=== sensor_conditioner ===
**sensor_conditioner: cell classes on the final placement**

The bar under the picture is 50 um long.
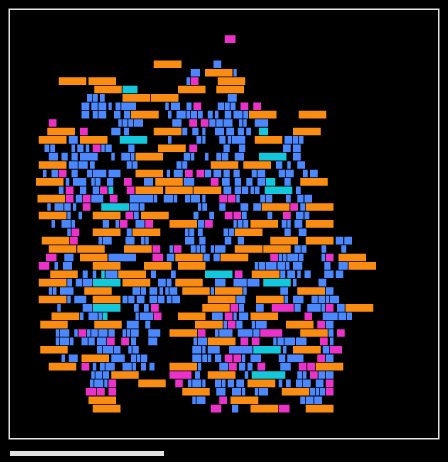

--- src/rtl/sensor_conditioner.sv ---
// Purpose: synchronize and debounce the two gate photo-sensor pins, flag a beam blocked too long.
// Latency: raw pin to clean level is DEBOUNCE_CYCLES+2 edges; fault rises STUCK_CYCLES edges after level.
// Backpressure: none; free-running sampler, all outputs come straight from flops.

// One sensor channel: 2-flop synchronizer, counter debouncer, stuck-high detector.
module sensor_conditioner_chan #(
  parameter int unsigned DEBOUNCE_CYCLES = 500000,
  parameter int unsigned STUCK_CYCLES    = 50000000
) (
  input  logic clk,
  input  logic reset,
  input  logic raw_i,
  output logic out_o,
  output logic fault_o
);

  localparam int DW = $clog2(DEBOUNCE_CYCLES) + 1;
  localparam int SW = $clog2(STUCK_CYCLES) + 1;

  localparam logic [DW-1:0] DCNT_LAST = DW'(DEBOUNCE_CYCLES - 1);
  localparam logic [DW-1:0] DCNT_ONE  = DW'(1);
  localparam logic [SW-1:0] SCNT_MAX  = SW'(STUCK_CYCLES);
  localparam logic [SW-1:0] SCNT_LAST = SW'(STUCK_CYCLES - 1);
  localparam logic [SW-1:0] SCNT_ONE  = SW'(1);

  logic          s1_q, s0_q;
  logic          out_q, out_d;
  logic          fault_q, fault_d;
  logic [DW-1:0] dcnt_q, dcnt_d;
  logic [SW-1:0] scnt_q, scnt_d;

  // Debounce: count consecutive samples that disagree with the clean level; any agreement restarts.
  always_comb begin
    dcnt_d = dcnt_q;
    out_d  = out_q;
    if (s0_q == out_q) begin
      dcnt_d = '0;
    end else if (dcnt_q == DCNT_LAST) begin
      out_d  = s0_q;
      dcnt_d = '0;
    end else begin
      dcnt_d = dcnt_q + DCNT_ONE;
    end
  end

  // Stuck detect: saturating count of cycles the clean level is high; fault sets as it reaches the limit.
  always_comb begin
    scnt_d  = scnt_q;
    fault_d = fault_q;
    if (!out_q) begin
      scnt_d  = '0;
      fault_d = 1'b0;
    end else if (scnt_q != SCNT_MAX) begin
      scnt_d = scnt_q + SCNT_ONE;
      if (scnt_q == SCNT_LAST) begin
        fault_d = 1'b1;
      end
    end
  end

  // State registers; reset clears everything including the synchronizer so no stale sample survives.
  always_ff @(posedge clk or negedge reset) begin
    if (!reset) begin
      s1_q    <= 1'b0;
      s0_q    <= 1'b0;
      dcnt_q  <= '0;
      out_q   <= 1'b0;
      scnt_q  <= '0;
      fault_q <= 1'b0;
    end else begin
      s1_q    <= raw_i;
      s0_q    <= s1_q;
      dcnt_q  <= dcnt_d;
      out_q   <= out_d;
      scnt_q  <= scnt_d;
      fault_q <= fault_d;
    end
  end

  assign out_o   = out_q;
  assign fault_o = fault_q;

endmodule

// Two identical, independent channels: a = outer beam, b = inner beam.
module sensor_conditioner #(
  parameter int unsigned DEBOUNCE_CYCLES = 500000,
  parameter int unsigned STUCK_CYCLES    = 50000000
) (
  input  logic clk,
  input  logic reset,
  input  logic a_raw,
  input  logic b_raw,
  output logic a,
  output logic b,
  output logic a_fault,
  output logic b_fault
);

  sensor_conditioner_chan #(
    .DEBOUNCE_CYCLES(DEBOUNCE_CYCLES),
    .STUCK_CYCLES   (STUCK_CYCLES)
  ) u_chan_a (
    .clk    (clk),
    .reset  (reset),
    .raw_i  (a_raw),
    .out_o  (a),
    .fault_o(a_fault)
  );

  sensor_conditioner_chan #(
    .DEBOUNCE_CYCLES(DEBOUNCE_CYCLES),
    .STUCK_CYCLES   (STUCK_CYCLES)
  ) u_chan_b (
    .clk    (clk),
    .reset  (reset),
    .raw_i  (b_raw),
    .out_o  (b),
    .fault_o(b_fault)
  );

endmodule

--- config.mk ---
export PLATFORM = sky130hd
export DESIGN_NAME = sensor_conditioner
export DESIGN_NICKNAME = d
export VERILOG_FILES = /design/src/rtl/sensor_conditioner.sv
export SDC_FILE = /design/constraint.sdc
export NUM_CORES = 1
export LEC_CHECK = 0
export CORE_MARGIN = 8
export CORE_UTILIZATION = 35
export DETAILED_ROUTE_END_ITERATION = 7
export PLACE_DENSITY = 0.6
export SYNTH_ARGS = -nofsm -noshare
export SYNTH_HDL_FRONTEND = slang
export SYNTH_SLANG_ARGS = --single-unit
export TNS_END_PERCENT = 50
--- constraint.sdc ---
create_clock -name clk -period 2 [get_ports clk]
set_clock_uncertainty 0.15 [all_clocks]
set_input_delay 0.4 -clock clk [delete_from_list [all_inputs] [get_ports clk]]
set_output_delay 0.4 -clock clk [all_outputs]
set_load 0.01 [all_outputs]
=== pif_wb_arbiter_flat ===
[config.mk]
export PLATFORM = sky130hd
export DESIGN_NAME = pif_wb_arbiter_flat
export DESIGN_NICKNAME = d
export VERILOG_FILES = /design/src/rtl/pif_wb_pkg.sv /design/src/rtl/pif_wb_if.sv /design/src/rtl/pif_wb_rr_pick.sv /design/src/rtl/pif_wb_arbiter.sv /design/src/flat_wrapper.sv
export SDC_FILE = /design/constraint.sdc
export NUM_CORES = 1
export LEC_CHECK = 0
export CAP_MARGIN = 30
export CELL_PAD_IN_SITES_DETAIL_PLACEMENT = 1
export CELL_PAD_IN_SITES_GLOBAL_PLACEMENT = 2
export CORE_MARGIN = 10
export CORE_UTILIZATION = 10
export CTS_BUF_LIST = sky130_fd_sc_hd__clkbuf_16
export CTS_CLUSTER_SIZE = 28
export DETAILED_ROUTE_END_ITERATION = 8
export PLACE_DENSITY_LB_ADDON = 0.15
export SLEW_MARGIN = 20
export SYNTH_ARGS = -nofsm -noshare
export SYNTH_HDL_FRONTEND = slang
export SYNTH_SLANG_ARGS = --single-unit
[constraint.sdc]
create_clock -name xclk -period 1.5 [get_ports xclk]
set_input_delay 0.3 -clock xclk [delete_from_list [all_inputs] [get_ports xclk]]
set_output_delay 0.3 -clock xclk [all_outputs]
set_load 0.02 [all_outputs]
[src/rtl/pif_wb_pkg.sv]
// -----------------------------------------------------------------------------
// pif_wb_pkg
// Shared definitions for the EFB Wishbone arbiter and the sequencers that use
// it: arbiter state encoding, Wishbone widths and EFB register addresses.
// The I2C and configuration sequencers both address the EFB through the
// arbiter, so the register map lives here rather than in either sequencer.
// -----------------------------------------------------------------------------
package pif_wb_pkg;

    localparam int WB_ADR_W = 8;
    localparam int WB_DAT_W = 8;

    // ERR and DRAIN are only reachable when PIF_WB_TIMEOUT_EN is defined.
    typedef enum logic [2:0] {
        ST_IDLE  = 3'd0,
        ST_GNT0  = 3'd1,
        ST_GNT1  = 3'd2,
        ST_ERR   = 3'd3,
        ST_DRAIN = 3'd4
    } arb_state_e;

    // Primary I2C block
    localparam logic [7:0] I2C1_CR    = 8'h40;
    localparam logic [7:0] I2C1_CMDR  = 8'h41;
    localparam logic [7:0] I2C1_TXDR  = 8'h44;
    localparam logic [7:0] I2C1_SR    = 8'h45;
    localparam logic [7:0] I2C1_RXDR  = 8'h47;

    // Secondary I2C block
    localparam logic [7:0] I2C2_CR    = 8'h4A;
    localparam logic [7:0] I2C2_CMDR  = 8'h4B;
    localparam logic [7:0] I2C2_TXDR  = 8'h4E;
    localparam logic [7:0] I2C2_SR    = 8'h4F;
    localparam logic [7:0] I2C2_RXDR  = 8'h51;

    // Configuration / UFM access
    localparam logic [7:0] CFG_CR     = 8'h70;
    localparam logic [7:0] CFG_TXDR   = 8'h71;
    localparam logic [7:0] CFG_SR     = 8'h72;
    localparam logic [7:0] CFG_RXDR   = 8'h73;
    localparam logic [7:0] CFG_IRQ    = 8'h74;
    localparam logic [7:0] CFG_IRQEN  = 8'h75;

endpackage

[src/rtl/pif_wb_if.sv]
// -----------------------------------------------------------------------------
// pif_wb_if
// 8-bit Wishbone bundle. "master" is the side that starts cycles (drives
// cyc/stb/we/adr/dat_w), "slave" is the side that answers (drives dat_r/ack).
// Signals: cyc, stb, we, adr[7:0], dat_w[7:0], dat_r[7:0], ack.
// -----------------------------------------------------------------------------
interface pif_wb_if;

    logic                              cyc;
    logic                              stb;
    logic                              we;
    logic [pif_wb_pkg::WB_ADR_W-1:0]   adr;
    logic [pif_wb_pkg::WB_DAT_W-1:0]   dat_w;
    logic [pif_wb_pkg::WB_DAT_W-1:0]   dat_r;
    logic                              ack;

    modport master (output cyc, stb, we, adr, dat_w, input dat_r, ack);
    modport slave  (input cyc, stb, we, adr, dat_w, output dat_r, ack);

endinterface

[src/rtl/pif_wb_rr_pick.sv]
// -----------------------------------------------------------------------------
// pif_wb_rr_pick
// Combinational two-way round-robin picker.
//   req_i[1:0]  request vector (bit x = master x wants the bus)
//   last_i      index of the master served most recently
//   valid_o     at least one request present
//   winner_o    index of the master to grant
// A lone requester always wins; on a tie the master that was not served last
// wins.
// -----------------------------------------------------------------------------
module pif_wb_rr_pick (
    input  logic [1:0] req_i,
    input  logic       last_i,
    output logic       valid_o,
    output logic       winner_o
);

    assign valid_o  = |req_i;
    assign winner_o = (&req_i) ? ~last_i : req_i[1];

endmodule

[src/rtl/pif_wb_arbiter.sv]
// -----------------------------------------------------------------------------
// pif_wb_arbiter
// Shares the single EFB Wishbone port between the I2C slave sequencer (m0)
// and the configuration/UFM sequencer (m1). Whole cyc-framed cycles are
// granted round-robin; the grant is registered, so a request reaches the EFB
// one cycle after cyc rises and there is always one idle bus cycle between
// grants.
//
// Ports:
//   xclk      system clock, rising edge
//   sys_rst   asynchronous active-low reset
//   m0, m1    master-side Wishbone buses (arbiter acts as their slave)
//   s         EFB-side Wishbone bus (arbiter acts as its master)
//   m0_err    one-cycle timeout error pulse to master 0
//   m1_err    one-cycle timeout error pulse to master 1
//   gnt       one-hot current grant, 00 when nobody owns the bus
//
// Optional feature: define PIF_WB_TIMEOUT_EN to abort a granted strobe that
// waits TIMEOUT_CYCLES without ack (ERR pulse, then DRAIN until the offender
// drops cyc). Without it the error outputs are tied low.
// -----------------------------------------------------------------------------
module pif_wb_arbiter
    import pif_wb_pkg::*;
#(
    parameter int TIMEOUT_CYCLES = 64,
    parameter int TO_BITS        = 7
) (
    input  logic        xclk,
    input  logic        sys_rst,
    pif_wb_if.slave     m0,
    pif_wb_if.slave     m1,
    pif_wb_if.master    s,
    output logic        m0_err,
    output logic        m1_err,
    output logic [1:0]  gnt
);

    if (2 ** TO_BITS <= TIMEOUT_CYCLES) begin : g_bad_to_bits
        $error("TO_BITS too small for TIMEOUT_CYCLES");
    end

    arb_state_e  state_q;
    logic        last_q;
    logic [1:0]  gnt_q;

    logic        pick_valid;
    logic        pick_winner;
    logic        own_idx;
    logic        own_cyc;

`ifdef PIF_WB_TIMEOUT_EN
    localparam logic [TO_BITS-1:0] TO_LIMIT = TO_BITS'(TIMEOUT_CYCLES - 1);
    logic [TO_BITS-1:0] to_cnt_q;
    logic               owner_q;
    logic [1:0]         err_q;

    // owner_q keeps the offender identity through ERR/DRAIN.
    assign own_idx = owner_q;
`else
    assign own_idx = (state_q == ST_GNT1);
`endif

    assign own_cyc = own_idx ? m1.cyc : m0.cyc;

    pif_wb_rr_pick u_pick (
        .req_i    ({m1.cyc, m0.cyc}),
        .last_i   (last_q),
        .valid_o  (pick_valid),
        .winner_o (pick_winner)
    );

    always_ff @(posedge xclk or negedge sys_rst) begin
        if (!sys_rst) begin
            state_q  <= ST_IDLE;
            gnt_q    <= 2'b00;
            last_q   <= 1'b1;
`ifdef PIF_WB_TIMEOUT_EN
            to_cnt_q <= '0;
            owner_q  <= 1'b0;
            err_q    <= 2'b00;
`endif
        end else begin
`ifdef PIF_WB_TIMEOUT_EN
            err_q <= 2'b00;
`endif
            case (state_q)
                ST_IDLE: begin
                    if (pick_valid) begin
                        state_q <= pick_winner ? ST_GNT1 : ST_GNT0;
                        gnt_q   <= pick_winner ? 2'b10 : 2'b01;
`ifdef PIF_WB_TIMEOUT_EN
                        owner_q  <= pick_winner;
                        to_cnt_q <= '0;
`endif
                    end
                end
                ST_GNT0, ST_GNT1: begin
                    if (!own_cyc) begin
                        // Release, including abandon-before-ack.
                        state_q <= ST_IDLE;
                        gnt_q   <= 2'b00;
                        last_q  <= own_idx;
`ifdef PIF_WB_TIMEOUT_EN
                        to_cnt_q <= '0;
                    end else if (s.ack) begin
                        to_cnt_q <= '0;
                    end else if (s.stb) begin
                        if (to_cnt_q == TO_LIMIT) begin
                            state_q  <= ST_ERR;
                            gnt_q    <= 2'b00;
                            err_q    <= own_idx ? 2'b10 : 2'b01;
                            to_cnt_q <= '0;
                        end else begin
                            to_cnt_q <= to_cnt_q + 1'b1;
                        end
`endif
                    end
                end
`ifdef PIF_WB_TIMEOUT_EN
                ST_ERR: begin
                    state_q <= ST_DRAIN;
                end
                ST_DRAIN: begin
                    // Keep the bus closed until the offender ends its frame.
                    if (!own_cyc) begin
                        state_q <= ST_IDLE;
                        last_q  <= owner_q;
                    end
                end
`endif
                default: begin
                    state_q <= ST_IDLE;
                    gnt_q   <= 2'b00;
                end
            endcase
        end
    end

    // EFB-side bus follows the granted master; quiet in every other state so
    // an asynchronous reset drops s.cyc without waiting for a clock.
    always_comb begin
        s.cyc   = 1'b0;
        s.stb   = 1'b0;
        s.we    = 1'b0;
        s.adr   = '0;
        s.dat_w = '0;
        case (state_q)
            ST_GNT0: begin
                s.cyc   = m0.cyc;
                s.stb   = m0.stb;
                s.we    = m0.we;
                s.adr   = m0.adr;
                s.dat_w = m0.dat_w;
            end
            ST_GNT1: begin
                s.cyc   = m1.cyc;
                s.stb   = m1.stb;
                s.we    = m1.we;
                s.adr   = m1.adr;
                s.dat_w = m1.dat_w;
            end
            default: ;
        endcase
    end

    assign m0.ack   = s.ack & (state_q == ST_GNT0);
    assign m1.ack   = s.ack & (state_q == ST_GNT1);
    assign m0.dat_r = (state_q == ST_GNT0) ? s.dat_r : '0;
    assign m1.dat_r = (state_q == ST_GNT1) ? s.dat_r : '0;
    assign gnt      = gnt_q;

`ifdef PIF_WB_TIMEOUT_EN
    assign m0_err = err_q[0];
    assign m1_err = err_q[1];
`else
    assign m0_err = 1'b0;
    assign m1_err = 1'b0;
`endif

endmodule

[src/flat_wrapper.sv]
// flat-port wrapper written by rule: the top's interface ports become plain ports
module pif_wb_arbiter_flat import pif_wb_pkg::*;
#(
    parameter int TIMEOUT_CYCLES = 64,
    parameter int TO_BITS        = 7
)
  (xclk, sys_rst, m0_err, m1_err, gnt, m0_cyc, m0_stb, m0_we, m0_adr, m0_dat_w, m0_dat_r, m0_ack, m1_cyc, m1_stb, m1_we, m1_adr, m1_dat_w, m1_dat_r, m1_ack, s_cyc, s_stb, s_we, s_adr, s_dat_w, s_dat_r, s_ack);
  pif_wb_if m0_i ();
  pif_wb_if m1_i ();
  pif_wb_if s_i ();
  input  logic xclk;
  input  logic sys_rst;
  output logic m0_err;
  output logic m1_err;
  output logic [1:0] gnt;
  input wire logic [$bits(m0_i.cyc)-1:0] m0_cyc;
  input wire logic [$bits(m0_i.stb)-1:0] m0_stb;
  input wire logic [$bits(m0_i.we)-1:0] m0_we;
  input wire logic [$bits(m0_i.adr)-1:0] m0_adr;
  input wire logic [$bits(m0_i.dat_w)-1:0] m0_dat_w;
  output wire logic [$bits(m0_i.dat_r)-1:0] m0_dat_r;
  output wire logic [$bits(m0_i.ack)-1:0] m0_ack;
  input wire logic [$bits(m1_i.cyc)-1:0] m1_cyc;
  input wire logic [$bits(m1_i.stb)-1:0] m1_stb;
  input wire logic [$bits(m1_i.we)-1:0] m1_we;
  input wire logic [$bits(m1_i.adr)-1:0] m1_adr;
  input wire logic [$bits(m1_i.dat_w)-1:0] m1_dat_w;
  output wire logic [$bits(m1_i.dat_r)-1:0] m1_dat_r;
  output wire logic [$bits(m1_i.ack)-1:0] m1_ack;
  output wire logic [$bits(s_i.cyc)-1:0] s_cyc;
  output wire logic [$bits(s_i.stb)-1:0] s_stb;
  output wire logic [$bits(s_i.we)-1:0] s_we;
  output wire logic [$bits(s_i.adr)-1:0] s_adr;
  output wire logic [$bits(s_i.dat_w)-1:0] s_dat_w;
  input wire logic [$bits(s_i.dat_r)-1:0] s_dat_r;
  input wire logic [$bits(s_i.ack)-1:0] s_ack;
  assign m0_i.cyc = m0_cyc;
  assign m0_i.stb = m0_stb;
  assign m0_i.we = m0_we;
  assign m0_i.adr = m0_adr;
  assign m0_i.dat_w = m0_dat_w;
  assign m0_dat_r = m0_i.dat_r;
  assign m0_ack = m0_i.ack;
  assign m1_i.cyc = m1_cyc;
  assign m1_i.stb = m1_stb;
  assign m1_i.we = m1_we;
  assign m1_i.adr = m1_adr;
  assign m1_i.dat_w = m1_dat_w;
  assign m1_dat_r = m1_i.dat_r;
  assign m1_ack = m1_i.ack;
  assign s_cyc = s_i.cyc;
  assign s_stb = s_i.stb;
  assign s_we = s_i.we;
  assign s_adr = s_i.adr;
  assign s_dat_w = s_i.dat_w;
  assign s_i.dat_r = s_dat_r;
  assign s_i.ack = s_ack;
  pif_wb_arbiter #(.TIMEOUT_CYCLES(TIMEOUT_CYCLES), .TO_BITS(TO_BITS)) u_core (.xclk(xclk), .sys_rst(sys_rst), .m0(m0_i), .m1(m1_i), .s(s_i), .m0_err(m0_err), .m1_err(m1_err), .gnt(gnt));
endmodule
**pif_wb_arbiter_flat: clock distribution**

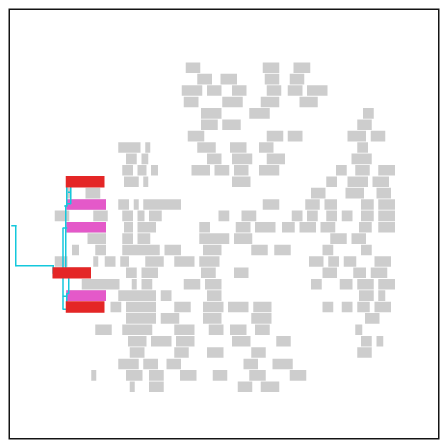
red -> clock drivers  # count 3
cyan -> clock wires  # length 96.1 um
magenta -> flip-flops  # count 3
routed clock nets = 4

==> results.ini, pif_wb_arbiter_flat <==
[pwr]
comb_power_uw=3480
p_clk_share_pct=10.2
switching_share_pct=39.9
p_seq_uw=168

[drt]
wirelength_met1_um=1640
via_per_inst=3.97
wl_met3_um=438
routedWlPerCell_um=17.6
ant_nets=0

[layout]
largest-register=u_core.state_q
fin_util_pct=34.7
seq_share_pct=3.52
logic_gate_count=77
non_clock_buffer_area_share_pct=49.4
comb_share_pct=38.7
area_growth_pct=232
diodes=0

[synth]
edf_count=0
synth_top_cell_by_area=a22oi_1
synth_area_per_cell_um2=7.34
ys_chip_area_um2=676
xor_share_pct=0
top_logic_kind=simple AND/OR/NAND/NOR gates
ys_warn_count=0
common_cells=a22oi_1, nor2b_1, and2_1
ys.flop_type=dfrtp_1

[flow_run]
warnings=32

[run_status]
failed_checks=negative setup slack
status=finished with violations

[floorplan]
placementRows=29
dieArea_um2=10400
die_h_um=102
boundaryPins=90

[critical_path]
critPathMaxStageDelay_ns=0.41
cp_num_buf_inv=3
cp-end-kind=output port
rrSetupSlack_ns=-0.21
ff2ff_path_depth=7

[sta]
hold_slack_ns=0.263
setup_viol=39
fmax_ghz=0.562
slew_viol_final=0
skew_ns=0.00108
setup_ws_ns=-0.281

[clock_tree]
clockBufferDepth=2
numCtsBuffers=3
clock-root-buffer=clkbuf_16
htreeDepth=1
clk_pin_slew_ns=0.03
cts_tree=built

[hold_path]
hold_path.class=input pin to asynchronous set/reset pin

[global_route]
use_met3_pct=2.43
grtUsageTotal_pct=8.78

**sensor_conditioner: sequential cells colored by netlist name**

Other sequential cells in the stronger gray, the rest of the logic in the fainter gray.
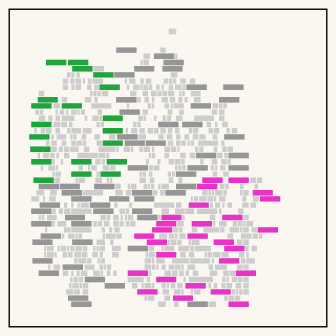
green -> `u_chan_a.dcnt_q`  # flops 20
magenta -> `u_chan_b.scnt_q`  # flops 27

Notes on 'cell classes on the final placement' of sensor_conditioner above:
magenta -> remaining buffers and delay cells  # cells 82, share of their area 11%
blue -> combinational and other logic  # cells 424, share of their area 43%
cyan -> clock drivers and dummy loads  # cells 16, share of their area 4.8%
orange -> sequential cells  # cells 102, share of their area 41%
fin area: 6480 um^2
core footprint: 14900 um^2

==> results.ini, sensor_conditioner <==
[run_status]
status=finished, final reports clean

[pwr]
power_switching_uw=849
pwr_density_cell_nw_per_um2=613
power_frac_seq_pct=52.6
p_leak_uw=0.00254
vdd_drop_max_mv=0.451
total_power_uw=3970
switching_share_pct=21.4

[synth]
ys_chip_area_um2=5260
synthArstFlopShare_pct=100
ys_sh_adder_pct=1.43
netlist_area_um2=5260
yosysSeqAreaShare_pct=48.5
fp_nets=563
xor_share_pct=6.99
yosys-top-cells-area=dfrtp_1, xor2_1, a21oi_1
ys_warn_count=0
synth_flop_count=102
synth_top_cell_by_area=dfrtp_1
synth_area_per_cell_um2=9.52
yosysTopAreaCellShare_pct=48.5
edf_count=0
yosys.area_share.simple_pct=28.0

[layout]
diodes=0
fillers=1407
clock_buffers=11
top_regs=u_chan_a.scnt_q (27), u_chan_b.scnt_q (27)
clk_share_pct=4.64
seq_share_pct=39.4
area_growth_pct=23.1
largestClassByArea=combinational gates
seqCellArea_um2=2550
non_clock_buffer_area_share_pct=10.4

[clock_tree]
clock-root-buffer=clkbuf_16
clock_latency_ns=0.34
clk_pin_slew_ns=0.07
numCtsBuffers=9
post_cts_resized=4
cts_tree=built

[global_route]
grtUsageTotal_pct=12.3
grt_util_met1_pct=15.0

[drt]
wl_met3_um=227
met2_length_um=5850
routedWlPerCell_um=14.4
wl_um=11700
wirelength_met1_um=5390
top_layer=met4
via_per_inst=5.45

[place]
post_dp_cell_area_um2=6010
dp.cells=786
gp_congestion=0.856

[sta]
hold_viol=0
fin_crit_ns=1.97
period_used_pct=98.7
fmax_ghz=0.506
worst_slew_pin_slew_ns=0.441
slew_viol_final=0

[critical_path]
crit_family=simple AND/OR/NAND/NOR gates
rr_startpoint=u_chan_a.dcnt_q[1]$_DFF_PN0_
crit_type=flip-flop to flip-flop
critPathMaxStageDelay_ns=0.50

[flow_run]
maxCapViolCount=0

[hold_path]
whs_path_depth=0
hold-path-endpoint=u_chan_a.s0_q$_DFF_PN0_
hp-start=u_chan_a.s1_q$_DFF_PN0_

[floorplan]
die_w_um=139


=== simmem_latency_queue ===
$ cat config.mk
export PLATFORM = sky130hd
export DESIGN_NAME = simmem_latency_queue
export DESIGN_NICKNAME = d
export VERILOG_FILES = /design/src/rtl/simmem_latency_queue.sv
export SDC_FILE = /design/constraint.sdc
export NUM_CORES = 1
export LEC_CHECK = 0
export CORE_UTILIZATION = 64
export DETAILED_ROUTE_END_ITERATION = 8
export GPL_TIMING_DRIVEN = 0
export PLACE_DENSITY_LB_ADDON = 0.05
export SLEW_MARGIN = 20
export SYNTH_ARGS = -nofsm -noshare
export SYNTH_HDL_FRONTEND = slang
export SYNTH_SLANG_ARGS = --single-unit
$ cat constraint.sdc
create_clock -name clk_i -period 7.6 [get_ports clk_i]
set_input_delay 0.76 -clock clk_i [delete_from_list [all_inputs] [get_ports clk_i]]
set_output_delay 0.76 -clock clk_i [all_outputs]
set_load 0.02 [all_outputs]
$ cat src/rtl/simmem_latency_queue.sv
// Per-channel latency-injecting FIFO: each accepted payload is held until its
// countdown expires and it reaches the head, then released in order.
module simmem_latency_queue #(
  parameter int unsigned NumCh = 2,
  parameter int unsigned DataW = 32,
  parameter int unsigned Depth = 8,
  parameter int unsigned LatW  = 8
) (
  input  logic                                clk_i,
  input  logic                                rst_ni,
  input  logic [NumCh-1:0]                    in_valid_i,
  output logic [NumCh-1:0]                    in_ready_o,
  input  logic [NumCh*DataW-1:0]              in_data_i,
  input  logic [NumCh*LatW-1:0]               lat_i,
  input  logic [NumCh-1:0]                    bypass_i,
  output logic [NumCh-1:0]                    out_valid_o,
  input  logic [NumCh-1:0]                    out_ready_i,
  output logic [NumCh*DataW-1:0]              out_data_o,
  output logic [NumCh*$clog2(Depth+1)-1:0]    occupancy_o
);

  localparam int unsigned AW   = $clog2(Depth);
  localparam int unsigned OccW = $clog2(Depth + 1);

  logic [DataW-1:0] mem_q [NumCh][Depth];
  logic [LatW-1:0]  cnt_q [NumCh][Depth];
  logic [LatW-1:0]  cnt_d [NumCh][Depth];
  logic [AW:0]      wptr_q [NumCh];
  logic [AW:0]      wptr_d [NumCh];
  logic [AW:0]      rptr_q [NumCh];
  logic [AW:0]      rptr_d [NumCh];
  logic [OccW-1:0]  occ_q  [NumCh];
  logic [OccW-1:0]  occ_d  [NumCh];

  logic [NumCh-1:0] push;
  logic [NumCh-1:0] pop;
  logic [NumCh-1:0] full;
  logic [NumCh-1:0] empty;

  always_comb begin
    push        = '0;
    pop         = '0;
    full        = '0;
    empty       = '0;
    in_ready_o  = '0;
    out_valid_o = '0;
    out_data_o  = '0;
    occupancy_o = '0;
    for (int unsigned c = 0; c < NumCh; c++) begin
      wptr_d[c] = wptr_q[c];
      rptr_d[c] = rptr_q[c];
      occ_d[c]  = occ_q[c];
      for (int unsigned i = 0; i < Depth; i++) begin
        cnt_d[c][i] = '0;
      end
    end

    for (int unsigned c = 0; c < NumCh; c++) begin
      empty[c] = (wptr_q[c] == rptr_q[c]);
      full[c]  = (wptr_q[c][AW-1:0] == rptr_q[c][AW-1:0]) &&
                 (wptr_q[c][AW] != rptr_q[c][AW]);
      // Ready depends only on stored state, so a same-cycle pop never frees a full channel.
      in_ready_o[c]  = !full[c];
      out_valid_o[c] = !empty[c] && (cnt_q[c][rptr_q[c][AW-1:0]] == '0);
      out_data_o[c*DataW +: DataW]  = mem_q[c][rptr_q[c][AW-1:0]];
      occupancy_o[c*OccW +: OccW]   = occ_q[c];

      push[c] = in_valid_i[c] && !full[c];
      pop[c]  = out_valid_o[c] && out_ready_i[c];

      wptr_d[c] = wptr_q[c] + {{AW{1'b0}}, push[c]};
      rptr_d[c] = rptr_q[c] + {{AW{1'b0}}, pop[c]};
      case ({push[c], pop[c]})
        2'b10:   occ_d[c] = occ_q[c] + {{(OccW-1){1'b0}}, 1'b1};
        2'b01:   occ_d[c] = occ_q[c] - {{(OccW-1){1'b0}}, 1'b1};
        default: occ_d[c] = occ_q[c];
      endcase

      // Free slots count down too; harmless because a write reloads them.
      for (int unsigned i = 0; i < Depth; i++) begin
        cnt_d[c][i] = (cnt_q[c][i] != '0) ? cnt_q[c][i] - 1'b1 : '0;
      end
      if (push[c]) begin
        cnt_d[c][wptr_q[c][AW-1:0]] = bypass_i[c] ? '0 : lat_i[c*LatW +: LatW];
      end
    end
  end

  always_ff @(posedge clk_i) begin
    if (!rst_ni) begin
      for (int unsigned c = 0; c < NumCh; c++) begin
        wptr_q[c] <= '0;
        rptr_q[c] <= '0;
        occ_q[c]  <= '0;
        for (int unsigned i = 0; i < Depth; i++) begin
          cnt_q[c][i] <= '0;
        end
      end
    end else begin
      for (int unsigned c = 0; c < NumCh; c++) begin
        wptr_q[c] <= wptr_d[c];
        rptr_q[c] <= rptr_d[c];
        occ_q[c]  <= occ_d[c];
        for (int unsigned i = 0; i < Depth; i++) begin
          cnt_q[c][i] <= cnt_d[c][i];
        end
      end
    end
  end

  always_ff @(posedge clk_i) begin
    for (int unsigned c = 0; c < NumCh; c++) begin
      if (rst_ni && push[c]) begin
        mem_q[c][wptr_q[c][AW-1:0]] <= in_data_i[c*DataW +: DataW];
      end
    end
  end

endmodule

=== plat_scheduler ===
===== src/rtl/plat_scheduler.sv =====
// plat_scheduler: per-frame scroll / retire / respawn sequencer for the platform slot table
module plat_scheduler #(
  parameter int          NUM_PLAT  = 15,
  parameter int          FIELD_H   = 480,
  parameter int          X_MAX     = 400,
  parameter int          START_X   = 200,
  parameter int          INIT_GAP  = 32,
  parameter int          PARK_Y    = 511,
  parameter logic [15:0] LFSR_SEED = 16'hACE1
) (
  input  logic                  Clk,
  input  logic                  Reset_n,
  input  logic                  frame_clk,
  input  logic                  game_reset,
  input  logic [7:0]            scroll_amt,
  input  logic [1:0]            difficulty,
  output logic [9*NUM_PLAT-1:0] platX_flat,
  output logic [9*NUM_PLAT-1:0] platY_flat,
  output logic [NUM_PLAT-1:0]   plat_live,
  output logic                  busy,
  output logic                  frame_done,
  output logic                  retired,
  output logic                  overrun
);
  typedef enum logic [2:0] {INIT, IDLE, SCROLL, RECYCLE, DONE} state_t;
  localparam int IW = $clog2(NUM_PLAT);
  localparam logic [IW-1:0] LAST = IW'(NUM_PLAT - 1);
  state_t state_q, state_d;
  logic [IW-1:0] idx_q, idx_d;
  logic [15:0] lfsr_q, lfsr_d;
  logic [2:0] fs_q, fs_d;
  logic [7:0] amt_q, amt_d;
  logic [1:0] diff_q, diff_d;
  logic [9:0] min_q, min_d;
  logic [8:0] px_q [NUM_PLAT];
  logic [8:0] px_d [NUM_PLAT];
  logic [8:0] py_q [NUM_PLAT];
  logic [8:0] py_d [NUM_PLAT];
  logic [NUM_PLAT-1:0] live_q, live_d;
  logic busy_q, busy_d, done_q, done_d, ret_q, ret_d, ovr_q, ovr_d;
  logic fedge, last, step;
  logic [8:0] r, rx;
  logic [9:0] s, gap, base;
  logic [10:0] yi;
  assign fedge = fs_q[1] & ~fs_q[2];
  assign last = idx_q == LAST;
  assign step = state_q == INIT || state_q == SCROLL || state_q == RECYCLE;
  assign r = lfsr_q[8:0];
  assign rx = r > 9'(X_MAX) ? r - 9'(X_MAX) - 9'd1 : r;
  assign s = {1'b0, py_q[idx_q]} + {2'b0, amt_q};
  assign gap = diff_q == 2'd0 ? 10'd24 : diff_q == 2'd1 ? 10'd40 : 10'd56;
  assign yi = 11'(FIELD_H - 16) - 11'(idx_q) * 11'(INIT_GAP);
  assign base = idx_q == '0 ? 10'(FIELD_H) : min_q;
  // state, table and pipeline registers
  always_ff @(posedge Clk or negedge Reset_n) begin
    if (!Reset_n) begin
      state_q <= INIT;
      idx_q   <= '0;
      lfsr_q  <= LFSR_SEED;
      fs_q    <= '0;
      amt_q   <= '0;
      diff_q  <= '0;
      min_q   <= 10'(FIELD_H);
      for (int k = 0; k < NUM_PLAT; k++) begin
        px_q[k] <= '0;
        py_q[k] <= 9'(PARK_Y);
      end
      live_q  <= '0;
      busy_q  <= 1'b1;
      done_q  <= 1'b0;
      ret_q   <= 1'b0;
      ovr_q   <= 1'b0;
    end else begin
      state_q <= state_d;
      idx_q   <= idx_d;
      lfsr_q  <= lfsr_d;
      fs_q    <= fs_d;
      amt_q   <= amt_d;
      diff_q  <= diff_d;
      min_q   <= min_d;
      px_q    <= px_d;
      py_q    <= py_d;
      live_q  <= live_d;
      busy_q  <= busy_d;
      done_q  <= done_d;
      ret_q   <= ret_d;
      ovr_q   <= ovr_d;
    end
  end
  // pass sequencing: one slot per cycle through INIT, SCROLL and RECYCLE
  always_comb begin
    idx_d = game_reset || (step && last) ? '0 : step ? idx_q + 1'b1 : idx_q;
    state_d = game_reset ? INIT :
              state_q == INIT && last ? IDLE :
              state_q == IDLE && fedge ? SCROLL :
              state_q == SCROLL && last ? RECYCLE :
              state_q == RECYCLE && last ? DONE :
              state_q == DONE ? IDLE : state_q;
  end
  // slot datapath, frame-edge capture and registered status outputs
  always_comb begin
    lfsr_d = {lfsr_q[14:0], lfsr_q[15] ^ lfsr_q[13] ^ lfsr_q[12] ^ lfsr_q[10]};
    fs_d = {fs_q[1:0], frame_clk};
    amt_d = amt_q;
    diff_d = diff_q;
    min_d = min_q;
    px_d = px_q;
    py_d = py_q;
    live_d = live_q;
    ret_d = 1'b0;
    done_d = !game_reset && state_q == DONE;
    busy_d = state_d != IDLE;
    ovr_d = !game_reset && (ovr_q || (fedge && state_q != IDLE));
    if (!game_reset) begin
      if (state_q == INIT) begin
        px_d[idx_q] = idx_q == '0 ? 9'(START_X) : rx;
        py_d[idx_q] = yi[10] ? 9'(PARK_Y) : yi[8:0];
        live_d[idx_q] = !yi[10];
        min_d = !yi[10] && yi[9:0] < base ? yi[9:0] : base;
      end else if (state_q == IDLE && fedge) begin
        amt_d = scroll_amt;
        diff_d = difficulty;
        min_d = 10'(FIELD_H);
      end else if (state_q == SCROLL && live_q[idx_q]) begin
        live_d[idx_q] = s < 10'(FIELD_H);
        py_d[idx_q] = s < 10'(FIELD_H) ? s[8:0] : 9'(PARK_Y);
        ret_d = s >= 10'(FIELD_H);
        min_d = s < min_q ? s : min_q;
      end else if (state_q == RECYCLE && !live_q[idx_q] && min_q >= gap) begin
        px_d[idx_q] = rx;
        py_d[idx_q] = '0;
        live_d[idx_q] = 1'b1;
        min_d = '0;
      end
    end
  end
  for (genvar i = 0; i < NUM_PLAT; i++) begin : g_flat
    assign platX_flat[9*i +: 9] = px_q[i];
    assign platY_flat[9*i +: 9] = py_q[i];
  end
  assign plat_live = live_q;
  assign busy = busy_q;
  assign frame_done = done_q;
  assign retired = ret_q;
  assign overrun = ovr_q;
endmodule


===== config.mk =====
export PLATFORM = sky130hd
export DESIGN_NAME = plat_scheduler
export DESIGN_NICKNAME = d
export VERILOG_FILES = /design/src/rtl/plat_scheduler.sv
export SDC_FILE = /design/constraint.sdc
export NUM_CORES = 1
export LEC_CHECK = 0
export ABC_AREA = 1
export CORE_MARGIN = 2
export CORE_UTILIZATION = 45
export CTS_CLUSTER_DIAMETER = 40
export DETAILED_ROUTE_END_ITERATION = 10
export PLACE_DENSITY = 0.81
export SLEW_MARGIN = 20
export SYNTH_ARGS = -nofsm -noshare
export SYNTH_HDL_FRONTEND = slang
export SYNTH_SLANG_ARGS = --single-unit

===== constraint.sdc =====
create_clock -name Clk -period 6.6 [get_ports Clk]
set_input_delay 0.99 -clock Clk [delete_from_list [all_inputs] [get_ports Clk]]
set_output_delay 0.99 -clock Clk [all_outputs]
set_load 0.01 [all_outputs]

=== font_rom_arbiter_flat ===
[src/rtl/font_rom_arbiter_if.sv]
// ============================================================================
// font_rom_arbiter_if : requester-side bus of the font ROM arbiter
// Rev 1.0
// ============================================================================
`default_nettype none

interface font_rom_arbiter_if #(
  parameter int NUM_REQ = 4,
  parameter int ADDR_W  = 15,
  parameter int DATA_W  = 1
);
  logic [NUM_REQ-1:0]        req;
  logic [NUM_REQ*ADDR_W-1:0] addr;
  logic [NUM_REQ-1:0]        gnt;
  logic [NUM_REQ-1:0]        rdata_valid;
  logic [DATA_W-1:0]         rdata;

  modport master (output req, addr, input gnt, rdata_valid, rdata);
  modport slave  (input req, addr, output gnt, rdata_valid, rdata);
endinterface

`default_nettype wire

[src/rtl/font_rom_arbiter.sv]
// ============================================================================
// font_rom_arbiter : shares the font ROM; requester 0 has strict priority,
// the rest are served round-robin. Optional FONT_ARB_STARVE_EN forces a
// background slot after STARVE_MAX cycles of requester-0 traffic.
// Rev 1.0
// ============================================================================
`default_nettype none

module font_rom_arbiter #(
  parameter int NUM_REQ    = 4,
  parameter int ADDR_W     = 15,
  parameter int DATA_W     = 1,
  parameter int ROM_LAT    = 1,
  parameter int STARVE_MAX = 64
) (
  input  wire logic              vga_clk,
  input  wire logic              vga_rst_n,
  font_rom_arbiter_if.slave      bus,
  output logic                   rom_en,
  output logic [ADDR_W-1:0]      rom_addra,
  input  wire logic [DATA_W-1:0] rom_douta,
  output logic                   busy
`ifdef FONT_ARB_STARVE_EN
  ,
  output logic                   starve_hit
`endif
);

  localparam int IDX_W = (NUM_REQ > 1) ? $clog2(NUM_REQ) : 1;
  localparam logic [IDX_W-1:0] LAST_IDX = IDX_W'(NUM_REQ - 1);
  localparam logic [IDX_W-1:0] FIRST_BG = IDX_W'(1);

  logic [NUM_REQ-1:0] r_gnt;
  logic [IDX_W-1:0]   r_gnt_idx;
  logic [IDX_W-1:0]   r_rr_ptr;
  logic [DATA_W-1:0]  r_rdata;

  logic               w_rr_found;
  logic [IDX_W-1:0]   w_rr_idx;
  logic [IDX_W-1:0]   w_rr_next;
  logic               w_force;
  logic               w_grant;
  logic               w_take_bg;
  logic [IDX_W-1:0]   w_win;
  logic [ADDR_W-1:0]  w_win_addr;
  logic               w_cap;

  logic [ROM_LAT-1:0] r_pipe_vld;
  logic [IDX_W-1:0]   r_pipe_idx [ROM_LAT];

  // Round-robin scan from r_rr_ptr over 1..NUM_REQ-1; the requester granted
  // last cycle is masked so it can react to its registered gnt.
  always_comb begin
    int               cand;
    logic [IDX_W-1:0] cand_idx;
    w_rr_found = 1'b0;
    w_rr_idx   = '0;
    cand       = 0;
    cand_idx   = '0;
    for (int k = 0; k < NUM_REQ - 1; k++) begin
      cand = int'(r_rr_ptr) + k;
      if (cand > NUM_REQ - 1) begin
        cand = cand - (NUM_REQ - 1);
      end
      cand_idx = IDX_W'(cand);
      if (!w_rr_found && bus.req[cand_idx] && !r_gnt[cand_idx]) begin
        w_rr_found = 1'b1;
        w_rr_idx   = cand_idx;
      end
    end
  end

  assign w_rr_next = (w_rr_idx == LAST_IDX) ? FIRST_BG : w_rr_idx + FIRST_BG;

`ifdef FONT_ARB_STARVE_EN
  logic [7:0] r_starve_cnt;
  logic       r_starve_hit;

  assign w_force    = bus.req[0] && w_rr_found && (r_starve_cnt == 8'(STARVE_MAX));
  assign starve_hit = r_starve_hit;

  always_ff @(posedge vga_clk or negedge vga_rst_n) begin
    if (!vga_rst_n) begin
      r_starve_cnt <= '0;
      r_starve_hit <= 1'b0;
    end else begin
      r_starve_hit <= w_force;
      if (w_take_bg) begin
        r_starve_cnt <= '0;
      end else if (bus.req[0] && (|bus.req[NUM_REQ-1:1]) && (r_starve_cnt != 8'hFF)) begin
        r_starve_cnt <= r_starve_cnt + 8'd1;
      end
    end
  end
`else
  logic unused_starve_cfg;
  assign unused_starve_cfg = ^8'(STARVE_MAX);
  assign w_force           = 1'b0;
`endif

  always_comb begin
    w_grant   = 1'b0;
    w_take_bg = 1'b0;
    w_win     = '0;
    if (bus.req[0] && !w_force) begin
      w_grant = 1'b1;
    end else if (w_rr_found) begin
      w_grant   = 1'b1;
      w_take_bg = 1'b1;
      w_win     = w_rr_idx;
    end
  end

  always_comb begin
    w_win_addr = '0;
    for (int j = 0; j < NUM_REQ; j++) begin
      if (w_win == IDX_W'(j)) begin
        w_win_addr = bus.addr[j*ADDR_W +: ADDR_W];
      end
    end
  end

  always_ff @(posedge vga_clk or negedge vga_rst_n) begin
    if (!vga_rst_n) begin
      r_gnt     <= '0;
      r_gnt_idx <= '0;
      rom_en    <= 1'b0;
      rom_addra <= '0;
      r_rr_ptr  <= FIRST_BG;
    end else begin
      r_gnt     <= w_grant ? (NUM_REQ'(1) << w_win) : '0;
      r_gnt_idx <= w_win;
      rom_en    <= w_grant;
      if (w_grant) begin
        rom_addra <= w_win_addr;
      end
      if (w_take_bg) begin
        r_rr_ptr <= w_rr_next;
      end
    end
  end

  always_ff @(posedge vga_clk or negedge vga_rst_n) begin
    if (!vga_rst_n) begin
      r_pipe_vld <= '0;
      for (int s = 0; s < ROM_LAT; s++) begin
        r_pipe_idx[s] <= '0;
      end
    end else begin
      r_pipe_vld[0] <= |r_gnt;
      r_pipe_idx[0] <= r_gnt_idx;
      for (int s = 1; s < ROM_LAT; s++) begin
        r_pipe_vld[s] <= r_pipe_vld[s-1];
        r_pipe_idx[s] <= r_pipe_idx[s-1];
      end
    end
  end

  // rdata is captured on the same edge that loads the last pipeline stage.
  generate
    if (ROM_LAT == 1) begin : g_cap_direct
      assign w_cap = |r_gnt;
    end else begin : g_cap_pipe
      assign w_cap = r_pipe_vld[ROM_LAT-2];
    end
  endgenerate

  always_ff @(posedge vga_clk or negedge vga_rst_n) begin
    if (!vga_rst_n) begin
      r_rdata <= '0;
    end else if (w_cap) begin
      r_rdata <= rom_douta;
    end
  end

  assign bus.gnt         = r_gnt;
  assign bus.rdata_valid = r_pipe_vld[ROM_LAT-1] ? (NUM_REQ'(1) << r_pipe_idx[ROM_LAT-1]) : '0;
  assign bus.rdata       = r_rdata;
  assign busy            = |r_pipe_vld;

endmodule

`default_nettype wire

[src/flat_wrapper.sv]
// flat-port wrapper written by rule: the top's interface ports become plain ports
module font_rom_arbiter_flat 
#(
  parameter int NUM_REQ    = 4,
  parameter int ADDR_W     = 15,
  parameter int DATA_W     = 1,
  parameter int ROM_LAT    = 1,
  parameter int STARVE_MAX = 64
)
  (vga_clk, vga_rst_n, rom_en, rom_addra, rom_douta, busy, bus_req, bus_addr, bus_gnt, bus_rdata_valid, bus_rdata);
  font_rom_arbiter_if #(.NUM_REQ(NUM_REQ), .ADDR_W(ADDR_W), .DATA_W(DATA_W)) bus_i ();
  input  wire logic vga_clk;
  input  wire logic vga_rst_n;
  output logic rom_en;
  output logic [ADDR_W-1:0] rom_addra;
  input  wire logic [DATA_W-1:0] rom_douta;
  output logic busy;
  input wire logic [$bits(bus_i.req)-1:0] bus_req;
  input wire logic [$bits(bus_i.addr)-1:0] bus_addr;
  output wire logic [$bits(bus_i.gnt)-1:0] bus_gnt;
  output wire logic [$bits(bus_i.rdata_valid)-1:0] bus_rdata_valid;
  output wire logic [$bits(bus_i.rdata)-1:0] bus_rdata;
  assign bus_i.req = bus_req;
  assign bus_i.addr = bus_addr;
  assign bus_gnt = bus_i.gnt;
  assign bus_rdata_valid = bus_i.rdata_valid;
  assign bus_rdata = bus_i.rdata;
  font_rom_arbiter #(.NUM_REQ(NUM_REQ), .ADDR_W(ADDR_W), .DATA_W(DATA_W), .ROM_LAT(ROM_LAT), .STARVE_MAX(STARVE_MAX)) u_core (.vga_clk(vga_clk), .vga_rst_n(vga_rst_n), .bus(bus_i), .rom_en(rom_en), .rom_addra(rom_addra), .rom_douta(rom_douta), .busy(busy));
endmodule
[config.mk]
export PLATFORM = sky130hd
export DESIGN_NAME = font_rom_arbiter_flat
export DESIGN_NICKNAME = d
export VERILOG_FILES = /design/src/rtl/font_rom_arbiter_if.sv /design/src/rtl/font_rom_arbiter.sv /design/src/flat_wrapper.sv
export SDC_FILE = /design/constraint.sdc
export NUM_CORES = 1
export LEC_CHECK = 0
export CORE_UTILIZATION = 60
export CTS_BUF_LIST = sky130_fd_sc_hd__clkbuf_8
export DETAILED_ROUTE_END_ITERATION = 6
export DONT_BUFFER_PORTS = 1
export PLACE_DENSITY = 0.85
export SKIP_LAST_GASP = 1
export SLEW_MARGIN = 20
export SYNTH_ARGS = -nofsm -noshare
export SYNTH_HDL_FRONTEND = slang
export SYNTH_SLANG_ARGS = --single-unit
[constraint.sdc]
create_clock -name vga_clk -period 5.6 [get_ports vga_clk]
set_clock_uncertainty 0.15 [all_clocks]
set_input_delay 0.56 -clock vga_clk [delete_from_list [all_inputs] [get_ports vga_clk]]
set_output_delay 0.56 -clock vga_clk [all_outputs]
set_load 0.1 [all_outputs]
=== hba_master_seq ===
--- src/rtl/hba_master_seq.sv ---
// hba_master_seq: programmable HBA master command sequencer.
// Executes WRITE/READ/POLL/DELAY/JUMP/END instructions from a small internal
// program RAM and drives the app-side request interface of an hba_master.
module hba_master_seq #(
    parameter int unsigned DBUS_WIDTH        = 8,
    parameter int unsigned PERIPH_ADDR_WIDTH = 4,
    parameter int unsigned REG_ADDR_WIDTH    = 8,
    parameter int unsigned DEPTH             = 16,
    parameter int unsigned PC_WIDTH          = 4,
    parameter int unsigned DELAY_UNIT        = 1000,
    parameter int unsigned POLL_MAX          = 0,
    parameter int unsigned INSTR_WIDTH       = 3 + PERIPH_ADDR_WIDTH + REG_ADDR_WIDTH + DBUS_WIDTH
) (
    input  logic                         hba_clk,
    input  logic                         hba_reset,
    input  logic                         seq_en,
    input  logic                         prog_we,
    input  logic [PC_WIDTH-1:0]          prog_addr,
    input  logic [INSTR_WIDTH-1:0]       prog_data,
    output logic [PERIPH_ADDR_WIDTH-1:0] app_core_addr,
    output logic [REG_ADDR_WIDTH-1:0]    app_reg_addr,
    output logic [DBUS_WIDTH-1:0]        app_data_in,
    output logic                         app_rnw,
    output logic                         app_en_strobe,
    input  logic [DBUS_WIDTH-1:0]        app_data_out,
    input  logic                         app_valid_out,
    output logic                         seq_busy,
    output logic                         seq_done,
    output logic                         seq_err,
    output logic [PC_WIDTH-1:0]          seq_pc,
    output logic [DBUS_WIDTH-1:0]        seq_rd_data
);

    // Wide enough to hold data * DELAY_UNIT for any data value.
    localparam int unsigned DlyW = DBUS_WIDTH + $clog2(DELAY_UNIT + 1);

    localparam logic [2:0] OpEnd   = 3'd0;
    localparam logic [2:0] OpWrite = 3'd1;
    localparam logic [2:0] OpRead  = 3'd2;
    localparam logic [2:0] OpPoll  = 3'd3;
    localparam logic [2:0] OpDelay = 3'd4;
    localparam logic [2:0] OpJump  = 3'd5;

    typedef enum logic [2:0] {
        StIdle,
        StFetch,
        StDecode,
        StXfer,
        StDelay,
        StDone,
        StError
    } state_e;

    state_e                         state_q, state_d;
    logic [PC_WIDTH-1:0]            pc_q, pc_d;
    logic [INSTR_WIDTH-1:0]         instr_q, instr_d;
    logic [PERIPH_ADDR_WIDTH-1:0]   core_q, core_d;
    logic [REG_ADDR_WIDTH-1:0]      reg_q, reg_d;
    logic [DBUS_WIDTH-1:0]          wdata_q, wdata_d;
    logic                           rnw_q, rnw_d;
    logic                           strobe_q, strobe_d;
    logic                           busy_q, busy_d;
    logic                           done_q, done_d;
    logic                           err_q, err_d;
    logic [DBUS_WIDTH-1:0]          rd_data_q, rd_data_d;
    logic [31:0]                    poll_cnt_q, poll_cnt_d;
    logic [DlyW-1:0]                delay_cnt_q, delay_cnt_d;
    logic                           abort_q, abort_d;
    logic                           seq_en_q;

    logic [INSTR_WIDTH-1:0]         prog_mem [DEPTH];

    logic [2:0]                     instr_op;
    logic [PERIPH_ADDR_WIDTH-1:0]   instr_core;
    logic [REG_ADDR_WIDTH-1:0]      instr_reg;
    logic [DBUS_WIDTH-1:0]          instr_data;
    logic                           seq_rise;
    logic                           seq_fall;
    logic                           abort_pend;
    logic [PC_WIDTH-1:0]            pc_inc;
    logic [31:0]                    poll_cnt_inc;
    logic                           poll_limit;

    assign instr_op   = instr_q[INSTR_WIDTH-1 -: 3];
    assign instr_core = instr_q[INSTR_WIDTH-4 -: PERIPH_ADDR_WIDTH];
    assign instr_reg  = instr_q[DBUS_WIDTH +: REG_ADDR_WIDTH];
    assign instr_data = instr_q[DBUS_WIDTH-1:0];

    assign seq_rise     = seq_en & ~seq_en_q;
    assign seq_fall     = ~seq_en & seq_en_q;
    // An abort seen during XFER is remembered until the transfer completes.
    assign abort_pend   = abort_q | seq_fall;
    assign pc_inc       = pc_q + PC_WIDTH'(1);
    assign poll_cnt_inc = poll_cnt_q + 32'd1;
    assign poll_limit   = (POLL_MAX != 0) && (poll_cnt_inc == POLL_MAX);

    // Program RAM: written only while the sequencer is not running; never cleared.
    always_ff @(posedge hba_clk) begin
        if (prog_we && !busy_q) begin
            prog_mem[prog_addr] <= prog_data;
        end
    end

    // Sequencer state register with synchronous reset.
    always_ff @(posedge hba_clk) begin
        if (hba_reset) begin
            state_q     <= StIdle;
            pc_q        <= '0;
            instr_q     <= '0;
            core_q      <= '0;
            reg_q       <= '0;
            wdata_q     <= '0;
            rnw_q       <= 1'b0;
            strobe_q    <= 1'b0;
            busy_q      <= 1'b0;
            done_q      <= 1'b0;
            err_q       <= 1'b0;
            rd_data_q   <= '0;
            poll_cnt_q  <= '0;
            delay_cnt_q <= '0;
            abort_q     <= 1'b0;
            seq_en_q    <= 1'b0;
        end else begin
            state_q     <= state_d;
            pc_q        <= pc_d;
            instr_q     <= instr_d;
            core_q      <= core_d;
            reg_q       <= reg_d;
            wdata_q     <= wdata_d;
            rnw_q       <= rnw_d;
            strobe_q    <= strobe_d;
            busy_q      <= busy_d;
            done_q      <= done_d;
            err_q       <= err_d;
            rd_data_q   <= rd_data_d;
            poll_cnt_q  <= poll_cnt_d;
            delay_cnt_q <= delay_cnt_d;
            abort_q     <= abort_d;
            seq_en_q    <= seq_en;
        end
    end

    // Next-state logic: fetch/decode/execute sequencing and abort handling.
    always_comb begin
        state_d     = state_q;
        pc_d        = pc_q;
        instr_d     = instr_q;
        core_d      = core_q;
        reg_d       = reg_q;
        wdata_d     = wdata_q;
        rnw_d       = rnw_q;
        strobe_d    = strobe_q;
        busy_d      = busy_q;
        done_d      = done_q;
        err_d       = err_q;
        rd_data_d   = rd_data_q;
        poll_cnt_d  = poll_cnt_q;
        delay_cnt_d = delay_cnt_q;
        abort_d     = abort_q;

        unique case (state_q)
            StIdle, StDone, StError: begin
                if (seq_rise) begin
                    pc_d       = '0;
                    done_d     = 1'b0;
                    err_d      = 1'b0;
                    poll_cnt_d = '0;
                    abort_d    = 1'b0;
                    busy_d     = 1'b1;
                    state_d    = StFetch;
                end
            end

            StFetch: begin
                if (abort_pend) begin
                    busy_d  = 1'b0;
                    abort_d = 1'b0;
                    state_d = StIdle;
                end else begin
                    instr_d = prog_mem[pc_q];
                    state_d = StDecode;
                end
            end

            StDecode: begin
                if (abort_pend) begin
                    busy_d  = 1'b0;
                    abort_d = 1'b0;
                    state_d = StIdle;
                end else begin
                    unique case (instr_op)
                        OpEnd: begin
                            done_d  = 1'b1;
                            busy_d  = 1'b0;
                            state_d = StDone;
                        end
                        OpWrite, OpRead, OpPoll: begin
                            core_d   = instr_core;
                            reg_d    = instr_reg;
                            wdata_d  = instr_data;
                            rnw_d    = (instr_op != OpWrite);
                            strobe_d = 1'b1;
                            state_d  = StXfer;
                        end
                        OpDelay: begin
                            if (instr_data == '0) begin
                                pc_d    = pc_inc;
                                state_d = StFetch;
                            end else begin
                                delay_cnt_d = DlyW'(instr_data) * DlyW'(DELAY_UNIT) - DlyW'(1);
                                state_d     = StDelay;
                            end
                        end
                        OpJump: begin
                            pc_d    = instr_data[PC_WIDTH-1:0];
                            state_d = StFetch;
                        end
                        default: begin
                            err_d   = 1'b1;
                            busy_d  = 1'b0;
                            state_d = StError;
                        end
                    endcase
                end
            end

            StXfer: begin
                abort_d = abort_pend;
                if (app_valid_out) begin
                    strobe_d = 1'b0;
                    if (instr_op != OpWrite) begin
                        rd_data_d = app_data_out;
                    end
                    if (instr_op == OpPoll && app_data_out != instr_data) begin
                        poll_cnt_d = poll_cnt_inc;
                        if (abort_pend) begin
                            busy_d  = 1'b0;
                            abort_d = 1'b0;
                            state_d = StIdle;
                        end else if (poll_limit) begin
                            err_d   = 1'b1;
                            busy_d  = 1'b0;
                            state_d = StError;
                        end else begin
                            state_d = StFetch;
                        end
                    end else begin
                        poll_cnt_d = '0;
                        pc_d       = pc_inc;
                        if (abort_pend) begin
                            busy_d  = 1'b0;
                            abort_d = 1'b0;
                            state_d = StIdle;
                        end else begin
                            state_d = StFetch;
                        end
                    end
                end
            end

            StDelay: begin
                if (abort_pend) begin
                    busy_d  = 1'b0;
                    abort_d = 1'b0;
                    state_d = StIdle;
                end else if (delay_cnt_q == '0) begin
                    pc_d    = pc_inc;
                    state_d = StFetch;
                end else begin
                    delay_cnt_d = delay_cnt_q - DlyW'(1);
                end
            end

            default: begin
                state_d = StIdle;
            end
        endcase
    end

    assign app_core_addr = core_q;
    assign app_reg_addr  = reg_q;
    assign app_data_in   = wdata_q;
    assign app_rnw       = rnw_q;
    assign app_en_strobe = strobe_q;
    assign seq_busy      = busy_q;
    assign seq_done      = done_q;
    assign seq_err       = err_q;
    assign seq_pc        = pc_q;
    assign seq_rd_data   = rd_data_q;

endmodule

--- config.mk ---
export PLATFORM = sky130hd
export DESIGN_NAME = hba_master_seq
export DESIGN_NICKNAME = d
export VERILOG_FILES = /design/src/rtl/hba_master_seq.sv
export SDC_FILE = /design/constraint.sdc
export NUM_CORES = 1
export LEC_CHECK = 0
export ABC_AREA = 1
export ABC_CLOCK_PERIOD_IN_PS = 3900
export CORE_MARGIN = 2
export CORE_UTILIZATION = 24
export DETAILED_ROUTE_END_ITERATION = 16
export HOLD_SLACK_MARGIN = 0.12
export PLACE_DENSITY = 0.5
export SETUP_SLACK_MARGIN = 0.4
export SYNTH_ARGS = -nofsm -noshare
export SYNTH_HDL_FRONTEND = slang
export SYNTH_SLANG_ARGS = --single-unit
--- constraint.sdc ---
create_clock -name hba_clk -period 3.9 [get_ports hba_clk]
set_input_delay 0.78 -clock hba_clk [delete_from_list [all_inputs] [get_ports hba_clk]]
set_output_delay 0.78 -clock hba_clk [all_outputs]
set_load 0.02 [all_outputs]

==> screenshots <==
Power grid.
Pins as bars on the die edge. Tap cells in gray.
(a)
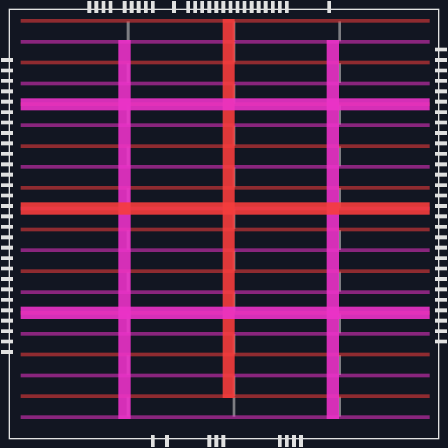
(b)
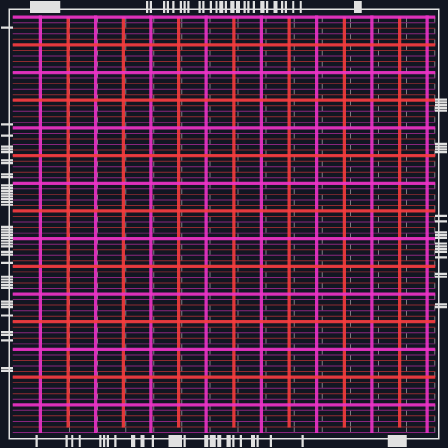
(c)
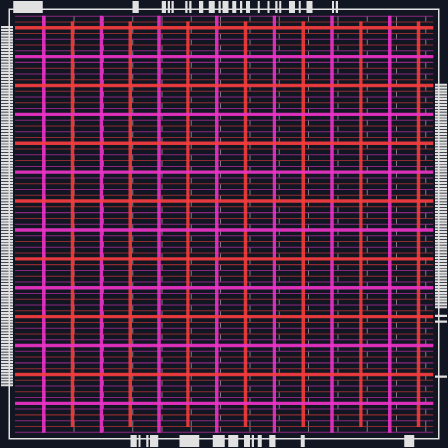
(d)
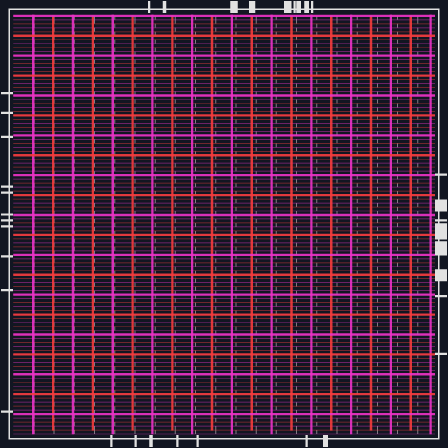
plat_scheduler is (c).
hba_master_seq is (d).
simmem_latency_queue is (b).
font_rom_arbiter_flat is (a).
Of these, largest die: (d)
Of these, smallest die: (a)

**plat_scheduler: cell classes on the final placement**

The bar under the picture is 50 um long.
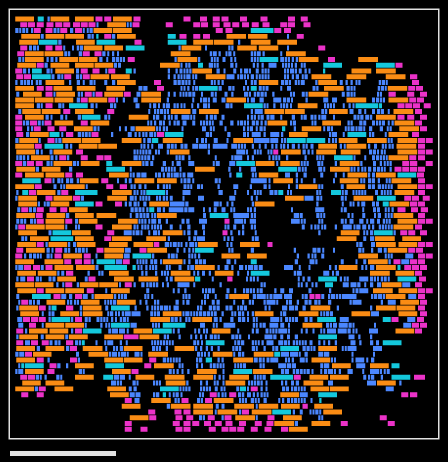
blue -> combinational and other logic  # cells 1823, share of their area 39%
cyan -> clock drivers and dummy loads  # cells 95, share of their area 8.3%
orange -> sequential cells  # cells 335, share of their area 39%
magenta -> remaining buffers and delay cells  # cells 313, share of their area 14%

==> results.ini, plat_scheduler <==
[sta]
slew_viol_final=0
hold_viol=0

[layout]
fin_util_pct=58.8
fillers=3468
inverters=232
nets=2568

[place]
post_dp_cell_area_um2=20900

[critical_path]
endpoint=min_q[1]$_DFFE_PN0P_
start_kind=flip-flop

[global_route]
grt_util_met1_pct=42.0
grt_max_degree=180

[synth]
edf_count=0
fp_nets=2290
ys.flop_type=dfrtp_1

[floorplan]
tap_cells=518

[run_status]
status=finished, final reports clean

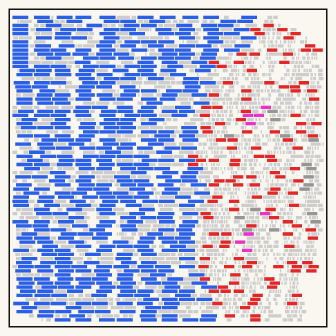
**Above:** simmem_latency_queue (sequential cells colored by netlist name).
Other sequential cells in the stronger gray, the rest of the logic in the fainter gray.
red -> `cnt_q`  # flops 128
magenta -> `wptr_q`  # flops 8, where right middle
blue -> `mem_q`  # flops 512
Register Area: 18400 um^2
fin util: 77.2%
sequential share of cell area: 56.4%

==> results.ini, simmem_latency_queue <==
[run_status]
status=finished, final reports clean

[synth]
ys_sh_adder_pct=1.50
xor_share_pct=2.02
edf_count=512
synth_top_cell_by_area=edfxtp_1
yosysTopAreaCellShare_pct=55.4
synthArstFlopShare_pct=0
ys.flop_type=edfxtp_1
ys_chip_area_um2=27800
netlist_area_um2=27800
synth_area_per_cell_um2=15.2
top_logic_kind=multiplexers
yosysSeqAreaShare_pct=66.4
ys_warn_count=0

[floorplan]
tap_cells=577
dieArea_um2=44200
die_h_um=210
fp_util_pct=65.6
die_w_um=210

[sta]
skew_ns=0.0273
setup_viol=0
setup_ws_ns=3.19
slew_headroom_pct=30.1
fin_crit_ns=4.41
hold_slack_ns=0.477

[critical_path]
cp-end-kind=output port
rrSetupSlack_ns=3.57
path_cells=clkbuf_1 > clkbuf_1 > nand3b_1 > a31oi_1 > nor3_1 > a31oi_1 > a31oi_1 > clkdlybuf4s50_1
endpoint=out_valid_o[0]
critPathMaxFanout=10
start_kind=flip-flop
crit_family=buffers and inverters
regToRegEndpoint=occ_q[0][3]$_SDFFE_PN0P_

[global_route]
grt_pass1_vias=17200
grt_pass1_wl_um=100000
grt_max_degree=25
grt_util_met1_pct=41.5
antenna_found_initial=7
grtUsageTotal_pct=30.6
met2_usage_pct=50.5

[hold_path]
hp-start=cnt_q[1][8]$_SDFF_PN0_

[layout]
logic_area_um2=8790
fin_cells=2701
nets=2199
logic_gate_count=1017
largest_reg_flops=512
non_clock_buffer_area_share_pct=7.62
drive_gt1_share_pct=16.7
clk_share_pct=6.21
comb_share_pct=26.9

[drt]
met2_length_um=32400
wirelength_met1_um=26600
routedWlPerCell_um=24.4

[clock_tree]
cts_tree=built

[place]
dp.cells=2586
dp_slack_ns=3.64

[flow_run]
warnings=26

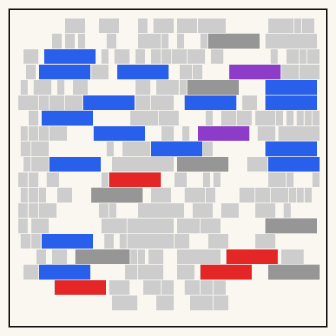
**Above:** font_rom_arbiter_flat (sequential cells colored by netlist name).
Other sequential cells in the stronger gray, the rest of the logic in the fainter gray.
blue -> `u_core.rom_addra`  # flops 15
purple -> `u_core.r_pipe_idx`  # flops 2
red -> `u_core.bus.gnt`  # flops 4

**font_rom_arbiter_flat: routing congestion map**

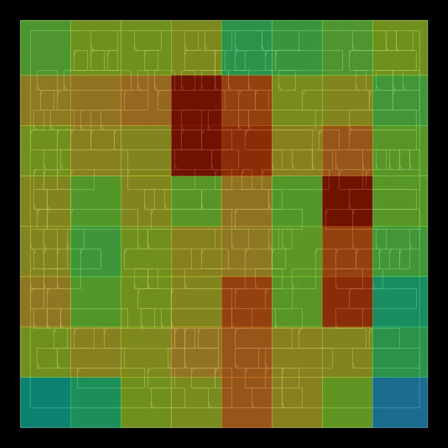
GRT met2 Usage: 46.3%
GR peak layer: met2
GR Util All Layers: 26.1%
fin util: 67.8%
met3 global-route usage: 5.81%

==> results.ini, font_rom_arbiter_flat <==
[layout]
area_growth_pct=7.63
largestClassByArea=combinational gates
fin_cells=207
non_clock_buffer_area_share_pct=2.94
comb_share_pct=49.0
drive_gt1_share_pct=13.6
diodes=0
mostFrequentLayoutCell=dfrtp_1
seqCellArea_um2=702
clock_buffers=3
largest_reg_flops=15

[place]
portBuffers=0

[sta]
slew_viol_final=0
hold_slack_ns=0.162
worst_slew_pin_slew_ns=1.05
tns_ns=0

[global_route]
overflow=0
antenna_found_initial=0
grt_pass1_vias=1386
grt_pass1_wl_um=6380

[synth]
yosysSeqAreaShare_pct=40.4
ys_sh_adder_pct=2.16
yosysCellCount=180
yosys.area_share.simple_pct=17.6
ys.flop_type=dfrtp_1

[clock_tree]
clk_pin_slew_ns=0.10
clkSinkCount=28
clockBufferDepth=2
clock-root-buffer=clkbuf_8
htreeDepth=1
postCtsSetupBuffers=0

[critical_path]
crit_cells=9
cp_num_buf_inv=2
critPathMaxStageDelay_ns=0.61
rr_startpoint=u_core.r_rr_ptr[0]$_DFFE_PN1P_
cp.arrival_ns=3.47
crit_type=flip-flop to flip-flop
cp-end-kind=flip-flop
cp_common_cell=inv_2
ff2ff_path_depth=9

[drt]
vias=1440
top_layer=met4

[run_status]
status=finished, final reports clean

[floorplan]
die_h_um=55.8
fp_util_pct=63.0

**hba_master_seq: cell classes on the final placement**

The bar under the picture is 100 um long.
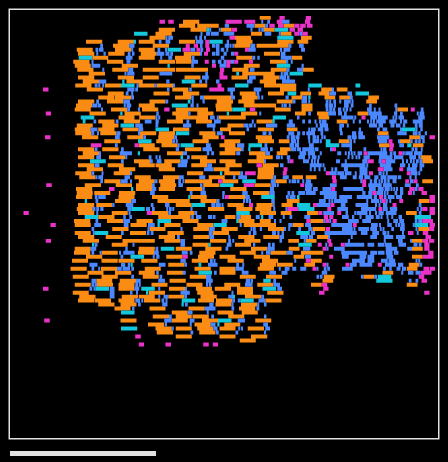
orange -> sequential cells  # cells 451, share of their area 56%
magenta -> remaining buffers and delay cells  # cells 164, share of their area 6.5%
cyan -> clock drivers and dummy loads  # cells 91, share of their area 6.9%
blue -> combinational and other logic  # cells 1260, share of their area 31%

**hba_master_seq: clock distribution**

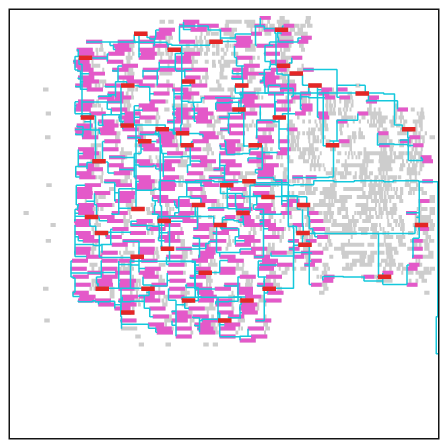
magenta -> flip-flops  # count 451
cyan -> clock wires  # length 5780 um
red -> clock drivers  # count 49
routed clock nets = 50
Fin Clk Skew: 0.0244 ns

==> results.ini, hba_master_seq <==
[run_status]
status=finished with violations
failed_checks=negative setup slack

[global_route]
met2_usage_pct=22.5
grt_pass1_vias=14000
overflow=0
use_met3_pct=1.89

[layout]
final_area_um2=24200
fillers=8398
comb_share_pct=26.9
fin_cells=3038
logic_gate_count=1110
nonClockBufferCount=164
drive_gt1_share_pct=13.1

[drt]
ant_nets=0
via_per_inst=4.68
drc=0
drtPass1Iterations=5
routedWlPerCell_um=18.8
met2_length_um=27900
wirelength_met1_um=25300
wl_met3_um=2710
vias=14200

[clock_tree]
numCtsBuffers=49
clock_latency_ns=0.60
clkSinkCount=451
clock-root-buffer=clkbuf_16
ctsHoldBuffers=0

[sta]
setup_ws_ns=-0.0265
slew_viol_final=0
tns_ns=-0.0878
setup_viol=6
fin_crit_ns=3.93

[synth]
ys_warn_count=0
yosysSeqAreaShare_pct=63.7
yosysTopAreaCellShare_pct=55.4
common_cells=edfxtp_1, nor2_1, o21ai_0
synthMostInstantiatedCell=edfxtp_1
synth_flop_count=451
top_logic_kind=AND-OR/OR-AND gates
synth_area_per_cell_um2=11.0

[critical_path]
critPathLaunch=instr_q[1]$_SDFFE_PP0P_
crit_type=flip-flop to flip-flop
cp.arrival_ns=4.44

[floorplan]
die_h_um=292

[flow_run]
maxCapViolCount=0

[hold_path]
whs_path_depth=2


=== scheduler_acc_selector ===
**scheduler_acc_selector: power grid**

Pins as bars on the die edge. Tap cells in gray.
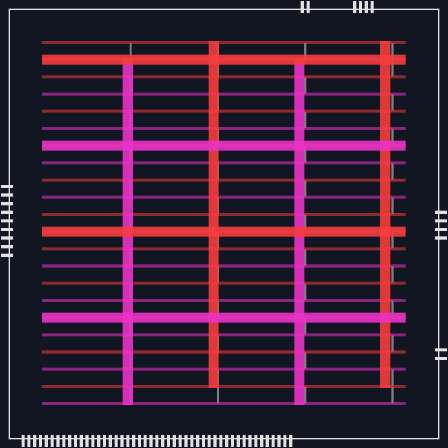

## config.mk

```make
export PLATFORM = sky130hd
export DESIGN_NAME = scheduler_acc_selector
export DESIGN_NICKNAME = d
export VERILOG_FILES = /design/src/rtl/scheduler_acc_selector_pkg.sv /design/src/rtl/scheduler_acc_selector_offset_table.sv /design/src/rtl/scheduler_acc_selector.sv
export SDC_FILE = /design/constraint.sdc
export NUM_CORES = 1
export LEC_CHECK = 0
export CAP_MARGIN = 20
export CELL_PAD_IN_SITES_DETAIL_PLACEMENT = 2
export CELL_PAD_IN_SITES_GLOBAL_PLACEMENT = 2
export CORE_MARGIN = 5
export CORE_UTILIZATION = 10
export DETAILED_ROUTE_END_ITERATION = 10
export PLACE_DENSITY = 0.95
export SLEW_MARGIN = 20
export SYNTH_ARGS = -nofsm -noshare
export SYNTH_HDL_FRONTEND = slang
export SYNTH_SLANG_ARGS = --single-unit
```

## constraint.sdc

```tcl
create_clock -name clk -period 1.4 [get_ports clk]
set_input_delay 0.35 -clock clk [delete_from_list [all_inputs] [get_ports clk]]
set_output_delay 0.35 -clock clk [all_outputs]
set_load 0.01 [all_outputs]
```

## src/rtl/scheduler_acc_selector_pkg.sv

```systemverilog
// Shared types and sched-info word field layout for the accelerator selector.
package scheduler_acc_selector_pkg;

    typedef enum logic [1:0] {IDLE, WAIT, RESP} state_e;

    localparam int unsigned FIRST_LSB = 0;

    function automatic int unsigned first_w(input int unsigned acc_bits);
        return acc_bits;
    endfunction

    function automatic int unsigned num_lsb(input int unsigned acc_bits);
        return FIRST_LSB + acc_bits;
    endfunction

    // One extra bit so a type can hold 2**ACC_BITS instances.
    function automatic int unsigned num_w(input int unsigned acc_bits);
        return acc_bits + 1;
    endfunction

endpackage

```

## src/rtl/scheduler_acc_selector_offset_table.sv

```systemverilog
// Per-type round-robin offset registers: async reset to 0, one comb read, one write port.
module sched_rr_offset_table #(
    parameter int DEPTH = 16,
    parameter int AW    = 4,
    parameter int W     = 4
) (
    input  logic          clk,
    input  logic          rstn,
    input  logic [AW-1:0] rd_addr,
    output logic [W-1:0]  rd_data,
    input  logic          wr_en,
    input  logic [AW-1:0] wr_addr,
    input  logic [W-1:0]  wr_data
);

    logic [DEPTH-1:0][W-1:0] tbl_q;

    assign rd_data = tbl_q[rd_addr];

    always_ff @(posedge clk or negedge rstn) begin
        if (!rstn) begin
            tbl_q <= '0;
        end else if (wr_en) begin
            tbl_q[wr_addr] <= wr_data;
        end
    end

endmodule

```

## src/rtl/scheduler_acc_selector.sv

```systemverilog
// Looks up an accelerator type's sched-info over memory port B and returns the ID to dispatch to.
// Define SCHED_ROUND_ROBIN_EN to rotate over a type's instances; otherwise first_acc_id is returned.
module scheduler_acc_selector
    import scheduler_acc_selector_pkg::*;
#(
    parameter int MAX_ACC_TYPES = 16,
    parameter int ACC_TYPE_BITS = $clog2(MAX_ACC_TYPES),
    parameter int DATA_BITS     = 48,
    parameter int ACC_BITS      = 4
) (
    input  logic                     clk,
    input  logic                     rstn,
    input  logic                     req_valid,
    output logic                     req_ready,
    input  logic [ACC_TYPE_BITS-1:0] req_acc_type,
    output logic                     resp_valid,
    input  logic                     resp_ready,
    output logic [ACC_BITS-1:0]      resp_acc_id,
    output logic                     resp_err,
    output logic [ACC_TYPE_BITS-1:0] scheduleData_portB_addr,
    output logic                     scheduleData_portB_en,
    input  logic [DATA_BITS-1:0]     scheduleData_portB_dout
);

    localparam int NUM_LSB = num_lsb(ACC_BITS);
    localparam int NUM_W   = num_w(ACC_BITS);
    localparam int FW      = first_w(ACC_BITS);

    state_e                   state_q;
    logic [ACC_TYPE_BITS-1:0] type_q;
    logic [ACC_BITS-1:0]      id_q;
    logic                     err_q;

    logic                     accept;
    logic [ACC_BITS-1:0]      first;
    logic [NUM_W-1:0]         num;
    logic [ACC_BITS-1:0]      off;

    assign req_ready   = (state_q == IDLE);
    assign resp_valid  = (state_q == RESP);
    assign resp_acc_id = id_q;
    assign resp_err    = err_q;
    assign accept      = req_valid & req_ready;

    // Reset forces state to IDLE asynchronously, so the read enable is gated explicitly.
    assign scheduleData_portB_en   = accept & rstn;
    assign scheduleData_portB_addr = req_acc_type;

    assign first = scheduleData_portB_dout[FIRST_LSB +: FW];
    assign num   = scheduleData_portB_dout[NUM_LSB +: NUM_W];

`ifdef SCHED_ROUND_ROBIN_EN
    logic [ACC_BITS-1:0] off_raw;
    logic [ACC_BITS-1:0] off_q;
    logic [ACC_BITS-1:0] off_nxt;
    logic [NUM_W-1:0]    num_q;
    logic                off_wr;
    logic                unused_hi;

    assign unused_hi = ^scheduleData_portB_dout[DATA_BITS-1:NUM_LSB+NUM_W];

    sched_rr_offset_table #(
        .DEPTH (MAX_ACC_TYPES),
        .AW    (ACC_TYPE_BITS),
        .W     (ACC_BITS)
    ) u_off_tbl (
        .clk     (clk),
        .rstn    (rstn),
        .rd_addr (type_q),
        .rd_data (off_raw),
        .wr_en   (off_wr),
        .wr_addr (type_q),
        .wr_data (off_nxt)
    );

    // A stale offset beyond a shrunk instance count restarts at the first instance.
    assign off     = ({1'b0, off_raw} >= num) ? '0 : off_raw;
    assign off_nxt = (({1'b0, off_q} + NUM_W'(1)) == num_q) ? '0 : off_q + 1'b1;
    assign off_wr  = resp_valid & resp_ready & ~err_q;

    always_ff @(posedge clk or negedge rstn) begin
        if (!rstn) begin
            off_q <= '0;
            num_q <= '0;
        end else if (state_q == WAIT) begin
            off_q <= off;
            num_q <= num;
        end
    end
`else
    logic unused_hi;

    assign unused_hi = ^{scheduleData_portB_dout[DATA_BITS-1:NUM_LSB+NUM_W], type_q};
    assign off       = '0;
`endif

    always_ff @(posedge clk or negedge rstn) begin
        if (!rstn) begin
            state_q <= IDLE;
            type_q  <= '0;
            id_q    <= '0;
            err_q   <= 1'b0;
        end else begin
            case (state_q)
                IDLE: begin
                    if (accept) begin
                        type_q  <= req_acc_type;
                        state_q <= WAIT;
                    end
                end
                WAIT: begin
                    if (num == '0) begin
                        err_q <= 1'b1;
                        id_q  <= '0;
                    end else begin
                        err_q <= 1'b0;
                        id_q  <= first + off;
                    end
                    state_q <= RESP;
                end
                RESP: begin
                    if (resp_ready) state_q <= IDLE;
                end
                default: state_q <= IDLE;
            endcase
        end
    end

endmodule

```

=== keypad_scanner ===
--- src/rtl/keypad_scanner.sv ---
// 4x3 membrane keypad scanner with whole-scan debounce.
// Presents the accepted key as a one-hot digit bus plus active-low start/stop.
module keypad_scanner #(
    parameter int SCAN_DIV       = 4,
    parameter int DEBOUNCE_SCANS = 3
) (
    input  logic       clk,
    input  logic       clear,
    input  logic [3:0] row_n,
    output logic [2:0] col_n,
    output logic [9:0] keyboard,
    output logic       startn,
    output logic       stopn,
    output logic       key_strobe
);

    localparam int DW = $clog2(SCAN_DIV);
    localparam int CW = $clog2(DEBOUNCE_SCANS + 1);
    localparam logic [3:0] KEY_STAR = 4'd10;
    localparam logic [3:0] KEY_HASH = 4'd11;
    localparam logic [3:0] KEY_NONE = 4'd15;

    logic [DW-1:0] dwell_reg, dwell_next;
    logic [1:0]    col_reg, col_next;
    logic [7:0]    snap_reg, snap_next;
    logic [3:0]    pending_reg, pending_next;
    logic [CW-1:0] count_reg, count_next;
    logic [3:0]    stable_reg, stable_next;
    logic [9:0]    keyboard_reg, keyboard_next;
    logic          startn_reg, startn_next;
    logic          stopn_reg, stopn_next;
    logic          strobe_reg, strobe_next;

    logic          sample, scan_done;
    logic [11:0]   scan_bits;
    logic [3:0]    hits, hit_code, candidate;
    logic [3:0]    code_tab [12];

    // Key code for snapshot bit column*4+row.
    generate
        for (genvar gi = 0; gi < 12; gi++) begin : g_code
            localparam int ROW = gi % 4;
            localparam int COL = gi / 4;
            localparam int CODE = (ROW < 3) ? (ROW * 3 + COL + 1) :
                                  (COL == 0) ? 10 : (COL == 1) ? 0 : 11;
            assign code_tab[gi] = 4'(CODE);
        end
    endgenerate

    // Column 2 is consumed live on the completing edge, so only columns 0/1 are stored.
    assign sample    = (dwell_reg == DW'(SCAN_DIV - 1));
    assign scan_done = sample && (col_reg == 2'd2);
    assign scan_bits = {~row_n, snap_reg};

    always_comb begin
        hits     = 4'd0;
        hit_code = KEY_NONE;
        for (int i = 0; i < 12; i++) begin
            if (scan_bits[i]) begin
                hits     = hits + 4'd1;
                hit_code = code_tab[i];
            end
        end
        candidate = (hits == 4'd1) ? hit_code : KEY_NONE;
    end

    // State register
    always_ff @(posedge clk or posedge clear) begin
        if (clear) begin
            dwell_reg    <= '0;
            col_reg      <= '0;
            snap_reg     <= '0;
            pending_reg  <= KEY_NONE;
            count_reg    <= '0;
            stable_reg   <= KEY_NONE;
            keyboard_reg <= '0;
            startn_reg   <= 1'b1;
            stopn_reg    <= 1'b1;
            strobe_reg   <= 1'b0;
        end else begin
            dwell_reg    <= dwell_next;
            col_reg      <= col_next;
            snap_reg     <= snap_next;
            pending_reg  <= pending_next;
            count_reg    <= count_next;
            stable_reg   <= stable_next;
            keyboard_reg <= keyboard_next;
            startn_reg   <= startn_next;
            stopn_reg    <= stopn_next;
            strobe_reg   <= strobe_next;
        end
    end

    // Next-state logic
    always_comb begin
        dwell_next   = dwell_reg + DW'(1);
        col_next     = col_reg;
        snap_next    = snap_reg;
        pending_next = pending_reg;
        count_next   = count_reg;
        stable_next  = stable_reg;
        strobe_next  = 1'b0;

        if (sample) begin
            dwell_next = '0;
            col_next   = (col_reg == 2'd2) ? 2'd0 : col_reg + 2'd1;
            if (col_reg != 2'd2)
                snap_next[{col_reg[0], 2'b00} +: 4] = ~row_n;
        end

        if (scan_done) begin
            if (candidate == pending_reg) begin
                if (count_reg != CW'(DEBOUNCE_SCANS))
                    count_next = count_reg + CW'(1);
            end else begin
                pending_next = candidate;
                count_next   = CW'(1);
            end
            if (count_next == CW'(DEBOUNCE_SCANS) && pending_next != stable_reg) begin
                stable_next = pending_next;
                strobe_next = (pending_next != KEY_NONE);
            end
        end

        // Outputs load with the new stable value so they change on the accepting edge.
        keyboard_next = '0;
        if (stable_next <= 4'd9)
            keyboard_next = 10'd1 << stable_next;
        startn_next = (stable_next != KEY_STAR);
        stopn_next  = (stable_next != KEY_HASH);
    end

    // Outputs
    always_comb begin
        case (col_reg)
            2'd0:    col_n = 3'b110;
            2'd1:    col_n = 3'b101;
            default: col_n = 3'b011;
        endcase
        keyboard   = keyboard_reg;
        startn     = startn_reg;
        stopn      = stopn_reg;
        key_strobe = strobe_reg;
    end

endmodule

--- config.mk ---
export PLATFORM = sky130hd
export DESIGN_NAME = keypad_scanner
export DESIGN_NICKNAME = d
export VERILOG_FILES = /design/src/rtl/keypad_scanner.sv
export SDC_FILE = /design/constraint.sdc
export NUM_CORES = 1
export LEC_CHECK = 0
export CAP_MARGIN = 40
export CORE_MARGIN = 5
export CORE_UTILIZATION = 25
export CTS_BUF_LIST = sky130_fd_sc_hd__clkbuf_4 sky130_fd_sc_hd__clkbuf_8
export CTS_CLUSTER_DIAMETER = 120
export DETAILED_ROUTE_END_ITERATION = 6
export PLACE_DENSITY_LB_ADDON = 0.1
export SLEW_MARGIN = 30
export SYNTH_ARGS = -nofsm -noshare
export SYNTH_HDL_FRONTEND = slang
export SYNTH_SLANG_ARGS = --single-unit
--- constraint.sdc ---
create_clock -name clk -period 10.1 [get_ports clk]
set_clock_uncertainty 0.2 [all_clocks]
set_input_delay 1.01 -clock clk [delete_from_list [all_inputs] [get_ports clk]]
set_output_delay 1.01 -clock clk [all_outputs]
set_load 0.05 [all_outputs]
=== mem_port_arbiter ===
`src/rtl/mem_port_arbiter.sv`:
```
// Shares one memory port between I-side and D-side cache controllers, one access in flight.
// Optional ARB_ROUND_ROBIN_EN: alternate on contention; otherwise D-side has fixed priority.
module mem_port_arbiter #(
  parameter int ADDR_WIDTH = 32,
  parameter int DATA_WIDTH = 32
) (
  input  logic                  clock,
  input  logic                  reset,
  input  logic [ADDR_WIDTH-1:0] i_addr,
  input  logic                  i_read,
  input  logic                  i_write,
  input  logic [DATA_WIDTH-1:0] i_wdata,
  output logic [DATA_WIDTH-1:0] i_rdata,
  output logic                  i_ready,
  input  logic [ADDR_WIDTH-1:0] d_addr,
  input  logic                  d_read,
  input  logic                  d_write,
  input  logic [DATA_WIDTH-1:0] d_wdata,
  output logic [DATA_WIDTH-1:0] d_rdata,
  output logic                  d_ready,
  output logic [ADDR_WIDTH-1:0] mem_addr,
  output logic                  mem_read,
  output logic                  mem_write,
  output logic [DATA_WIDTH-1:0] mem_wdata,
  input  logic [DATA_WIDTH-1:0] mem_rdata,
  input  logic                  mem_ready,
  output logic                  owner,
  output logic                  busy
);

  localparam logic [1:0] IDLE = 2'd0;
  localparam logic [1:0] BUSY = 2'd1;
  localparam logic [1:0] RESP = 2'd2;

  logic [1:0] state;
  logic       last_grant;
  logic       i_act;
  logic       d_act;
  logic       win;
  logic       win_write;

  // win is only consumed when someone is active; falling back to last_grant keeps it tracked
  always_comb begin
    i_act = i_read | i_write;
    d_act = d_read | d_write;
`ifdef ARB_ROUND_ROBIN_EN
    if (i_act && d_act)
      win = ~last_grant;
    else if (i_act || d_act)
      win = d_act;
    else
      win = last_grant;
`else
    if (i_act || d_act)
      win = d_act;
    else
      win = last_grant;
`endif
    win_write = win ? d_write : i_write;
  end

  always_ff @(posedge clock or posedge reset) begin
    if (reset) begin
      state      <= IDLE;
      last_grant <= 1'b1;
      owner      <= 1'b0;
      busy       <= 1'b0;
      mem_addr   <= '0;
      mem_wdata  <= '0;
      mem_read   <= 1'b0;
      mem_write  <= 1'b0;
      i_rdata    <= '0;
      d_rdata    <= '0;
      i_ready    <= 1'b0;
      d_ready    <= 1'b0;
    end else begin
      case (state)
        IDLE: begin
          if (i_act || d_act) begin
            owner     <= win;
            mem_addr  <= win ? d_addr : i_addr;
            mem_wdata <= win ? d_wdata : i_wdata;
            mem_write <= win_write;
            mem_read  <= ~win_write;
            busy      <= 1'b1;
            state     <= BUSY;
          end
        end
        BUSY: begin
          if (mem_ready) begin
            mem_read   <= 1'b0;
            mem_write  <= 1'b0;
            last_grant <= owner;
            if (owner) begin
              d_ready <= 1'b1;
              if (mem_read) d_rdata <= mem_rdata;
            end else begin
              i_ready <= 1'b1;
              if (mem_read) i_rdata <= mem_rdata;
            end
            state <= RESP;
          end
        end
        RESP: begin
          // requests are ignored here so a requester can drop its level after ready
          i_ready <= 1'b0;
          d_ready <= 1'b0;
          busy    <= 1'b0;
          state   <= IDLE;
        end
        default: begin
          busy  <= 1'b0;
          state <= IDLE;
        end
      endcase
    end
  end

endmodule

```
`config.mk`:
```
export PLATFORM = sky130hd
export DESIGN_NAME = mem_port_arbiter
export DESIGN_NICKNAME = d
export VERILOG_FILES = /design/src/rtl/mem_port_arbiter.sv
export SDC_FILE = /design/constraint.sdc
export NUM_CORES = 1
export LEC_CHECK = 0
export CAP_MARGIN = 15
export CORE_ASPECT_RATIO = 1.25
export CORE_MARGIN = 5
export CORE_UTILIZATION = 39
export CTS_CLUSTER_DIAMETER = 150
export DETAILED_ROUTE_END_ITERATION = 10
export GPL_TIMING_DRIVEN = 0
export PLACE_DENSITY_LB_ADDON = 0.2
export REMOVE_ABC_BUFFERS = 1
export SYNTH_ARGS = -nofsm -noshare
export SYNTH_HDL_FRONTEND = slang
export SYNTH_SLANG_ARGS = --single-unit
```
`constraint.sdc`:
```
create_clock -name clock -period 4.8 [get_ports clock]
set_input_delay 0.72 -clock clock [delete_from_list [all_inputs] [get_ports clock]]
set_output_delay 0.72 -clock clock [all_outputs]
set_load 0.005 [all_outputs]
```

==> notes/layouts.md <==
Pictures saved along the way, in no particular order.

Sequential cells colored by netlist name.
Other sequential cells in the stronger gray, the rest of the logic in the fainter gray.
Plate I
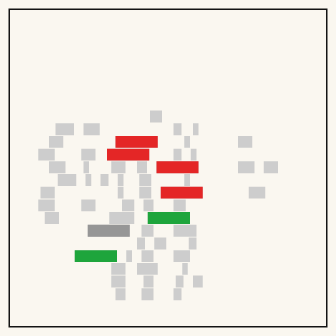
Plate II
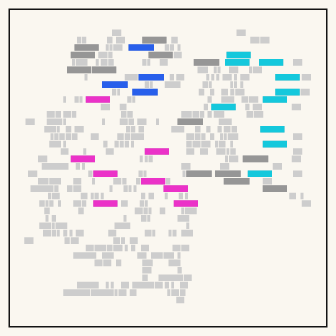
Plate III
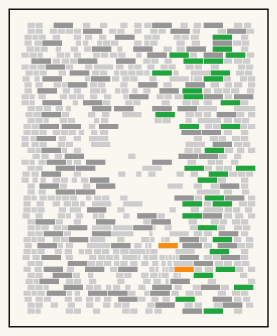
Plate II is keypad_scanner.
Plate I is scheduler_acc_selector.
Plate III is mem_port_arbiter.
Of these, fewest sequential cells: Plate I
Of these, fewest cells: Plate I

**scheduler_acc_selector: clock distribution**

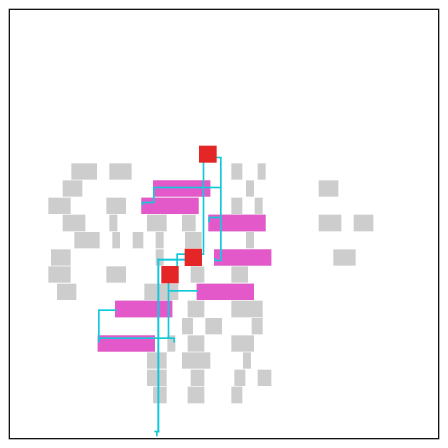
cyan -> clock wires  # length 129 um
red -> clock drivers  # count 3
magenta -> flip-flops  # count 7
flops lie = middle
routed clock nets = 4
clock network power share: 17.7%
clock network power: 182 uW
Fin Clk Skew: 0.00204 ns
Latency at later pin: 0.25 ns

About 'power grid' of scheduler_acc_selector:
red -> VDD
magenta -> VSS
met1 rails = 22
signal pins = 68
met4 straps = 4
met5 straps = 4

==> results.ini, scheduler_acc_selector <==
[synth]
common_cells=nand2_1, dfrtp_1, buf_4
yosysTopAreaCellShare_pct=52.6
synth_cell_types=14

[hold_path]
hold_path.class=input pin to asynchronous set/reset pin

[sta]
slew_headroom_pct=85.9
hold_slack_ns=0.0279
setup_ws_ns=-0.0343
setup_viol=2

[global_route]
grt_pass1_vias=405

[drt]
wl_met3_um=132
wirelength_met1_um=467
drt-initial-drc-count=0
drtPass1Iterations=1

[run_status]
status=finished with violations
failed_checks=negative setup slack

[critical_path]
cp.arrival_ns=1.08
crit_cells=3
required_ns=1.05

[pwr]
power_leader=combinational cells

[floorplan]
die_w_um=67.7
die_h_um=67.7

[layout]
inverters=1
largestClassByArea=buffers
logic_area_um2=141
fin_util_pct=19.0

[clock_tree]
ctsHoldBuffers=0

[place]
dp.cells=100

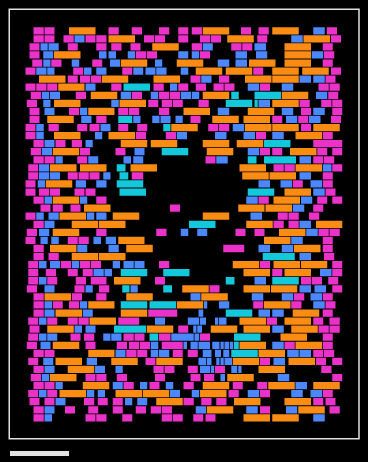
**Above:** mem_port_arbiter (cell classes on the final placement).
The bar under the picture is 20 um long.
blue -> combinational and other logic  # cells 223, share of their area 22%
cyan -> clock drivers and dummy loads  # cells 32, share of their area 6.7%
magenta -> remaining buffers and delay cells  # cells 308, share of their area 34%
orange -> sequential cells  # cells 136, share of their area 37%
core footprint: 14300 um^2
fin util: 66.1%
fin area: 9440 um^2
sequential share of cell area: 36.1%
row count: 49

==> results.ini, mem_port_arbiter <==
[drt]
wirelength_met1_um=7220
drt-initial-drc-count=244
wl_um=18500

[critical_path]
required_ns=5.14
critPathMaxStageDelay_ns=0.82
crit_family=simple AND/OR/NAND/NOR gates
path_cells=or2_2 > nor4_4 > buf_6 > buf_6 > a221o_1
cp.arrival_ns=2.91
crit_cells=5

[run_status]
status=finished, final reports clean

[place]
dpl.hpwl_um=13500
gp_congestion=0.783

[global_route]
overflow=0
grt_util_met1_pct=24.0
grt_max_degree=70

[synth]
synthMostInstantiatedCell=dfrtp_1
synth_cell_types=25
netlist_area_um2=5630
top_logic_kind=multiplexers

[floorplan]
dieArea_um2=17000

[layout]
inverters=5
comb_share_pct=21.4
lay_top_cells=clkdlybuf4s50_1, dfrtp_1, mux2_1

[flow_run]
maxCapViolCount=0

[pwr]
clk-power_uw=1340

**keypad_scanner: cell classes on the final placement**

The bar under the picture is 20 um long.
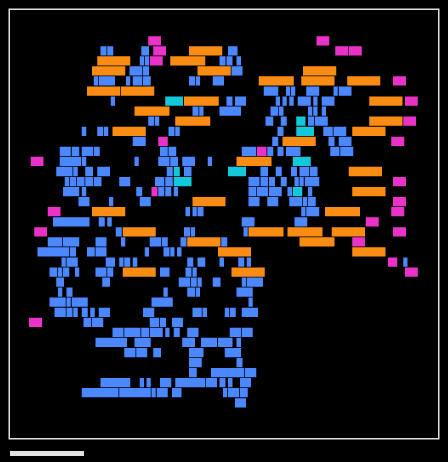
cyan -> clock drivers and dummy loads  # cells 8, share of their area 2.9%
magenta -> remaining buffers and delay cells  # cells 25, share of their area 7.8%
orange -> sequential cells  # cells 35, share of their area 29%
blue -> combinational and other logic  # cells 255, share of their area 60%
row count: 38
fin area: 3210 um^2

==> results.ini, keypad_scanner <==
[floorplan]
die_h_um=116

[run_status]
status=finished, final reports clean

[synth]
synth_flop_count=35
common_cells=nand2_1, dfrtp_1, nor2_1
synth_cell_types=59

[pwr]
power_switching_uw=250
p_seq_uw=187
p_clk_share_pct=17.0

[critical_path]
required_ns=10.07

[drt]
vias=2144
drc=0

[layout]
logic_area_um2=1770

[sta]
hold_viol=0

[clock_tree]
cts_tree=built
postCtsSetupBuffers=0

[global_route]
grtUsageTotal_pct=9.68


=== freq_meter ===
**freq_meter: power grid**

Pins as bars on the die edge. Tap cells in gray.
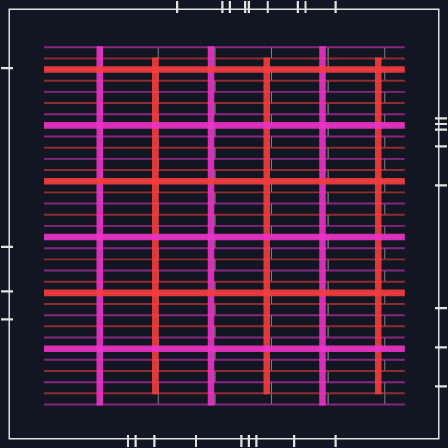

`config.mk`:
```
export PLATFORM = sky130hd
export DESIGN_NAME = freq_meter
export DESIGN_NICKNAME = d
export VERILOG_FILES = /design/src/rtl/freq_pkg.sv /design/src/rtl/freq_meter_sync_edge.sv /design/src/rtl/freq_meter.sv
export SDC_FILE = /design/constraint.sdc
export NUM_CORES = 1
export LEC_CHECK = 0
export ABC_AREA = 1
export CAP_MARGIN = 20
export CORE_MARGIN = 8
export CORE_UTILIZATION = 55
export CTS_CLUSTER_DIAMETER = 50
export DETAILED_ROUTE_END_ITERATION = 7
export HOLD_SLACK_MARGIN = 0.02
export PLACE_DENSITY = 0.75
export SLEW_MARGIN = 20
export SYNTH_ARGS = -nofsm -noshare
export SYNTH_HDL_FRONTEND = slang
export SYNTH_SLANG_ARGS = --single-unit
```
`constraint.sdc`:
```
create_clock -name clk_in -period 3.4 [get_ports clk_in]
set_input_delay 0.51 -clock clk_in [delete_from_list [all_inputs] [get_ports clk_in]]
set_output_delay 0.51 -clock clk_in [all_outputs]
set_load 0.02 [all_outputs]
```
`src/rtl/freq_pkg.sv`:
```
// Shared constants for the clock-division chain and the frequency meter state encoding.
// Consumed by freq_meter (optional period output enabled by FREQ_METER_PERIOD_EN).
package freq_pkg;

   localparam int unsigned CLK_HZ          = 12_000_000;
   localparam int unsigned DEF_CNT_W       = 24;
   localparam logic [27:0] DEF_GATE_CYCLES = 28'd12_000_000;

   typedef enum logic {
      IDLE  = 1'b0,
      COUNT = 1'b1
   } state_t;

endpackage

```
`src/rtl/freq_meter_sync_edge.sv`:
```
// Multi-stage synchronizer for an asynchronous input followed by a rising-edge detector.
// The detector compares the synchronized level against its own one-cycle-delayed copy.
module sync_edge #(
   parameter int unsigned SYNC_STAGES = 2
) (
   input  logic clk_in,
   input  logic rst_n,
   input  logic d,
   output logic rise
);

   logic [SYNC_STAGES-1:0] sync_q;
   logic                   prev_q;

   always_ff @(posedge clk_in or negedge rst_n) begin
      if (!rst_n) begin
         sync_q <= '0;
         prev_q <= 1'b0;
      end else begin
         sync_q <= {sync_q[SYNC_STAGES-2:0], d};
         prev_q <= sync_q[SYNC_STAGES-1];
      end
   end

   assign rise = sync_q[SYNC_STAGES-1] & ~prev_q;

endmodule

```
`src/rtl/freq_meter.sv`:
```
// Gate-window frequency meter: counts synchronized rising edges of sig_in over GATE_CYCLES clocks.
// Define FREQ_METER_PERIOD_EN to add an edge-to-edge period output.
module freq_meter
   import freq_pkg::*;
#(
   parameter logic [27:0] GATE_CYCLES = DEF_GATE_CYCLES,
   parameter int unsigned CNT_W       = DEF_CNT_W,
   parameter int unsigned SYNC_STAGES = 2
) (
   input  logic             clk_in,
   input  logic             rst_n,
   input  logic             en,
   input  logic             sig_in,
   output logic [CNT_W-1:0] count,
   output logic             valid,
   output logic             ovf
`ifdef FREQ_METER_PERIOD_EN
   ,
   output logic [CNT_W-1:0] period,
   output logic             period_valid
`endif
);

   localparam int unsigned GW = $clog2(GATE_CYCLES);
   localparam logic [GW-1:0]    GATE_LAST = GW'(GATE_CYCLES - 28'd1);
   localparam logic [CNT_W-1:0] EDGE_MAX  = '1;

   state_t           state_q, state_d;
   logic [GW-1:0]    gate_q, gate_d;
   logic [CNT_W-1:0] edge_q, edge_d, edgeNext;
   logic             sat_q, sat_d, satNext;
   logic [CNT_W-1:0] count_q, count_d;
   logic             ovf_q, ovf_d;
   logic             valid_q, valid_d;
   logic             rise;

   sync_edge #(
      .SYNC_STAGES(SYNC_STAGES)
   ) u_sync_edge (
      .clk_in(clk_in),
      .rst_n (rst_n),
      .d     (sig_in),
      .rise  (rise)
   );

   // Edge counter sticks at all-ones; an edge arriving there marks the window as saturated.
   always_comb begin
      edgeNext = edge_q;
      satNext  = sat_q;
      if (rise) begin
         if (edge_q == EDGE_MAX) begin
            satNext = 1'b1;
         end else begin
            edgeNext = edge_q + CNT_W'(1);
         end
      end
   end

   always_comb begin
      state_d = state_q;
      gate_d  = gate_q;
      edge_d  = edge_q;
      sat_d   = sat_q;
      count_d = count_q;
      ovf_d   = ovf_q;
      valid_d = 1'b0;
      case (state_q)
         IDLE: begin
            gate_d = '0;
            edge_d = '0;
            sat_d  = 1'b0;
            if (en) begin
               state_d = COUNT;
            end
         end
         COUNT: begin
            // The terminal cycle always reports, even if en drops on that same cycle.
            if (gate_q == GATE_LAST) begin
               count_d = edgeNext;
               ovf_d   = satNext;
               valid_d = 1'b1;
               gate_d  = '0;
               edge_d  = '0;
               sat_d   = 1'b0;
               if (!en) begin
                  state_d = IDLE;
               end
            end else if (!en) begin
               state_d = IDLE;
               gate_d  = '0;
               edge_d  = '0;
               sat_d   = 1'b0;
            end else begin
               gate_d = gate_q + GW'(1);
               edge_d = edgeNext;
               sat_d  = satNext;
            end
         end
         default: state_d = IDLE;
      endcase
   end

   always_ff @(posedge clk_in or negedge rst_n) begin
      if (!rst_n) begin
         state_q <= IDLE;
         gate_q  <= '0;
         edge_q  <= '0;
         sat_q   <= 1'b0;
         count_q <= '0;
         ovf_q   <= 1'b0;
         valid_q <= 1'b0;
      end else begin
         state_q <= state_d;
         gate_q  <= gate_d;
         edge_q  <= edge_d;
         sat_q   <= sat_d;
         count_q <= count_d;
         ovf_q   <= ovf_d;
         valid_q <= valid_d;
      end
   end

   assign count = count_q;
   assign valid = valid_q;
   assign ovf   = ovf_q;

`ifdef FREQ_METER_PERIOD_EN
   logic [CNT_W-1:0] perCnt_q, perCnt_d;
   logic [CNT_W-1:0] period_q, period_d;
   logic             armed_q, armed_d;
   logic             perValid_q, perValid_d;

   // The first edge after enabling only arms; each later edge reports the cycles since the previous one.
   always_comb begin
      perCnt_d   = perCnt_q;
      period_d   = period_q;
      armed_d    = armed_q;
      perValid_d = 1'b0;
      if (!en) begin
         armed_d  = 1'b0;
         perCnt_d = '0;
      end else if (rise) begin
         if (armed_q) begin
            period_d   = perCnt_q;
            perValid_d = 1'b1;
         end
         armed_d  = 1'b1;
         perCnt_d = CNT_W'(1);
      end else if (armed_q && (perCnt_q != EDGE_MAX)) begin
         perCnt_d = perCnt_q + CNT_W'(1);
      end
   end

   always_ff @(posedge clk_in or negedge rst_n) begin
      if (!rst_n) begin
         perCnt_q   <= '0;
         period_q   <= '0;
         armed_q    <= 1'b0;
         perValid_q <= 1'b0;
      end else begin
         perCnt_q   <= perCnt_d;
         period_q   <= period_d;
         armed_q    <= armed_d;
         perValid_q <= perValid_d;
      end
   end

   assign period       = period_q;
   assign period_valid = perValid_q;
`endif

endmodule
```
=== fir_decim_4_sched_flat ===
### src/rtl/fir_decim_4_sched_if.sv
// Input frame stream between the upstream source and the FIR sequencer.
//   in_valid : frame valid (source -> sequencer)
//   in_data  : 4 x 18-bit signed samples, channel k at [18k+17:18k]
//   in_ready : sequencer FIFO can accept a frame (sequencer -> source)
interface fir_decim_4_sched_if;
    logic        in_valid;
    logic [71:0] in_data;
    logic        in_ready;

    modport master (output in_valid, output in_data, input in_ready);
    modport slave  (input in_valid, input in_data, output in_ready);
endinterface

### src/rtl/fir_decim_4_sched.sv
// Sequencer / front end for the 4-channel decimate-by-4 FIR.
// Buffers input frames in a small FIFO, drives the FIR state counter, the
// time-multiplexed sample stream and the coefficient-set select, and
// qualifies the FIR output strobe after discarding the start-up results.
// Ports:
//   c, rn          clock (4x sample rate), async active-low reset
//   en             run enable (low -> IDLE)
//   sel_req        requested coefficient set
//   s_in           input frame stream (valid/ready, 72-bit frame)
//   state, id, sel FIR drive: state counter, sample for channel state[1:0], coef set
//   fir_ov, fir_od FIR output strobe / data
//   out_valid/out_data  qualified output strobe / registered FIR result
//   underflow      sticky: FIFO empty at a frame boundary in RUN
//   busy           high in FLUSH or RUN
module fir_decim_4_sched #(
    parameter int FIFO_DEPTH = 4,
    parameter int FLUSH_LEN  = 256,
    parameter int DISCARD    = 4
) (
    input  logic                     c,
    input  logic                     rn,
    input  logic                     en,
    input  logic                     sel_req,
    fir_decim_4_sched_if.slave       s_in,
    output logic [7:0]               state,
    output logic [17:0]              id,
    output logic                     sel,
    input  logic                     fir_ov,
    input  logic [71:0]              fir_od,
    output logic                     out_valid,
    output logic [71:0]              out_data,
    output logic                     underflow,
    output logic                     busy
);
    localparam int AW  = $clog2(FIFO_DEPTH);
    localparam int FCW = (FLUSH_LEN > 1) ? $clog2(FLUSH_LEN) : 1;
    localparam int DW  = $clog2(DISCARD + 2);

    typedef enum logic [1:0] {IDLE, FLUSH, RUN} fsm_t;

    fsm_t                r_fsm, w_nxt;
    logic [7:0]          r_state, w_st_nxt;
    logic [17:0]         r_id, w_id_nxt;
    logic                r_sel, r_out_valid, r_underflow, r_busy, r_in_ready;
    logic [71:0]         r_out_data;
    logic [FCW-1:0]      r_fcnt;
    logic [DW-1:0]       r_disc;
    logic [3:0][17:0]    r_cur;
    logic [3:0][17:0]    r_mem [FIFO_DEPTH];
    logic [AW-1:0]       r_wp, r_rp;
    logic [AW:0]         r_cnt, w_cnt_nxt;
    logic [3:0][17:0]    w_frame;
    logic                w_empty, w_push, w_pop, w_pop_edge, w_run_entry;

    always_comb begin
        w_nxt = r_fsm;
        if (!en) begin
            w_nxt = IDLE;
        end else begin
            case (r_fsm)
                IDLE:    w_nxt = FLUSH;
                FLUSH:   if (r_fcnt == FCW'(FLUSH_LEN - 1)) w_nxt = RUN;
                default: w_nxt = r_fsm;
            endcase
        end
    end

    // The edge into RUN is also a frame boundary, so the first RUN cycle
    // already presents real data to the FIR.
    assign w_run_entry = (r_fsm == FLUSH) && (w_nxt == RUN);
    assign w_pop_edge  = w_run_entry ||
                         ((r_fsm == RUN) && (w_nxt == RUN) && (r_state[1:0] == 2'd3));
    assign w_empty     = (r_cnt == '0);
    assign w_pop       = w_pop_edge && !w_empty;
    // r_in_ready is already low when full, so a push never lands on a full FIFO.
    assign w_push      = s_in.in_valid && r_in_ready;
    assign w_cnt_nxt   = r_cnt + (AW+1)'(w_push) - (AW+1)'(w_pop);
    assign w_frame     = w_empty ? '0 : r_mem[r_rp];

    always_comb begin
        w_st_nxt = '0;
        w_id_nxt = '0;
        if (w_nxt != IDLE && r_fsm != IDLE)
            w_st_nxt = r_state + 8'd1;
        if (w_nxt == RUN) begin
            if (w_pop_edge) w_id_nxt = w_frame[0];
            else            w_id_nxt = r_cur[w_st_nxt[1:0]];
        end
    end

    always_ff @(posedge c) begin
        if (w_push && w_nxt != IDLE)
            r_mem[r_wp] <= s_in.in_data;
    end

    always_ff @(posedge c or negedge rn) begin
        if (!rn) begin
            r_fsm       <= IDLE;
            r_state     <= '0;
            r_id        <= '0;
            r_sel       <= 1'b0;
            r_out_valid <= 1'b0;
            r_out_data  <= '0;
            r_underflow <= 1'b0;
            r_busy      <= 1'b0;
            r_in_ready  <= 1'b0;
            r_fcnt      <= '0;
            r_disc      <= DW'(DISCARD);
            r_cur       <= '0;
            r_wp        <= '0;
            r_rp        <= '0;
            r_cnt       <= '0;
        end else begin
            r_fsm      <= w_nxt;
            r_state    <= w_st_nxt;
            r_id       <= w_id_nxt;
            r_busy     <= (w_nxt != IDLE);
            r_in_ready <= (w_nxt != IDLE) && (w_cnt_nxt != (AW+1)'(FIFO_DEPTH));
            r_fcnt     <= (r_fsm == FLUSH) ? r_fcnt + FCW'(1) : '0;

            if (w_nxt == IDLE) begin
                r_wp  <= '0;
                r_rp  <= '0;
                r_cnt <= '0;
            end else begin
                if (w_push) r_wp <= r_wp + AW'(1);
                if (w_pop)  r_rp <= r_rp + AW'(1);
                r_cnt <= w_cnt_nxt;
            end

            // An empty FIFO at a boundary feeds zeros; the counter never stalls.
            if (w_pop_edge) begin
                r_cur <= w_frame;
                if (w_empty) r_underflow <= 1'b1;
            end
            if (w_nxt == IDLE)
                r_underflow <= 1'b0;

            // Coefficient set only switches on a 16-cycle MAC block boundary.
            if (r_fsm == IDLE)
                r_sel <= sel_req;
            else if (r_state[3:0] == 4'hF)
                r_sel <= sel_req;

            r_out_valid <= 1'b0;
            if (r_fsm == RUN && fir_ov) begin
                r_out_data <= fir_od;
                if (r_disc != '0) r_disc <= r_disc - DW'(1);
                else              r_out_valid <= 1'b1;
            end
            if (w_run_entry)
                r_disc <= DW'(DISCARD);
        end
    end

    assign state         = r_state;
    assign id            = r_id;
    assign sel           = r_sel;
    assign out_valid     = r_out_valid;
    assign out_data      = r_out_data;
    assign underflow     = r_underflow;
    assign busy          = r_busy;
    assign s_in.in_ready = r_in_ready;
endmodule

### src/flat_wrapper.sv
// flat-port wrapper written by rule: the top's interface ports become plain ports
module fir_decim_4_sched_flat 
#(
    parameter int FIFO_DEPTH = 4,
    parameter int FLUSH_LEN  = 256,
    parameter int DISCARD    = 4
)
  (c, rn, en, sel_req, state, id, sel, fir_ov, fir_od, out_valid, out_data, underflow, busy, s_in_in_valid, s_in_in_data, s_in_in_ready);
  fir_decim_4_sched_if s_in_i ();
  input  logic c;
  input  logic rn;
  input  logic en;
  input  logic sel_req;
  output logic [7:0] state;
  output logic [17:0] id;
  output logic sel;
  input  logic fir_ov;
  input  logic [71:0] fir_od;
  output logic out_valid;
  output logic [71:0] out_data;
  output logic underflow;
  output logic busy;
  input wire logic [$bits(s_in_i.in_valid)-1:0] s_in_in_valid;
  input wire logic [$bits(s_in_i.in_data)-1:0] s_in_in_data;
  output wire logic [$bits(s_in_i.in_ready)-1:0] s_in_in_ready;
  assign s_in_i.in_valid = s_in_in_valid;
  assign s_in_i.in_data = s_in_in_data;
  assign s_in_in_ready = s_in_i.in_ready;
  fir_decim_4_sched #(.FIFO_DEPTH(FIFO_DEPTH), .FLUSH_LEN(FLUSH_LEN), .DISCARD(DISCARD)) u_core (.c(c), .rn(rn), .en(en), .sel_req(sel_req), .s_in(s_in_i), .state(state), .id(id), .sel(sel), .fir_ov(fir_ov), .fir_od(fir_od), .out_valid(out_valid), .out_data(out_data), .underflow(underflow), .busy(busy));
endmodule
### config.mk
export PLATFORM = sky130hd
export DESIGN_NAME = fir_decim_4_sched_flat
export DESIGN_NICKNAME = d
export VERILOG_FILES = /design/src/rtl/fir_decim_4_sched_if.sv /design/src/rtl/fir_decim_4_sched.sv /design/src/flat_wrapper.sv
export SDC_FILE = /design/constraint.sdc
export NUM_CORES = 1
export LEC_CHECK = 0
export ABC_AREA = 1
export CAP_MARGIN = 20
export CORE_ASPECT_RATIO = 1.5
export CORE_MARGIN = 2
export CORE_UTILIZATION = 50
export DETAILED_ROUTE_END_ITERATION = 16
export GPL_ROUTABILITY_DRIVEN = 1
export HOLD_SLACK_MARGIN = 0.05
export PLACE_DENSITY = 0.79
export SLEW_MARGIN = 20
export SYNTH_ARGS = -nofsm -noshare
export SYNTH_HDL_FRONTEND = slang
export SYNTH_SLANG_ARGS = --single-unit
### constraint.sdc
create_clock -name c -period 4.1 [get_ports c]
set_input_delay 0.615 -clock c [delete_from_list [all_inputs] [get_ports c]]
set_output_delay 0.615 -clock c [all_outputs]
set_load 0.01 [all_outputs]
**fir_decim_4_sched_flat: cell classes on the final placement**

The bar under the picture is 50 um long.
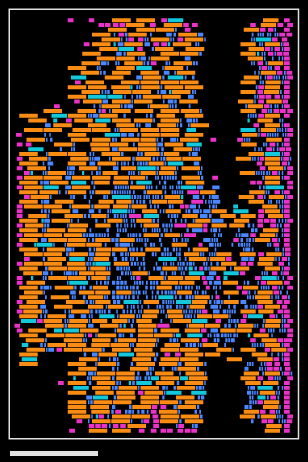
orange -> sequential cells  # cells 483, share of their area 59%
cyan -> clock drivers and dummy loads  # cells 80, share of their area 6.5%
blue -> combinational and other logic  # cells 1135, share of their area 23%
magenta -> remaining buffers and delay cells  # cells 274, share of their area 12%
core footprint: 37700 um^2
fin util: 62.8%
row count: 87

==> results.ini, fir_decim_4_sched_flat <==
[synth]
common_cells=nand2_1, edfxtp_1, dfrtp_1
syn-instance-count=1718
synthMuxAreaShare_pct=0
yosys-top-cells-area=edfxtp_1, dfrtp_1, nand2_1
synthArstFlopShare_pct=40.4
synth_cell_types=37
synthMostInstantiatedCell=nand2_1
ys_sh_adder_pct=0.757
yosys.area_share.simple_pct=16.6
synth_flop_count=483

[layout]
drive_gt1_share_pct=5.88
largestClassByArea=registers
clk_share_pct=6.36
seq_share_pct=57.2
fillers=2771
largest-register=u_core.r_mem
lay_top_cells=nand2_1, edfxtp_1, clkdlybuf4s50_1

[global_route]
met2_usage_pct=40.2
grt_max_degree=119
overflow=0
grtUsageTotal_pct=22.8
use_met3_pct=3.75

[hold_path]
hold_path.class=input pin to asynchronous set/reset pin

[pwr]
power_switching_uw=2140
vdd_drop_max_mv=0.357
comb_power_uw=644
switching_share_pct=20.9
p_leak_uw=0.00965

[clock_tree]
clock_latency_ns=0.56
clockBufferDepth=3
post_cts_resized=0
cts_tree=built
ctsHoldBuffers=0

[run_status]
status=finished, final reports clean

[sta]
fmax_ghz=0.377
setup_ws_ns=1.45
tns_ns=0
fin_crit_ns=2.65
hold_slack_ns=0.206
period_used_pct=64.6

[critical_path]
regToRegEndpoint=u_core.s_in.in_ready$_DFF_PN0_
required_ns=4.54
rrSetupSlack_ns=1.45
critPathLaunch=u_core.r_fcnt[0]$_DFF_PN0_
cp_common_cell=inv_1

[place]
dp.cells=2381
gp_congestion=0.928
dpl.hpwl_um=29600
portBuffers=252

[flow_run]
maxCapViolCount=0

[drt]
drt-initial-drc-count=1423
drc=0
routedWlPerCell_um=19.0
top_layer=met4

[floorplan]
dieArea_um2=40000

**freq_meter: clock distribution**

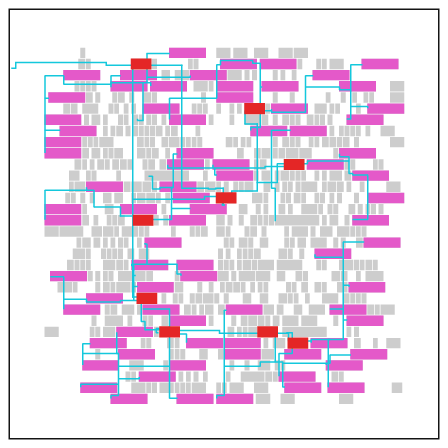
red -> clock drivers  # count 9
cyan -> clock wires  # length 975 um
magenta -> flip-flops  # count 79
routed clock nets = 10
flops lie = all over the die

**freq_meter: cell classes on the final placement**

The bar under the picture is 20 um long.
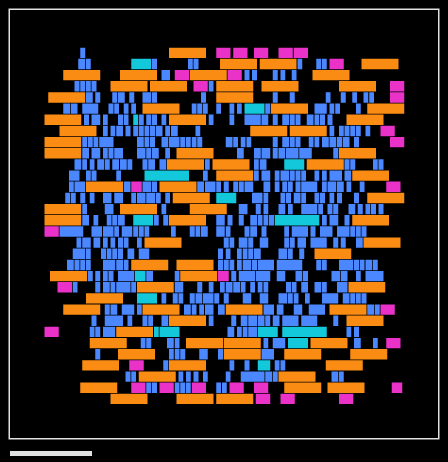
orange -> sequential cells  # cells 79, share of their area 42%
blue -> combinational and other logic  # cells 471, share of their area 47%
magenta -> remaining buffers and delay cells  # cells 31, share of their area 6.4%
cyan -> clock drivers and dummy loads  # cells 16, share of their area 5.0%

About 'power grid' of freq_meter:
red -> VDD
magenta -> VSS
met5 straps = 6
tap cells = 102
rows = 32

==> results.ini, freq_meter <==
[run_status]
status=finished, final reports clean

[pwr]
combPwrFrac_pct=2.6
p_leak_uw=0.00226
internal_power_uw=1440

[synth]
synth_top_cell_by_area=dfrtp_1
ys.flop_type=dfrtp_1
ys_chip_area_um2=4290
synthMuxAreaShare_pct=0

[global_route]
overflow=0
busiest_layer=met2

[layout]
comb_share_pct=41.2
clock_buffers=11

[clock_tree]
clock_latency_ns=0.35
post_cts_resized=0
postCtsSetupBuffers=0

[critical_path]
cp-end-kind=flip-flop
rrSetupSlack_ns=1.23
cp.arrival_ns=2.40
critPathLaunch=gate_q[0]$_DFF_PN0_

[place]
portBuffers=29

[drt]
drtPass1Iterations=6

[sta]
fmax_ghz=0.461


=== muldiv_sequencer_flat ===
**muldiv_sequencer_flat: clock distribution**

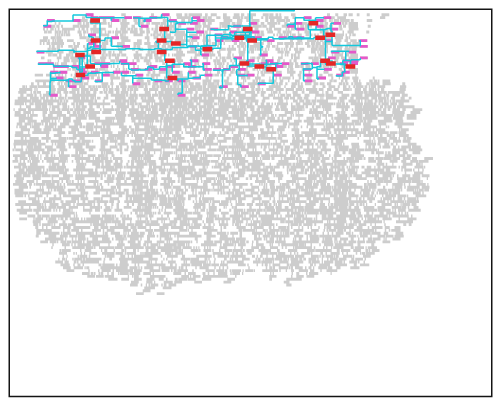

<file path="src/rtl/rv32im_pkg.sv">
// Shared RV32IM constants: M-extension funct3 encodings and the mul/div sequencer state type.
package rv32im_pkg;

   localparam logic [2:0] F3_MUL    = 3'b000;
   localparam logic [2:0] F3_MULH   = 3'b001;
   localparam logic [2:0] F3_MULHSU = 3'b010;
   localparam logic [2:0] F3_MULHU  = 3'b011;
   localparam logic [2:0] F3_DIV    = 3'b100;
   localparam logic [2:0] F3_DIVU   = 3'b101;
   localparam logic [2:0] F3_REM    = 3'b110;
   localparam logic [2:0] F3_REMU   = 3'b111;

   typedef enum logic [1:0] {
      MD_IDLE = 2'd0,
      MD_BUSY = 2'd1,
      MD_DONE = 2'd2
   } md_state_e;

endpackage

</file>
<file path="src/rtl/muldiv_sequencer_if.sv">
// EX-stage <-> mul/div sequencer signal bundle; the pipeline drives through master, the sequencer sits on slave.
interface muldiv_sequencer_if #(parameter int XLEN = 32);

   logic            md_start;
   logic [2:0]      funct3E;
   logic [XLEN-1:0] srcA;
   logic [XLEN-1:0] srcB;
   logic            flushE;
   logic            md_stall;
   logic            md_valid;
   logic [XLEN-1:0] md_result;
   logic            md_busy;

   modport master (
      output md_start, funct3E, srcA, srcB, flushE,
      input  md_stall, md_valid, md_result, md_busy
   );

   modport slave (
      input  md_start, funct3E, srcA, srcB, flushE,
      output md_stall, md_valid, md_result, md_busy
   );

endinterface

</file>
<file path="src/rtl/div_step.sv">
// One restoring-division iteration on magnitudes: shift the next dividend bit into the partial remainder, trial-subtract.
module div_step #(parameter int XLEN = 32) (
   input  logic [XLEN-1:0] rem_i,
   input  logic [XLEN-1:0] quo_i,
   input  logic [XLEN-1:0] dvs_i,
   output logic [XLEN-1:0] rem_o,
   output logic [XLEN-1:0] quo_o
);

   logic [XLEN:0] shifted;
   logic [XLEN:0] diff;
   logic          ge;

   // Remainder stays below the divisor, so one guard bit is enough for the trial subtract.
   always_comb begin
      shifted = {rem_i, quo_i[XLEN-1]};
      diff    = shifted - {1'b0, dvs_i};
      ge      = ~diff[XLEN];
      rem_o   = ge ? diff[XLEN-1:0] : shifted[XLEN-1:0];
      quo_o   = {quo_i[XLEN-2:0], ge};
   end

endmodule

</file>
<file path="src/rtl/muldiv_sequencer.sv">
// RV32M execute unit: single-cycle multiply, 33-cycle iterative divide with pipeline stall.
// Define MULDIV_EARLY_OUT_EN to resolve divide-by-zero and signed overflow in the acceptance cycle.
module muldiv_sequencer
   import rv32im_pkg::*;
#(parameter int XLEN = 32) (
   input  logic              clk,
   input  logic              rst,
   muldiv_sequencer_if.slave md
);

   md_state_e       state_q, state_d;
   logic [5:0]      cnt_q, cnt_d;
   logic [XLEN-1:0] rem_q, rem_d, quo_q, quo_d, dvs_q, dvs_d, a_q, a_d;
   logic            rem_sel_q, rem_sel_d, neg_quo_q, neg_quo_d;
   logic            neg_rem_q, neg_rem_d, div0_q, div0_d;

   logic [XLEN-1:0]   step_rem, step_quo;
   logic              a_sx, b_sx, div_signed;
   logic [2*XLEN-1:0] a_ext, b_ext, prod;
   logic [XLEN-1:0]   mul_res, a_mag, b_mag, quo_fix, rem_fix, div_res;
   logic              stall_c, valid_c;
   logic [XLEN-1:0]   result_c;

   function automatic logic [XLEN-1:0] mag(input logic [XLEN-1:0] v, input logic sgn);
      return (sgn && v[XLEN-1]) ? -v : v;
   endfunction

   div_step #(.XLEN(XLEN)) u_div_step (
      .rem_i (rem_q),
      .quo_i (quo_q),
      .dvs_i (dvs_q),
      .rem_o (step_rem),
      .quo_o (step_quo)
   );

   // Low 2*XLEN bits of the sign/zero-extended product are exact for every signedness mix.
   always_comb begin
      a_sx       = md.srcA[XLEN-1] && (md.funct3E != F3_MULHU);
      b_sx       = md.srcB[XLEN-1] && ((md.funct3E == F3_MUL) || (md.funct3E == F3_MULH));
      a_ext      = {{XLEN{a_sx}}, md.srcA};
      b_ext      = {{XLEN{b_sx}}, md.srcB};
      prod       = a_ext * b_ext;
      mul_res    = (md.funct3E == F3_MUL) ? prod[XLEN-1:0] : prod[2*XLEN-1:XLEN];
      div_signed = (md.funct3E == F3_DIV) || (md.funct3E == F3_REM);
      a_mag      = mag(md.srcA, div_signed);
      b_mag      = mag(md.srcB, div_signed);
      quo_fix    = neg_quo_q ? -quo_q : quo_q;
      rem_fix    = neg_rem_q ? -rem_q : rem_q;
      if (div0_q) div_res = rem_sel_q ? a_q : '1;
      else        div_res = rem_sel_q ? rem_fix : quo_fix;
   end

`ifdef MULDIV_EARLY_OUT_EN
   logic            early_div0, early_ovf, early_hit;
   logic [XLEN-1:0] early_res;

   always_comb begin
      early_div0 = (md.srcB == '0);
      early_ovf  = div_signed && (md.srcA == {1'b1, {(XLEN-1){1'b0}}}) && (&md.srcB);
      early_hit  = early_div0 || early_ovf;
      if (early_div0) early_res = md.funct3E[1] ? md.srcA : '1;
      else            early_res = md.funct3E[1] ? '0 : {1'b1, {(XLEN-1){1'b0}}};
   end
`endif

   always_comb begin
      state_d   = state_q;
      cnt_d     = cnt_q;
      rem_d     = rem_q;
      quo_d     = quo_q;
      dvs_d     = dvs_q;
      a_d       = a_q;
      rem_sel_d = rem_sel_q;
      neg_quo_d = neg_quo_q;
      neg_rem_d = neg_rem_q;
      div0_d    = div0_q;
      stall_c   = 1'b0;
      valid_c   = 1'b0;
      result_c  = '0;
      case (state_q)
         MD_IDLE: begin
            if (md.md_start && !md.flushE) begin
               if (!md.funct3E[2]) begin
                  valid_c  = 1'b1;
                  result_c = mul_res;
               end
`ifdef MULDIV_EARLY_OUT_EN
               else if (early_hit) begin
                  valid_c  = 1'b1;
                  result_c = early_res;
               end
`endif
               else begin
                  stall_c   = 1'b1;
                  state_d   = MD_BUSY;
                  cnt_d     = '0;
                  rem_d     = '0;
                  quo_d     = a_mag;
                  dvs_d     = b_mag;
                  a_d       = md.srcA;
                  rem_sel_d = md.funct3E[1];
                  neg_quo_d = div_signed && (md.srcA[XLEN-1] ^ md.srcB[XLEN-1]);
                  neg_rem_d = div_signed && md.srcA[XLEN-1];
                  div0_d    = (md.srcB == '0);
               end
            end
         end
         MD_BUSY: begin
            stall_c = 1'b1;
            rem_d   = step_rem;
            quo_d   = step_quo;
            cnt_d   = cnt_q + 6'd1;
            if (cnt_q == 6'd31) begin
               state_d = MD_DONE;
               cnt_d   = '0;
            end
            if (md.flushE) begin
               state_d = MD_IDLE;
               cnt_d   = '0;
            end
         end
         MD_DONE: begin
            if (!md.flushE) begin
               valid_c  = 1'b1;
               result_c = div_res;
            end
            state_d = MD_IDLE;
         end
         default: state_d = MD_IDLE;
      endcase
      if (rst) begin
         stall_c  = 1'b0;
         valid_c  = 1'b0;
         result_c = '0;
      end
   end

   always_ff @(posedge clk) begin
      if (rst) begin
         state_q   <= MD_IDLE;
         cnt_q     <= '0;
         rem_q     <= '0;
         quo_q     <= '0;
         dvs_q     <= '0;
         a_q       <= '0;
         rem_sel_q <= 1'b0;
         neg_quo_q <= 1'b0;
         neg_rem_q <= 1'b0;
         div0_q    <= 1'b0;
      end else begin
         state_q   <= state_d;
         cnt_q     <= cnt_d;
         rem_q     <= rem_d;
         quo_q     <= quo_d;
         dvs_q     <= dvs_d;
         a_q       <= a_d;
         rem_sel_q <= rem_sel_d;
         neg_quo_q <= neg_quo_d;
         neg_rem_q <= neg_rem_d;
         div0_q    <= div0_d;
      end
   end

   assign md.md_stall  = stall_c;
   assign md.md_valid  = valid_c;
   assign md.md_result = result_c;
   assign md.md_busy   = (state_q == MD_BUSY);

endmodule
</file>
<file path="src/flat_wrapper.sv">
// flat-port wrapper written by rule: the top's interface ports become plain ports
module muldiv_sequencer_flat import rv32im_pkg::*;
#(parameter int XLEN = 32)
  (clk, rst, md_md_start, md_funct3E, md_srcA, md_srcB, md_flushE, md_md_stall, md_md_valid, md_md_result, md_md_busy);
  muldiv_sequencer_if #(.XLEN(XLEN)) md_i ();
  input  logic clk;
  input  logic rst;
  input wire logic [$bits(md_i.md_start)-1:0] md_md_start;
  input wire logic [$bits(md_i.funct3E)-1:0] md_funct3E;
  input wire logic [$bits(md_i.srcA)-1:0] md_srcA;
  input wire logic [$bits(md_i.srcB)-1:0] md_srcB;
  input wire logic [$bits(md_i.flushE)-1:0] md_flushE;
  output wire logic [$bits(md_i.md_stall)-1:0] md_md_stall;
  output wire logic [$bits(md_i.md_valid)-1:0] md_md_valid;
  output wire logic [$bits(md_i.md_result)-1:0] md_md_result;
  output wire logic [$bits(md_i.md_busy)-1:0] md_md_busy;
  assign md_i.md_start = md_md_start;
  assign md_i.funct3E = md_funct3E;
  assign md_i.srcA = md_srcA;
  assign md_i.srcB = md_srcB;
  assign md_i.flushE = md_flushE;
  assign md_md_stall = md_i.md_stall;
  assign md_md_valid = md_i.md_valid;
  assign md_md_result = md_i.md_result;
  assign md_md_busy = md_i.md_busy;
  muldiv_sequencer #(.XLEN(XLEN)) u_core (.clk(clk), .rst(rst), .md(md_i));
endmodule
</file>
<file path="config.mk">
export PLATFORM = sky130hd
export DESIGN_NAME = muldiv_sequencer_flat
export DESIGN_NICKNAME = d
export VERILOG_FILES = /design/src/rtl/rv32im_pkg.sv /design/src/rtl/muldiv_sequencer_if.sv /design/src/rtl/div_step.sv /design/src/rtl/muldiv_sequencer.sv /design/src/flat_wrapper.sv
export SDC_FILE = /design/constraint.sdc
export NUM_CORES = 2
export LEC_CHECK = 0
export CORE_ASPECT_RATIO = 0.8
export CORE_MARGIN = 2
export CORE_UTILIZATION = 30
export CTS_BUF_LIST = sky130_fd_sc_hd__clkbuf_16
export CTS_CLUSTER_DIAMETER = 200
export CTS_CLUSTER_SIZE = 40
export DETAILED_ROUTE_END_ITERATION = 12
export GPL_ROUTABILITY_DRIVEN = 0
export GPL_TIMING_DRIVEN = 0
export SLEW_MARGIN = 10
export SYNTH_ARGS = -nofsm -noshare
export SYNTH_HDL_FRONTEND = slang
export SYNTH_SLANG_ARGS = --single-unit
</file>
<file path="constraint.sdc">
create_clock -name clk -period 9 [get_ports clk]
set_input_delay 0.9 -clock clk [delete_from_list [all_inputs] [get_ports clk]]
set_output_delay 0.9 -clock clk [all_outputs]
set_load 0.05 [all_outputs]
</file>
=== tile_sequencer_flat ===
## src/rtl/tpu_ctrl_pkg.sv

```systemverilog
`default_nettype none
// ============================================================================
//  Module      : tpu_ctrl_pkg
//  Description : Shared definitions for the tile sequencer: state encoding
//                and default widths/stride.
//  Revision    : 1.0  initial release
// ============================================================================
package tpu_ctrl_pkg;

    localparam int DEF_ADDR_W     = 10;
    localparam int DEF_CNT_W      = 4;
    localparam int DEF_TILE_WORDS = 8;

    typedef enum logic [2:0] {
        S_IDLE   = 3'd0,
        S_LOAD   = 3'd1,
        S_MATMUL = 3'd2,
        S_DRAIN  = 3'd3,
        S_NORM   = 3'd4,
        S_NEXT   = 3'd5,
        S_DONE   = 3'd6
    } state_t;

endpackage : tpu_ctrl_pkg
`default_nettype wire

```

## src/rtl/tile_sequencer_if.sv

```systemverilog
`default_nettype none
// ============================================================================
//  Module      : tile_sequencer_if
//  Description : Engine-side bundle of the tile sequencer: matmul request and
//                tile addresses, normalization request, and completion flags.
//                master = sequencer, slave = matmul/norm engines.
//  Revision    : 1.0  initial release
// ============================================================================
interface tile_sequencer_if
    import tpu_ctrl_pkg::*;
#(
    parameter int ADDR_W = DEF_ADDR_W
);
    logic              start_mat_mul;
    logic              done_mat_mul;
    logic [ADDR_W-1:0] a_addr;
    logic [ADDR_W-1:0] b_addr;
    logic [ADDR_W-1:0] c_addr;
    logic              accum_clear;
    logic              start_norm;
    logic              done_norm;

    modport master (
        output start_mat_mul, a_addr, b_addr, c_addr, accum_clear, start_norm,
        input  done_mat_mul, done_norm
    );

    modport slave (
        input  start_mat_mul, a_addr, b_addr, c_addr, accum_clear, start_norm,
        output done_mat_mul, done_norm
    );
endinterface : tile_sequencer_if
`default_nettype wire

```

## src/rtl/tile_loop_counter.sv

```systemverilog
`default_nettype none
// ============================================================================
//  Module      : tile_loop_counter
//  Description : Nested m (outer) / n (middle) / k (inner) tile counter.
//                Ports: clk, reset, clear (sync zero), advance (step once),
//                m/n/k_tiles (loop bounds), k (current inner index),
//                m/n/k_next (values after the next advance), last_k,
//                run_wrap (advancing now wraps all three loops).
//  Revision    : 1.0  initial release
// ============================================================================
module tile_loop_counter
    import tpu_ctrl_pkg::*;
#(
    parameter int CNT_W = DEF_CNT_W
) (
    input  logic             clk,
    input  logic             reset,
    input  logic             clear,
    input  logic             advance,
    input  logic [CNT_W-1:0] m_tiles,
    input  logic [CNT_W-1:0] n_tiles,
    input  logic [CNT_W-1:0] k_tiles,
    output logic [CNT_W-1:0] k,
    output logic [CNT_W-1:0] m_next,
    output logic [CNT_W-1:0] n_next,
    output logic [CNT_W-1:0] k_next,
    output logic             last_k,
    output logic             run_wrap
);
    logic [CNT_W-1:0] r_m, r_n, r_k;
    logic             w_last_n, w_last_m;

    assign last_k   = (r_k == k_tiles - CNT_W'(1));
    assign w_last_n = (r_n == n_tiles - CNT_W'(1));
    assign w_last_m = (r_m == m_tiles - CNT_W'(1));
    assign run_wrap = last_k && w_last_n && w_last_m;
    assign k        = r_k;

    // Each level only moves when every inner level wraps on this step.
    always_comb begin
        k_next = last_k ? '0 : r_k + CNT_W'(1);
        n_next = r_n;
        m_next = r_m;
        if (last_k) begin
            n_next = w_last_n ? '0 : r_n + CNT_W'(1);
            if (w_last_n) begin
                m_next = w_last_m ? '0 : r_m + CNT_W'(1);
            end
        end
    end

    always_ff @(posedge clk) begin
        if (reset || clear) begin
            r_m <= '0;
            r_n <= '0;
            r_k <= '0;
        end else if (advance) begin
            r_m <= m_next;
            r_n <= n_next;
            r_k <= k_next;
        end
    end
endmodule : tile_loop_counter
`default_nettype wire

```

## src/rtl/tile_sequencer.sv

```systemverilog
`default_nettype none
// ============================================================================
//  Module      : tile_sequencer
//  Description : Walks an M x N x K tile loop, issuing a matmul per tile step
//                with registered A/B/C addresses, and a normalization after
//                the last k-step of every output tile.
//                Ports: clk, reset (sync, active-high), start (level run
//                enable), cfg_* (tile counts and base addresses, captured in
//                LOAD), busy, done_all, bus (engine handshakes/addresses).
//  Revision    : 1.0  initial release
// ============================================================================
module tile_sequencer
    import tpu_ctrl_pkg::*;
#(
    parameter int ADDR_W     = DEF_ADDR_W,
    parameter int CNT_W      = DEF_CNT_W,
    parameter int TILE_WORDS = DEF_TILE_WORDS
) (
    input  logic              clk,
    input  logic              reset,
    input  logic              start,
    input  logic [CNT_W-1:0]  cfg_m_tiles,
    input  logic [CNT_W-1:0]  cfg_n_tiles,
    input  logic [CNT_W-1:0]  cfg_k_tiles,
    input  logic [ADDR_W-1:0] cfg_a_base,
    input  logic [ADDR_W-1:0] cfg_b_base,
    input  logic [ADDR_W-1:0] cfg_c_base,
    output logic              busy,
    output logic              done_all,
    tile_sequencer_if.master  bus
);
    state_t            r_state, w_state_nx;

    logic [CNT_W-1:0]  r_m_tiles, r_n_tiles, r_k_tiles;
    logic [ADDR_W-1:0] r_a_base, r_b_base, r_c_base;
    logic [ADDR_W-1:0] r_a_addr, r_b_addr, r_c_addr;
    logic [ADDR_W-1:0] w_a_off, w_b_off, w_c_off;

    logic [CNT_W-1:0]  w_k, w_m_nx, w_n_nx, w_k_nx;
    logic              w_last_k, w_run_wrap, w_cfg_zero;

    assign w_cfg_zero = (cfg_m_tiles == '0) || (cfg_n_tiles == '0) || (cfg_k_tiles == '0);

    tile_loop_counter #(
        .CNT_W (CNT_W)
    ) u_counter (
        .clk      (clk),
        .reset    (reset),
        .clear    ((r_state == S_IDLE) || !start),
        .advance  ((r_state == S_NEXT) && start),
        .m_tiles  (r_m_tiles),
        .n_tiles  (r_n_tiles),
        .k_tiles  (r_k_tiles),
        .k        (w_k),
        .m_next   (w_m_nx),
        .n_next   (w_n_nx),
        .k_next   (w_k_nx),
        .last_k   (w_last_k),
        .run_wrap (w_run_wrap)
    );

    // Offsets use the post-advance indices so the registers hold the new
    // tile's addresses from the first MATMUL cycle. Arithmetic is done at
    // ADDR_W bits, giving the required modulo-2^ADDR_W wrap.
    assign w_a_off = (ADDR_W'(w_m_nx) * ADDR_W'(r_k_tiles) + ADDR_W'(w_k_nx)) * ADDR_W'(TILE_WORDS);
    assign w_b_off = (ADDR_W'(w_k_nx) * ADDR_W'(r_n_tiles) + ADDR_W'(w_n_nx)) * ADDR_W'(TILE_WORDS);
    assign w_c_off = (ADDR_W'(w_m_nx) * ADDR_W'(r_n_tiles) + ADDR_W'(w_n_nx)) * ADDR_W'(TILE_WORDS);

    always_ff @(posedge clk) begin
        if (reset) begin
            r_state <= S_IDLE;
        end else begin
            r_state <= w_state_nx;
        end
    end

    always_comb begin
        w_state_nx = r_state;
        case (r_state)
            S_IDLE:   if (start) w_state_nx = S_LOAD;
            S_LOAD:   w_state_nx = w_cfg_zero ? S_DONE : S_MATMUL;
            S_MATMUL: if (bus.done_mat_mul) w_state_nx = S_DRAIN;
            S_DRAIN:  if (!bus.done_mat_mul) w_state_nx = w_last_k ? S_NORM : S_NEXT;
            S_NORM:   if (bus.done_norm) w_state_nx = S_NEXT;
            S_NEXT:   w_state_nx = w_run_wrap ? S_DONE : S_MATMUL;
            S_DONE:   w_state_nx = S_DONE;
            default:  w_state_nx = S_IDLE;
        endcase
        // Dropping start aborts from any state, discarding in-flight requests.
        if (!start) w_state_nx = S_IDLE;
    end

    // Configuration is sampled while in LOAD, i.e. the value present on the
    // edge that leaves LOAD; later changes are ignored for this run.
    always_ff @(posedge clk) begin
        if (reset) begin
            r_m_tiles <= '0;
            r_n_tiles <= '0;
            r_k_tiles <= '0;
            r_a_base  <= '0;
            r_b_base  <= '0;
            r_c_base  <= '0;
        end else if (r_state == S_LOAD) begin
            r_m_tiles <= cfg_m_tiles;
            r_n_tiles <= cfg_n_tiles;
            r_k_tiles <= cfg_k_tiles;
            r_a_base  <= cfg_a_base;
            r_b_base  <= cfg_b_base;
            r_c_base  <= cfg_c_base;
        end
    end

    // Addresses load only on MATMUL entry, so they stay put through
    // MATMUL/DRAIN/NORM. The first tile (m=n=k=0) sits exactly on the bases.
    always_ff @(posedge clk) begin
        if (reset || !start) begin
            r_a_addr <= '0;
            r_b_addr <= '0;
            r_c_addr <= '0;
        end else if ((r_state == S_LOAD) && (w_state_nx == S_MATMUL)) begin
            r_a_addr <= cfg_a_base;
            r_b_addr <= cfg_b_base;
            r_c_addr <= cfg_c_base;
        end else if ((r_state == S_NEXT) && (w_state_nx == S_MATMUL)) begin
            r_a_addr <= r_a_base + w_a_off;
            r_b_addr <= r_b_base + w_b_off;
            r_c_addr <= r_c_base + w_c_off;
        end
    end

    assign bus.a_addr        = r_a_addr;
    assign bus.b_addr        = r_b_addr;
    assign bus.c_addr        = r_c_addr;
    assign bus.start_mat_mul = (r_state == S_MATMUL);
    assign bus.accum_clear   = (r_state == S_MATMUL) && (w_k == '0);
    assign bus.start_norm    = (r_state == S_NORM);
    assign busy              = (r_state != S_IDLE) && (r_state != S_DONE);
    assign done_all          = (r_state == S_DONE);

endmodule : tile_sequencer
`default_nettype wire
```

## src/flat_wrapper.sv

```systemverilog
// flat-port wrapper written by rule: the top's interface ports become plain ports
module tile_sequencer_flat import tpu_ctrl_pkg::*;
#(
    parameter int ADDR_W     = DEF_ADDR_W,
    parameter int CNT_W      = DEF_CNT_W,
    parameter int TILE_WORDS = DEF_TILE_WORDS
)
  (clk, reset, start, cfg_m_tiles, cfg_n_tiles, cfg_k_tiles, cfg_a_base, cfg_b_base, cfg_c_base, busy, done_all, bus_start_mat_mul, bus_a_addr, bus_b_addr, bus_c_addr, bus_accum_clear, bus_start_norm, bus_done_mat_mul, bus_done_norm);
  tile_sequencer_if #(.ADDR_W(ADDR_W)) bus_i ();
  input  logic clk;
  input  logic reset;
  input  logic start;
  input  logic [CNT_W-1:0] cfg_m_tiles;
  input  logic [CNT_W-1:0] cfg_n_tiles;
  input  logic [CNT_W-1:0] cfg_k_tiles;
  input  logic [ADDR_W-1:0] cfg_a_base;
  input  logic [ADDR_W-1:0] cfg_b_base;
  input  logic [ADDR_W-1:0] cfg_c_base;
  output logic busy;
  output logic done_all;
  output wire logic [$bits(bus_i.start_mat_mul)-1:0] bus_start_mat_mul;
  output wire logic [$bits(bus_i.a_addr)-1:0] bus_a_addr;
  output wire logic [$bits(bus_i.b_addr)-1:0] bus_b_addr;
  output wire logic [$bits(bus_i.c_addr)-1:0] bus_c_addr;
  output wire logic [$bits(bus_i.accum_clear)-1:0] bus_accum_clear;
  output wire logic [$bits(bus_i.start_norm)-1:0] bus_start_norm;
  input wire logic [$bits(bus_i.done_mat_mul)-1:0] bus_done_mat_mul;
  input wire logic [$bits(bus_i.done_norm)-1:0] bus_done_norm;
  assign bus_start_mat_mul = bus_i.start_mat_mul;
  assign bus_a_addr = bus_i.a_addr;
  assign bus_b_addr = bus_i.b_addr;
  assign bus_c_addr = bus_i.c_addr;
  assign bus_accum_clear = bus_i.accum_clear;
  assign bus_start_norm = bus_i.start_norm;
  assign bus_i.done_mat_mul = bus_done_mat_mul;
  assign bus_i.done_norm = bus_done_norm;
  tile_sequencer #(.ADDR_W(ADDR_W), .CNT_W(CNT_W), .TILE_WORDS(TILE_WORDS)) u_core (.clk(clk), .reset(reset), .start(start), .cfg_m_tiles(cfg_m_tiles), .cfg_n_tiles(cfg_n_tiles), .cfg_k_tiles(cfg_k_tiles), .cfg_a_base(cfg_a_base), .cfg_b_base(cfg_b_base), .cfg_c_base(cfg_c_base), .busy(busy), .done_all(done_all), .bus(bus_i));
endmodule
```

## config.mk

```make
export PLATFORM = sky130hd
export DESIGN_NAME = tile_sequencer_flat
export DESIGN_NICKNAME = d
export VERILOG_FILES = /design/src/rtl/tpu_ctrl_pkg.sv /design/src/rtl/tile_sequencer_if.sv /design/src/rtl/tile_loop_counter.sv /design/src/rtl/tile_sequencer.sv /design/src/flat_wrapper.sv
export SDC_FILE = /design/constraint.sdc
export NUM_CORES = 1
export LEC_CHECK = 0
export ABC_AREA = 1
export CORE_ASPECT_RATIO = 0.5
export CORE_MARGIN = 3
export CORE_UTILIZATION = 40
export CTS_BUF_LIST = sky130_fd_sc_hd__clkbuf_8
export DETAILED_ROUTE_END_ITERATION = 6
export PLACE_DENSITY_LB_ADDON = 0.3
export RECOVER_POWER = 25
export SLEW_MARGIN = 10
export SYNTH_ARGS = -nofsm -noshare
export SYNTH_HDL_FRONTEND = slang
export SYNTH_SLANG_ARGS = --single-unit
```

## constraint.sdc

```tcl
create_clock -name clk -period 16.5 [get_ports clk]
set_input_delay 3.3 -clock clk [delete_from_list [all_inputs] [get_ports clk]]
set_output_delay 3.3 -clock clk [all_outputs]
set_load 0.03 [all_outputs]
```


==> layout pictures side by side <==
Power grid.
Pins as bars on the die edge. Tap cells in gray.
image #1
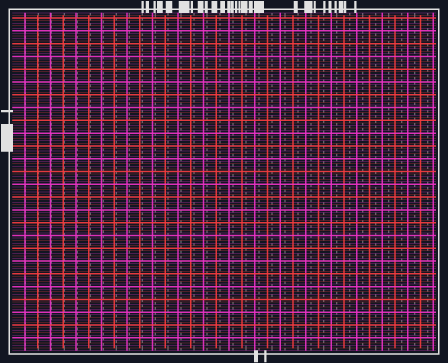
image #2
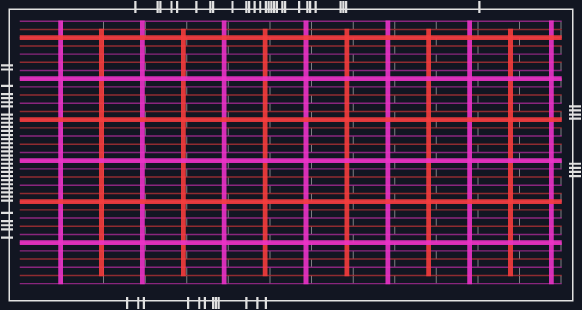
- image #2 = tile_sequencer_flat
- image #1 = muldiv_sequencer_flat
- most pins: image #1

**muldiv_sequencer_flat: routing congestion map**

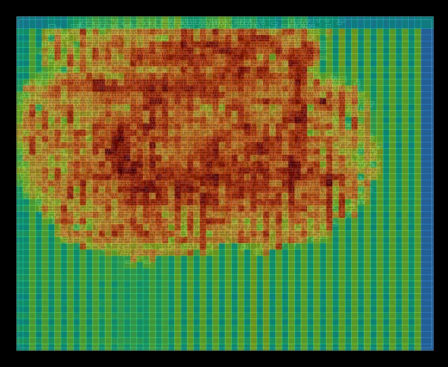
GRT met2 Usage: 33.3%
fin util: 36.5%
met1 Usage GRT: 32.7%

About 'clock distribution' of muldiv_sequencer_flat:
cyan -> clock wires  # length 2340 um
red -> clock drivers  # count 25
magenta -> flip-flops  # count 140
routed clock nets = 26
Latency at later pin: 0.50 ns
Fin Clk Skew: 0.0141 ns

==> results.ini, muldiv_sequencer_flat <==
[run_status]
status=finished with violations
failed_checks=max-capacitance violations, negative setup slack

[floorplan]
die_h_um=365
placementRows=132

[synth]
yosys.area_share.simple_pct=16.0
synth_top_cell_by_area=fa_1
yosysSeqAreaShare_pct=5.74
yosysCellCount=5779
xor_share_pct=3.75
synth_cell_types=82
syn-instance-count=5779
top_logic_kind=adder cells
synthMuxAreaShare_pct=0.635

[sta]
hold_viol=0
setup_viol=29
setup_ws_ns=-1.13
slew_viol_final=0
hold_slack_ns=0.453

[drt]
wl_um=205000
drc=0
routedWlPerCell_um=25.0
met2_length_um=81000
via_per_inst=5.34
ant_nets=0
drtPass1Iterations=10

[layout]
logic_area_um2=42100
design.seq.count=140
seqCellArea_um2=2800

[global_route]
grt_pass1_vias=44500
grtUsageTotal_pct=24.5
grt_max_degree=25
overflow=0

[clock_tree]
ctsHoldBuffers=0
cts_tree=built
htreeDepth=4
postCtsSetupBuffers=140

[critical_path]
crit_family=adder cells
critPathMaxFanout=6
start_kind=input pin
regToRegEndpoint=u_core.rem_q[1]$_SDFFE_PP0P_
ff2ff_path_depth=15
crit_cells=32
critPathLaunch=md_funct3E[1]
cp-end-kind=output port
endpoint=md_md_result[31]

[place]
portBuffers=57
dpl.hpwl_um=164000
post_dp_cell_area_um2=52500

[flow_run]
maxCapViolCount=1
warnings=29

**tile_sequencer_flat: cell classes on the final placement**

The bar under the picture is 50 um long.
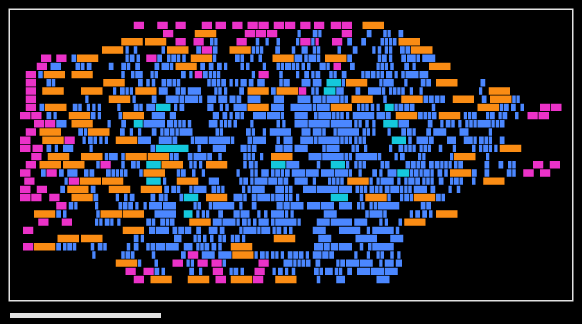
orange -> sequential cells  # cells 87, share of their area 23%
cyan -> clock drivers and dummy loads  # cells 16, share of their area 2.9%
magenta -> remaining buffers and delay cells  # cells 85, share of their area 11%
blue -> combinational and other logic  # cells 821, share of their area 62%
row count: 32
core footprint: 15700 um^2
fin util: 49.3%

==> results.ini, tile_sequencer_flat <==
[sta]
slew_viol_final=35
slew_headroom_pct=-16.5

[layout]
nonClockBufferCount=85
mostFrequentLayoutCell=nand2_1
fillers=1561
clk_share_pct=2.84

[clock_tree]
ctsHoldBuffers=0

[synth]
yosys-top-cells-area=dfxtp_1, ha_1, nand2_1
common_cells=nand2_1, inv_1, a21oi_1, dfxtp_1, nor2_1
fp_nets=1075

[critical_path]
cp.arrival_ns=6.54
cp-end-kind=flip-flop

[run_status]
failed_checks=max-capacitance violations, max-slew violations
status=finished with violations

[flow_run]
maxCapViolCount=1

[global_route]
antenna_found_initial=0

[drt]
met2_length_um=7300

[place]
gp_congestion=0.923


=== twiddle_rotator ===
**twiddle_rotator: clock distribution**

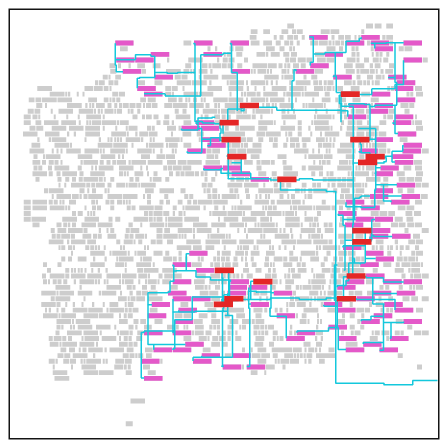

`config.mk`:
```
export PLATFORM = sky130hd
export DESIGN_NAME = twiddle_rotator
export DESIGN_NICKNAME = d
export VERILOG_FILES = /design/src/rtl/twiddle_rotator.sv
export SDC_FILE = /design/constraint.sdc
export NUM_CORES = 1
export LEC_CHECK = 0
export CORE_MARGIN = 4
export CORE_UTILIZATION = 42
export DETAILED_ROUTE_END_ITERATION = 10
export GPL_TIMING_DRIVEN = 1
export PLACE_DENSITY = 0.62
export SYNTH_ARGS = -nofsm -noshare
export SYNTH_HDL_FRONTEND = slang
export SYNTH_SLANG_ARGS = --single-unit
```
`constraint.sdc`:
```
create_clock -name clk -period 5.63 [get_ports clk]
set_clock_uncertainty 0.1 [all_clocks]
set_input_delay 0.563 -clock clk [delete_from_list [all_inputs] [get_ports clk]]
set_output_delay 0.563 -clock clk [all_outputs]
set_load 0.01 [all_outputs]
```
`src/rtl/twiddle_rotator.sv`:
```
// Inter-stage twiddle multiplier for a radix-2^2 SDF FFT pipeline.
// Derives the twiddle exponent from a sample counter, addresses an external registered ROM, and rotates each sample.
module twiddle_rotator #(
    parameter int WIDTH    = 8,
    parameter int TW_WIDTH = 8,
    parameter int N        = 16,
    parameter int AW       = $clog2(N)
) (
    input  logic                       clk,
    input  logic                       rst_n,
    input  logic                       in_valid,
    input  logic                       in_sof,
    input  logic signed [WIDTH-1:0]    in_re,
    input  logic signed [WIDTH-1:0]    in_im,
    output logic        [AW-1:0]       tw_addr,
    input  logic signed [TW_WIDTH-1:0] tw_re,
    input  logic signed [TW_WIDTH-1:0] tw_im,
    output logic                       out_valid,
    output logic                       out_sof,
    output logic signed [WIDTH-1:0]    out_re,
    output logic signed [WIDTH-1:0]    out_im
);

    localparam int PW = WIDTH + TW_WIDTH;
    localparam int SW = PW + 1;
    localparam logic signed [SW-1:0] RND  = SW'(2 ** (TW_WIDTH - 2));
    localparam logic signed [SW-1:0] SMAX = SW'(2 ** (WIDTH - 1) - 1);
    localparam logic signed [SW-1:0] SMIN = ~SMAX;

    function automatic logic signed [WIDTH-1:0] round_sat(input logic signed [SW-1:0] v);
        logic signed [SW-1:0] r;
        r = (v + RND) >>> (TW_WIDTH - 1);
        if (r > SMAX)
            return SMAX[WIDTH-1:0];
        else if (r < SMIN)
            return SMIN[WIDTH-1:0];
        else
            return r[WIDTH-1:0];
    endfunction

    // ---------------- sample counter and twiddle exponent ----------------
    logic [AW-1:0] r_cnt;
    logic [AW-1:0] w_idx;
    logic [1:0]    w_q;
    logic [AW-1:0] w_qs;
    logic [AW-1:0] w_k;
    logic [AW-1:0] w_e;

    assign w_idx = in_sof ? '0 : r_cnt;
    assign w_q   = w_idx[AW-1 -: 2];
    // quadrant order {0,2,1,3} is the bit-reverse of the 2-bit quadrant index
    assign w_qs    = {{(AW-2){1'b0}}, w_q[0], w_q[1]};
    assign w_k     = {2'b00, w_idx[AW-3:0]};
    assign w_e     = w_qs * w_k;
    assign tw_addr = in_valid ? w_e : '0;

    always_ff @(posedge clk or negedge rst_n) begin
        if (!rst_n)
            r_cnt <= '0;
        else if (in_valid)
            r_cnt <= w_idx + AW'(1);
    end

    // ---------------- S1: capture sample alongside ROM lookup ----------------
    logic                    r1_valid, r1_sof, r1_byp;
    logic signed [WIDTH-1:0] r1_re, r1_im;

    always_ff @(posedge clk or negedge rst_n) begin
        if (!rst_n) begin
            r1_valid <= 1'b0;
            r1_sof   <= 1'b0;
            r1_byp   <= 1'b0;
            r1_re    <= '0;
            r1_im    <= '0;
        end else begin
            r1_valid <= in_valid;
            r1_sof   <= in_valid & in_sof;
            if (in_valid) begin
                r1_byp <= (w_e == '0);
                r1_re  <= in_re;
                r1_im  <= in_im;
            end
        end
    end

    // ---------------- S2: partial products ----------------
    logic signed [PW-1:0] w_ar, w_ai, w_tr, w_ti;
    assign w_ar = PW'(r1_re);
    assign w_ai = PW'(r1_im);
    assign w_tr = PW'(tw_re);
    assign w_ti = PW'(tw_im);

    logic                    r2_valid, r2_sof, r2_byp;
    logic signed [WIDTH-1:0] r2_re, r2_im;
    logic signed [PW-1:0]    r2_p_rr, r2_p_ii, r2_p_ri, r2_p_ir;

    always_ff @(posedge clk or negedge rst_n) begin
        if (!rst_n) begin
            r2_valid <= 1'b0;
            r2_sof   <= 1'b0;
            r2_byp   <= 1'b0;
            r2_re    <= '0;
            r2_im    <= '0;
            r2_p_rr  <= '0;
            r2_p_ii  <= '0;
            r2_p_ri  <= '0;
            r2_p_ir  <= '0;
        end else begin
            r2_valid <= r1_valid;
            r2_sof   <= r1_valid & r1_sof;
            if (r1_valid) begin
                r2_byp  <= r1_byp;
                r2_re   <= r1_re;
                r2_im   <= r1_im;
                r2_p_rr <= w_ar * w_tr;
                r2_p_ii <= w_ai * w_ti;
                r2_p_ri <= w_ar * w_ti;
                r2_p_ir <= w_ai * w_tr;
            end
        end
    end

    // ---------------- S3: combine, round, saturate ----------------
    logic signed [SW-1:0]    w_sum_re, w_sum_im;
    logic signed [WIDTH-1:0] w_rot_re, w_rot_im;

    assign w_sum_re = SW'(r2_p_rr) - SW'(r2_p_ii);
    assign w_sum_im = SW'(r2_p_ri) + SW'(r2_p_ir);
    assign w_rot_re = round_sat(w_sum_re);
    assign w_rot_im = round_sat(w_sum_im);

    // W^0 = 1 has no Q1 encoding, so e==0 samples skip the multiplier entirely
    always_ff @(posedge clk or negedge rst_n) begin
        if (!rst_n) begin
            out_valid <= 1'b0;
            out_sof   <= 1'b0;
            out_re    <= '0;
            out_im    <= '0;
        end else begin
            out_valid <= r2_valid;
            out_sof   <= r2_valid & r2_sof;
            if (r2_valid) begin
                out_re <= r2_byp ? r2_re : w_rot_re;
                out_im <= r2_byp ? r2_im : w_rot_im;
            end
        end
    end

endmodule

```
=== skew_load_controller ===
$ cat config.mk
export PLATFORM = sky130hd
export DESIGN_NAME = skew_load_controller
export DESIGN_NICKNAME = d
export VERILOG_FILES = /design/src/rtl/skew_ctrl_pkg.sv /design/src/rtl/skew_load_controller.sv
export SDC_FILE = /design/constraint.sdc
export NUM_CORES = 1
export LEC_CHECK = 0
export ABC_AREA = 1
export ABC_CLOCK_PERIOD_IN_PS = 1400
export CAP_MARGIN = 5
export CELL_PAD_IN_SITES_DETAIL_PLACEMENT = 1
export CELL_PAD_IN_SITES_GLOBAL_PLACEMENT = 1
export CORE_MARGIN = 1
export CORE_UTILIZATION = 38
export CTS_BUF_LIST = sky130_fd_sc_hd__clkbuf_8 sky130_fd_sc_hd__clkbuf_16
export DETAILED_ROUTE_END_ITERATION = 16
export DONT_BUFFER_PORTS = 1
export HOLD_SLACK_MARGIN = 0.05
export PLACE_DENSITY_LB_ADDON = 0.1
export SKIP_LAST_GASP = 1
export SLEW_MARGIN = 20
export SYNTH_ARGS = -nofsm -noshare
export SYNTH_HDL_FRONTEND = slang
export SYNTH_SLANG_ARGS = --single-unit
export TNS_END_PERCENT = 5
$ cat constraint.sdc
create_clock -name clk -period 1.4 [get_ports clk]
set_clock_uncertainty 0.1 [all_clocks]
set_input_delay 0.14 -clock clk [delete_from_list [all_inputs] [get_ports clk]]
set_output_delay 0.14 -clock clk [all_outputs]
set_load 0.02 [all_outputs]
$ cat src/rtl/skew_ctrl_pkg.sv
// Shared types and helpers for the skew-buffer load/stream controller.
package skew_ctrl_pkg;

  typedef enum logic [1:0] {
    IDLE,
    LOAD,
    STREAM,
    DONE
  } state_t;

  // A tile of N rows drains through the skew buffer in 2N-1 shifts.
  function automatic int unsigned stream_len(input int unsigned array_size);
    return 2 * array_size - 1;
  endfunction

endpackage

$ cat src/rtl/skew_load_controller.sv
// Loads one A-matrix tile row by row into the skew buffer, then streams the
// skewed columns out under downstream backpressure and pulses done.
module skew_load_controller
  import skew_ctrl_pkg::*;
#(
  parameter int unsigned ARRAY_SIZE = 8,
  parameter int unsigned DATA_WIDTH = 8
) (
  input  logic                          clk,
  input  logic                          rst_n,
  input  logic                          in_valid,
  output logic                          in_ready,
  output logic                          buf_write,
  output logic [$clog2(ARRAY_SIZE)-1:0] buf_row_ptr,
  output logic                          buf_enable,
  input  logic                          out_ready,
  output logic                          out_valid,
  output logic                          out_last,
  output logic                          done,
  output logic                          busy
);

  localparam int unsigned PTR_W  = $clog2(ARRAY_SIZE);
  localparam int unsigned ROW_W  = PTR_W + 1;
  localparam int unsigned SCNT_W = $clog2(2 * ARRAY_SIZE);
  localparam int unsigned SLEN   = stream_len(ARRAY_SIZE);

  localparam logic [ROW_W-1:0]  ROW_LAST    = ROW_W'(ARRAY_SIZE - 1);
  localparam logic [SCNT_W-1:0] STREAM_LAST = SCNT_W'(SLEN - 1);

  if (ARRAY_SIZE < 2 || DATA_WIDTH == 0) begin : g_param_check
    $error("skew_load_controller: ARRAY_SIZE must be >= 2 and DATA_WIDTH > 0");
  end

  state_t              state;
  logic [ROW_W-1:0]    row_cnt;
  logic [SCNT_W-1:0]   stream_cnt;

  // Strobes decode directly from state so the handshakes stay same-cycle.
  always_comb begin
    in_ready    = (state == IDLE) || (state == LOAD);
    buf_write   = in_valid && in_ready;
    out_valid   = (state == STREAM);
    buf_enable  = out_valid && out_ready;
    out_last    = out_valid && (stream_cnt == STREAM_LAST);
    done        = (state == DONE);
    busy        = (state != IDLE);
    buf_row_ptr = (state == LOAD) ? row_cnt[PTR_W-1:0] : '0;
  end

  always_ff @(posedge clk or negedge rst_n) begin
    if (!rst_n) begin
      state      <= IDLE;
      row_cnt    <= '0;
      stream_cnt <= '0;
    end else begin
      unique case (state)
        IDLE: begin
          if (buf_write) begin
            row_cnt <= ROW_W'(1);
            state   <= LOAD;
          end
        end
        LOAD: begin
          if (buf_write) begin
            row_cnt <= row_cnt + 1'b1;
            if (row_cnt == ROW_LAST) begin
              stream_cnt <= '0;
              state      <= STREAM;
            end
          end
        end
        STREAM: begin
          if (buf_enable) begin
            if (out_last) state <= DONE;
            else          stream_cnt <= stream_cnt + 1'b1;
          end
        end
        DONE: begin
          row_cnt    <= '0;
          stream_cnt <= '0;
          state      <= IDLE;
        end
        default: state <= IDLE;
      endcase
    end
  end

endmodule

=== i2c_slave_responder ===
`src/rtl/i2c_slave_responder.sv`:
```
// I2C slave exposing four 8-bit registers: pointer write, auto-increment data write, sequential read.
// SCL/SDA are oversampled on clk; SDA is driven open-drain through an active-low enable.
module i2c_slave_responder #(
   parameter logic [6:0]  SLAVE_ADDR  = 7'h50,
   parameter int unsigned GLITCH_SYNC = 2
) (
   input  logic        clk,
   input  logic        arst,
   input  logic        scl_i,
   input  logic        sda_i,
   output logic        sda_o,
   output logic        sda_en_o,
   output logic [31:0] regs_o,
   output logic        busy_o
);

   localparam int unsigned SYNC_W = (GLITCH_SYNC < 2) ? 2 : GLITCH_SYNC;

   typedef enum logic [3:0] {
      IDLE, ADDR, ADDR_ACK, PTR, PTR_ACK, WRITE, WR_ACK, READ, RD_ACK, IGNORE
   } state_t;

   state_t            state_q, state_d;
   logic [SYNC_W-1:0] scl_sync_q, scl_sync_d;
   logic [SYNC_W-1:0] sda_sync_q, sda_sync_d;
   logic              scl_prev_q, scl_prev_d;
   logic              sda_prev_q, sda_prev_d;
   logic [3:0]        bit_cnt_q, bit_cnt_d;
   logic [7:0]        shreg_q, shreg_d;
   logic [1:0]        ptr_q, ptr_d;
   logic              rw_q, rw_d;
   logic [3:0][7:0]   regs_q, regs_d;
   logic              sda_en_q, sda_en_d;
   logic              busy_q, busy_d;

   logic       scl_s, sda_s, scl_rise, scl_fall, start_c, stop_c;
   logic [7:0] rx_byte;

   assign scl_s    = scl_sync_q[SYNC_W-1];
   assign sda_s    = sda_sync_q[SYNC_W-1];
   assign scl_rise = scl_s & ~scl_prev_q;
   assign scl_fall = ~scl_s & scl_prev_q;
   // SCL must be high in both samples so an SCL edge coinciding with an SDA edge is not a condition
   assign start_c  = scl_s & scl_prev_q & sda_prev_q & ~sda_s;
   assign stop_c   = scl_s & scl_prev_q & ~sda_prev_q & sda_s;
   assign rx_byte  = {shreg_q[6:0], sda_s};

   always_comb begin
      scl_sync_d = {scl_sync_q[SYNC_W-2:0], scl_i};
      sda_sync_d = {sda_sync_q[SYNC_W-2:0], sda_i};
      scl_prev_d = scl_s;
      sda_prev_d = sda_s;
      state_d    = state_q;
      bit_cnt_d  = bit_cnt_q;
      shreg_d    = shreg_q;
      ptr_d      = ptr_q;
      rw_d       = rw_q;
      regs_d     = regs_q;
      sda_en_d   = sda_en_q;
      busy_d     = busy_q;

      case (state_q)
         ADDR: begin
            if (scl_rise) begin
               shreg_d   = rx_byte;
               bit_cnt_d = bit_cnt_q + 4'd1;
               if (bit_cnt_q == 4'd7) begin
                  if (rx_byte[7:1] == SLAVE_ADDR) begin
                     state_d = ADDR_ACK;
                     rw_d    = rx_byte[0];
                     busy_d  = 1'b1;
                  end else begin
                     state_d = IGNORE;
                     busy_d  = 1'b0;
                  end
               end
            end
         end
         PTR, WRITE: begin
            if (scl_rise) begin
               shreg_d   = rx_byte;
               bit_cnt_d = bit_cnt_q + 4'd1;
               if (bit_cnt_q == 4'd7) begin
                  if (state_q == PTR) begin
                     ptr_d   = rx_byte[1:0];
                     state_d = PTR_ACK;
                  end else begin
                     regs_d[ptr_q] = rx_byte;
                     ptr_d         = ptr_q + 2'd1;
                     state_d       = WR_ACK;
                  end
               end
            end
         end
         // count 8: ACK goes out at the 8th falling edge; count 9: released at the 9th
         ADDR_ACK, PTR_ACK, WR_ACK: begin
            if (scl_fall) begin
               if (bit_cnt_q == 4'd8) begin
                  sda_en_d  = 1'b0;
                  bit_cnt_d = 4'd9;
               end else if (bit_cnt_q == 4'd9) begin
                  sda_en_d  = 1'b1;
                  bit_cnt_d = 4'd0;
                  if (state_q == ADDR_ACK && rw_q) begin
                     state_d  = READ;
                     shreg_d  = regs_q[ptr_q];
                     sda_en_d = regs_q[ptr_q][7];
                  end else if (state_q == ADDR_ACK) begin
                     state_d = PTR;
                  end else begin
                     state_d = WRITE;
                  end
               end
            end
         end
         READ: begin
            if (scl_rise && bit_cnt_q != 4'd8) bit_cnt_d = bit_cnt_q + 4'd1;
            if (scl_fall) begin
               if (bit_cnt_q == 4'd8) begin
                  sda_en_d = 1'b1;
                  state_d  = RD_ACK;
               end else if (bit_cnt_q != 4'd0) begin
                  shreg_d  = {shreg_q[6:0], 1'b0};
                  sda_en_d = shreg_q[6];
               end
            end
         end
         RD_ACK: begin
            if (scl_rise && bit_cnt_q == 4'd8) begin
               if (sda_s) begin
                  state_d = IGNORE;
               end else begin
                  ptr_d     = ptr_q + 2'd1;
                  bit_cnt_d = 4'd9;
               end
            end else if (scl_fall && bit_cnt_q == 4'd9) begin
               state_d   = READ;
               bit_cnt_d = 4'd0;
               shreg_d   = regs_q[ptr_q];
               sda_en_d  = regs_q[ptr_q][7];
            end
         end
         default: ;
      endcase

      // STOP is applied last so it wins over a simultaneous START
      if (start_c) begin
         state_d   = ADDR;
         bit_cnt_d = 4'd0;
         sda_en_d  = 1'b1;
      end
      if (stop_c) begin
         state_d   = IDLE;
         bit_cnt_d = 4'd0;
         sda_en_d  = 1'b1;
         busy_d    = 1'b0;
      end
   end

   always_ff @(posedge clk or negedge arst) begin
      if (!arst) begin
         state_q    <= IDLE;
         scl_sync_q <= '1;
         sda_sync_q <= '1;
         scl_prev_q <= 1'b1;
         sda_prev_q <= 1'b1;
         bit_cnt_q  <= 4'd0;
         shreg_q    <= 8'h00;
         ptr_q      <= 2'd0;
         rw_q       <= 1'b0;
         regs_q     <= '0;
         sda_en_q   <= 1'b1;
         busy_q     <= 1'b0;
      end else begin
         state_q    <= state_d;
         scl_sync_q <= scl_sync_d;
         sda_sync_q <= sda_sync_d;
         scl_prev_q <= scl_prev_d;
         sda_prev_q <= sda_prev_d;
         bit_cnt_q  <= bit_cnt_d;
         shreg_q    <= shreg_d;
         ptr_q      <= ptr_d;
         rw_q       <= rw_d;
         regs_q     <= regs_d;
         sda_en_q   <= sda_en_d;
         busy_q     <= busy_d;
      end
   end

   assign sda_o    = 1'b0;
   assign sda_en_o = sda_en_q;
   assign regs_o   = regs_q;
   assign busy_o   = busy_q;

endmodule

```
`config.mk`:
```
export PLATFORM = sky130hd
export DESIGN_NAME = i2c_slave_responder
export DESIGN_NICKNAME = d
export VERILOG_FILES = /design/src/rtl/i2c_slave_responder.sv
export SDC_FILE = /design/constraint.sdc
export NUM_CORES = 1
export LEC_CHECK = 0
export ABC_AREA = 1
export CAP_MARGIN = 20
export CORE_UTILIZATION = 51
export DETAILED_ROUTE_END_ITERATION = 6
export PLACE_DENSITY = 0.76
export SYNTH_ARGS = -nofsm -noshare
export SYNTH_HDL_FRONTEND = slang
export SYNTH_SLANG_ARGS = --single-unit
```
`constraint.sdc`:
```
create_clock -name clk -period 1.8 [get_ports clk]
set_input_delay 0.27 -clock clk [delete_from_list [all_inputs] [get_ports clk]]
set_output_delay 0.27 -clock clk [all_outputs]
set_load 0.1 [all_outputs]
```
=== yoda_encoder ===
## src/rtl/yoda_encoder.sv

```systemverilog
// Run-length encoder for the YODA decoder: raw bytes in, (count, value) pairs out,
// closed by a 0x00 terminator. Ready/ack handshakes match the decoder side.
module yoda_encoder #(
    parameter int unsigned MAX_RUN = 255
) (
    input  logic       clk,
    input  logic       reset,
    input  logic       rd,
    input  logic [7:0] data_in,
    input  logic       last,
    output logic       reading,
    output logic [7:0] data_out,
    output logic       sending,
    input  logic       received,
    output logic       done
);

    localparam logic [7:0] RUN_LIMIT = 8'(MAX_RUN);

    typedef enum logic [2:0] {
        S_IDLE,
        S_ACCUM,
        S_EMIT_CNT,
        S_GAP_CNT,
        S_EMIT_VAL,
        S_GAP_VAL,
        S_EMIT_TERM,
        S_DONE
    } state_t;

    state_t     state, state_nxt;
    logic [7:0] value, count, pend;
    logic       pend_last, pend_v, closed, reading_q;
    logic       capture, extend;

    // One capture per two cycles: the reading pulse blocks the cycle after a capture.
    assign capture = ((state == S_IDLE) || (state == S_ACCUM)) && rd && !reading_q;
    assign extend  = (data_in == value) && (count < RUN_LIMIT);
    assign reading = reading_q;

    always_ff @(posedge clk) begin
        if (reset) begin
            state <= S_IDLE;
        end else begin
            state <= state_nxt;
        end
    end

    always_comb begin
        state_nxt = state;
        sending   = 1'b0;
        data_out  = '0;
        done      = 1'b0;
        unique case (state)
            S_IDLE: begin
                if (capture) state_nxt = last ? S_EMIT_CNT : S_ACCUM;
            end
            S_ACCUM: begin
                if (capture) begin
                    if (extend) state_nxt = last ? S_EMIT_CNT : S_ACCUM;
                    else        state_nxt = S_EMIT_CNT;
                end
            end
            S_EMIT_CNT: begin
                sending  = 1'b1;
                data_out = count;
                if (received) state_nxt = S_GAP_CNT;
            end
            S_GAP_CNT: begin
                state_nxt = S_EMIT_VAL;
            end
            S_EMIT_VAL: begin
                sending  = 1'b1;
                data_out = value;
                if (received) state_nxt = S_GAP_VAL;
            end
            S_GAP_VAL: begin
                if (pend_v)      state_nxt = pend_last ? S_EMIT_CNT : S_ACCUM;
                else if (closed) state_nxt = S_EMIT_TERM;
                else             state_nxt = S_ACCUM;
            end
            S_EMIT_TERM: begin
                sending = 1'b1;
                if (received) state_nxt = S_DONE;
            end
            S_DONE: begin
                done = 1'b1;
            end
            default: state_nxt = S_IDLE;
        endcase
    end

    always_ff @(posedge clk) begin
        if (reset) begin
            value     <= '0;
            count     <= '0;
            pend      <= '0;
            pend_last <= 1'b0;
            pend_v    <= 1'b0;
            closed    <= 1'b0;
            reading_q <= 1'b0;
        end else begin
            reading_q <= capture;
            if (capture) begin
                if (last) closed <= 1'b1;
                if (state == S_IDLE) begin
                    value <= data_in;
                    count <= 8'd1;
                end else if (extend) begin
                    count <= count + 8'd1;
                end else begin
                    // Byte that breaks the run waits here while the closed run is emitted.
                    pend      <= data_in;
                    pend_last <= last;
                    pend_v    <= 1'b1;
                end
            end
            if ((state == S_GAP_VAL) && pend_v) begin
                value     <= pend;
                count     <= 8'd1;
                pend_v    <= 1'b0;
                pend_last <= 1'b0;
            end
        end
    end

endmodule
```

## config.mk

```make
export PLATFORM = sky130hd
export DESIGN_NAME = yoda_encoder
export DESIGN_NICKNAME = d
export VERILOG_FILES = /design/src/rtl/yoda_encoder.sv
export SDC_FILE = /design/constraint.sdc
export NUM_CORES = 1
export LEC_CHECK = 0
export CORE_AREA = 2 2 58 60
export DETAILED_ROUTE_END_ITERATION = 16
export DIE_AREA = 0 0 60 62
export PLACE_DENSITY = 0.89
export SLEW_MARGIN = 20
export SYNTH_ARGS = -nofsm -noshare
export SYNTH_HDL_FRONTEND = slang
export SYNTH_SLANG_ARGS = --single-unit
```

## constraint.sdc

```tcl
create_clock -name clk -period 3.1 [get_ports clk]
set_input_delay 0.775 -clock clk [delete_from_list [all_inputs] [get_ports clk]]
set_output_delay 0.775 -clock clk [all_outputs]
set_load 0.01 [all_outputs]
```

=== cla_seq_add_ctrl ===
## src/rtl/cla_seq_add_ctrl.sv

```systemverilog
// cla_seq_add_ctrl
//   Adds two TOTAL_W-bit operands by passing them through one DATA_WIDTH-bit
//   carry_gen_adder slice, one slice per clock, least significant slice
//   first. A registered carry links each slice to the next, so a wide add
//   costs NUM_SLICES cycles but needs only one narrow CLA.
//
// Ports
//   clk, rst        rising-edge clock, synchronous active-high reset
//   in_valid/ready  operand request handshake; a, b, cin sampled on accept
//   a, b, cin       TOTAL_W-bit operands and carry-in
//   out_valid/ready result handshake
//   sum, cout       registered TOTAL_W-bit result and final carry-out
//   busy            high while an operation is in RUN or DONE
//   o_dbg_state     current FSM state (0 IDLE, 1 RUN, 2 DONE)
//
// Handshake: a transfer happens on a rising edge where valid and ready are
// both high. The producer holds valid and its data until that edge. in_ready
// is high only in IDLE outside reset. out_valid stays high, with sum/cout
// frozen, until the consumer takes the result.

module carry_gen_adder #(
  parameter int data_width = 4
) (
  input  logic [data_width-1:0] a,
  input  logic [data_width-1:0] b,
  input  logic                  cin,
  output logic [data_width-1:0] sum,
  output logic                  cout
);
  logic [data_width-1:0] w_g;
  logic [data_width-1:0] w_p;
  logic [data_width:0]   w_c;

  assign w_g = a & b;
  assign w_p = a ^ b;

  // Each carry is a generate/propagate recurrence. The loop unrolls into a
  // flat product-of-terms per carry bit, which gives the lookahead structure.
  always_comb begin
    w_c    = '0;
    w_c[0] = cin;
    for (int i = 0; i < data_width; i++) begin
      w_c[i+1] = w_g[i] | (w_p[i] & w_c[i]);
    end
  end

  assign sum  = w_p ^ w_c[data_width-1:0];
  assign cout = w_c[data_width];
endmodule

module cla_seq_add_ctrl #(
  parameter int DATA_WIDTH = 4,
  parameter int NUM_SLICES = 4
) (
  input  logic                             clk,
  input  logic                             rst,
  input  logic                             in_valid,
  output logic                             in_ready,
  input  logic [DATA_WIDTH*NUM_SLICES-1:0] a,
  input  logic [DATA_WIDTH*NUM_SLICES-1:0] b,
  input  logic                             cin,
  output logic                             out_valid,
  input  logic                             out_ready,
  output logic [DATA_WIDTH*NUM_SLICES-1:0] sum,
  output logic                             cout,
  output logic                             busy,
  output logic [1:0]                       o_dbg_state
);
  localparam int TOTAL_W = DATA_WIDTH * NUM_SLICES;
  localparam int IDX_W   = (NUM_SLICES > 1) ? $clog2(NUM_SLICES) : 1;

  typedef enum logic [1:0] {
    S_IDLE = 2'd0,
    S_RUN  = 2'd1,
    S_DONE = 2'd2
  } state_t;

  state_t              r_state;
  state_t              w_next_state;
  logic [IDX_W-1:0]    r_idx;
  logic                r_carry;
  logic [TOTAL_W-1:0]  r_a;
  logic [TOTAL_W-1:0]  r_b;
  logic [TOTAL_W-1:0]  r_sum;
  logic                r_cout;
  logic                r_out_valid;

  logic [DATA_WIDTH-1:0] w_slice_a;
  logic [DATA_WIDTH-1:0] w_slice_b;
  logic [DATA_WIDTH-1:0] w_slice_sum;
  logic                  w_slice_cout;
  logic                  w_accept;
  logic                  w_last;

  assign in_ready    = (r_state == S_IDLE) && !rst;
  assign w_accept    = in_valid && in_ready;
  assign w_last      = (r_idx == IDX_W'(NUM_SLICES - 1));
  assign out_valid   = r_out_valid;
  assign sum         = r_sum;
  assign cout        = r_cout;
  assign busy        = (r_state != S_IDLE);
  assign o_dbg_state = r_state;

  // Slice inputs come from the operand registers, never the ports, so they
  // only change on clock edges. Outside RUN their value is unused.
  assign w_slice_a = r_a[int'(r_idx)*DATA_WIDTH +: DATA_WIDTH];
  assign w_slice_b = r_b[int'(r_idx)*DATA_WIDTH +: DATA_WIDTH];

  carry_gen_adder #(.data_width(DATA_WIDTH)) u_slice (
    w_slice_a, w_slice_b, r_carry, w_slice_sum, w_slice_cout
  );

  always_ff @(posedge clk) begin
    if (rst) r_state <= S_IDLE;
    else     r_state <= w_next_state;
  end

  always_comb begin
    w_next_state = r_state;
    case (r_state)
      S_IDLE:  if (w_accept)  w_next_state = S_RUN;
      S_RUN:   if (w_last)    w_next_state = S_DONE;
      S_DONE:  if (out_ready) w_next_state = S_IDLE;
      default: w_next_state = S_IDLE;
    endcase
  end

  always_ff @(posedge clk) begin
    if (rst) begin
      r_idx       <= '0;
      r_carry     <= 1'b0;
      r_a         <= '0;
      r_b         <= '0;
      r_sum       <= '0;
      r_cout      <= 1'b0;
      r_out_valid <= 1'b0;
    end else begin
      case (r_state)
        S_IDLE: begin
          if (w_accept) begin
            r_a     <= a;
            r_b     <= b;
            r_carry <= cin;
            r_idx   <= '0;
            r_sum   <= '0;
          end
        end
        S_RUN: begin
          r_sum[int'(r_idx)*DATA_WIDTH +: DATA_WIDTH] <= w_slice_sum;
          r_carry <= w_slice_cout;
          if (w_last) begin
            r_cout      <= w_slice_cout;
            r_out_valid <= 1'b1;
            r_idx       <= '0;
          end else begin
            r_idx <= r_idx + IDX_W'(1);
          end
        end
        S_DONE: begin
          if (out_ready) r_out_valid <= 1'b0;
        end
        default: r_out_valid <= 1'b0;
      endcase
    end
  end
endmodule
```

## config.mk

```make
export PLATFORM = sky130hd
export DESIGN_NAME = cla_seq_add_ctrl
export DESIGN_NICKNAME = d
export VERILOG_FILES = /design/src/rtl/cla_seq_add_ctrl.sv
export SDC_FILE = /design/constraint.sdc
export NUM_CORES = 1
export LEC_CHECK = 0
export CAP_MARGIN = 15
export CORE_MARGIN = 4
export CORE_UTILIZATION = 28
export CTS_BUF_LIST = sky130_fd_sc_hd__clkbuf_4 sky130_fd_sc_hd__clkbuf_8 sky130_fd_sc_hd__clkbuf_16
export CTS_CLUSTER_SIZE = 16
export DETAILED_ROUTE_END_ITERATION = 12
export PLACE_DENSITY = 0.54
export SLEW_MARGIN = 10
export SYNTH_ARGS = -nofsm -noshare
export SYNTH_HDL_FRONTEND = slang
export SYNTH_SLANG_ARGS = --single-unit
```

## constraint.sdc

```tcl
create_clock -name clk -period 3.1 [get_ports clk]
set_input_delay 0.31 -clock clk [delete_from_list [all_inputs] [get_ports clk]]
set_output_delay 0.31 -clock clk [all_outputs]
set_load 0.02 [all_outputs]
```


==> gallery <==
Routing congestion map.
panel A
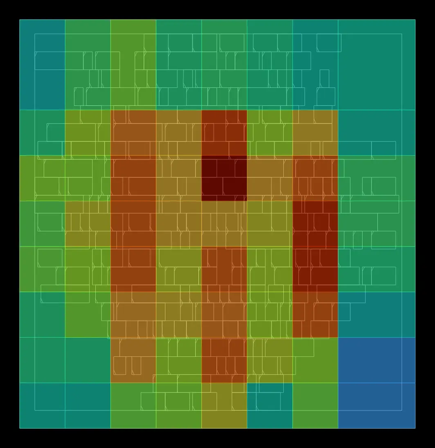
panel B
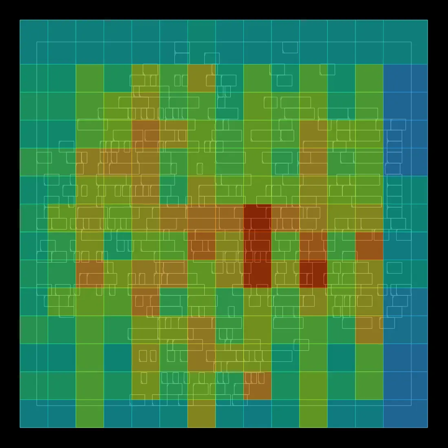
panel C
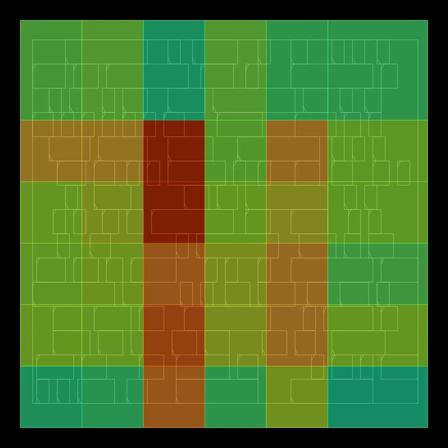
panel D
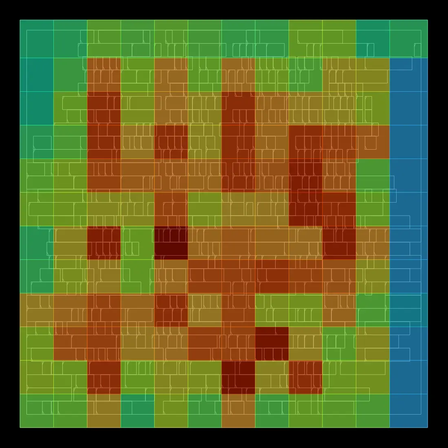
panel E
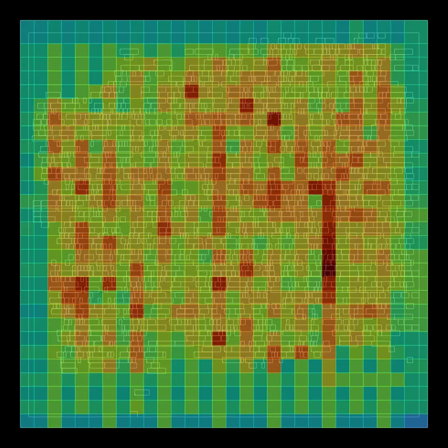
i2c_slave_responder: panel D
yoda_encoder: panel A
cla_seq_add_ctrl: panel B
skew_load_controller: panel C
twiddle_rotator: panel E
The one with the lowest track usage is panel B.

**yoda_encoder: clock distribution**

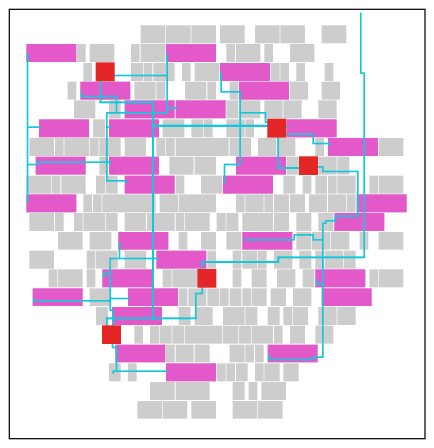
cyan -> clock wires  # length 392 um
magenta -> flip-flops  # count 31
red -> clock drivers  # count 5
routed clock nets = 6
clock network power share: 23.9%
clock network power: 237 uW
Fin Clk Skew: 0.0134 ns

**yoda_encoder: power grid**

Pins as bars on the die edge. Tap cells in gray.
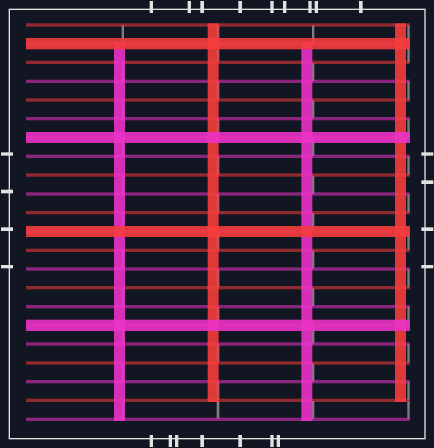
red -> VDD
magenta -> VSS
met1 rails = 22
met5 straps = 4
signal pins = 24
met4 straps = 4

==> results.ini, yoda_encoder <==
[run_status]
status=finished, final reports clean

[clock_tree]
htreeDepth=2
postCtsSetupBuffers=0
clkSinkCount=31
cts_tree=built
numCtsBuffers=5

[layout]
comb_share_pct=49.0
final_area_um2=2030
fillers=263
inverters=4
clock_buffers=5

[sta]
fin_crit_ns=2.84
hold_viol=0
period_used_pct=91.7

[critical_path]
crit_cells=5
start_kind=flip-flop
rr_startpoint=state[0]$_SDFFE_PP0P_
critPathLaunch=state[2]$_SDFFE_PP0P_
crit_path_top_delay_cell=dfxtp_1

[synth]
yosys-top-cells-area=dfxtp_1, nor2_1, mux2i_1
xor_share_pct=4.10
ys_warn_count=0
common_cells=nor2_1, dfxtp_1, nand2_1
synth_cell_types=36
yosys.area_share.simple_pct=26.6
synthMostInstantiatedCell=nor2_1

[flow_run]
maxCapViolCount=0

[pwr]
total_power_uw=992
power_switching_uw=353

[hold_path]
hold-path-endpoint=closed$_SDFFE_PP0P_

[floorplan]
fp_util_pct=53.8

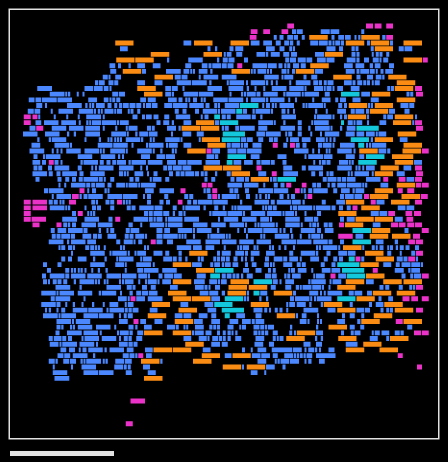
**Above:** twiddle_rotator (cell classes on the final placement).
The bar under the picture is 50 um long.
orange -> sequential cells  # cells 124, share of their area 18%
blue -> combinational and other logic  # cells 1492, share of their area 73%
cyan -> clock drivers and dummy loads  # cells 31, share of their area 3.7%
magenta -> remaining buffers and delay cells  # cells 101, share of their area 5.4%

## Picture notes: 'clock distribution' of twiddle_rotator
red -> clock drivers  # count 17
cyan -> clock wires  # length 2170 um
magenta -> flip-flops  # count 124
routed clock nets = 18

==> results.ini, twiddle_rotator <==
[layout]
fin_util_pct=48.3
largestClassByArea=combinational gates
comb_share_pct=63.4
non_clock_buffer_area_share_pct=5.24
fin_cells=2259
nonClockBufferCount=101
logic_gate_count=1132
fillers=3592

[clock_tree]
clockBufferDepth=2
clock_latency_ns=0.43
htreeDepth=4

[drt]
met2_length_um=17600
vias=11300
top_layer=met4
ant_nets=0

[synth]
synthArstFlopShare_pct=100
synthMostInstantiatedCell=inv_1
ys_sh_aoi_pct=6.84
edf_count=0
common_cells=inv_1, fa_1, and2_1, ha_1, dfrtp_1
syn-instance-count=1671

[flow_run]
warnings=27

[run_status]
status=finished, final reports clean

[global_route]
busiest_layer=met2
grt_pass1_wl_um=63500
grt_util_met1_pct=27.5
met2_usage_pct=31.3
grt_max_degree=71

[floorplan]
dieArea_um2=42000
fp_util_pct=42.9
die_w_um=205

[critical_path]
crit_family=adder cells
cp_num_buf_inv=3
critPathMaxStageDelay_ns=0.92
rrSetupSlack_ns=0.34

[place]
dpl.hpwl_um=30200

[pwr]
power_frac_seq_pct=14.1
vdd_drop_max_mv=0.318
p_leak_uw=0.00903
power_leader=combinational cells

[sta]
period_used_pct=94.0
fin_crit_ns=5.29
worst_slew_pin_slew_ns=0.953
setup_viol=0
rsz0062_at_grt=false
hold_viol=0

[hold_path]
hold_path.class=input pin to asynchronous set/reset pin

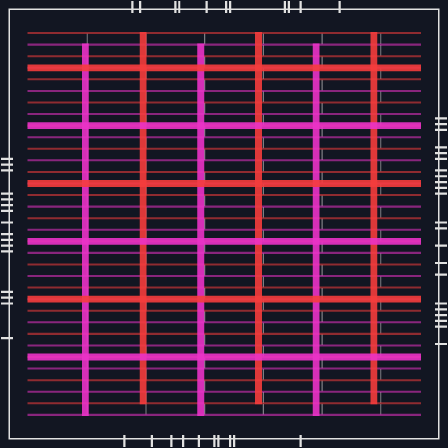
**Above:** cla_seq_add_ctrl (power grid).
Pins as bars on the die edge. Tap cells in gray.
magenta -> VSS
red -> VDD
met1 rails = 34
met5 straps = 6
signal pins = 59

**cla_seq_add_ctrl: clock distribution**

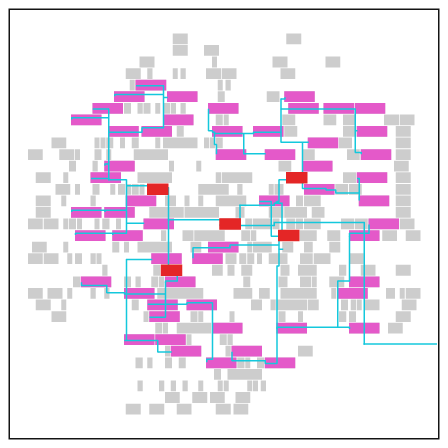
cyan -> clock wires  # length 651 um
magenta -> flip-flops  # count 55
red -> clock drivers  # count 5
routed clock nets = 6
clock network power: 462 uW
clock network power share: 32.0%

==> results.ini, cla_seq_add_ctrl <==
[run_status]
status=finished, final reports clean

[critical_path]
endpoint=sum[11]$_SDFFE_PP0P_
required_ns=3.35
cp_common_cell=fa_1

[pwr]
vdd_drop_max_mv=0.181
comb_power_uw=217
power_leader=sequential cells

[hold_path]
hold-path-endpoint=r_a[12]$_SDFFE_PP0P_

[layout]
fin_cells=415
nonClockBufferCount=65
largestClassByArea=combinational gates
clk_share_pct=3.33
comb_share_pct=36.5

[synth]
ys_sh_aoi_pct=15.8
synthMuxAreaShare_pct=9.79
yosys.area_share.simple_pct=17.4
ys_sh_adder_pct=5.42
synthArstFlopShare_pct=0
ys_chip_area_um2=2400
synth_area_per_cell_um2=9.46

[sta]
period_used_pct=92.9
hold_viol=0
fmax_ghz=0.347
slew_headroom_pct=63.9
fin_crit_ns=2.88

[floorplan]
placementRows=33

[global_route]
grt_pass1_wl_um=9520
grt_max_degree=70
grt_pass1_vias=1922
antenna_found_initial=0

[drt]
wl_um=5580
drtPass1Iterations=4
ant_nets=0
met2_length_um=2500

[place]
dpl.hpwl_um=4190

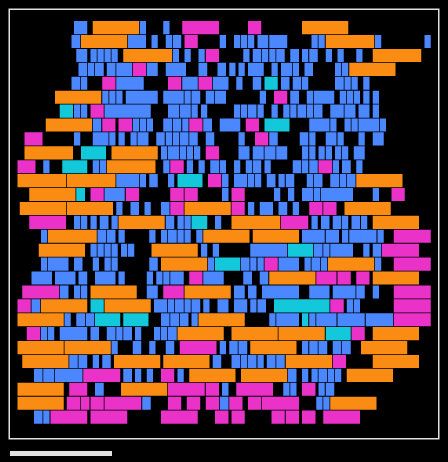
**Above:** i2c_slave_responder (cell classes on the final placement).
The bar under the picture is 20 um long.
magenta -> remaining buffers and delay cells  # cells 78, share of their area 19%
cyan -> clock drivers and dummy loads  # cells 16, share of their area 4.3%
blue -> combinational and other logic  # cells 377, share of their area 44%
orange -> sequential cells  # cells 58, share of their area 33%
fin area: 4570 um^2
sequential share of cell area: 32.0%
fin util: 71.6%
core footprint: 6390 um^2

==> results.ini, i2c_slave_responder <==
[critical_path]
critPathLaunch=bit_cnt_q[1]$_DFFE_PN0P_
rr_startpoint=bit_cnt_q[1]$_DFFE_PN0P_
critPathMaxFanout=8
crit_cells=8
cp_num_buf_inv=1
required_ns=2.02

[floorplan]
boundaryPins=39
die_w_um=83.7
fp_util_pct=53.3
dieArea_um2=7000

[drt]
via_per_inst=5.44
ant_nets=0
wirelength_met1_um=4020
drc=0
vias=3295

[clock_tree]
cts_tree=built
clock_latency_ns=0.34
ctsHoldBuffers=1
clkSinkCount=58
clock-root-buffer=clkbuf_8

[global_route]
grt_util_met1_pct=37.4
met2_usage_pct=43.2
grt_pass1_wl_um=15400
overflow=0
grt_max_degree=33
busiest_layer=met2

[hold_path]
whs_path_depth=1
hold_path.class=input pin to flip-flop

[pwr]
comb_power_uw=3090
p_seq_uw=1730
power_switching_uw=2780
power_leader=combinational cells

[layout]
clock_buffers=10
lay_top_cells=nand2_1, buf_4, dfrtp_1
fin_cells=606
seqCellArea_um2=1460
clk_share_pct=4.24
nets=535
nonClockBufferCount=78
inverters=48
comb_share_pct=39.3

[sta]
hold_slack_ns=0.332
worst_slew_pin_slew_ns=0.589
setup_viol=5
tns_ns=-0.0473
period_used_pct=101
rsz0062_at_grt=true
slew_headroom_pct=60.7
setup_ws_ns=-0.0207
slew_viol_final=0

[place]
dp_slack_ns=-0.0751
dpl.hpwl_um=6640
portBuffers=37

[synth]
synthMuxAreaShare_pct=3.64
synth_area_per_cell_um2=7.67
synth_flop_count=58
common_cells=nand2_1, dfrtp_1, o21ai_0
ys_sh_aoi_pct=11.8
xor_share_pct=0.515
fp_nets=455
synthArstFlopShare_pct=100
ys_warn_count=0

[flow_run]
maxCapViolCount=0
warnings=33

[run_status]
failed_checks=negative setup slack
status=finished with violations

**skew_load_controller: power grid**

Pins as bars on the die edge. Tap cells in gray.
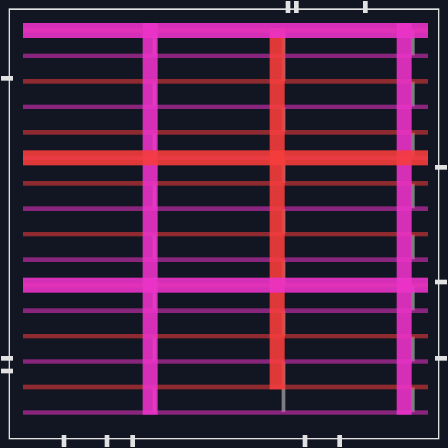
magenta -> VSS
red -> VDD
tap cells = 25
met1 rails = 16
met5 straps = 3
rows = 15

**skew_load_controller: clock distribution**

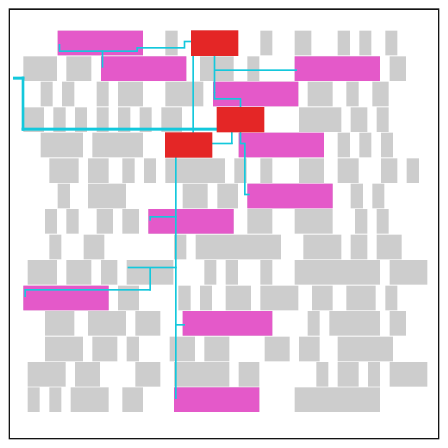
cyan -> clock wires  # length 156 um
red -> clock drivers  # count 3
magenta -> flip-flops  # count 10
routed clock nets = 4
Latency at later pin: 0.23 ns
clock network power share: 13.3%
clock network power: 365 uW

==> results.ini, skew_load_controller <==
[drt]
wl_um=2270
vias=744
wl_met3_um=36
drt-initial-drc-count=3

[synth]
ys_chip_area_um2=726
synth_top_cell_by_area=dfrtp_1
ys_sh_adder_pct=12.1
ys_sh_aoi_pct=7.76
edf_count=0
synthArstFlopShare_pct=100
synthMuxAreaShare_pct=0
ys_warn_count=0
fp_nets=109
yosysCellCount=98
synth_cell_types=19

[layout]
fin_util_pct=63.0
clk_share_pct=4.95
mostFrequentLayoutCell=nand2_1
inverters=14
clock_buffers=4
design.seq.count=10
fin_cells=149

[floorplan]
core_um2=1760
die_h_um=45.7
fp_util_pct=41.1

[place]
post_dp_cell_area_um2=892
dp.cells=138
gp_congestion=0.695
portBuffers=0

[critical_path]
crit_cells=5
regToRegEndpoint=stream_cnt[3]$_DFFE_PN0P_
endpoint=out_last
ff2ff_path_depth=8
cp_num_buf_inv=3
crit_path_top_delay_cell=dfrtp_1
critPathMaxFanout=4
critPathLaunch=state[0]$_DFFE_PN0P_

[global_route]
grtUsageTotal_pct=24.9
grt_pass1_wl_um=3590

[sta]
hold_viol=0
setup_viol=19
setup_ws_ns=-0.134
hold_slack_ns=0.161
rsz0062_at_grt=true

[run_status]
failed_checks=negative setup slack
status=finished with violations

[pwr]
pwr_density_cell_nw_per_um2=2480
switching_share_pct=46.9
power_leader=combinational cells
power_frac_seq_pct=18.0
power_switching_uw=1290

[clock_tree]
clock-root-buffer=clkbuf_8


=== layer1_weight_loader ===
**layer1_weight_loader: power grid**

Pins as bars on the die edge. Tap cells in gray.
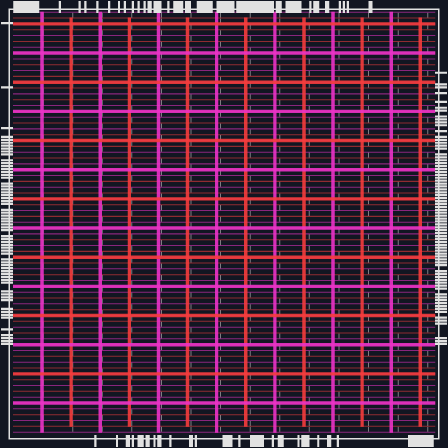

### config.mk
export PLATFORM = sky130hd
export DESIGN_NAME = layer1_weight_loader
export DESIGN_NICKNAME = d
export VERILOG_FILES = /design/src/rtl/layer1_weight_loader_pkg.sv /design/src/rtl/layer1_weight_loader.sv
export SDC_FILE = /design/constraint.sdc
export NUM_CORES = 1
export LEC_CHECK = 0
export CELL_PAD_IN_SITES_DETAIL_PLACEMENT = 2
export CELL_PAD_IN_SITES_GLOBAL_PLACEMENT = 2
export CORE_UTILIZATION = 30
export CTS_BUF_LIST = sky130_fd_sc_hd__clkbuf_4 sky130_fd_sc_hd__clkbuf_8
export DETAILED_ROUTE_END_ITERATION = 10
export GPL_ROUTABILITY_DRIVEN = 0
export GPL_TIMING_DRIVEN = 0
export PLACE_DENSITY_LB_ADDON = 0.25
export SLEW_MARGIN = 15
export SYNTH_ARGS = -nofsm -noshare
export SYNTH_HDL_FRONTEND = slang
export SYNTH_SLANG_ARGS = --single-unit
### constraint.sdc
create_clock -name clk -period 4.3 [get_ports clk]
set_input_delay 0.645 -clock clk [delete_from_list [all_inputs] [get_ports clk]]
set_output_delay 0.645 -clock clk [all_outputs]
set_load 0.005 [all_outputs]
### src/rtl/layer1_weight_loader_pkg.sv
// Shared definitions for the Layer 1 weight path: default sizes, boolean
// constants and the loader state encoding.
package layer1_weight_loader_pkg;

   localparam logic TRUE  = 1'b1;
   localparam logic FALSE = 1'b0;

   // Default geometry of the Layer 1 weight memory
   localparam int RELU_NODES         = 16;
   localparam int LAYER_1_BIT_WIDTH  = 16;
   localparam int LAYER_1_INPUT_ROWS = 784;

   // Row index width is fixed by the storage port (up to 1024 rows)
   localparam int ROW_INDEX_WIDTH = 10;

   typedef enum logic [1:0] {
      ST_IDLE    = 2'd0,
      ST_COLLECT = 2'd1,
      ST_WRITE   = 2'd2,
      ST_DONE    = 2'd3
   } loader_state_t;

endpackage

### src/rtl/layer1_weight_loader.sv
// Serial-to-row packer for the Layer 1 weight storage. Collects NODES weights
// per row over a valid/ready handshake, strobes each full row into storage
// and pulses done after INPUT_ROWS rows.
module layer1_weight_loader
   import layer1_weight_loader_pkg::*;
#(
   parameter int NODES      = RELU_NODES,
   parameter int BIT_WIDTH  = LAYER_1_BIT_WIDTH,
   parameter int INPUT_ROWS = LAYER_1_INPUT_ROWS
) (
   input  logic                         clk,
   input  logic                         reset,
   input  logic                         start,
   input  logic [BIT_WIDTH-1:0]         weightIn,
   input  logic                         weightValid,
   output logic                         weightReady,
   output logic                         writeEnable,
   output logic [ROW_INDEX_WIDTH-1:0]   NodeSelect,
   output logic [NODES*BIT_WIDTH-1:0]   writeIn,
   output logic                         busy,
   output logic                         done
);

   localparam int SLOT_WIDTH = (NODES > 1) ? $clog2(NODES) : 1;
   localparam logic [SLOT_WIDTH-1:0]      LAST_SLOT = SLOT_WIDTH'(NODES - 1);
   localparam logic [ROW_INDEX_WIDTH-1:0] LAST_ROW  = ROW_INDEX_WIDTH'(INPUT_ROWS - 1);

   loader_state_t         state_r;
   logic [SLOT_WIDTH-1:0] slot_r;
   logic                  accept_s;

   // A weight is consumed only while ready is asserted (i.e. in COLLECT)
   always_comb begin
      accept_s = weightValid && weightReady;
   end

   // Load sequencer: state, slot/row counters, row register and all
   // outputs are updated together so every output is a flop
   always_ff @(posedge clk) begin
      if (reset) begin
         state_r     <= ST_IDLE;
         slot_r      <= '0;
         NodeSelect  <= '0;
         writeIn     <= '0;
         weightReady <= FALSE;
         writeEnable <= FALSE;
         busy        <= FALSE;
         done        <= FALSE;
      end else begin
         case (state_r)
            ST_IDLE: begin
               if (start) begin
                  state_r     <= ST_COLLECT;
                  slot_r      <= '0;
                  NodeSelect  <= '0;
                  weightReady <= TRUE;
                  busy        <= TRUE;
               end else begin
                  weightReady <= FALSE;
                  busy        <= FALSE;
               end
               writeEnable <= FALSE;
               done        <= FALSE;
            end

            ST_COLLECT: begin
               if (accept_s) begin
                  // Slot k lands in slice k; earlier slots keep their values
                  writeIn[int'(slot_r)*BIT_WIDTH +: BIT_WIDTH] <= weightIn;
                  if (slot_r == LAST_SLOT) begin
                     state_r     <= ST_WRITE;
                     slot_r      <= '0;
                     weightReady <= FALSE;
                     writeEnable <= TRUE;
                  end else begin
                     slot_r <= slot_r + SLOT_WIDTH'(1);
                  end
               end else begin
                  slot_r <= slot_r;
               end
            end

            ST_WRITE: begin
               writeEnable <= FALSE;
               if (NodeSelect == LAST_ROW) begin
                  state_r <= ST_DONE;
                  done    <= TRUE;
               end else begin
                  state_r     <= ST_COLLECT;
                  NodeSelect  <= NodeSelect + ROW_INDEX_WIDTH'(1);
                  weightReady <= TRUE;
               end
            end

            ST_DONE: begin
               state_r    <= ST_IDLE;
               NodeSelect <= '0;
               done       <= FALSE;
               busy       <= FALSE;
            end

            default: begin
               state_r     <= ST_IDLE;
               slot_r      <= '0;
               NodeSelect  <= '0;
               weightReady <= FALSE;
               writeEnable <= FALSE;
               busy        <= FALSE;
               done        <= FALSE;
            end
         endcase
      end
   end

endmodule
=== uart_tx_dev ===
`config.mk`:
```
export PLATFORM = sky130hd
export DESIGN_NAME = uart_tx_dev
export DESIGN_NICKNAME = d
export VERILOG_FILES = /design/src/rtl/uart_tx_dev.sv
export SDC_FILE = /design/constraint.sdc
export NUM_CORES = 1
export LEC_CHECK = 0
export ABC_AREA = 0
export CORE_MARGIN = 5
export CORE_UTILIZATION = 37
export DETAILED_ROUTE_END_ITERATION = 12
export GPL_TIMING_DRIVEN = 1
export PLACE_DENSITY = 0.72
export REMOVE_ABC_BUFFERS = 1
export SLEW_MARGIN = 5
export SYNTH_ARGS = -nofsm -noshare
export SYNTH_HDL_FRONTEND = slang
export SYNTH_SLANG_ARGS = --single-unit
```
`constraint.sdc`:
```
create_clock -name clk -period 3.3 [get_ports clk]
set_input_delay 0.66 -clock clk [delete_from_list [all_inputs] [get_ports clk]]
set_output_delay 0.66 -clock clk [all_outputs]
set_load 0.1 [all_outputs]
```
`src/rtl/uart_tx_dev.sv`:
```
// Bridge-bus UART transmitter: CPU-written bytes queue in a small FIFO and are
// serialised on txd as 8N1 frames; IRQ signals that all queued data has gone out.
module uart_tx_dev #(
    parameter int          FIFO_DEPTH = 4,
    parameter logic [15:0] DIV_RESET  = 16'd434
) (
    input  logic        clk,
    input  logic        reset,
    input  logic [31:2] Addr,
    input  logic        WE,
    input  logic [31:0] Din,
    output logic [31:0] Dout,
    output logic        IRQ,
    output logic        txd
);

    localparam int PW = (FIFO_DEPTH > 1) ? $clog2(FIFO_DEPTH) : 1;
    localparam int CW = $clog2(FIFO_DEPTH + 1);

    typedef enum logic [1:0] {
        S_IDLE,
        S_START,
        S_DATA,
        S_STOP
    } state_e;

    state_e          state_q, state_d;
    logic [15:0]     timer_q, timer_d;
    logic [2:0]      bit_idx_q, bit_idx_d;
    logic [7:0]      shift_q, shift_d;
    logic            txd_q, txd_d;
    logic [PW-1:0]   wr_ptr_q, wr_ptr_d;
    logic [PW-1:0]   rd_ptr_q, rd_ptr_d;
    logic [CW-1:0]   count_q, count_d;
    logic            ovf_q, ovf_d;
    logic            en_q, en_d;
    logic            ie_q, ie_d;
    logic [15:0]     div_q, div_d;
    logic [7:0]      fifo_mem_q [FIFO_DEPTH];

    logic [1:0]      reg_sel;
    logic            push_req;
    logic            push_ok;
    logic            pop;
    logic            full;
    logic            empty;
    logic            busy;
    logic            can_start;
    logic            timer_done;
    logic [15:0]     reload;
    logic            unused_bits;

    assign unused_bits = ^{Addr[31:4], Din[31:16]};

    assign reg_sel    = Addr[3:2];
    assign push_req   = WE && (reg_sel == 2'd0);
    assign full       = (count_q == CW'(FIFO_DEPTH));
    assign empty      = (count_q == '0);
    assign busy       = (state_q != S_IDLE);
    assign can_start  = en_q && !empty;
    assign timer_done = (timer_q == 16'd0);
    // A divisor of zero runs at one clock per bit rather than stalling.
    assign reload     = (div_q == 16'd0) ? 16'd0 : (div_q - 16'd1);

    always_comb begin
        state_d   = state_q;
        timer_d   = timer_q;
        bit_idx_d = bit_idx_q;
        shift_d   = shift_q;
        pop       = 1'b0;
        case (state_q)
            S_IDLE: begin
                if (can_start) begin
                    pop     = 1'b1;
                    shift_d = fifo_mem_q[rd_ptr_q];
                    timer_d = reload;
                    state_d = S_START;
                end
            end
            S_START: begin
                if (timer_done) begin
                    timer_d   = reload;
                    bit_idx_d = 3'd0;
                    state_d   = S_DATA;
                end else begin
                    timer_d = timer_q - 16'd1;
                end
            end
            S_DATA: begin
                if (timer_done) begin
                    timer_d = reload;
                    shift_d = shift_q >> 1;
                    if (bit_idx_q == 3'd7) begin
                        state_d = S_STOP;
                    end else begin
                        bit_idx_d = bit_idx_q + 3'd1;
                    end
                end else begin
                    timer_d = timer_q - 16'd1;
                end
            end
            S_STOP: begin
                if (timer_done) begin
                    if (can_start) begin
                        pop     = 1'b1;
                        shift_d = fifo_mem_q[rd_ptr_q];
                        timer_d = reload;
                        state_d = S_START;
                    end else begin
                        state_d = S_IDLE;
                    end
                end else begin
                    timer_d = timer_q - 16'd1;
                end
            end
            default: state_d = S_IDLE;
        endcase
    end

    // txd is registered, so the line trails the state register by one clock.
    always_comb begin
        txd_d = 1'b1;
        case (state_q)
            S_START: txd_d = 1'b0;
            S_DATA:  txd_d = shift_q[0];
            default: txd_d = 1'b1;
        endcase
    end

    // A pop frees the head slot in the same cycle, so a push into a full FIFO is kept.
    always_comb begin
        push_ok  = push_req && (!full || pop);
        wr_ptr_d = push_ok ? (wr_ptr_q + 1'b1) : wr_ptr_q;
        rd_ptr_d = pop ? (rd_ptr_q + 1'b1) : rd_ptr_q;
        count_d  = count_q + CW'(push_ok) - CW'(pop);
        ovf_d    = ovf_q;
        if (push_req && full && !pop) begin
            ovf_d = 1'b1;
        end else if (WE && (reg_sel == 2'd1)) begin
            ovf_d = 1'b0;
        end
        en_d  = en_q;
        ie_d  = ie_q;
        div_d = div_q;
        if (WE && (reg_sel == 2'd2)) begin
            en_d = Din[0];
            ie_d = Din[1];
        end
        if (WE && (reg_sel == 2'd3)) begin
            div_d = Din[15:0];
        end
    end

    always_ff @(posedge clk or posedge reset) begin
        if (reset) begin
            state_q   <= S_IDLE;
            timer_q   <= 16'd0;
            bit_idx_q <= 3'd0;
            shift_q   <= 8'd0;
            txd_q     <= 1'b1;
            wr_ptr_q  <= '0;
            rd_ptr_q  <= '0;
            count_q   <= '0;
            ovf_q     <= 1'b0;
            en_q      <= 1'b0;
            ie_q      <= 1'b0;
            div_q     <= DIV_RESET;
        end else begin
            state_q   <= state_d;
            timer_q   <= timer_d;
            bit_idx_q <= bit_idx_d;
            shift_q   <= shift_d;
            txd_q     <= txd_d;
            wr_ptr_q  <= wr_ptr_d;
            rd_ptr_q  <= rd_ptr_d;
            count_q   <= count_d;
            ovf_q     <= ovf_d;
            en_q      <= en_d;
            ie_q      <= ie_d;
            div_q     <= div_d;
        end
    end

    always_ff @(posedge clk) begin
        if (push_ok) begin
            fifo_mem_q[wr_ptr_q] <= Din[7:0];
        end
    end

    always_comb begin
        Dout = 32'd0;
        case (reg_sel)
            2'd0: Dout = 32'd0;
            2'd1: Dout = {24'd0, 4'(count_q), ovf_q, busy, empty, full};
            2'd2: Dout = {30'd0, ie_q, en_q};
            2'd3: Dout = {16'd0, div_q};
            default: Dout = 32'd0;
        endcase
    end

    assign IRQ = ie_q && empty && !busy;
    assign txd = txd_q;

endmodule
```
=== quick_uart_rx_fifo ===
===== src/rtl/quick_uart_rx_fifo.sv =====
// quick_uart_rx_fifo: oversampling UART receiver with parity, multi-stop-bit checking,
// 3-sample majority voting, start-glitch rejection and a first-word-fall-through frame FIFO.
// Optional feature macro: QUICK_UART_RX_FIFO_BREAK_DETECT_EN adds break detection and the
// break_o port. Without it, a break is pushed as an ordinary frame with frame_err set.
module quick_uart_rx_fifo #(
  parameter int unsigned CLK_FREQ   = 100000000,
  parameter int unsigned BAUD       = 115200,
  parameter int unsigned DIV        = CLK_FREQ / BAUD,
  parameter logic        IDLE_VALUE = 1'b1,
  parameter int unsigned DATA_BITS  = 8,
  parameter int unsigned PARITY     = 0,
  parameter int unsigned STOP_BITS  = 1,
  parameter int unsigned DEPTH      = 4
) (
  input  logic                 clk_i,
  input  logic                 rst_i,
  input  logic                 rx_i,
  input  logic                 ready_i,
  output logic                 valid_o,
  output logic [DATA_BITS-1:0] data_o,
  output logic                 frame_err_o,
  output logic                 parity_err_o,
  output logic                 overrun_o
`ifdef QUICK_UART_RX_FIFO_BREAK_DETECT_EN
  ,
  output logic                 break_o
`endif
);

  localparam int unsigned CNT_W  = $clog2(DIV);
  localparam int unsigned BIT_W  = 4;
  localparam int unsigned PTR_W  = $clog2(DEPTH);
  localparam int unsigned OCC_W  = PTR_W + 1;
  localparam int unsigned ENT_W  = DATA_BITS + 2;

  // Elaboration-time parameter sanity checks
  generate
    if (DIV < 8) begin : g_bad_div
      $error("quick_uart_rx_fifo: DIV must be >= 8");
    end
    if (DATA_BITS < 5 || DATA_BITS > 9) begin : g_bad_bits
      $error("quick_uart_rx_fifo: DATA_BITS must be 5..9");
    end
    if (PARITY > 2) begin : g_bad_par
      $error("quick_uart_rx_fifo: PARITY must be 0, 1 or 2");
    end
    if (STOP_BITS < 1 || STOP_BITS > 2) begin : g_bad_stop
      $error("quick_uart_rx_fifo: STOP_BITS must be 1 or 2");
    end
    if (DEPTH < 2 || (DEPTH & (DEPTH - 1)) != 0) begin : g_bad_depth
      $error("quick_uart_rx_fifo: DEPTH must be a power of two >= 2");
    end
  endgenerate

  typedef enum logic [2:0] {
    S_IDLE,
    S_START,
    S_DATA,
    S_PARITY,
    S_STOP,
    S_PUSH,
    S_WAIT_IDLE
  } state_t;

  // Synchroniser and sample history
  logic rx_s1, rx_s2, rx_s3, rx_s4;
  logic maj_c;

  // Receiver state
  state_t               state;
  logic [CNT_W-1:0]     cnt;
  logic [BIT_W-1:0]     bit_cnt;
  logic [DATA_BITS-1:0] data_sh;
  logic                 par_bit;
  logic                 frame_err;
  logic                 last_bad;
  logic                 par_err_c;
  logic                 tick_c;
`ifdef QUICK_UART_RX_FIFO_BREAK_DETECT_EN
  logic                 all_active;
`endif

  // FIFO state
  logic [ENT_W-1:0] mem [DEPTH];
  logic [PTR_W-1:0] wr_ptr, rd_ptr, rd_nxt_c;
  logic [OCC_W-1:0] count, count_nxt_c;
  logic [ENT_W-1:0] head;
  logic [ENT_W-1:0] push_entry_c;
  logic             push_req_c, do_push_c, pop_c, full_c;

  // Two-flop synchroniser plus two history flops for the 3-sample vote
  always_ff @(posedge clk_i) begin
    if (rst_i) begin
      rx_s1 <= IDLE_VALUE;
      rx_s2 <= IDLE_VALUE;
      rx_s3 <= IDLE_VALUE;
      rx_s4 <= IDLE_VALUE;
    end else begin
      rx_s1 <= rx_i;
      rx_s2 <= rx_s1;
      rx_s3 <= rx_s2;
      rx_s4 <= rx_s3;
    end
  end

  // Majority of three consecutive synchronised samples around the bit centre
  always_comb begin
    maj_c  = (rx_s2 & rx_s3) | (rx_s2 & rx_s4) | (rx_s3 & rx_s4);
    tick_c = (cnt == '0);
  end

  // Parity check over the assembled data and the received parity bit
  always_comb begin
    par_err_c = 1'b0;
    if (PARITY == 1) begin
      par_err_c = ~(^data_sh ^ par_bit);
    end else if (PARITY == 2) begin
      par_err_c = ^data_sh ^ par_bit;
    end
  end

  // Receive FSM: bit timing, sampling and per-frame error collection
  always_ff @(posedge clk_i) begin
    if (rst_i) begin
      state     <= S_IDLE;
      cnt       <= '0;
      bit_cnt   <= '0;
      data_sh   <= '0;
      par_bit   <= 1'b0;
      frame_err <= 1'b0;
      last_bad  <= 1'b0;
`ifdef QUICK_UART_RX_FIFO_BREAK_DETECT_EN
      all_active <= 1'b0;
      break_o    <= 1'b0;
`endif
    end else begin
`ifdef QUICK_UART_RX_FIFO_BREAK_DETECT_EN
      break_o <= 1'b0;
`endif
      case (state)
        S_IDLE: begin
          if (rx_s2 != IDLE_VALUE) begin
            state <= S_START;
            cnt   <= CNT_W'(DIV / 2);
          end
        end
        S_START: begin
          if (tick_c) begin
            if (maj_c == IDLE_VALUE) begin
              state <= S_IDLE;
            end else begin
              state     <= S_DATA;
              cnt       <= CNT_W'(DIV - 1);
              bit_cnt   <= '0;
              frame_err <= 1'b0;
              last_bad  <= 1'b0;
              par_bit   <= 1'b0;
`ifdef QUICK_UART_RX_FIFO_BREAK_DETECT_EN
              all_active <= 1'b1;
`endif
            end
          end else begin
            cnt <= cnt - 1'b1;
          end
        end
        S_DATA: begin
          if (tick_c) begin
            data_sh <= {maj_c, data_sh[DATA_BITS-1:1]};
            cnt     <= CNT_W'(DIV - 1);
`ifdef QUICK_UART_RX_FIFO_BREAK_DETECT_EN
            all_active <= all_active & (maj_c != IDLE_VALUE);
`endif
            if (bit_cnt == BIT_W'(DATA_BITS - 1)) begin
              bit_cnt <= '0;
              state   <= (PARITY != 0) ? S_PARITY : S_STOP;
            end else begin
              bit_cnt <= bit_cnt + 1'b1;
            end
          end else begin
            cnt <= cnt - 1'b1;
          end
        end
        S_PARITY: begin
          if (tick_c) begin
            par_bit <= maj_c;
            cnt     <= CNT_W'(DIV - 1);
            bit_cnt <= '0;
            state   <= S_STOP;
`ifdef QUICK_UART_RX_FIFO_BREAK_DETECT_EN
            all_active <= all_active & (maj_c != IDLE_VALUE);
`endif
          end else begin
            cnt <= cnt - 1'b1;
          end
        end
        S_STOP: begin
          if (tick_c) begin
            if (maj_c != IDLE_VALUE) begin
              frame_err <= 1'b1;
            end
`ifdef QUICK_UART_RX_FIFO_BREAK_DETECT_EN
            all_active <= all_active & (maj_c != IDLE_VALUE);
`endif
            if (bit_cnt == BIT_W'(STOP_BITS - 1)) begin
              state    <= S_PUSH;
              last_bad <= (maj_c != IDLE_VALUE);
`ifdef QUICK_UART_RX_FIFO_BREAK_DETECT_EN
              // Pulse covers exactly the PUSH cycle
              break_o  <= all_active & (maj_c != IDLE_VALUE);
`endif
            end else begin
              bit_cnt <= bit_cnt + 1'b1;
              cnt     <= CNT_W'(DIV - 1);
            end
          end else begin
            cnt <= cnt - 1'b1;
          end
        end
        S_PUSH: begin
          // A break always ends with a bad stop bit, so it lands in WAIT_IDLE too
          state <= last_bad ? S_WAIT_IDLE : S_IDLE;
        end
        S_WAIT_IDLE: begin
          if (rx_s2 == IDLE_VALUE) begin
            state <= S_IDLE;
          end
        end
        default: begin
          state <= S_IDLE;
        end
      endcase
    end
  end

  // FIFO push/pop decisions and next occupancy
  always_comb begin
    push_entry_c = {par_err_c, frame_err, data_sh};
`ifdef QUICK_UART_RX_FIFO_BREAK_DETECT_EN
    push_req_c   = (state == S_PUSH) && !break_o;
`else
    push_req_c   = (state == S_PUSH);
`endif
    pop_c        = valid_o && ready_i;
    full_c       = (count == OCC_W'(DEPTH));
    do_push_c    = push_req_c && (!full_c || pop_c);
    rd_nxt_c     = rd_ptr + PTR_W'(1);
    count_nxt_c  = count;
    if (do_push_c && !pop_c) begin
      count_nxt_c = count + 1'b1;
    end else if (!do_push_c && pop_c) begin
      count_nxt_c = count - 1'b1;
    end
  end

  // FIFO storage; contents need no reset because occupancy gates every read
  always_ff @(posedge clk_i) begin
    if (do_push_c) begin
      mem[wr_ptr] <= push_entry_c;
    end
  end

  // FIFO pointers, occupancy, registered head entry and overrun flag
  always_ff @(posedge clk_i) begin
    if (rst_i) begin
      wr_ptr    <= '0;
      rd_ptr    <= '0;
      count     <= '0;
      valid_o   <= 1'b0;
      head      <= '0;
      overrun_o <= 1'b0;
    end else begin
      count   <= count_nxt_c;
      valid_o <= (count_nxt_c != '0);
      if (do_push_c) begin
        wr_ptr <= wr_ptr + 1'b1;
      end
      if (pop_c) begin
        rd_ptr <= rd_nxt_c;
      end
      if (pop_c) begin
        if (count == OCC_W'(1)) begin
          if (do_push_c) begin
            head <= push_entry_c;
          end
        end else begin
          head <= mem[rd_nxt_c];
        end
      end else if (do_push_c && count == '0) begin
        head <= push_entry_c;
      end
      if (pop_c) begin
        overrun_o <= 1'b0;
      end else if (push_req_c && !do_push_c) begin
        overrun_o <= 1'b1;
      end
    end
  end

  // Head entry fields
  always_comb begin
    data_o       = head[DATA_BITS-1:0];
    frame_err_o  = head[DATA_BITS];
    parity_err_o = head[DATA_BITS+1];
  end

endmodule

===== config.mk =====
export PLATFORM = sky130hd
export DESIGN_NAME = quick_uart_rx_fifo
export DESIGN_NICKNAME = d
export VERILOG_FILES = /design/src/rtl/quick_uart_rx_fifo.sv
export SDC_FILE = /design/constraint.sdc
export NUM_CORES = 1
export LEC_CHECK = 0
export ABC_AREA = 0
export CORE_MARGIN = 2
export CORE_UTILIZATION = 25
export DETAILED_ROUTE_END_ITERATION = 10
export GPL_ROUTABILITY_DRIVEN = 0
export GPL_TIMING_DRIVEN = 0
export SYNTH_ARGS = -nofsm -noshare
export SYNTH_HDL_FRONTEND = slang
export SYNTH_SLANG_ARGS = --single-unit

===== constraint.sdc =====
create_clock -name clk_i -period 4.59 [get_ports clk_i]
set_input_delay 0.918 -clock clk_i [delete_from_list [all_inputs] [get_ports clk_i]]
set_output_delay 0.918 -clock clk_i [all_outputs]
set_load 0.05 [all_outputs]


==> layout pictures side by side <==
Cell classes on the final placement.
The bar under the picture is 50 um long.
shot_01.png
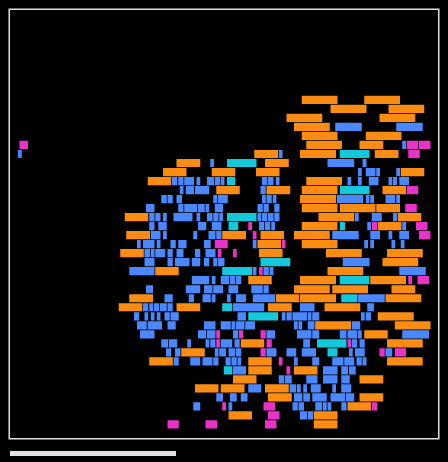
shot_02.png
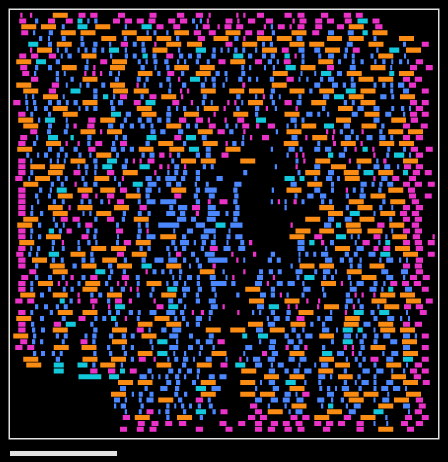
shot_03.png
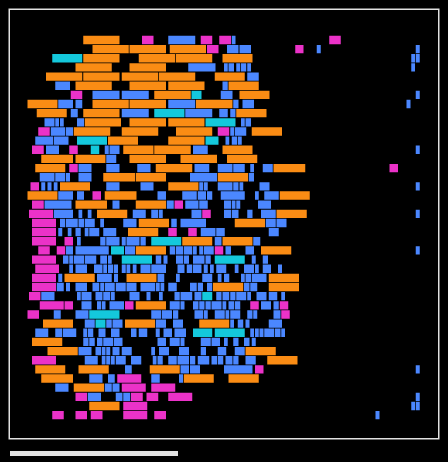
- largest die: shot_02.png
- most cells: shot_02.png
quick_uart_rx_fifo is shot_01.png.
layer1_weight_loader is shot_02.png.
uart_tx_dev is shot_03.png.

**quick_uart_rx_fifo: routing congestion map**

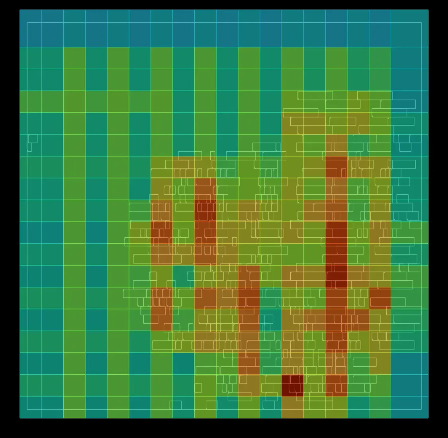
met1 Usage GRT: 12.7%
fin util: 30.2%

==> results.ini, quick_uart_rx_fifo <==
[critical_path]
endpoint=head[5]$_SDFFE_PP0P_
crit_type=input pin to flip-flop
rr_startpoint=cnt[0]$_SDFFE_PP0P_
required_ns=4.83
crit_cells=8
critPathLaunch=ready_i

[clock_tree]
clock-root-buffer=clkbuf_16
htreeDepth=3
clkSinkCount=85
clock_latency_ns=0.33

[place]
dpl.hpwl_um=5550
dp.cells=584
portBuffers=14

[layout]
largest_reg_flops=36
final_area_um2=4600
fillers=1547
drive_gt1_share_pct=13.9
top_regs=mem (36), cnt (10), head (9)
seq_share_pct=44.8
logic_gate_count=240
nets=399
largestClassByArea=registers
diodes=0
area_growth_pct=17.6
fin_cells=600

[floorplan]
die_w_um=129
tap_cells=211
dieArea_um2=16700
core_um2=15300
boundaryPins=16
fp_util_pct=25.6

[drt]
wl_um=7900
via_per_inst=4.65
met2_length_um=3760
drc=0
top_layer=met4

[pwr]
p_clk_share_pct=30.3
clk-power_uw=682
power_leader=sequential cells
pwr_density_cell_nw_per_um2=490
combPwrFrac_pct=30.0
total_power_uw=2250

[synth]
yosysCellCount=359
common_cells=dfxtp_1, edfxtp_1, nand2_1
synthMuxAreaShare_pct=6.20
synth_cell_types=59
netlist_area_um2=3910
yosysTopAreaCellShare_pct=27.6
ys.flop_type=dfxtp_1
ys_sh_aoi_pct=14.0
synthMostInstantiatedCell=dfxtp_1

[sta]
slew_headroom_pct=46.9
fin_crit_ns=2.82
hold_slack_ns=0.409
setup_ws_ns=1.77

[run_status]
status=finished, final reports clean

[flow_run]
maxCapViolCount=0
warnings=33

[global_route]
met2_usage_pct=16.9
grt_max_degree=16
grt_pass1_wl_um=13200

[hold_path]
hp-start=rx_s1$_SDFF_PP1_

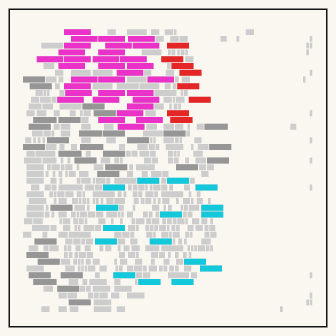
**Above:** uart_tx_dev (sequential cells colored by netlist name).
Other sequential cells in the stronger gray, the rest of the logic in the fainter gray.
cyan -> `timer_q`  # flops 16
red -> `shift_q`  # flops 8, where top middle
magenta -> `fifo_mem_q`  # flops 32
not colored = 32

**uart_tx_dev: clock distribution**

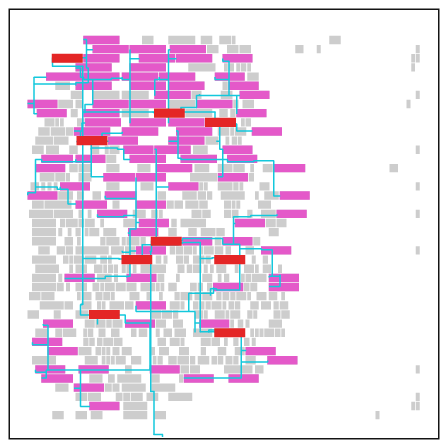
cyan -> clock wires  # length 1070 um
red -> clock drivers  # count 9
magenta -> flip-flops  # count 88
routed clock nets = 10

==> results.ini, uart_tx_dev <==
[global_route]
busiest_layer=met2
grt_pass1_wl_um=19000
antenna_found_initial=0
grt_util_met1_pct=18.9

[pwr]
power_leader=combinational cells
combPwrFrac_pct=48.5
p_clk_share_pct=19.0
switching_share_pct=43.1
clk-power_uw=1010
power_switching_uw=2310
p_leak_uw=0.00244

[synth]
ys_chip_area_um2=5080
ys_warn_count=0
synth_cell_types=70
ys_sh_adder_pct=4.82
synth_area_per_cell_um2=11.0

[floorplan]
dieArea_um2=16200
fp_util_pct=38.1
placementRows=42

[sta]
worst_slew_pin_slew_ns=0.882
fmax_ghz=0.306

[place]
post_dp_cell_area_um2=5770
dpl.hpwl_um=8250

[layout]
fin_util_pct=45.6
nonClockBufferCount=55
mostFrequentLayoutCell=dfrtp_1
logic_area_um2=2480
comb_share_pct=40.8

[drt]
wl_met3_um=749
wl_um=11300
drt-initial-drc-count=282
drc=0
routedWlPerCell_um=16.5

[hold_path]
hold-path-endpoint=ovf_q$_DFFE_PP0P_
hp-start=ovf_q$_DFFE_PP0P_

[critical_path]
ff2ff_path_depth=13
start_kind=flip-flop
crit_type=flip-flop to flip-flop
endpoint=count_q[2]$_DFF_PP0_
rr_startpoint=timer_q[9]$_DFF_PP0_

[clock_tree]
clock_latency_ns=0.35
htreeDepth=3

[run_status]
status=finished, final reports clean

**layer1_weight_loader: clock distribution**

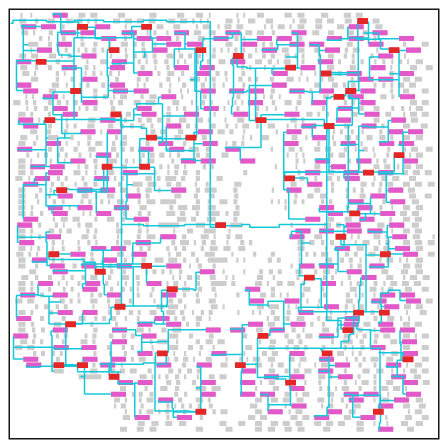
magenta -> flip-flops  # count 276
red -> clock drivers  # count 50
cyan -> clock wires  # length 4620 um
routed clock nets = 51

About 'power grid' of layer1_weight_loader:
red -> VDD
magenta -> VSS
met4 straps = 14
rows = 72

==> results.ini, layer1_weight_loader <==
[floorplan]
die_h_um=200
placementRows=72

[sta]
slew_headroom_pct=16.2
rsz0062_at_grt=false

[hold_path]
hp-start=writeIn[6]$_SDFFE_PP0P_

[synth]
ys_sh_adder_pct=1.07
synthMuxAreaShare_pct=5.74
ys.flop_type=dfxtp_1
yosysTopAreaCellShare_pct=47.2
yosysCellCount=1342

[flow_run]
maxCapViolCount=0

[clock_tree]
numCtsBuffers=50

[drt]
ant_nets=0
top_layer=met4
met2_length_um=25000
drtPass1Iterations=5
routedWlPerCell_um=23.5
wirelength_met1_um=22200

[critical_path]
critPathLaunch=slot_r[0]$_SDFFE_PP0P_
path_cells=clkbuf_2 > clkbuf_2 > buf_1 > inv_1 > ha_1 > buf_2 > nor2b_1 > clkbuf_1 > o211ai_1 > clkbuf_1 > o21ai_0 > a21oi_1
crit_path_top_delay_cell=dfxtp_2
crit_family=buffers and inverters
crit_cells=12

[layout]
final_area_um2=16200
top_regs=writeIn (256), NodeSelect (10), slot_r (4)
comb_share_pct=34.3

[global_route]
antenna_found_initial=0
grt_pass1_vias=12800
grt_max_degree=13

[run_status]
status=finished, final reports clean

[pwr]
internal_power_uw=4380
p_leak_uw=0.00532

[place]
dp.cells=2132


=== btb_update_unit ===
$ cat config.mk
export PLATFORM = sky130hd
export DESIGN_NAME = btb_update_unit
export DESIGN_NICKNAME = d
export VERILOG_FILES = /design/src/rtl/btb_update_unit.sv
export SDC_FILE = /design/constraint.sdc
export NUM_CORES = 1
export LEC_CHECK = 0
export ABC_AREA = 1
export CAP_MARGIN = 20
export CELL_PAD_IN_SITES_DETAIL_PLACEMENT = 1
export CELL_PAD_IN_SITES_GLOBAL_PLACEMENT = 1
export CORE_ASPECT_RATIO = 0.75
export CORE_MARGIN = 1.5
export CORE_UTILIZATION = 34
export DETAILED_ROUTE_END_ITERATION = 16
export GPL_ROUTABILITY_DRIVEN = 0
export PLACE_DENSITY = 0.72
export SYNTH_ARGS = -nofsm -noshare
export SYNTH_HDL_FRONTEND = slang
export SYNTH_SLANG_ARGS = --single-unit
export TNS_END_PERCENT = 100
$ cat constraint.sdc
create_clock -name clk -period 6.5 [get_ports clk]
set_input_delay 0.975 -clock clk [delete_from_list [all_inputs] [get_ports clk]]
set_output_delay 0.975 -clock clk [all_outputs]
set_load 0.02 [all_outputs]
$ cat src/rtl/btb_update_unit.sv
// rtl/btb_update_unit.sv - BTB write side: update FIFO plus read-modify-write of one set
// Hits refresh state/target, taken misses allocate over the LRU victim, not-taken misses write nothing.
module btb_update_unit #(
  parameter int         FIFO_DEPTH  = 2,
  parameter logic [1:0] ALLOC_STATE = 2'b11
) (
  input  logic         clk,
  input  logic         rst,
  input  logic         upd_valid,
  output logic         upd_ready,
  input  logic [31:0]  upd_pc,
  input  logic [31:0]  upd_target,
  input  logic         upd_taken,
  output logic [2:0]   rd_index,
  input  logic [127:0] rd_set,
  output logic         wr_en,
  output logic [2:0]   wr_index,
  output logic [127:0] wr_set,
  output logic         lru_wr_en,
  output logic [2:0]   lru_wr_index,
  output logic         lru_wr_value,
  output logic         busy
);
  localparam int PW = $clog2(FIFO_DEPTH);
  localparam int CW = PW + 1;
  localparam logic [CW-1:0] FULL_CNT = CW'(FIFO_DEPTH);

  typedef enum logic [1:0] {IDLE, READ, WRITE} state_e;
  state_e state_q, state_d;

  logic [29:0]   fifo_pc_q  [FIFO_DEPTH];
  logic [31:0]   fifo_tgt_q [FIFO_DEPTH];
  logic          fifo_tk_q  [FIFO_DEPTH];
  logic [PW-1:0] wr_ptr_q, wr_ptr_d, rd_ptr_q, rd_ptr_d;
  logic [CW-1:0] count_q, count_d;

  // Popped record, pc kept as pc[31:2] so [2:0] is the set index and [29:3] the tag.
  logic [29:0]  cur_pc_q, cur_pc_d;
  logic [31:0]  cur_tgt_q, cur_tgt_d;
  logic         cur_tk_q, cur_tk_d;

  logic         wr_en_q, wr_en_d;
  logic [2:0]   wr_index_q, wr_index_d;
  logic [127:0] wr_set_q, wr_set_d;
  logic         lru_val_q, lru_val_d;
  logic [7:0]   shadow_q, shadow_d;

  logic         full, empty, push, pop;
  logic [63:0]  way1, way2, alloc_way;
  logic [26:0]  cur_tag;
  logic [2:0]   cur_idx;
  logic         hit1, hit2, vic_way2, do_write, new_lru;
  logic [127:0] new_set;
  logic         unused_pc_bits;

  assign unused_pc_bits = ^upd_pc[1:0];

  function automatic logic [1:0] pred_next(input logic [1:0] s, input logic tk);
    case ({tk, s})
      3'b1_00: pred_next = 2'b01;
      3'b1_01: pred_next = 2'b11;
      3'b1_11: pred_next = 2'b10;
      3'b1_10: pred_next = 2'b10;
      3'b0_10: pred_next = 2'b11;
      3'b0_11: pred_next = 2'b01;
      3'b0_01: pred_next = 2'b00;
      default: pred_next = 2'b00;
    endcase
  endfunction

  function automatic logic [63:0] hit_way(input logic [63:0] w, input logic tk, input logic [31:0] tgt);
    hit_way = {w[63:36], tk ? tgt : w[35:4], pred_next(w[3:2], tk), 2'b00};
  endfunction

  assign full      = (count_q == FULL_CNT);
  assign empty     = (count_q == '0);
  assign upd_ready = !full;
  assign push      = upd_valid && !full;

  always_ff @(posedge clk or posedge rst) begin
    if (rst) state_q <= IDLE;
    else     state_q <= state_d;
  end

  always_comb begin
    state_d = state_q;
    unique case (state_q)
      IDLE:    if (!empty) state_d = READ;
      READ:    state_d = WRITE;
      WRITE:   state_d = empty ? IDLE : READ;
      default: state_d = IDLE;
    endcase
  end

  always_comb begin
    pop      = 1'b0;
    rd_index = 3'd0;
    busy     = 1'b1;
    unique case (state_q)
      IDLE: begin
        pop  = !empty;
        busy = !empty;
      end
      READ:    rd_index = cur_pc_q[2:0];
      WRITE:   pop = !empty;
      default: ;
    endcase
  end

  assign wr_en        = wr_en_q;
  assign wr_index     = wr_index_q;
  assign wr_set       = wr_set_q;
  assign lru_wr_en    = wr_en_q;
  assign lru_wr_index = wr_index_q;
  assign lru_wr_value = lru_val_q;

  always_ff @(posedge clk) begin
    if (push) begin
      fifo_pc_q[wr_ptr_q]  <= upd_pc[31:2];
      fifo_tgt_q[wr_ptr_q] <= upd_target;
      fifo_tk_q[wr_ptr_q]  <= upd_taken;
    end
  end

  always_comb begin
    way1      = rd_set[127:64];
    way2      = rd_set[63:0];
    cur_tag   = cur_pc_q[29:3];
    cur_idx   = cur_pc_q[2:0];
    hit1      = way1[63] && (way1[62:36] == cur_tag);
    hit2      = !hit1 && way2[63] && (way2[62:36] == cur_tag);
    alloc_way = {1'b1, cur_tag, cur_tgt_q, ALLOC_STATE, 2'b00};
    // Shadow bit 0 means way1 was written last, so way2 is the LRU victim.
    vic_way2  = way1[63] && (!way2[63] || !shadow_q[cur_idx]);
    new_set   = rd_set;
    new_lru   = 1'b0;
    do_write  = 1'b1;
    if (hit1) begin
      new_set[127:64] = hit_way(way1, cur_tk_q, cur_tgt_q);
    end else if (hit2) begin
      new_set[63:0] = hit_way(way2, cur_tk_q, cur_tgt_q);
      new_lru       = 1'b1;
    end else if (cur_tk_q) begin
      if (vic_way2) begin
        new_set[63:0] = alloc_way;
        new_lru       = 1'b1;
      end else begin
        new_set[127:64] = alloc_way;
      end
    end else begin
      do_write = 1'b0;
    end
  end

  always_comb begin
    wr_ptr_d   = wr_ptr_q;
    rd_ptr_d   = rd_ptr_q;
    count_d    = count_q;
    cur_pc_d   = cur_pc_q;
    cur_tgt_d  = cur_tgt_q;
    cur_tk_d   = cur_tk_q;
    wr_en_d    = 1'b0;
    wr_index_d = wr_index_q;
    wr_set_d   = wr_set_q;
    lru_val_d  = lru_val_q;
    shadow_d   = shadow_q;
    if (push) wr_ptr_d = wr_ptr_q + 1'b1;
    if (pop) begin
      rd_ptr_d  = rd_ptr_q + 1'b1;
      cur_pc_d  = fifo_pc_q[rd_ptr_q];
      cur_tgt_d = fifo_tgt_q[rd_ptr_q];
      cur_tk_d  = fifo_tk_q[rd_ptr_q];
    end
    if (push && !pop)      count_d = count_q + 1'b1;
    else if (!push && pop) count_d = count_q - 1'b1;
    if (state_q == READ) begin
      wr_en_d    = do_write;
      wr_index_d = cur_idx;
      wr_set_d   = new_set;
      lru_val_d  = new_lru;
    end
    if (wr_en_q) shadow_d[wr_index_q] = lru_val_q;
  end

  always_ff @(posedge clk or posedge rst) begin
    if (rst) begin
      wr_ptr_q   <= '0;
      rd_ptr_q   <= '0;
      count_q    <= '0;
      cur_pc_q   <= '0;
      cur_tgt_q  <= '0;
      cur_tk_q   <= 1'b0;
      wr_en_q    <= 1'b0;
      wr_index_q <= '0;
      wr_set_q   <= '0;
      lru_val_q  <= 1'b0;
      shadow_q   <= '0;
    end else begin
      wr_ptr_q   <= wr_ptr_d;
      rd_ptr_q   <= rd_ptr_d;
      count_q    <= count_d;
      cur_pc_q   <= cur_pc_d;
      cur_tgt_q  <= cur_tgt_d;
      cur_tk_q   <= cur_tk_d;
      wr_en_q    <= wr_en_d;
      wr_index_q <= wr_index_d;
      wr_set_q   <= wr_set_d;
      lru_val_q  <= lru_val_d;
      shadow_q   <= shadow_d;
    end
  end
endmodule

=== dff_bank_arbiter_flat ===
[config.mk]
export PLATFORM = sky130hd
export DESIGN_NAME = dff_bank_arbiter_flat
export DESIGN_NICKNAME = d
export VERILOG_FILES = /design/src/rtl/dff_bank_arbiter_if.sv /design/src/rtl/dff_bank_arbiter.sv /design/src/flat_wrapper.sv
export SDC_FILE = /design/constraint.sdc
export NUM_CORES = 1
export LEC_CHECK = 0
export CORE_ASPECT_RATIO = 0.6
export CORE_MARGIN = 5
export CORE_UTILIZATION = 47
export CTS_BUF_LIST = sky130_fd_sc_hd__clkbuf_8
export DETAILED_ROUTE_END_ITERATION = 7
export GPL_TIMING_DRIVEN = 0
export PLACE_DENSITY_LB_ADDON = 0.2
export SETUP_SLACK_MARGIN = 0.15
export SLEW_MARGIN = 20
export SYNTH_ARGS = -nofsm -noshare
export SYNTH_HDL_FRONTEND = slang
export SYNTH_SLANG_ARGS = --single-unit
[constraint.sdc]
create_clock -name clk -period 5.45 [get_ports clk]
set_clock_uncertainty 0.1 [all_clocks]
set_input_delay 1.09 -clock clk [delete_from_list [all_inputs] [get_ports clk]]
set_output_delay 1.09 -clock clk [all_outputs]
set_load 0.005 [all_outputs]
[src/rtl/dff_bank_arbiter_if.sv]
// Requester-side bus of the shared DFF bank arbiter: per-requester request, op and data,
// plus the grant/ack handshake and the shared register value.
interface dff_bank_arbiter_if #(
  parameter int unsigned N_REQ = 4,
  parameter int unsigned WIDTH = 8
);
  logic [N_REQ-1:0]       req;
  logic [2*N_REQ-1:0]     op;
  logic [WIDTH*N_REQ-1:0] d;
  logic [N_REQ-1:0]       gnt;
  logic [N_REQ-1:0]       ack;
  logic [WIDTH-1:0]       q;
  logic                   busy;

  modport master (output req, op, d, input gnt, ack, q, busy);
  modport slave  (input req, op, d, output gnt, ack, q, busy);
endinterface

[src/rtl/dff_bank_arbiter.sv]
// Round-robin arbiter that serialises LOAD/SET/CLEAR/NOP commands from N_REQ requesters
// onto one shared WIDTH-bit register; one transaction takes IDLE -> GRANT -> ACK.
module dff_bank_arbiter #(
  parameter int unsigned     N_REQ   = 4,
  parameter int unsigned     WIDTH   = 8,
  parameter logic [WIDTH-1:0] SET_VAL = {WIDTH{1'b1}}
) (
  input logic             clk,
  input logic             reset,
  dff_bank_arbiter_if.slave bus
);

  localparam int unsigned PTR_W = (N_REQ > 1) ? $clog2(N_REQ) : 1;

  localparam logic [1:0] OP_LOAD  = 2'b00;
  localparam logic [1:0] OP_SET   = 2'b01;
  localparam logic [1:0] OP_CLEAR = 2'b10;

  typedef enum logic [1:0] {
    S_IDLE  = 2'd0,
    S_GRANT = 2'd1,
    S_ACK   = 2'd2
  } state_t;

  state_t state_q, state_d;

  logic [PTR_W-1:0] ptr_q, ptr_d;
  logic [PTR_W-1:0] win_q, win_d;
  logic [1:0]       op_q, op_d;
  logic [WIDTH-1:0] dat_q, dat_d;
  logic [WIDTH-1:0] q_q, q_d;
  logic [N_REQ-1:0] gnt_q, gnt_d;
  logic [N_REQ-1:0] ack_q, ack_d;
  logic             busy_q, busy_d;

  logic [1:0]       op_arr [N_REQ];
  logic [WIDTH-1:0] d_arr  [N_REQ];
  logic             found;
  logic [PTR_W-1:0] sel;

  // Unpack the flat per-requester buses into indexable arrays
  always_comb begin
    for (int i = 0; i < int'(N_REQ); i++) begin
      op_arr[i] = bus.op[2*i +: 2];
      d_arr[i]  = bus.d[WIDTH*i +: WIDTH];
    end
  end

  // First active requester at or after ptr, wrapping past N_REQ-1
  always_comb begin
    int               idx_full;
    logic [PTR_W-1:0] idx;
    found    = 1'b0;
    sel      = '0;
    idx_full = 0;
    idx      = '0;
    for (int k = 0; k < int'(N_REQ); k++) begin
      idx_full = int'(ptr_q) + k;
      if (idx_full >= int'(N_REQ)) idx_full = idx_full - int'(N_REQ);
      idx = PTR_W'(idx_full);
      if (!found && bus.req[idx]) begin
        found = 1'b1;
        sel   = idx;
      end
    end
  end

  // State register
  always_ff @(posedge clk or negedge reset) begin
    if (!reset) state_q <= S_IDLE;
    else        state_q <= state_d;
  end

  // Next-state logic
  always_comb begin
    state_d = state_q;
    case (state_q)
      S_IDLE:  if (found) state_d = S_GRANT;
      S_GRANT: state_d = S_ACK;
      S_ACK:   state_d = S_IDLE;
      default: state_d = S_IDLE;
    endcase
  end

  // Output and datapath next values; everything lands in registers below
  always_comb begin
    ptr_d  = ptr_q;
    win_d  = win_q;
    op_d   = op_q;
    dat_d  = dat_q;
    q_d    = q_q;
    gnt_d  = '0;
    ack_d  = '0;
    busy_d = 1'b0;
    case (state_q)
      S_IDLE: begin
        if (found) begin
          win_d  = sel;
          op_d   = op_arr[sel];
          dat_d  = d_arr[sel];
          gnt_d  = N_REQ'(1) << sel;
          busy_d = 1'b1;
        end
      end
      S_GRANT: begin
        case (op_q)
          OP_LOAD:  q_d = dat_q;
          OP_SET:   q_d = SET_VAL;
          OP_CLEAR: q_d = '0;
          default:  q_d = q_q;
        endcase
        ack_d  = N_REQ'(1) << win_q;
        ptr_d  = (win_q == PTR_W'(N_REQ - 1)) ? '0 : win_q + 1'b1;
        busy_d = 1'b1;
      end
      default: ;
    endcase
  end

  // Registered outputs and latched command
  always_ff @(posedge clk or negedge reset) begin
    if (!reset) begin
      ptr_q  <= '0;
      win_q  <= '0;
      op_q   <= '0;
      dat_q  <= '0;
      q_q    <= '0;
      gnt_q  <= '0;
      ack_q  <= '0;
      busy_q <= 1'b0;
    end else begin
      ptr_q  <= ptr_d;
      win_q  <= win_d;
      op_q   <= op_d;
      dat_q  <= dat_d;
      q_q    <= q_d;
      gnt_q  <= gnt_d;
      ack_q  <= ack_d;
      busy_q <= busy_d;
    end
  end

  assign bus.gnt  = gnt_q;
  assign bus.ack  = ack_q;
  assign bus.q    = q_q;
  assign bus.busy = busy_q;

  // Handshake sanity: grant and acknowledge are exclusive and at most one-hot
  a_gnt_ack_excl: assert property (@(posedge clk) disable iff (!reset)
    !((|gnt_q) && (|ack_q)));
  a_onehot: assert property (@(posedge clk) disable iff (!reset)
    $onehot0(gnt_q) && $onehot0(ack_q));

endmodule

[src/flat_wrapper.sv]
// flat-port wrapper written by rule: the top's interface ports become plain ports
module dff_bank_arbiter_flat 
#(
  parameter int unsigned     N_REQ   = 4,
  parameter int unsigned     WIDTH   = 8,
  parameter logic [WIDTH-1:0] SET_VAL = {WIDTH{1'b1}}
)
  (clk, reset, bus_req, bus_op, bus_d, bus_gnt, bus_ack, bus_q, bus_busy);
  dff_bank_arbiter_if #(.N_REQ(N_REQ), .WIDTH(WIDTH)) bus_i ();
  input logic clk;
  input logic reset;
  input wire logic [$bits(bus_i.req)-1:0] bus_req;
  input wire logic [$bits(bus_i.op)-1:0] bus_op;
  input wire logic [$bits(bus_i.d)-1:0] bus_d;
  output wire logic [$bits(bus_i.gnt)-1:0] bus_gnt;
  output wire logic [$bits(bus_i.ack)-1:0] bus_ack;
  output wire logic [$bits(bus_i.q)-1:0] bus_q;
  output wire logic [$bits(bus_i.busy)-1:0] bus_busy;
  assign bus_i.req = bus_req;
  assign bus_i.op = bus_op;
  assign bus_i.d = bus_d;
  assign bus_gnt = bus_i.gnt;
  assign bus_ack = bus_i.ack;
  assign bus_q = bus_i.q;
  assign bus_busy = bus_i.busy;
  dff_bank_arbiter #(.N_REQ(N_REQ), .WIDTH(WIDTH), .SET_VAL(SET_VAL)) u_core (.clk(clk), .reset(reset), .bus(bus_i));
endmodule

## Gallery

Sequential cells colored by netlist name.
Other sequential cells in the stronger gray, the rest of the logic in the fainter gray.
picture 1
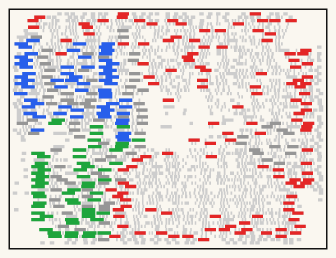
picture 2
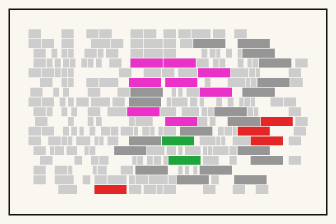
Of these, most cells: picture 1
Picture 1 is btb_update_unit.
Picture 2 is dff_bank_arbiter_flat.

Key to picture 1:
red -> `wr_set`  # flops 128
blue -> `fifo_tgt_q`  # flops 64
green -> `fifo_pc_q`  # flops 60
not colored = 84

**dff_bank_arbiter_flat: routing congestion map**

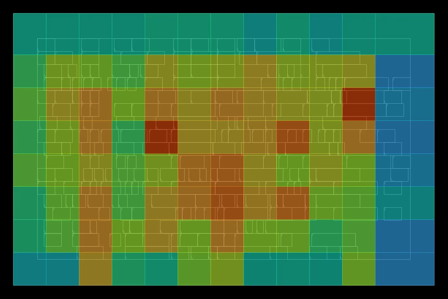
GRT met2 Usage: 23.6%
GR Util All Layers: 17.6%
met1 Usage GRT: 26.5%
fin util: 69.2%

==> results.ini, dff_bank_arbiter_flat <==
[synth]
syn-instance-count=169
ys_chip_area_um2=1730
synth_area_per_cell_um2=10.2
synthMuxAreaShare_pct=9.27
yosysCellCount=169
yosysSeqAreaShare_pct=47.8
ys_sh_aoi_pct=21.6
fp_nets=221
ys_warn_count=0
synth_flop_count=33

[drt]
ant_nets=0
wirelength_met1_um=2060
drc=0
drtPass1Iterations=4

[critical_path]
cp-end-kind=flip-flop
crit_cells=9
crit_type=input pin to flip-flop
critPathLaunch=bus_req[1]
ff2ff_path_depth=5
path_cells=clkdlybuf4s50_1 > nor4_1 > or3_1 > buf_2 > inv_2 > o21ai_2 > buf_4 > a21oi_1 > a221o_1
critPathMaxFanout=10

[pwr]
p_seq_uw=432
clk-power_uw=197
switching_share_pct=36.8
power_leader=combinational cells
total_power_uw=1250
power_switching_uw=461
vdd_drop_max_mv=0.268

[layout]
fillers=300
nonClockBufferCount=72
comb_share_pct=33.4
lay_top_cells=clkdlybuf4s50_1, dfrtp_1, a21oi_1
largestClassByArea=combinational gates
seqCellArea_um2=826
area_growth_pct=44.9
fin_cells=286
final_area_um2=2500

[clock_tree]
clockBufferDepth=2
post_cts_resized=0

[place]
portBuffers=62
gp_congestion=0.808
dp_slack_ns=2.13

[global_route]
grt_pass1_wl_um=6820
grt_pass1_vias=1440
overflow=0

[sta]
slew_headroom_pct=52.5
fin_crit_ns=3.03
worst_slew_pin_slew_ns=0.712
period_used_pct=55.6
hold_slack_ns=0.355

[floorplan]
boundaryPins=63
dieArea_um2=5030
tap_cells=47

[flow_run]
maxCapViolCount=0

[run_status]
status=finished, final reports clean

[hold_path]
hp-start=u_core.state_q[1]$_DFFE_PN0P_

**btb_update_unit: clock distribution**

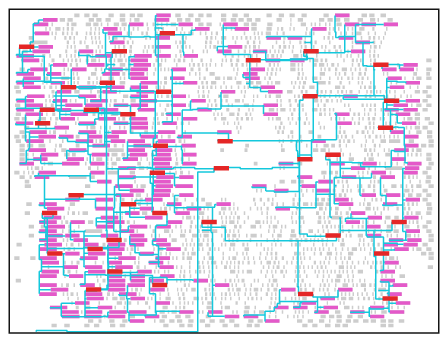
cyan -> clock wires  # length 4870 um
red -> clock drivers  # count 38
magenta -> flip-flops  # count 336
routed clock nets = 39
flops lie = all over the die
clock network power share: 19.1%
clock network power: 2220 uW

**btb_update_unit: routing congestion map**

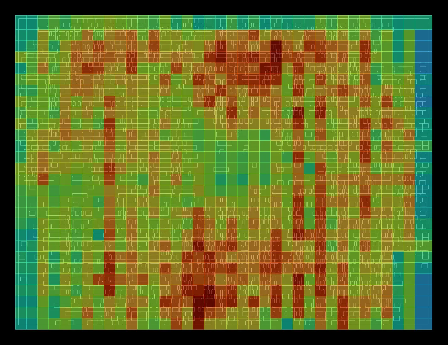
met1 Usage GRT: 38.0%
GRT met2 Usage: 37.3%
met3 global-route usage: 4.22%
fin util: 45.1%
GR Util All Layers: 25.5%

==> results.ini, btb_update_unit <==
[clock_tree]
htreeDepth=2
clock_latency_ns=0.56
clockBufferDepth=3
clock-root-buffer=clkbuf_16

[drt]
ant_nets=0
drtPass1Iterations=5
vias=15900

[layout]
largestClassByArea=registers
clk_share_pct=5.77
logic_gate_count=1473
fillers=5865

[pwr]
p_seq_uw=3870

[floorplan]
core_um2=48600

[critical_path]
rr_startpoint=cur_pc_q[22]$_DFFE_PP0P_

[hold_path]
hold_path.class=flip-flop to flip-flop

[run_status]
status=finished, final reports clean

[synth]
synth_area_per_cell_um2=7.79

[place]
dp.cells=3033


=== mux8_1_rr_arb ===
**mux8_1_rr_arb: clock distribution**

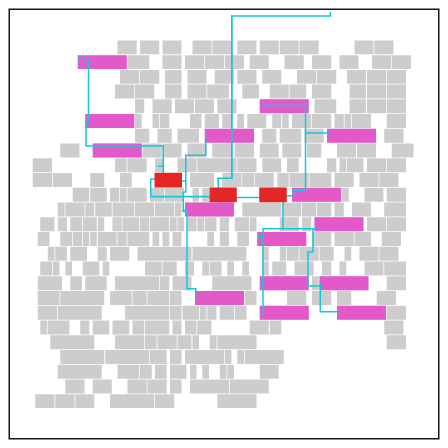

[config.mk]
export PLATFORM = sky130hd
export DESIGN_NAME = mux8_1_rr_arb
export DESIGN_NICKNAME = d
export VERILOG_FILES = /design/src/rtl/mux8_1_rr_arb.sv
export SDC_FILE = /design/constraint.sdc
export NUM_CORES = 1
export LEC_CHECK = 0
export CAP_MARGIN = 5
export CORE_MARGIN = 4
export CORE_UTILIZATION = 42
export DETAILED_ROUTE_END_ITERATION = 12
export PLACE_DENSITY = 0.85
export REMOVE_ABC_BUFFERS = 1
export SLEW_MARGIN = 20
export SYNTH_ARGS = -nofsm -noshare
export SYNTH_HDL_FRONTEND = slang
export SYNTH_SLANG_ARGS = --single-unit
export TNS_END_PERCENT = 100
[constraint.sdc]
create_clock -name clk -period 5 [get_ports clk]
set_input_delay 0.5 -clock clk [delete_from_list [all_inputs] [get_ports clk]]
set_output_delay 0.5 -clock clk [all_outputs]
set_load 0.1 [all_outputs]
[src/rtl/mux8_1_rr_arb.sv]
// 8-to-1 round-robin merge into a single registered output slot.
// The pointer advances past each granted channel, so every requester is served within 8 transfers.
module mux8_1_rr_arb #(
    parameter int WIDTH = 8
) (
    input  logic               clk,
    input  logic               rst_n,
    input  logic [7:0]         in_valid,
    input  logic [8*WIDTH-1:0] in_data,
    output logic [7:0]         in_ready,
    output logic               out_valid,
    output logic [WIDTH-1:0]   out_data,
    output logic [2:0]         out_sel,
    input  logic               out_ready
);

    logic             r_out_valid;
    logic [WIDTH-1:0] r_out_data;
    logic [2:0]       r_out_sel;
    logic [2:0]       r_rr_ptr;

    logic             w_load_en;
    logic             w_grant_found;
    logic [2:0]       w_grant;
    logic             w_in_xfer;
    logic [7:0]       w_in_ready;

    assign w_load_en = !r_out_valid || out_ready;

    // First requester at or above the pointer wins; the 3-bit index wraps 7 -> 0 on its own.
    always_comb begin
        w_grant_found = 1'b0;
        w_grant       = 3'd0;
        for (int i = 0; i < 8; i++) begin
            if (!w_grant_found && in_valid[r_rr_ptr + 3'(i)]) begin
                w_grant_found = 1'b1;
                w_grant       = r_rr_ptr + 3'(i);
            end
        end
    end

    // rst_n gates the handshake so no channel sees a ready while the block is held in reset.
    assign w_in_xfer  = rst_n && w_load_en && w_grant_found;
    assign w_in_ready = w_in_xfer ? (8'd1 << w_grant) : 8'd0;

    always_ff @(posedge clk or negedge rst_n) begin
        if (!rst_n) begin
            r_out_valid <= 1'b0;
            r_out_data  <= '0;
            r_out_sel   <= 3'd0;
            r_rr_ptr    <= 3'd0;
        end else if (w_in_xfer) begin
            r_out_valid <= 1'b1;
            r_out_data  <= in_data[w_grant*WIDTH +: WIDTH];
            r_out_sel   <= w_grant;
            r_rr_ptr    <= w_grant + 3'd1;
        end else if (out_ready) begin
            r_out_valid <= 1'b0;
        end
    end

    assign in_ready  = w_in_ready;
    assign out_valid = r_out_valid;
    assign out_data  = r_out_data;
    assign out_sel   = r_out_sel;

endmodule

=== timeout_timer ===
File: src/rtl/timeout_timer.sv
// timeout_timer: tick-driven countdown timer for the code-lock datapath.
// Loads a tick count on start, decrements it on each prescaler strobe (ce)
// while running, and pulses done for one cycle when the count expires.
// Optional feature macro: TIMEOUT_TIMER_PERIODIC_EN
//   defined   -> on expiry the counter reloads and the timer keeps running
//   undefined -> one-shot, the timer returns to IDLE on expiry
// Per-cycle priority: clr > abort > start > ce.
module timeout_timer #(
  parameter int WIDTH = 8
) (
  input  logic             clk,
  input  logic             clr,
  input  logic             ce,
  input  logic             start,
  input  logic [WIDTH-1:0] load_val,
  input  logic             abort,
  output logic             busy,
  output logic             done,
  output logic [WIDTH-1:0] remaining
);

  typedef enum logic {
    IDLE = 1'b0,
    RUN  = 1'b1
  } state_t;

  state_t           state_r;
  logic [WIDTH-1:0] count_r;
  logic             busy_r;
  logic             done_r;
  logic             load_zero_s;
  logic             last_tick_s;

`ifdef TIMEOUT_TIMER_PERIODIC_EN
  logic [WIDTH-1:0] reload_r;
`endif

  // Decode the zero-length load and the terminal count.
  always_comb begin
    load_zero_s = (load_val == {WIDTH{1'b0}});
    last_tick_s = (count_r == {{(WIDTH-1){1'b0}}, 1'b1});
  end

  // Timer FSM: state, counter, reload value and registered busy/done.
  always_ff @(posedge clk) begin
    if (clr) begin
      state_r <= IDLE;
      count_r <= {WIDTH{1'b0}};
      busy_r  <= 1'b0;
      done_r  <= 1'b0;
`ifdef TIMEOUT_TIMER_PERIODIC_EN
      reload_r <= {WIDTH{1'b0}};
`endif
    end else begin
      // done is a single-cycle pulse unless re-asserted below.
      done_r <= 1'b0;
      case (state_r)
        IDLE: begin
          if (abort) begin
            // Nothing to stop; hold the idle values.
            state_r <= IDLE;
            count_r <= {WIDTH{1'b0}};
            busy_r  <= 1'b0;
          end else if (start) begin
            if (load_zero_s) begin
              // Zero-length timeout: expire immediately without running.
              state_r <= IDLE;
              count_r <= {WIDTH{1'b0}};
              busy_r  <= 1'b0;
              done_r  <= 1'b1;
            end else begin
              state_r <= RUN;
              count_r <= load_val;
              busy_r  <= 1'b1;
`ifdef TIMEOUT_TIMER_PERIODIC_EN
              reload_r <= load_val;
`endif
            end
          end else begin
            // ce has no effect while idle.
            state_r <= IDLE;
            count_r <= {WIDTH{1'b0}};
            busy_r  <= 1'b0;
          end
        end

        RUN: begin
          if (abort) begin
            // Silent stop: no done pulse.
            state_r <= IDLE;
            count_r <= {WIDTH{1'b0}};
            busy_r  <= 1'b0;
          end else if (start) begin
            // Restart; a coincident ce is deliberately not counted.
            if (load_zero_s) begin
              state_r <= IDLE;
              count_r <= {WIDTH{1'b0}};
              busy_r  <= 1'b0;
              done_r  <= 1'b1;
            end else begin
              state_r <= RUN;
              count_r <= load_val;
              busy_r  <= 1'b1;
`ifdef TIMEOUT_TIMER_PERIODIC_EN
              reload_r <= load_val;
`endif
            end
          end else if (ce) begin
            if (last_tick_s) begin
              // Terminal tick: signal expiry.
              done_r <= 1'b1;
`ifdef TIMEOUT_TIMER_PERIODIC_EN
              state_r <= RUN;
              count_r <= reload_r;
              busy_r  <= 1'b1;
`else
              state_r <= IDLE;
              count_r <= {WIDTH{1'b0}};
              busy_r  <= 1'b0;
`endif
            end else if (count_r == {WIDTH{1'b0}}) begin
              // Unreachable in normal operation; recover to IDLE rather
              // than wrapping below zero.
              state_r <= IDLE;
              count_r <= {WIDTH{1'b0}};
              busy_r  <= 1'b0;
            end else begin
              state_r <= RUN;
              count_r <= count_r - {{(WIDTH-1){1'b0}}, 1'b1};
              busy_r  <= 1'b1;
            end
          end else begin
            // No tick this cycle: hold the count.
            state_r <= RUN;
            count_r <= count_r;
            busy_r  <= 1'b1;
          end
        end

        default: begin
          // Illegal state encoding: return to a safe idle.
          state_r <= IDLE;
          count_r <= {WIDTH{1'b0}};
          busy_r  <= 1'b0;
          done_r  <= 1'b0;
        end
      endcase
    end
  end

  // Outputs come straight from registers.
  always_comb begin
    busy      = busy_r;
    done      = done_r;
    remaining = count_r;
  end

endmodule

File: config.mk
export PLATFORM = sky130hd
export DESIGN_NAME = timeout_timer
export DESIGN_NICKNAME = d
export VERILOG_FILES = /design/src/rtl/timeout_timer.sv
export SDC_FILE = /design/constraint.sdc
export NUM_CORES = 1
export LEC_CHECK = 0
export ABC_AREA = 0
export CAP_MARGIN = 20
export CORE_MARGIN = 4
export CORE_UTILIZATION = 46
export CTS_BUF_LIST = sky130_fd_sc_hd__clkbuf_8
export DETAILED_ROUTE_END_ITERATION = 10
export MAX_ROUTING_LAYER = met4
export PLACE_DENSITY_LB_ADDON = 0.08
export SKIP_LAST_GASP = 1
export SLEW_MARGIN = 20
export SYNTH_ARGS = -nofsm -noshare
export SYNTH_HDL_FRONTEND = slang
export SYNTH_SLANG_ARGS = --single-unit
File: constraint.sdc
create_clock -name clk -period 2.14 [get_ports clk]
set_input_delay 0.321 -clock clk [delete_from_list [all_inputs] [get_ports clk]]
set_output_delay 0.321 -clock clk [all_outputs]
set_load 0.03 [all_outputs]
**timeout_timer: signal wires on met2**

The bar under the picture is 10 um long. Cells faint in the background.
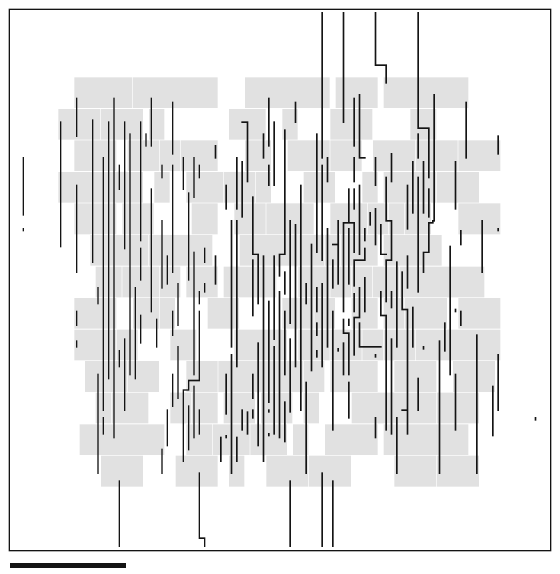
longest straight run = 29.2 um
nets with wire on the layer = 108

**timeout_timer: routing congestion map**

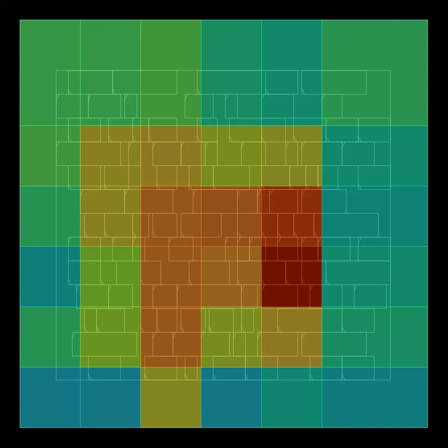
met1 Usage GRT: 25.5%
GR Util All Layers: 21.7%
met3 global-route usage: 7.03%
fin util: 74.3%
GR peak layer: met2

==> results.ini, timeout_timer <==
[run_status]
status=finished, final reports clean

[synth]
syn-instance-count=80
yosys-top-cells-area=dfxtp_1, a211oi_1, nor2_1
yosysSeqAreaShare_pct=29.3
ys.flop_type=dfxtp_1
synth_area_per_cell_um2=8.56
yosysTopAreaCellShare_pct=29.3
fp_nets=95
yosys.area_share.simple_pct=35.3
synthMostInstantiatedCell=dfxtp_1
ys_sh_aoi_pct=23.8
synth_flop_count=10

[hold_path]
hp-start=remaining[1]$_SDFFE_PP0P_
hold-path-endpoint=remaining[1]$_SDFFE_PP0P_
hold_path.class=flip-flop to flip-flop

[sta]
rsz0062_at_grt=false
fin_crit_ns=1.90
tns_ns=0

[layout]
seqCellArea_um2=200
logic_gate_count=63
largestClassByArea=combinational gates
clk_share_pct=5.49
clock_buffers=4

[drt]
drc=0
via_per_inst=6.10
top_layer=met4
drtPass1Iterations=4

[clock_tree]
clk_pin_slew_ns=0.05

[critical_path]
ff2ff_path_depth=6
required_ns=2.30
rr_startpoint=remaining[0]$_SDFFE_PP0P_
start_kind=flip-flop
path_cells=inv_1 > ha_1 > or2_2 > a31oi_2 > a221oi_1 > a211oi_1

[floorplan]
die_h_um=46.6
dieArea_um2=2170

[place]
post_dp_cell_area_um2=948

**mux8_1_rr_arb: routing congestion map**

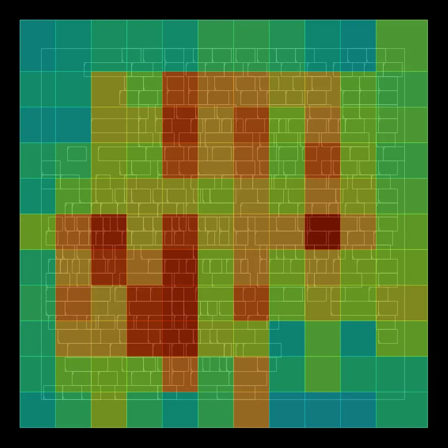
met3 global-route usage: 3.85%
fin util: 66.6%
met1 Usage GRT: 25.4%
GR peak layer: met2
GR Util All Layers: 21.1%

**mux8_1_rr_arb: cell classes on the final placement**

The bar under the picture is 20 um long.
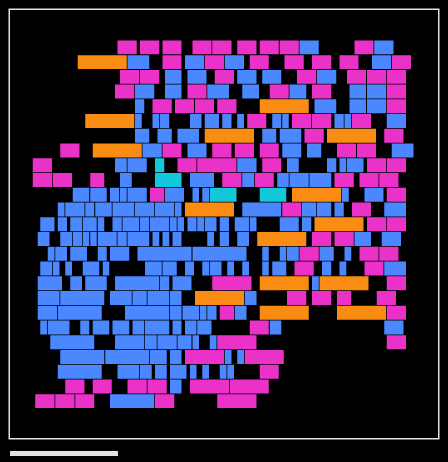
magenta -> remaining buffers and delay cells  # cells 98, share of their area 34%
orange -> sequential cells  # cells 15, share of their area 12%
cyan -> clock drivers and dummy loads  # cells 4, share of their area 1.5%
blue -> combinational and other logic  # cells 202, share of their area 53%
sequential share of cell area: 11.8%
core footprint: 4790 um^2
fin area: 3190 um^2
row count: 25

## Picture notes: 'clock distribution' of mux8_1_rr_arb
magenta -> flip-flops  # count 15
cyan -> clock wires  # length 253 um
red -> clock drivers  # count 3
routed clock nets = 4

==> results.ini, mux8_1_rr_arb <==
[floorplan]
tap_cells=67
boundaryPins=95
dieArea_um2=6240

[sta]
fin_crit_ns=4.48
hold_slack_ns=0.479
rsz0062_at_grt=false
fmax_ghz=0.223
hold_viol=0
setup_viol=0
slew_headroom_pct=32.7
period_used_pct=89.7
worst_slew_pin_slew_ns=1.01

[drt]
met2_length_um=3460
top_layer=met4
ant_nets=0
wl_um=6780
vias=2212

[critical_path]
required_ns=4.50
crit_type=flip-flop to output port
path_cells=inv_1 > ha_1 > mux4_2 > mux2_4 > o32ai_4 > nand3_1 > a211o_2 > nand2_8 > inv_1 > ha_1 > and2_1 > buf_12
cp-end-kind=output port
critPathMaxStageDelay_ns=0.64
cp.arrival_ns=3.98
critPathMaxFanout=37
cp_num_buf_inv=3
regToRegEndpoint=out_data[4]$_DFFE_PN0P_
crit_cells=12
rr_startpoint=r_rr_ptr[0]$_DFFE_PN0P_

[layout]
diodes=0
lay_top_cells=clkdlybuf4s50_1, nand2_1, mux2i_1
drive_gt1_share_pct=15.4
seqCellArea_um2=375
clk_share_pct=1.45
logic_area_um2=1610
design.seq.count=15
largestClassByArea=combinational gates
fin_cells=386
nets=398

[hold_path]
hp-start=out_sel[1]$_DFFE_PN0P_
hold-path-endpoint=out_sel[1]$_DFFE_PN0P_

[synth]
synth_area_per_cell_um2=9.12
ys_chip_area_um2=2120
synthMostInstantiatedCell=nand2_1
synth_cell_types=55
ys_warn_count=0
syn-instance-count=232
yosysTopAreaCellShare_pct=17.7
yosysSeqAreaShare_pct=17.7
synth_top_cell_by_area=dfrtp_1
synth_flop_count=15
synthArstFlopShare_pct=100

[global_route]
grt_max_degree=38
grt_pass1_wl_um=10600

[place]
post_dp_cell_area_um2=3140
portBuffers=94
dpl.hpwl_um=5480

[run_status]
status=finished, final reports clean

[flow_run]
warnings=26

[clock_tree]
clock_latency_ns=0.25
htreeDepth=1



## Gallery

Cell classes on the final placement.
image #1
The bar under the picture is 20 um long.
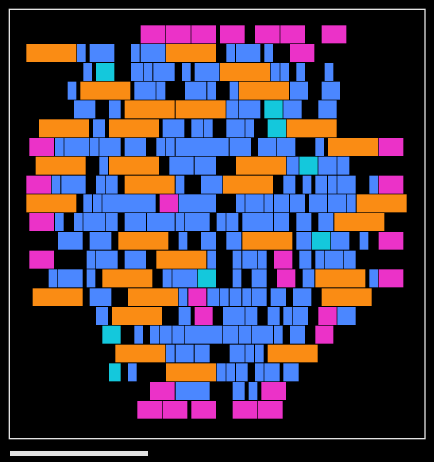
image #2
The bar under the picture is 50 um long.
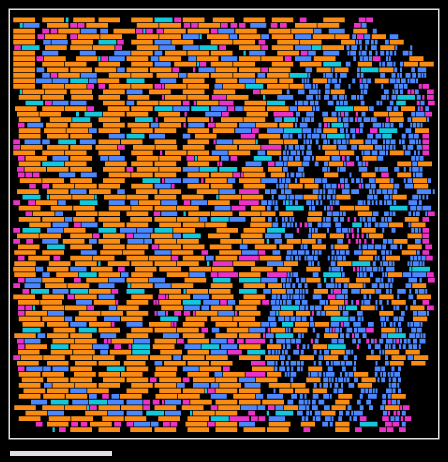
image #3
The bar under the picture is 20 um long.
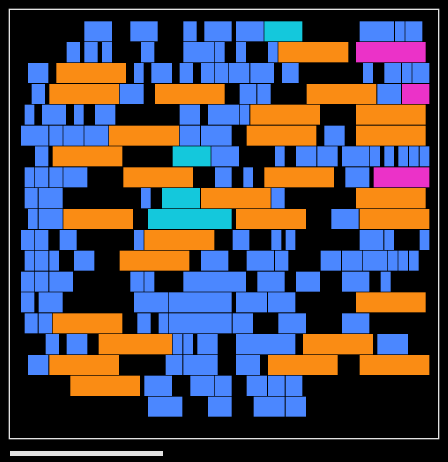
image #4
The bar under the picture is 20 um long.
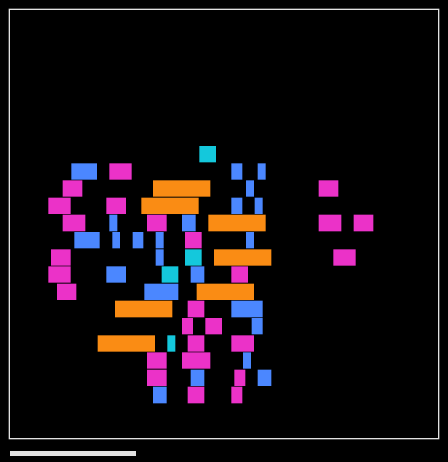
image #5
The bar under the picture is 100 um long.
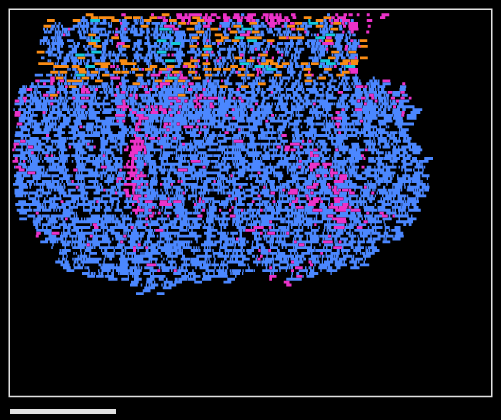
image #6
The bar under the picture is 20 um long.
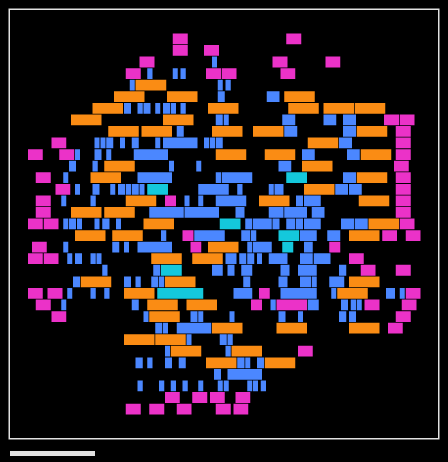
- image #3 = font_rom_arbiter_flat
- image #4 = scheduler_acc_selector
- image #6 = cla_seq_add_ctrl
- image #5 = muldiv_sequencer_flat
- image #2 = simmem_latency_queue
- image #1 = yoda_encoder


==> gallery <==
Sequential cells colored by netlist name.
Other sequential cells in the stronger gray, the rest of the logic in the fainter gray.
image #1
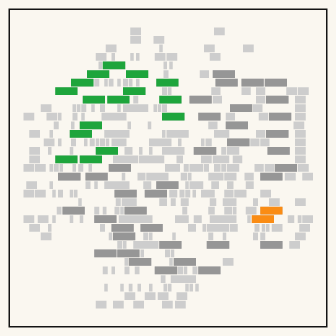
image #2
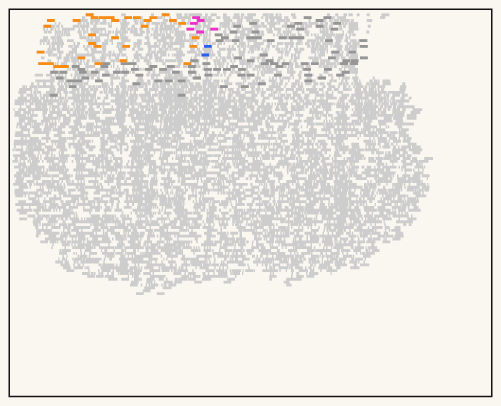
image #3
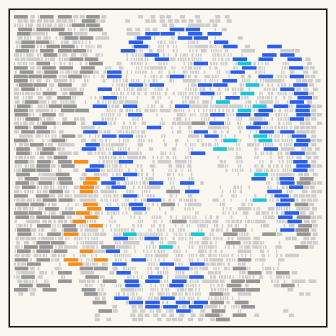
image #4
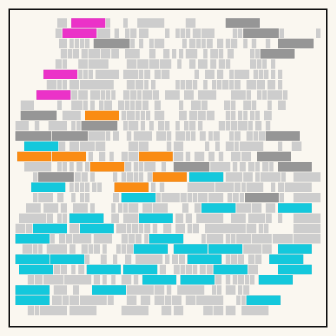
image #5
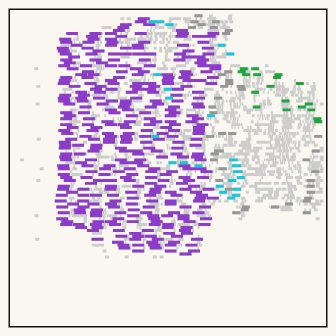
image #6
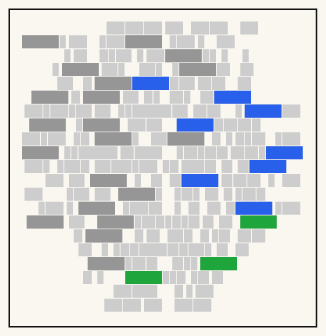
- image #2 = muldiv_sequencer_flat
- image #3 = plat_scheduler
- image #1 = cla_seq_add_ctrl
- image #4 = i2c_slave_responder
- image #6 = yoda_encoder
- image #5 = hba_master_seq

Power is estimated from default activity; no workload was simulated.
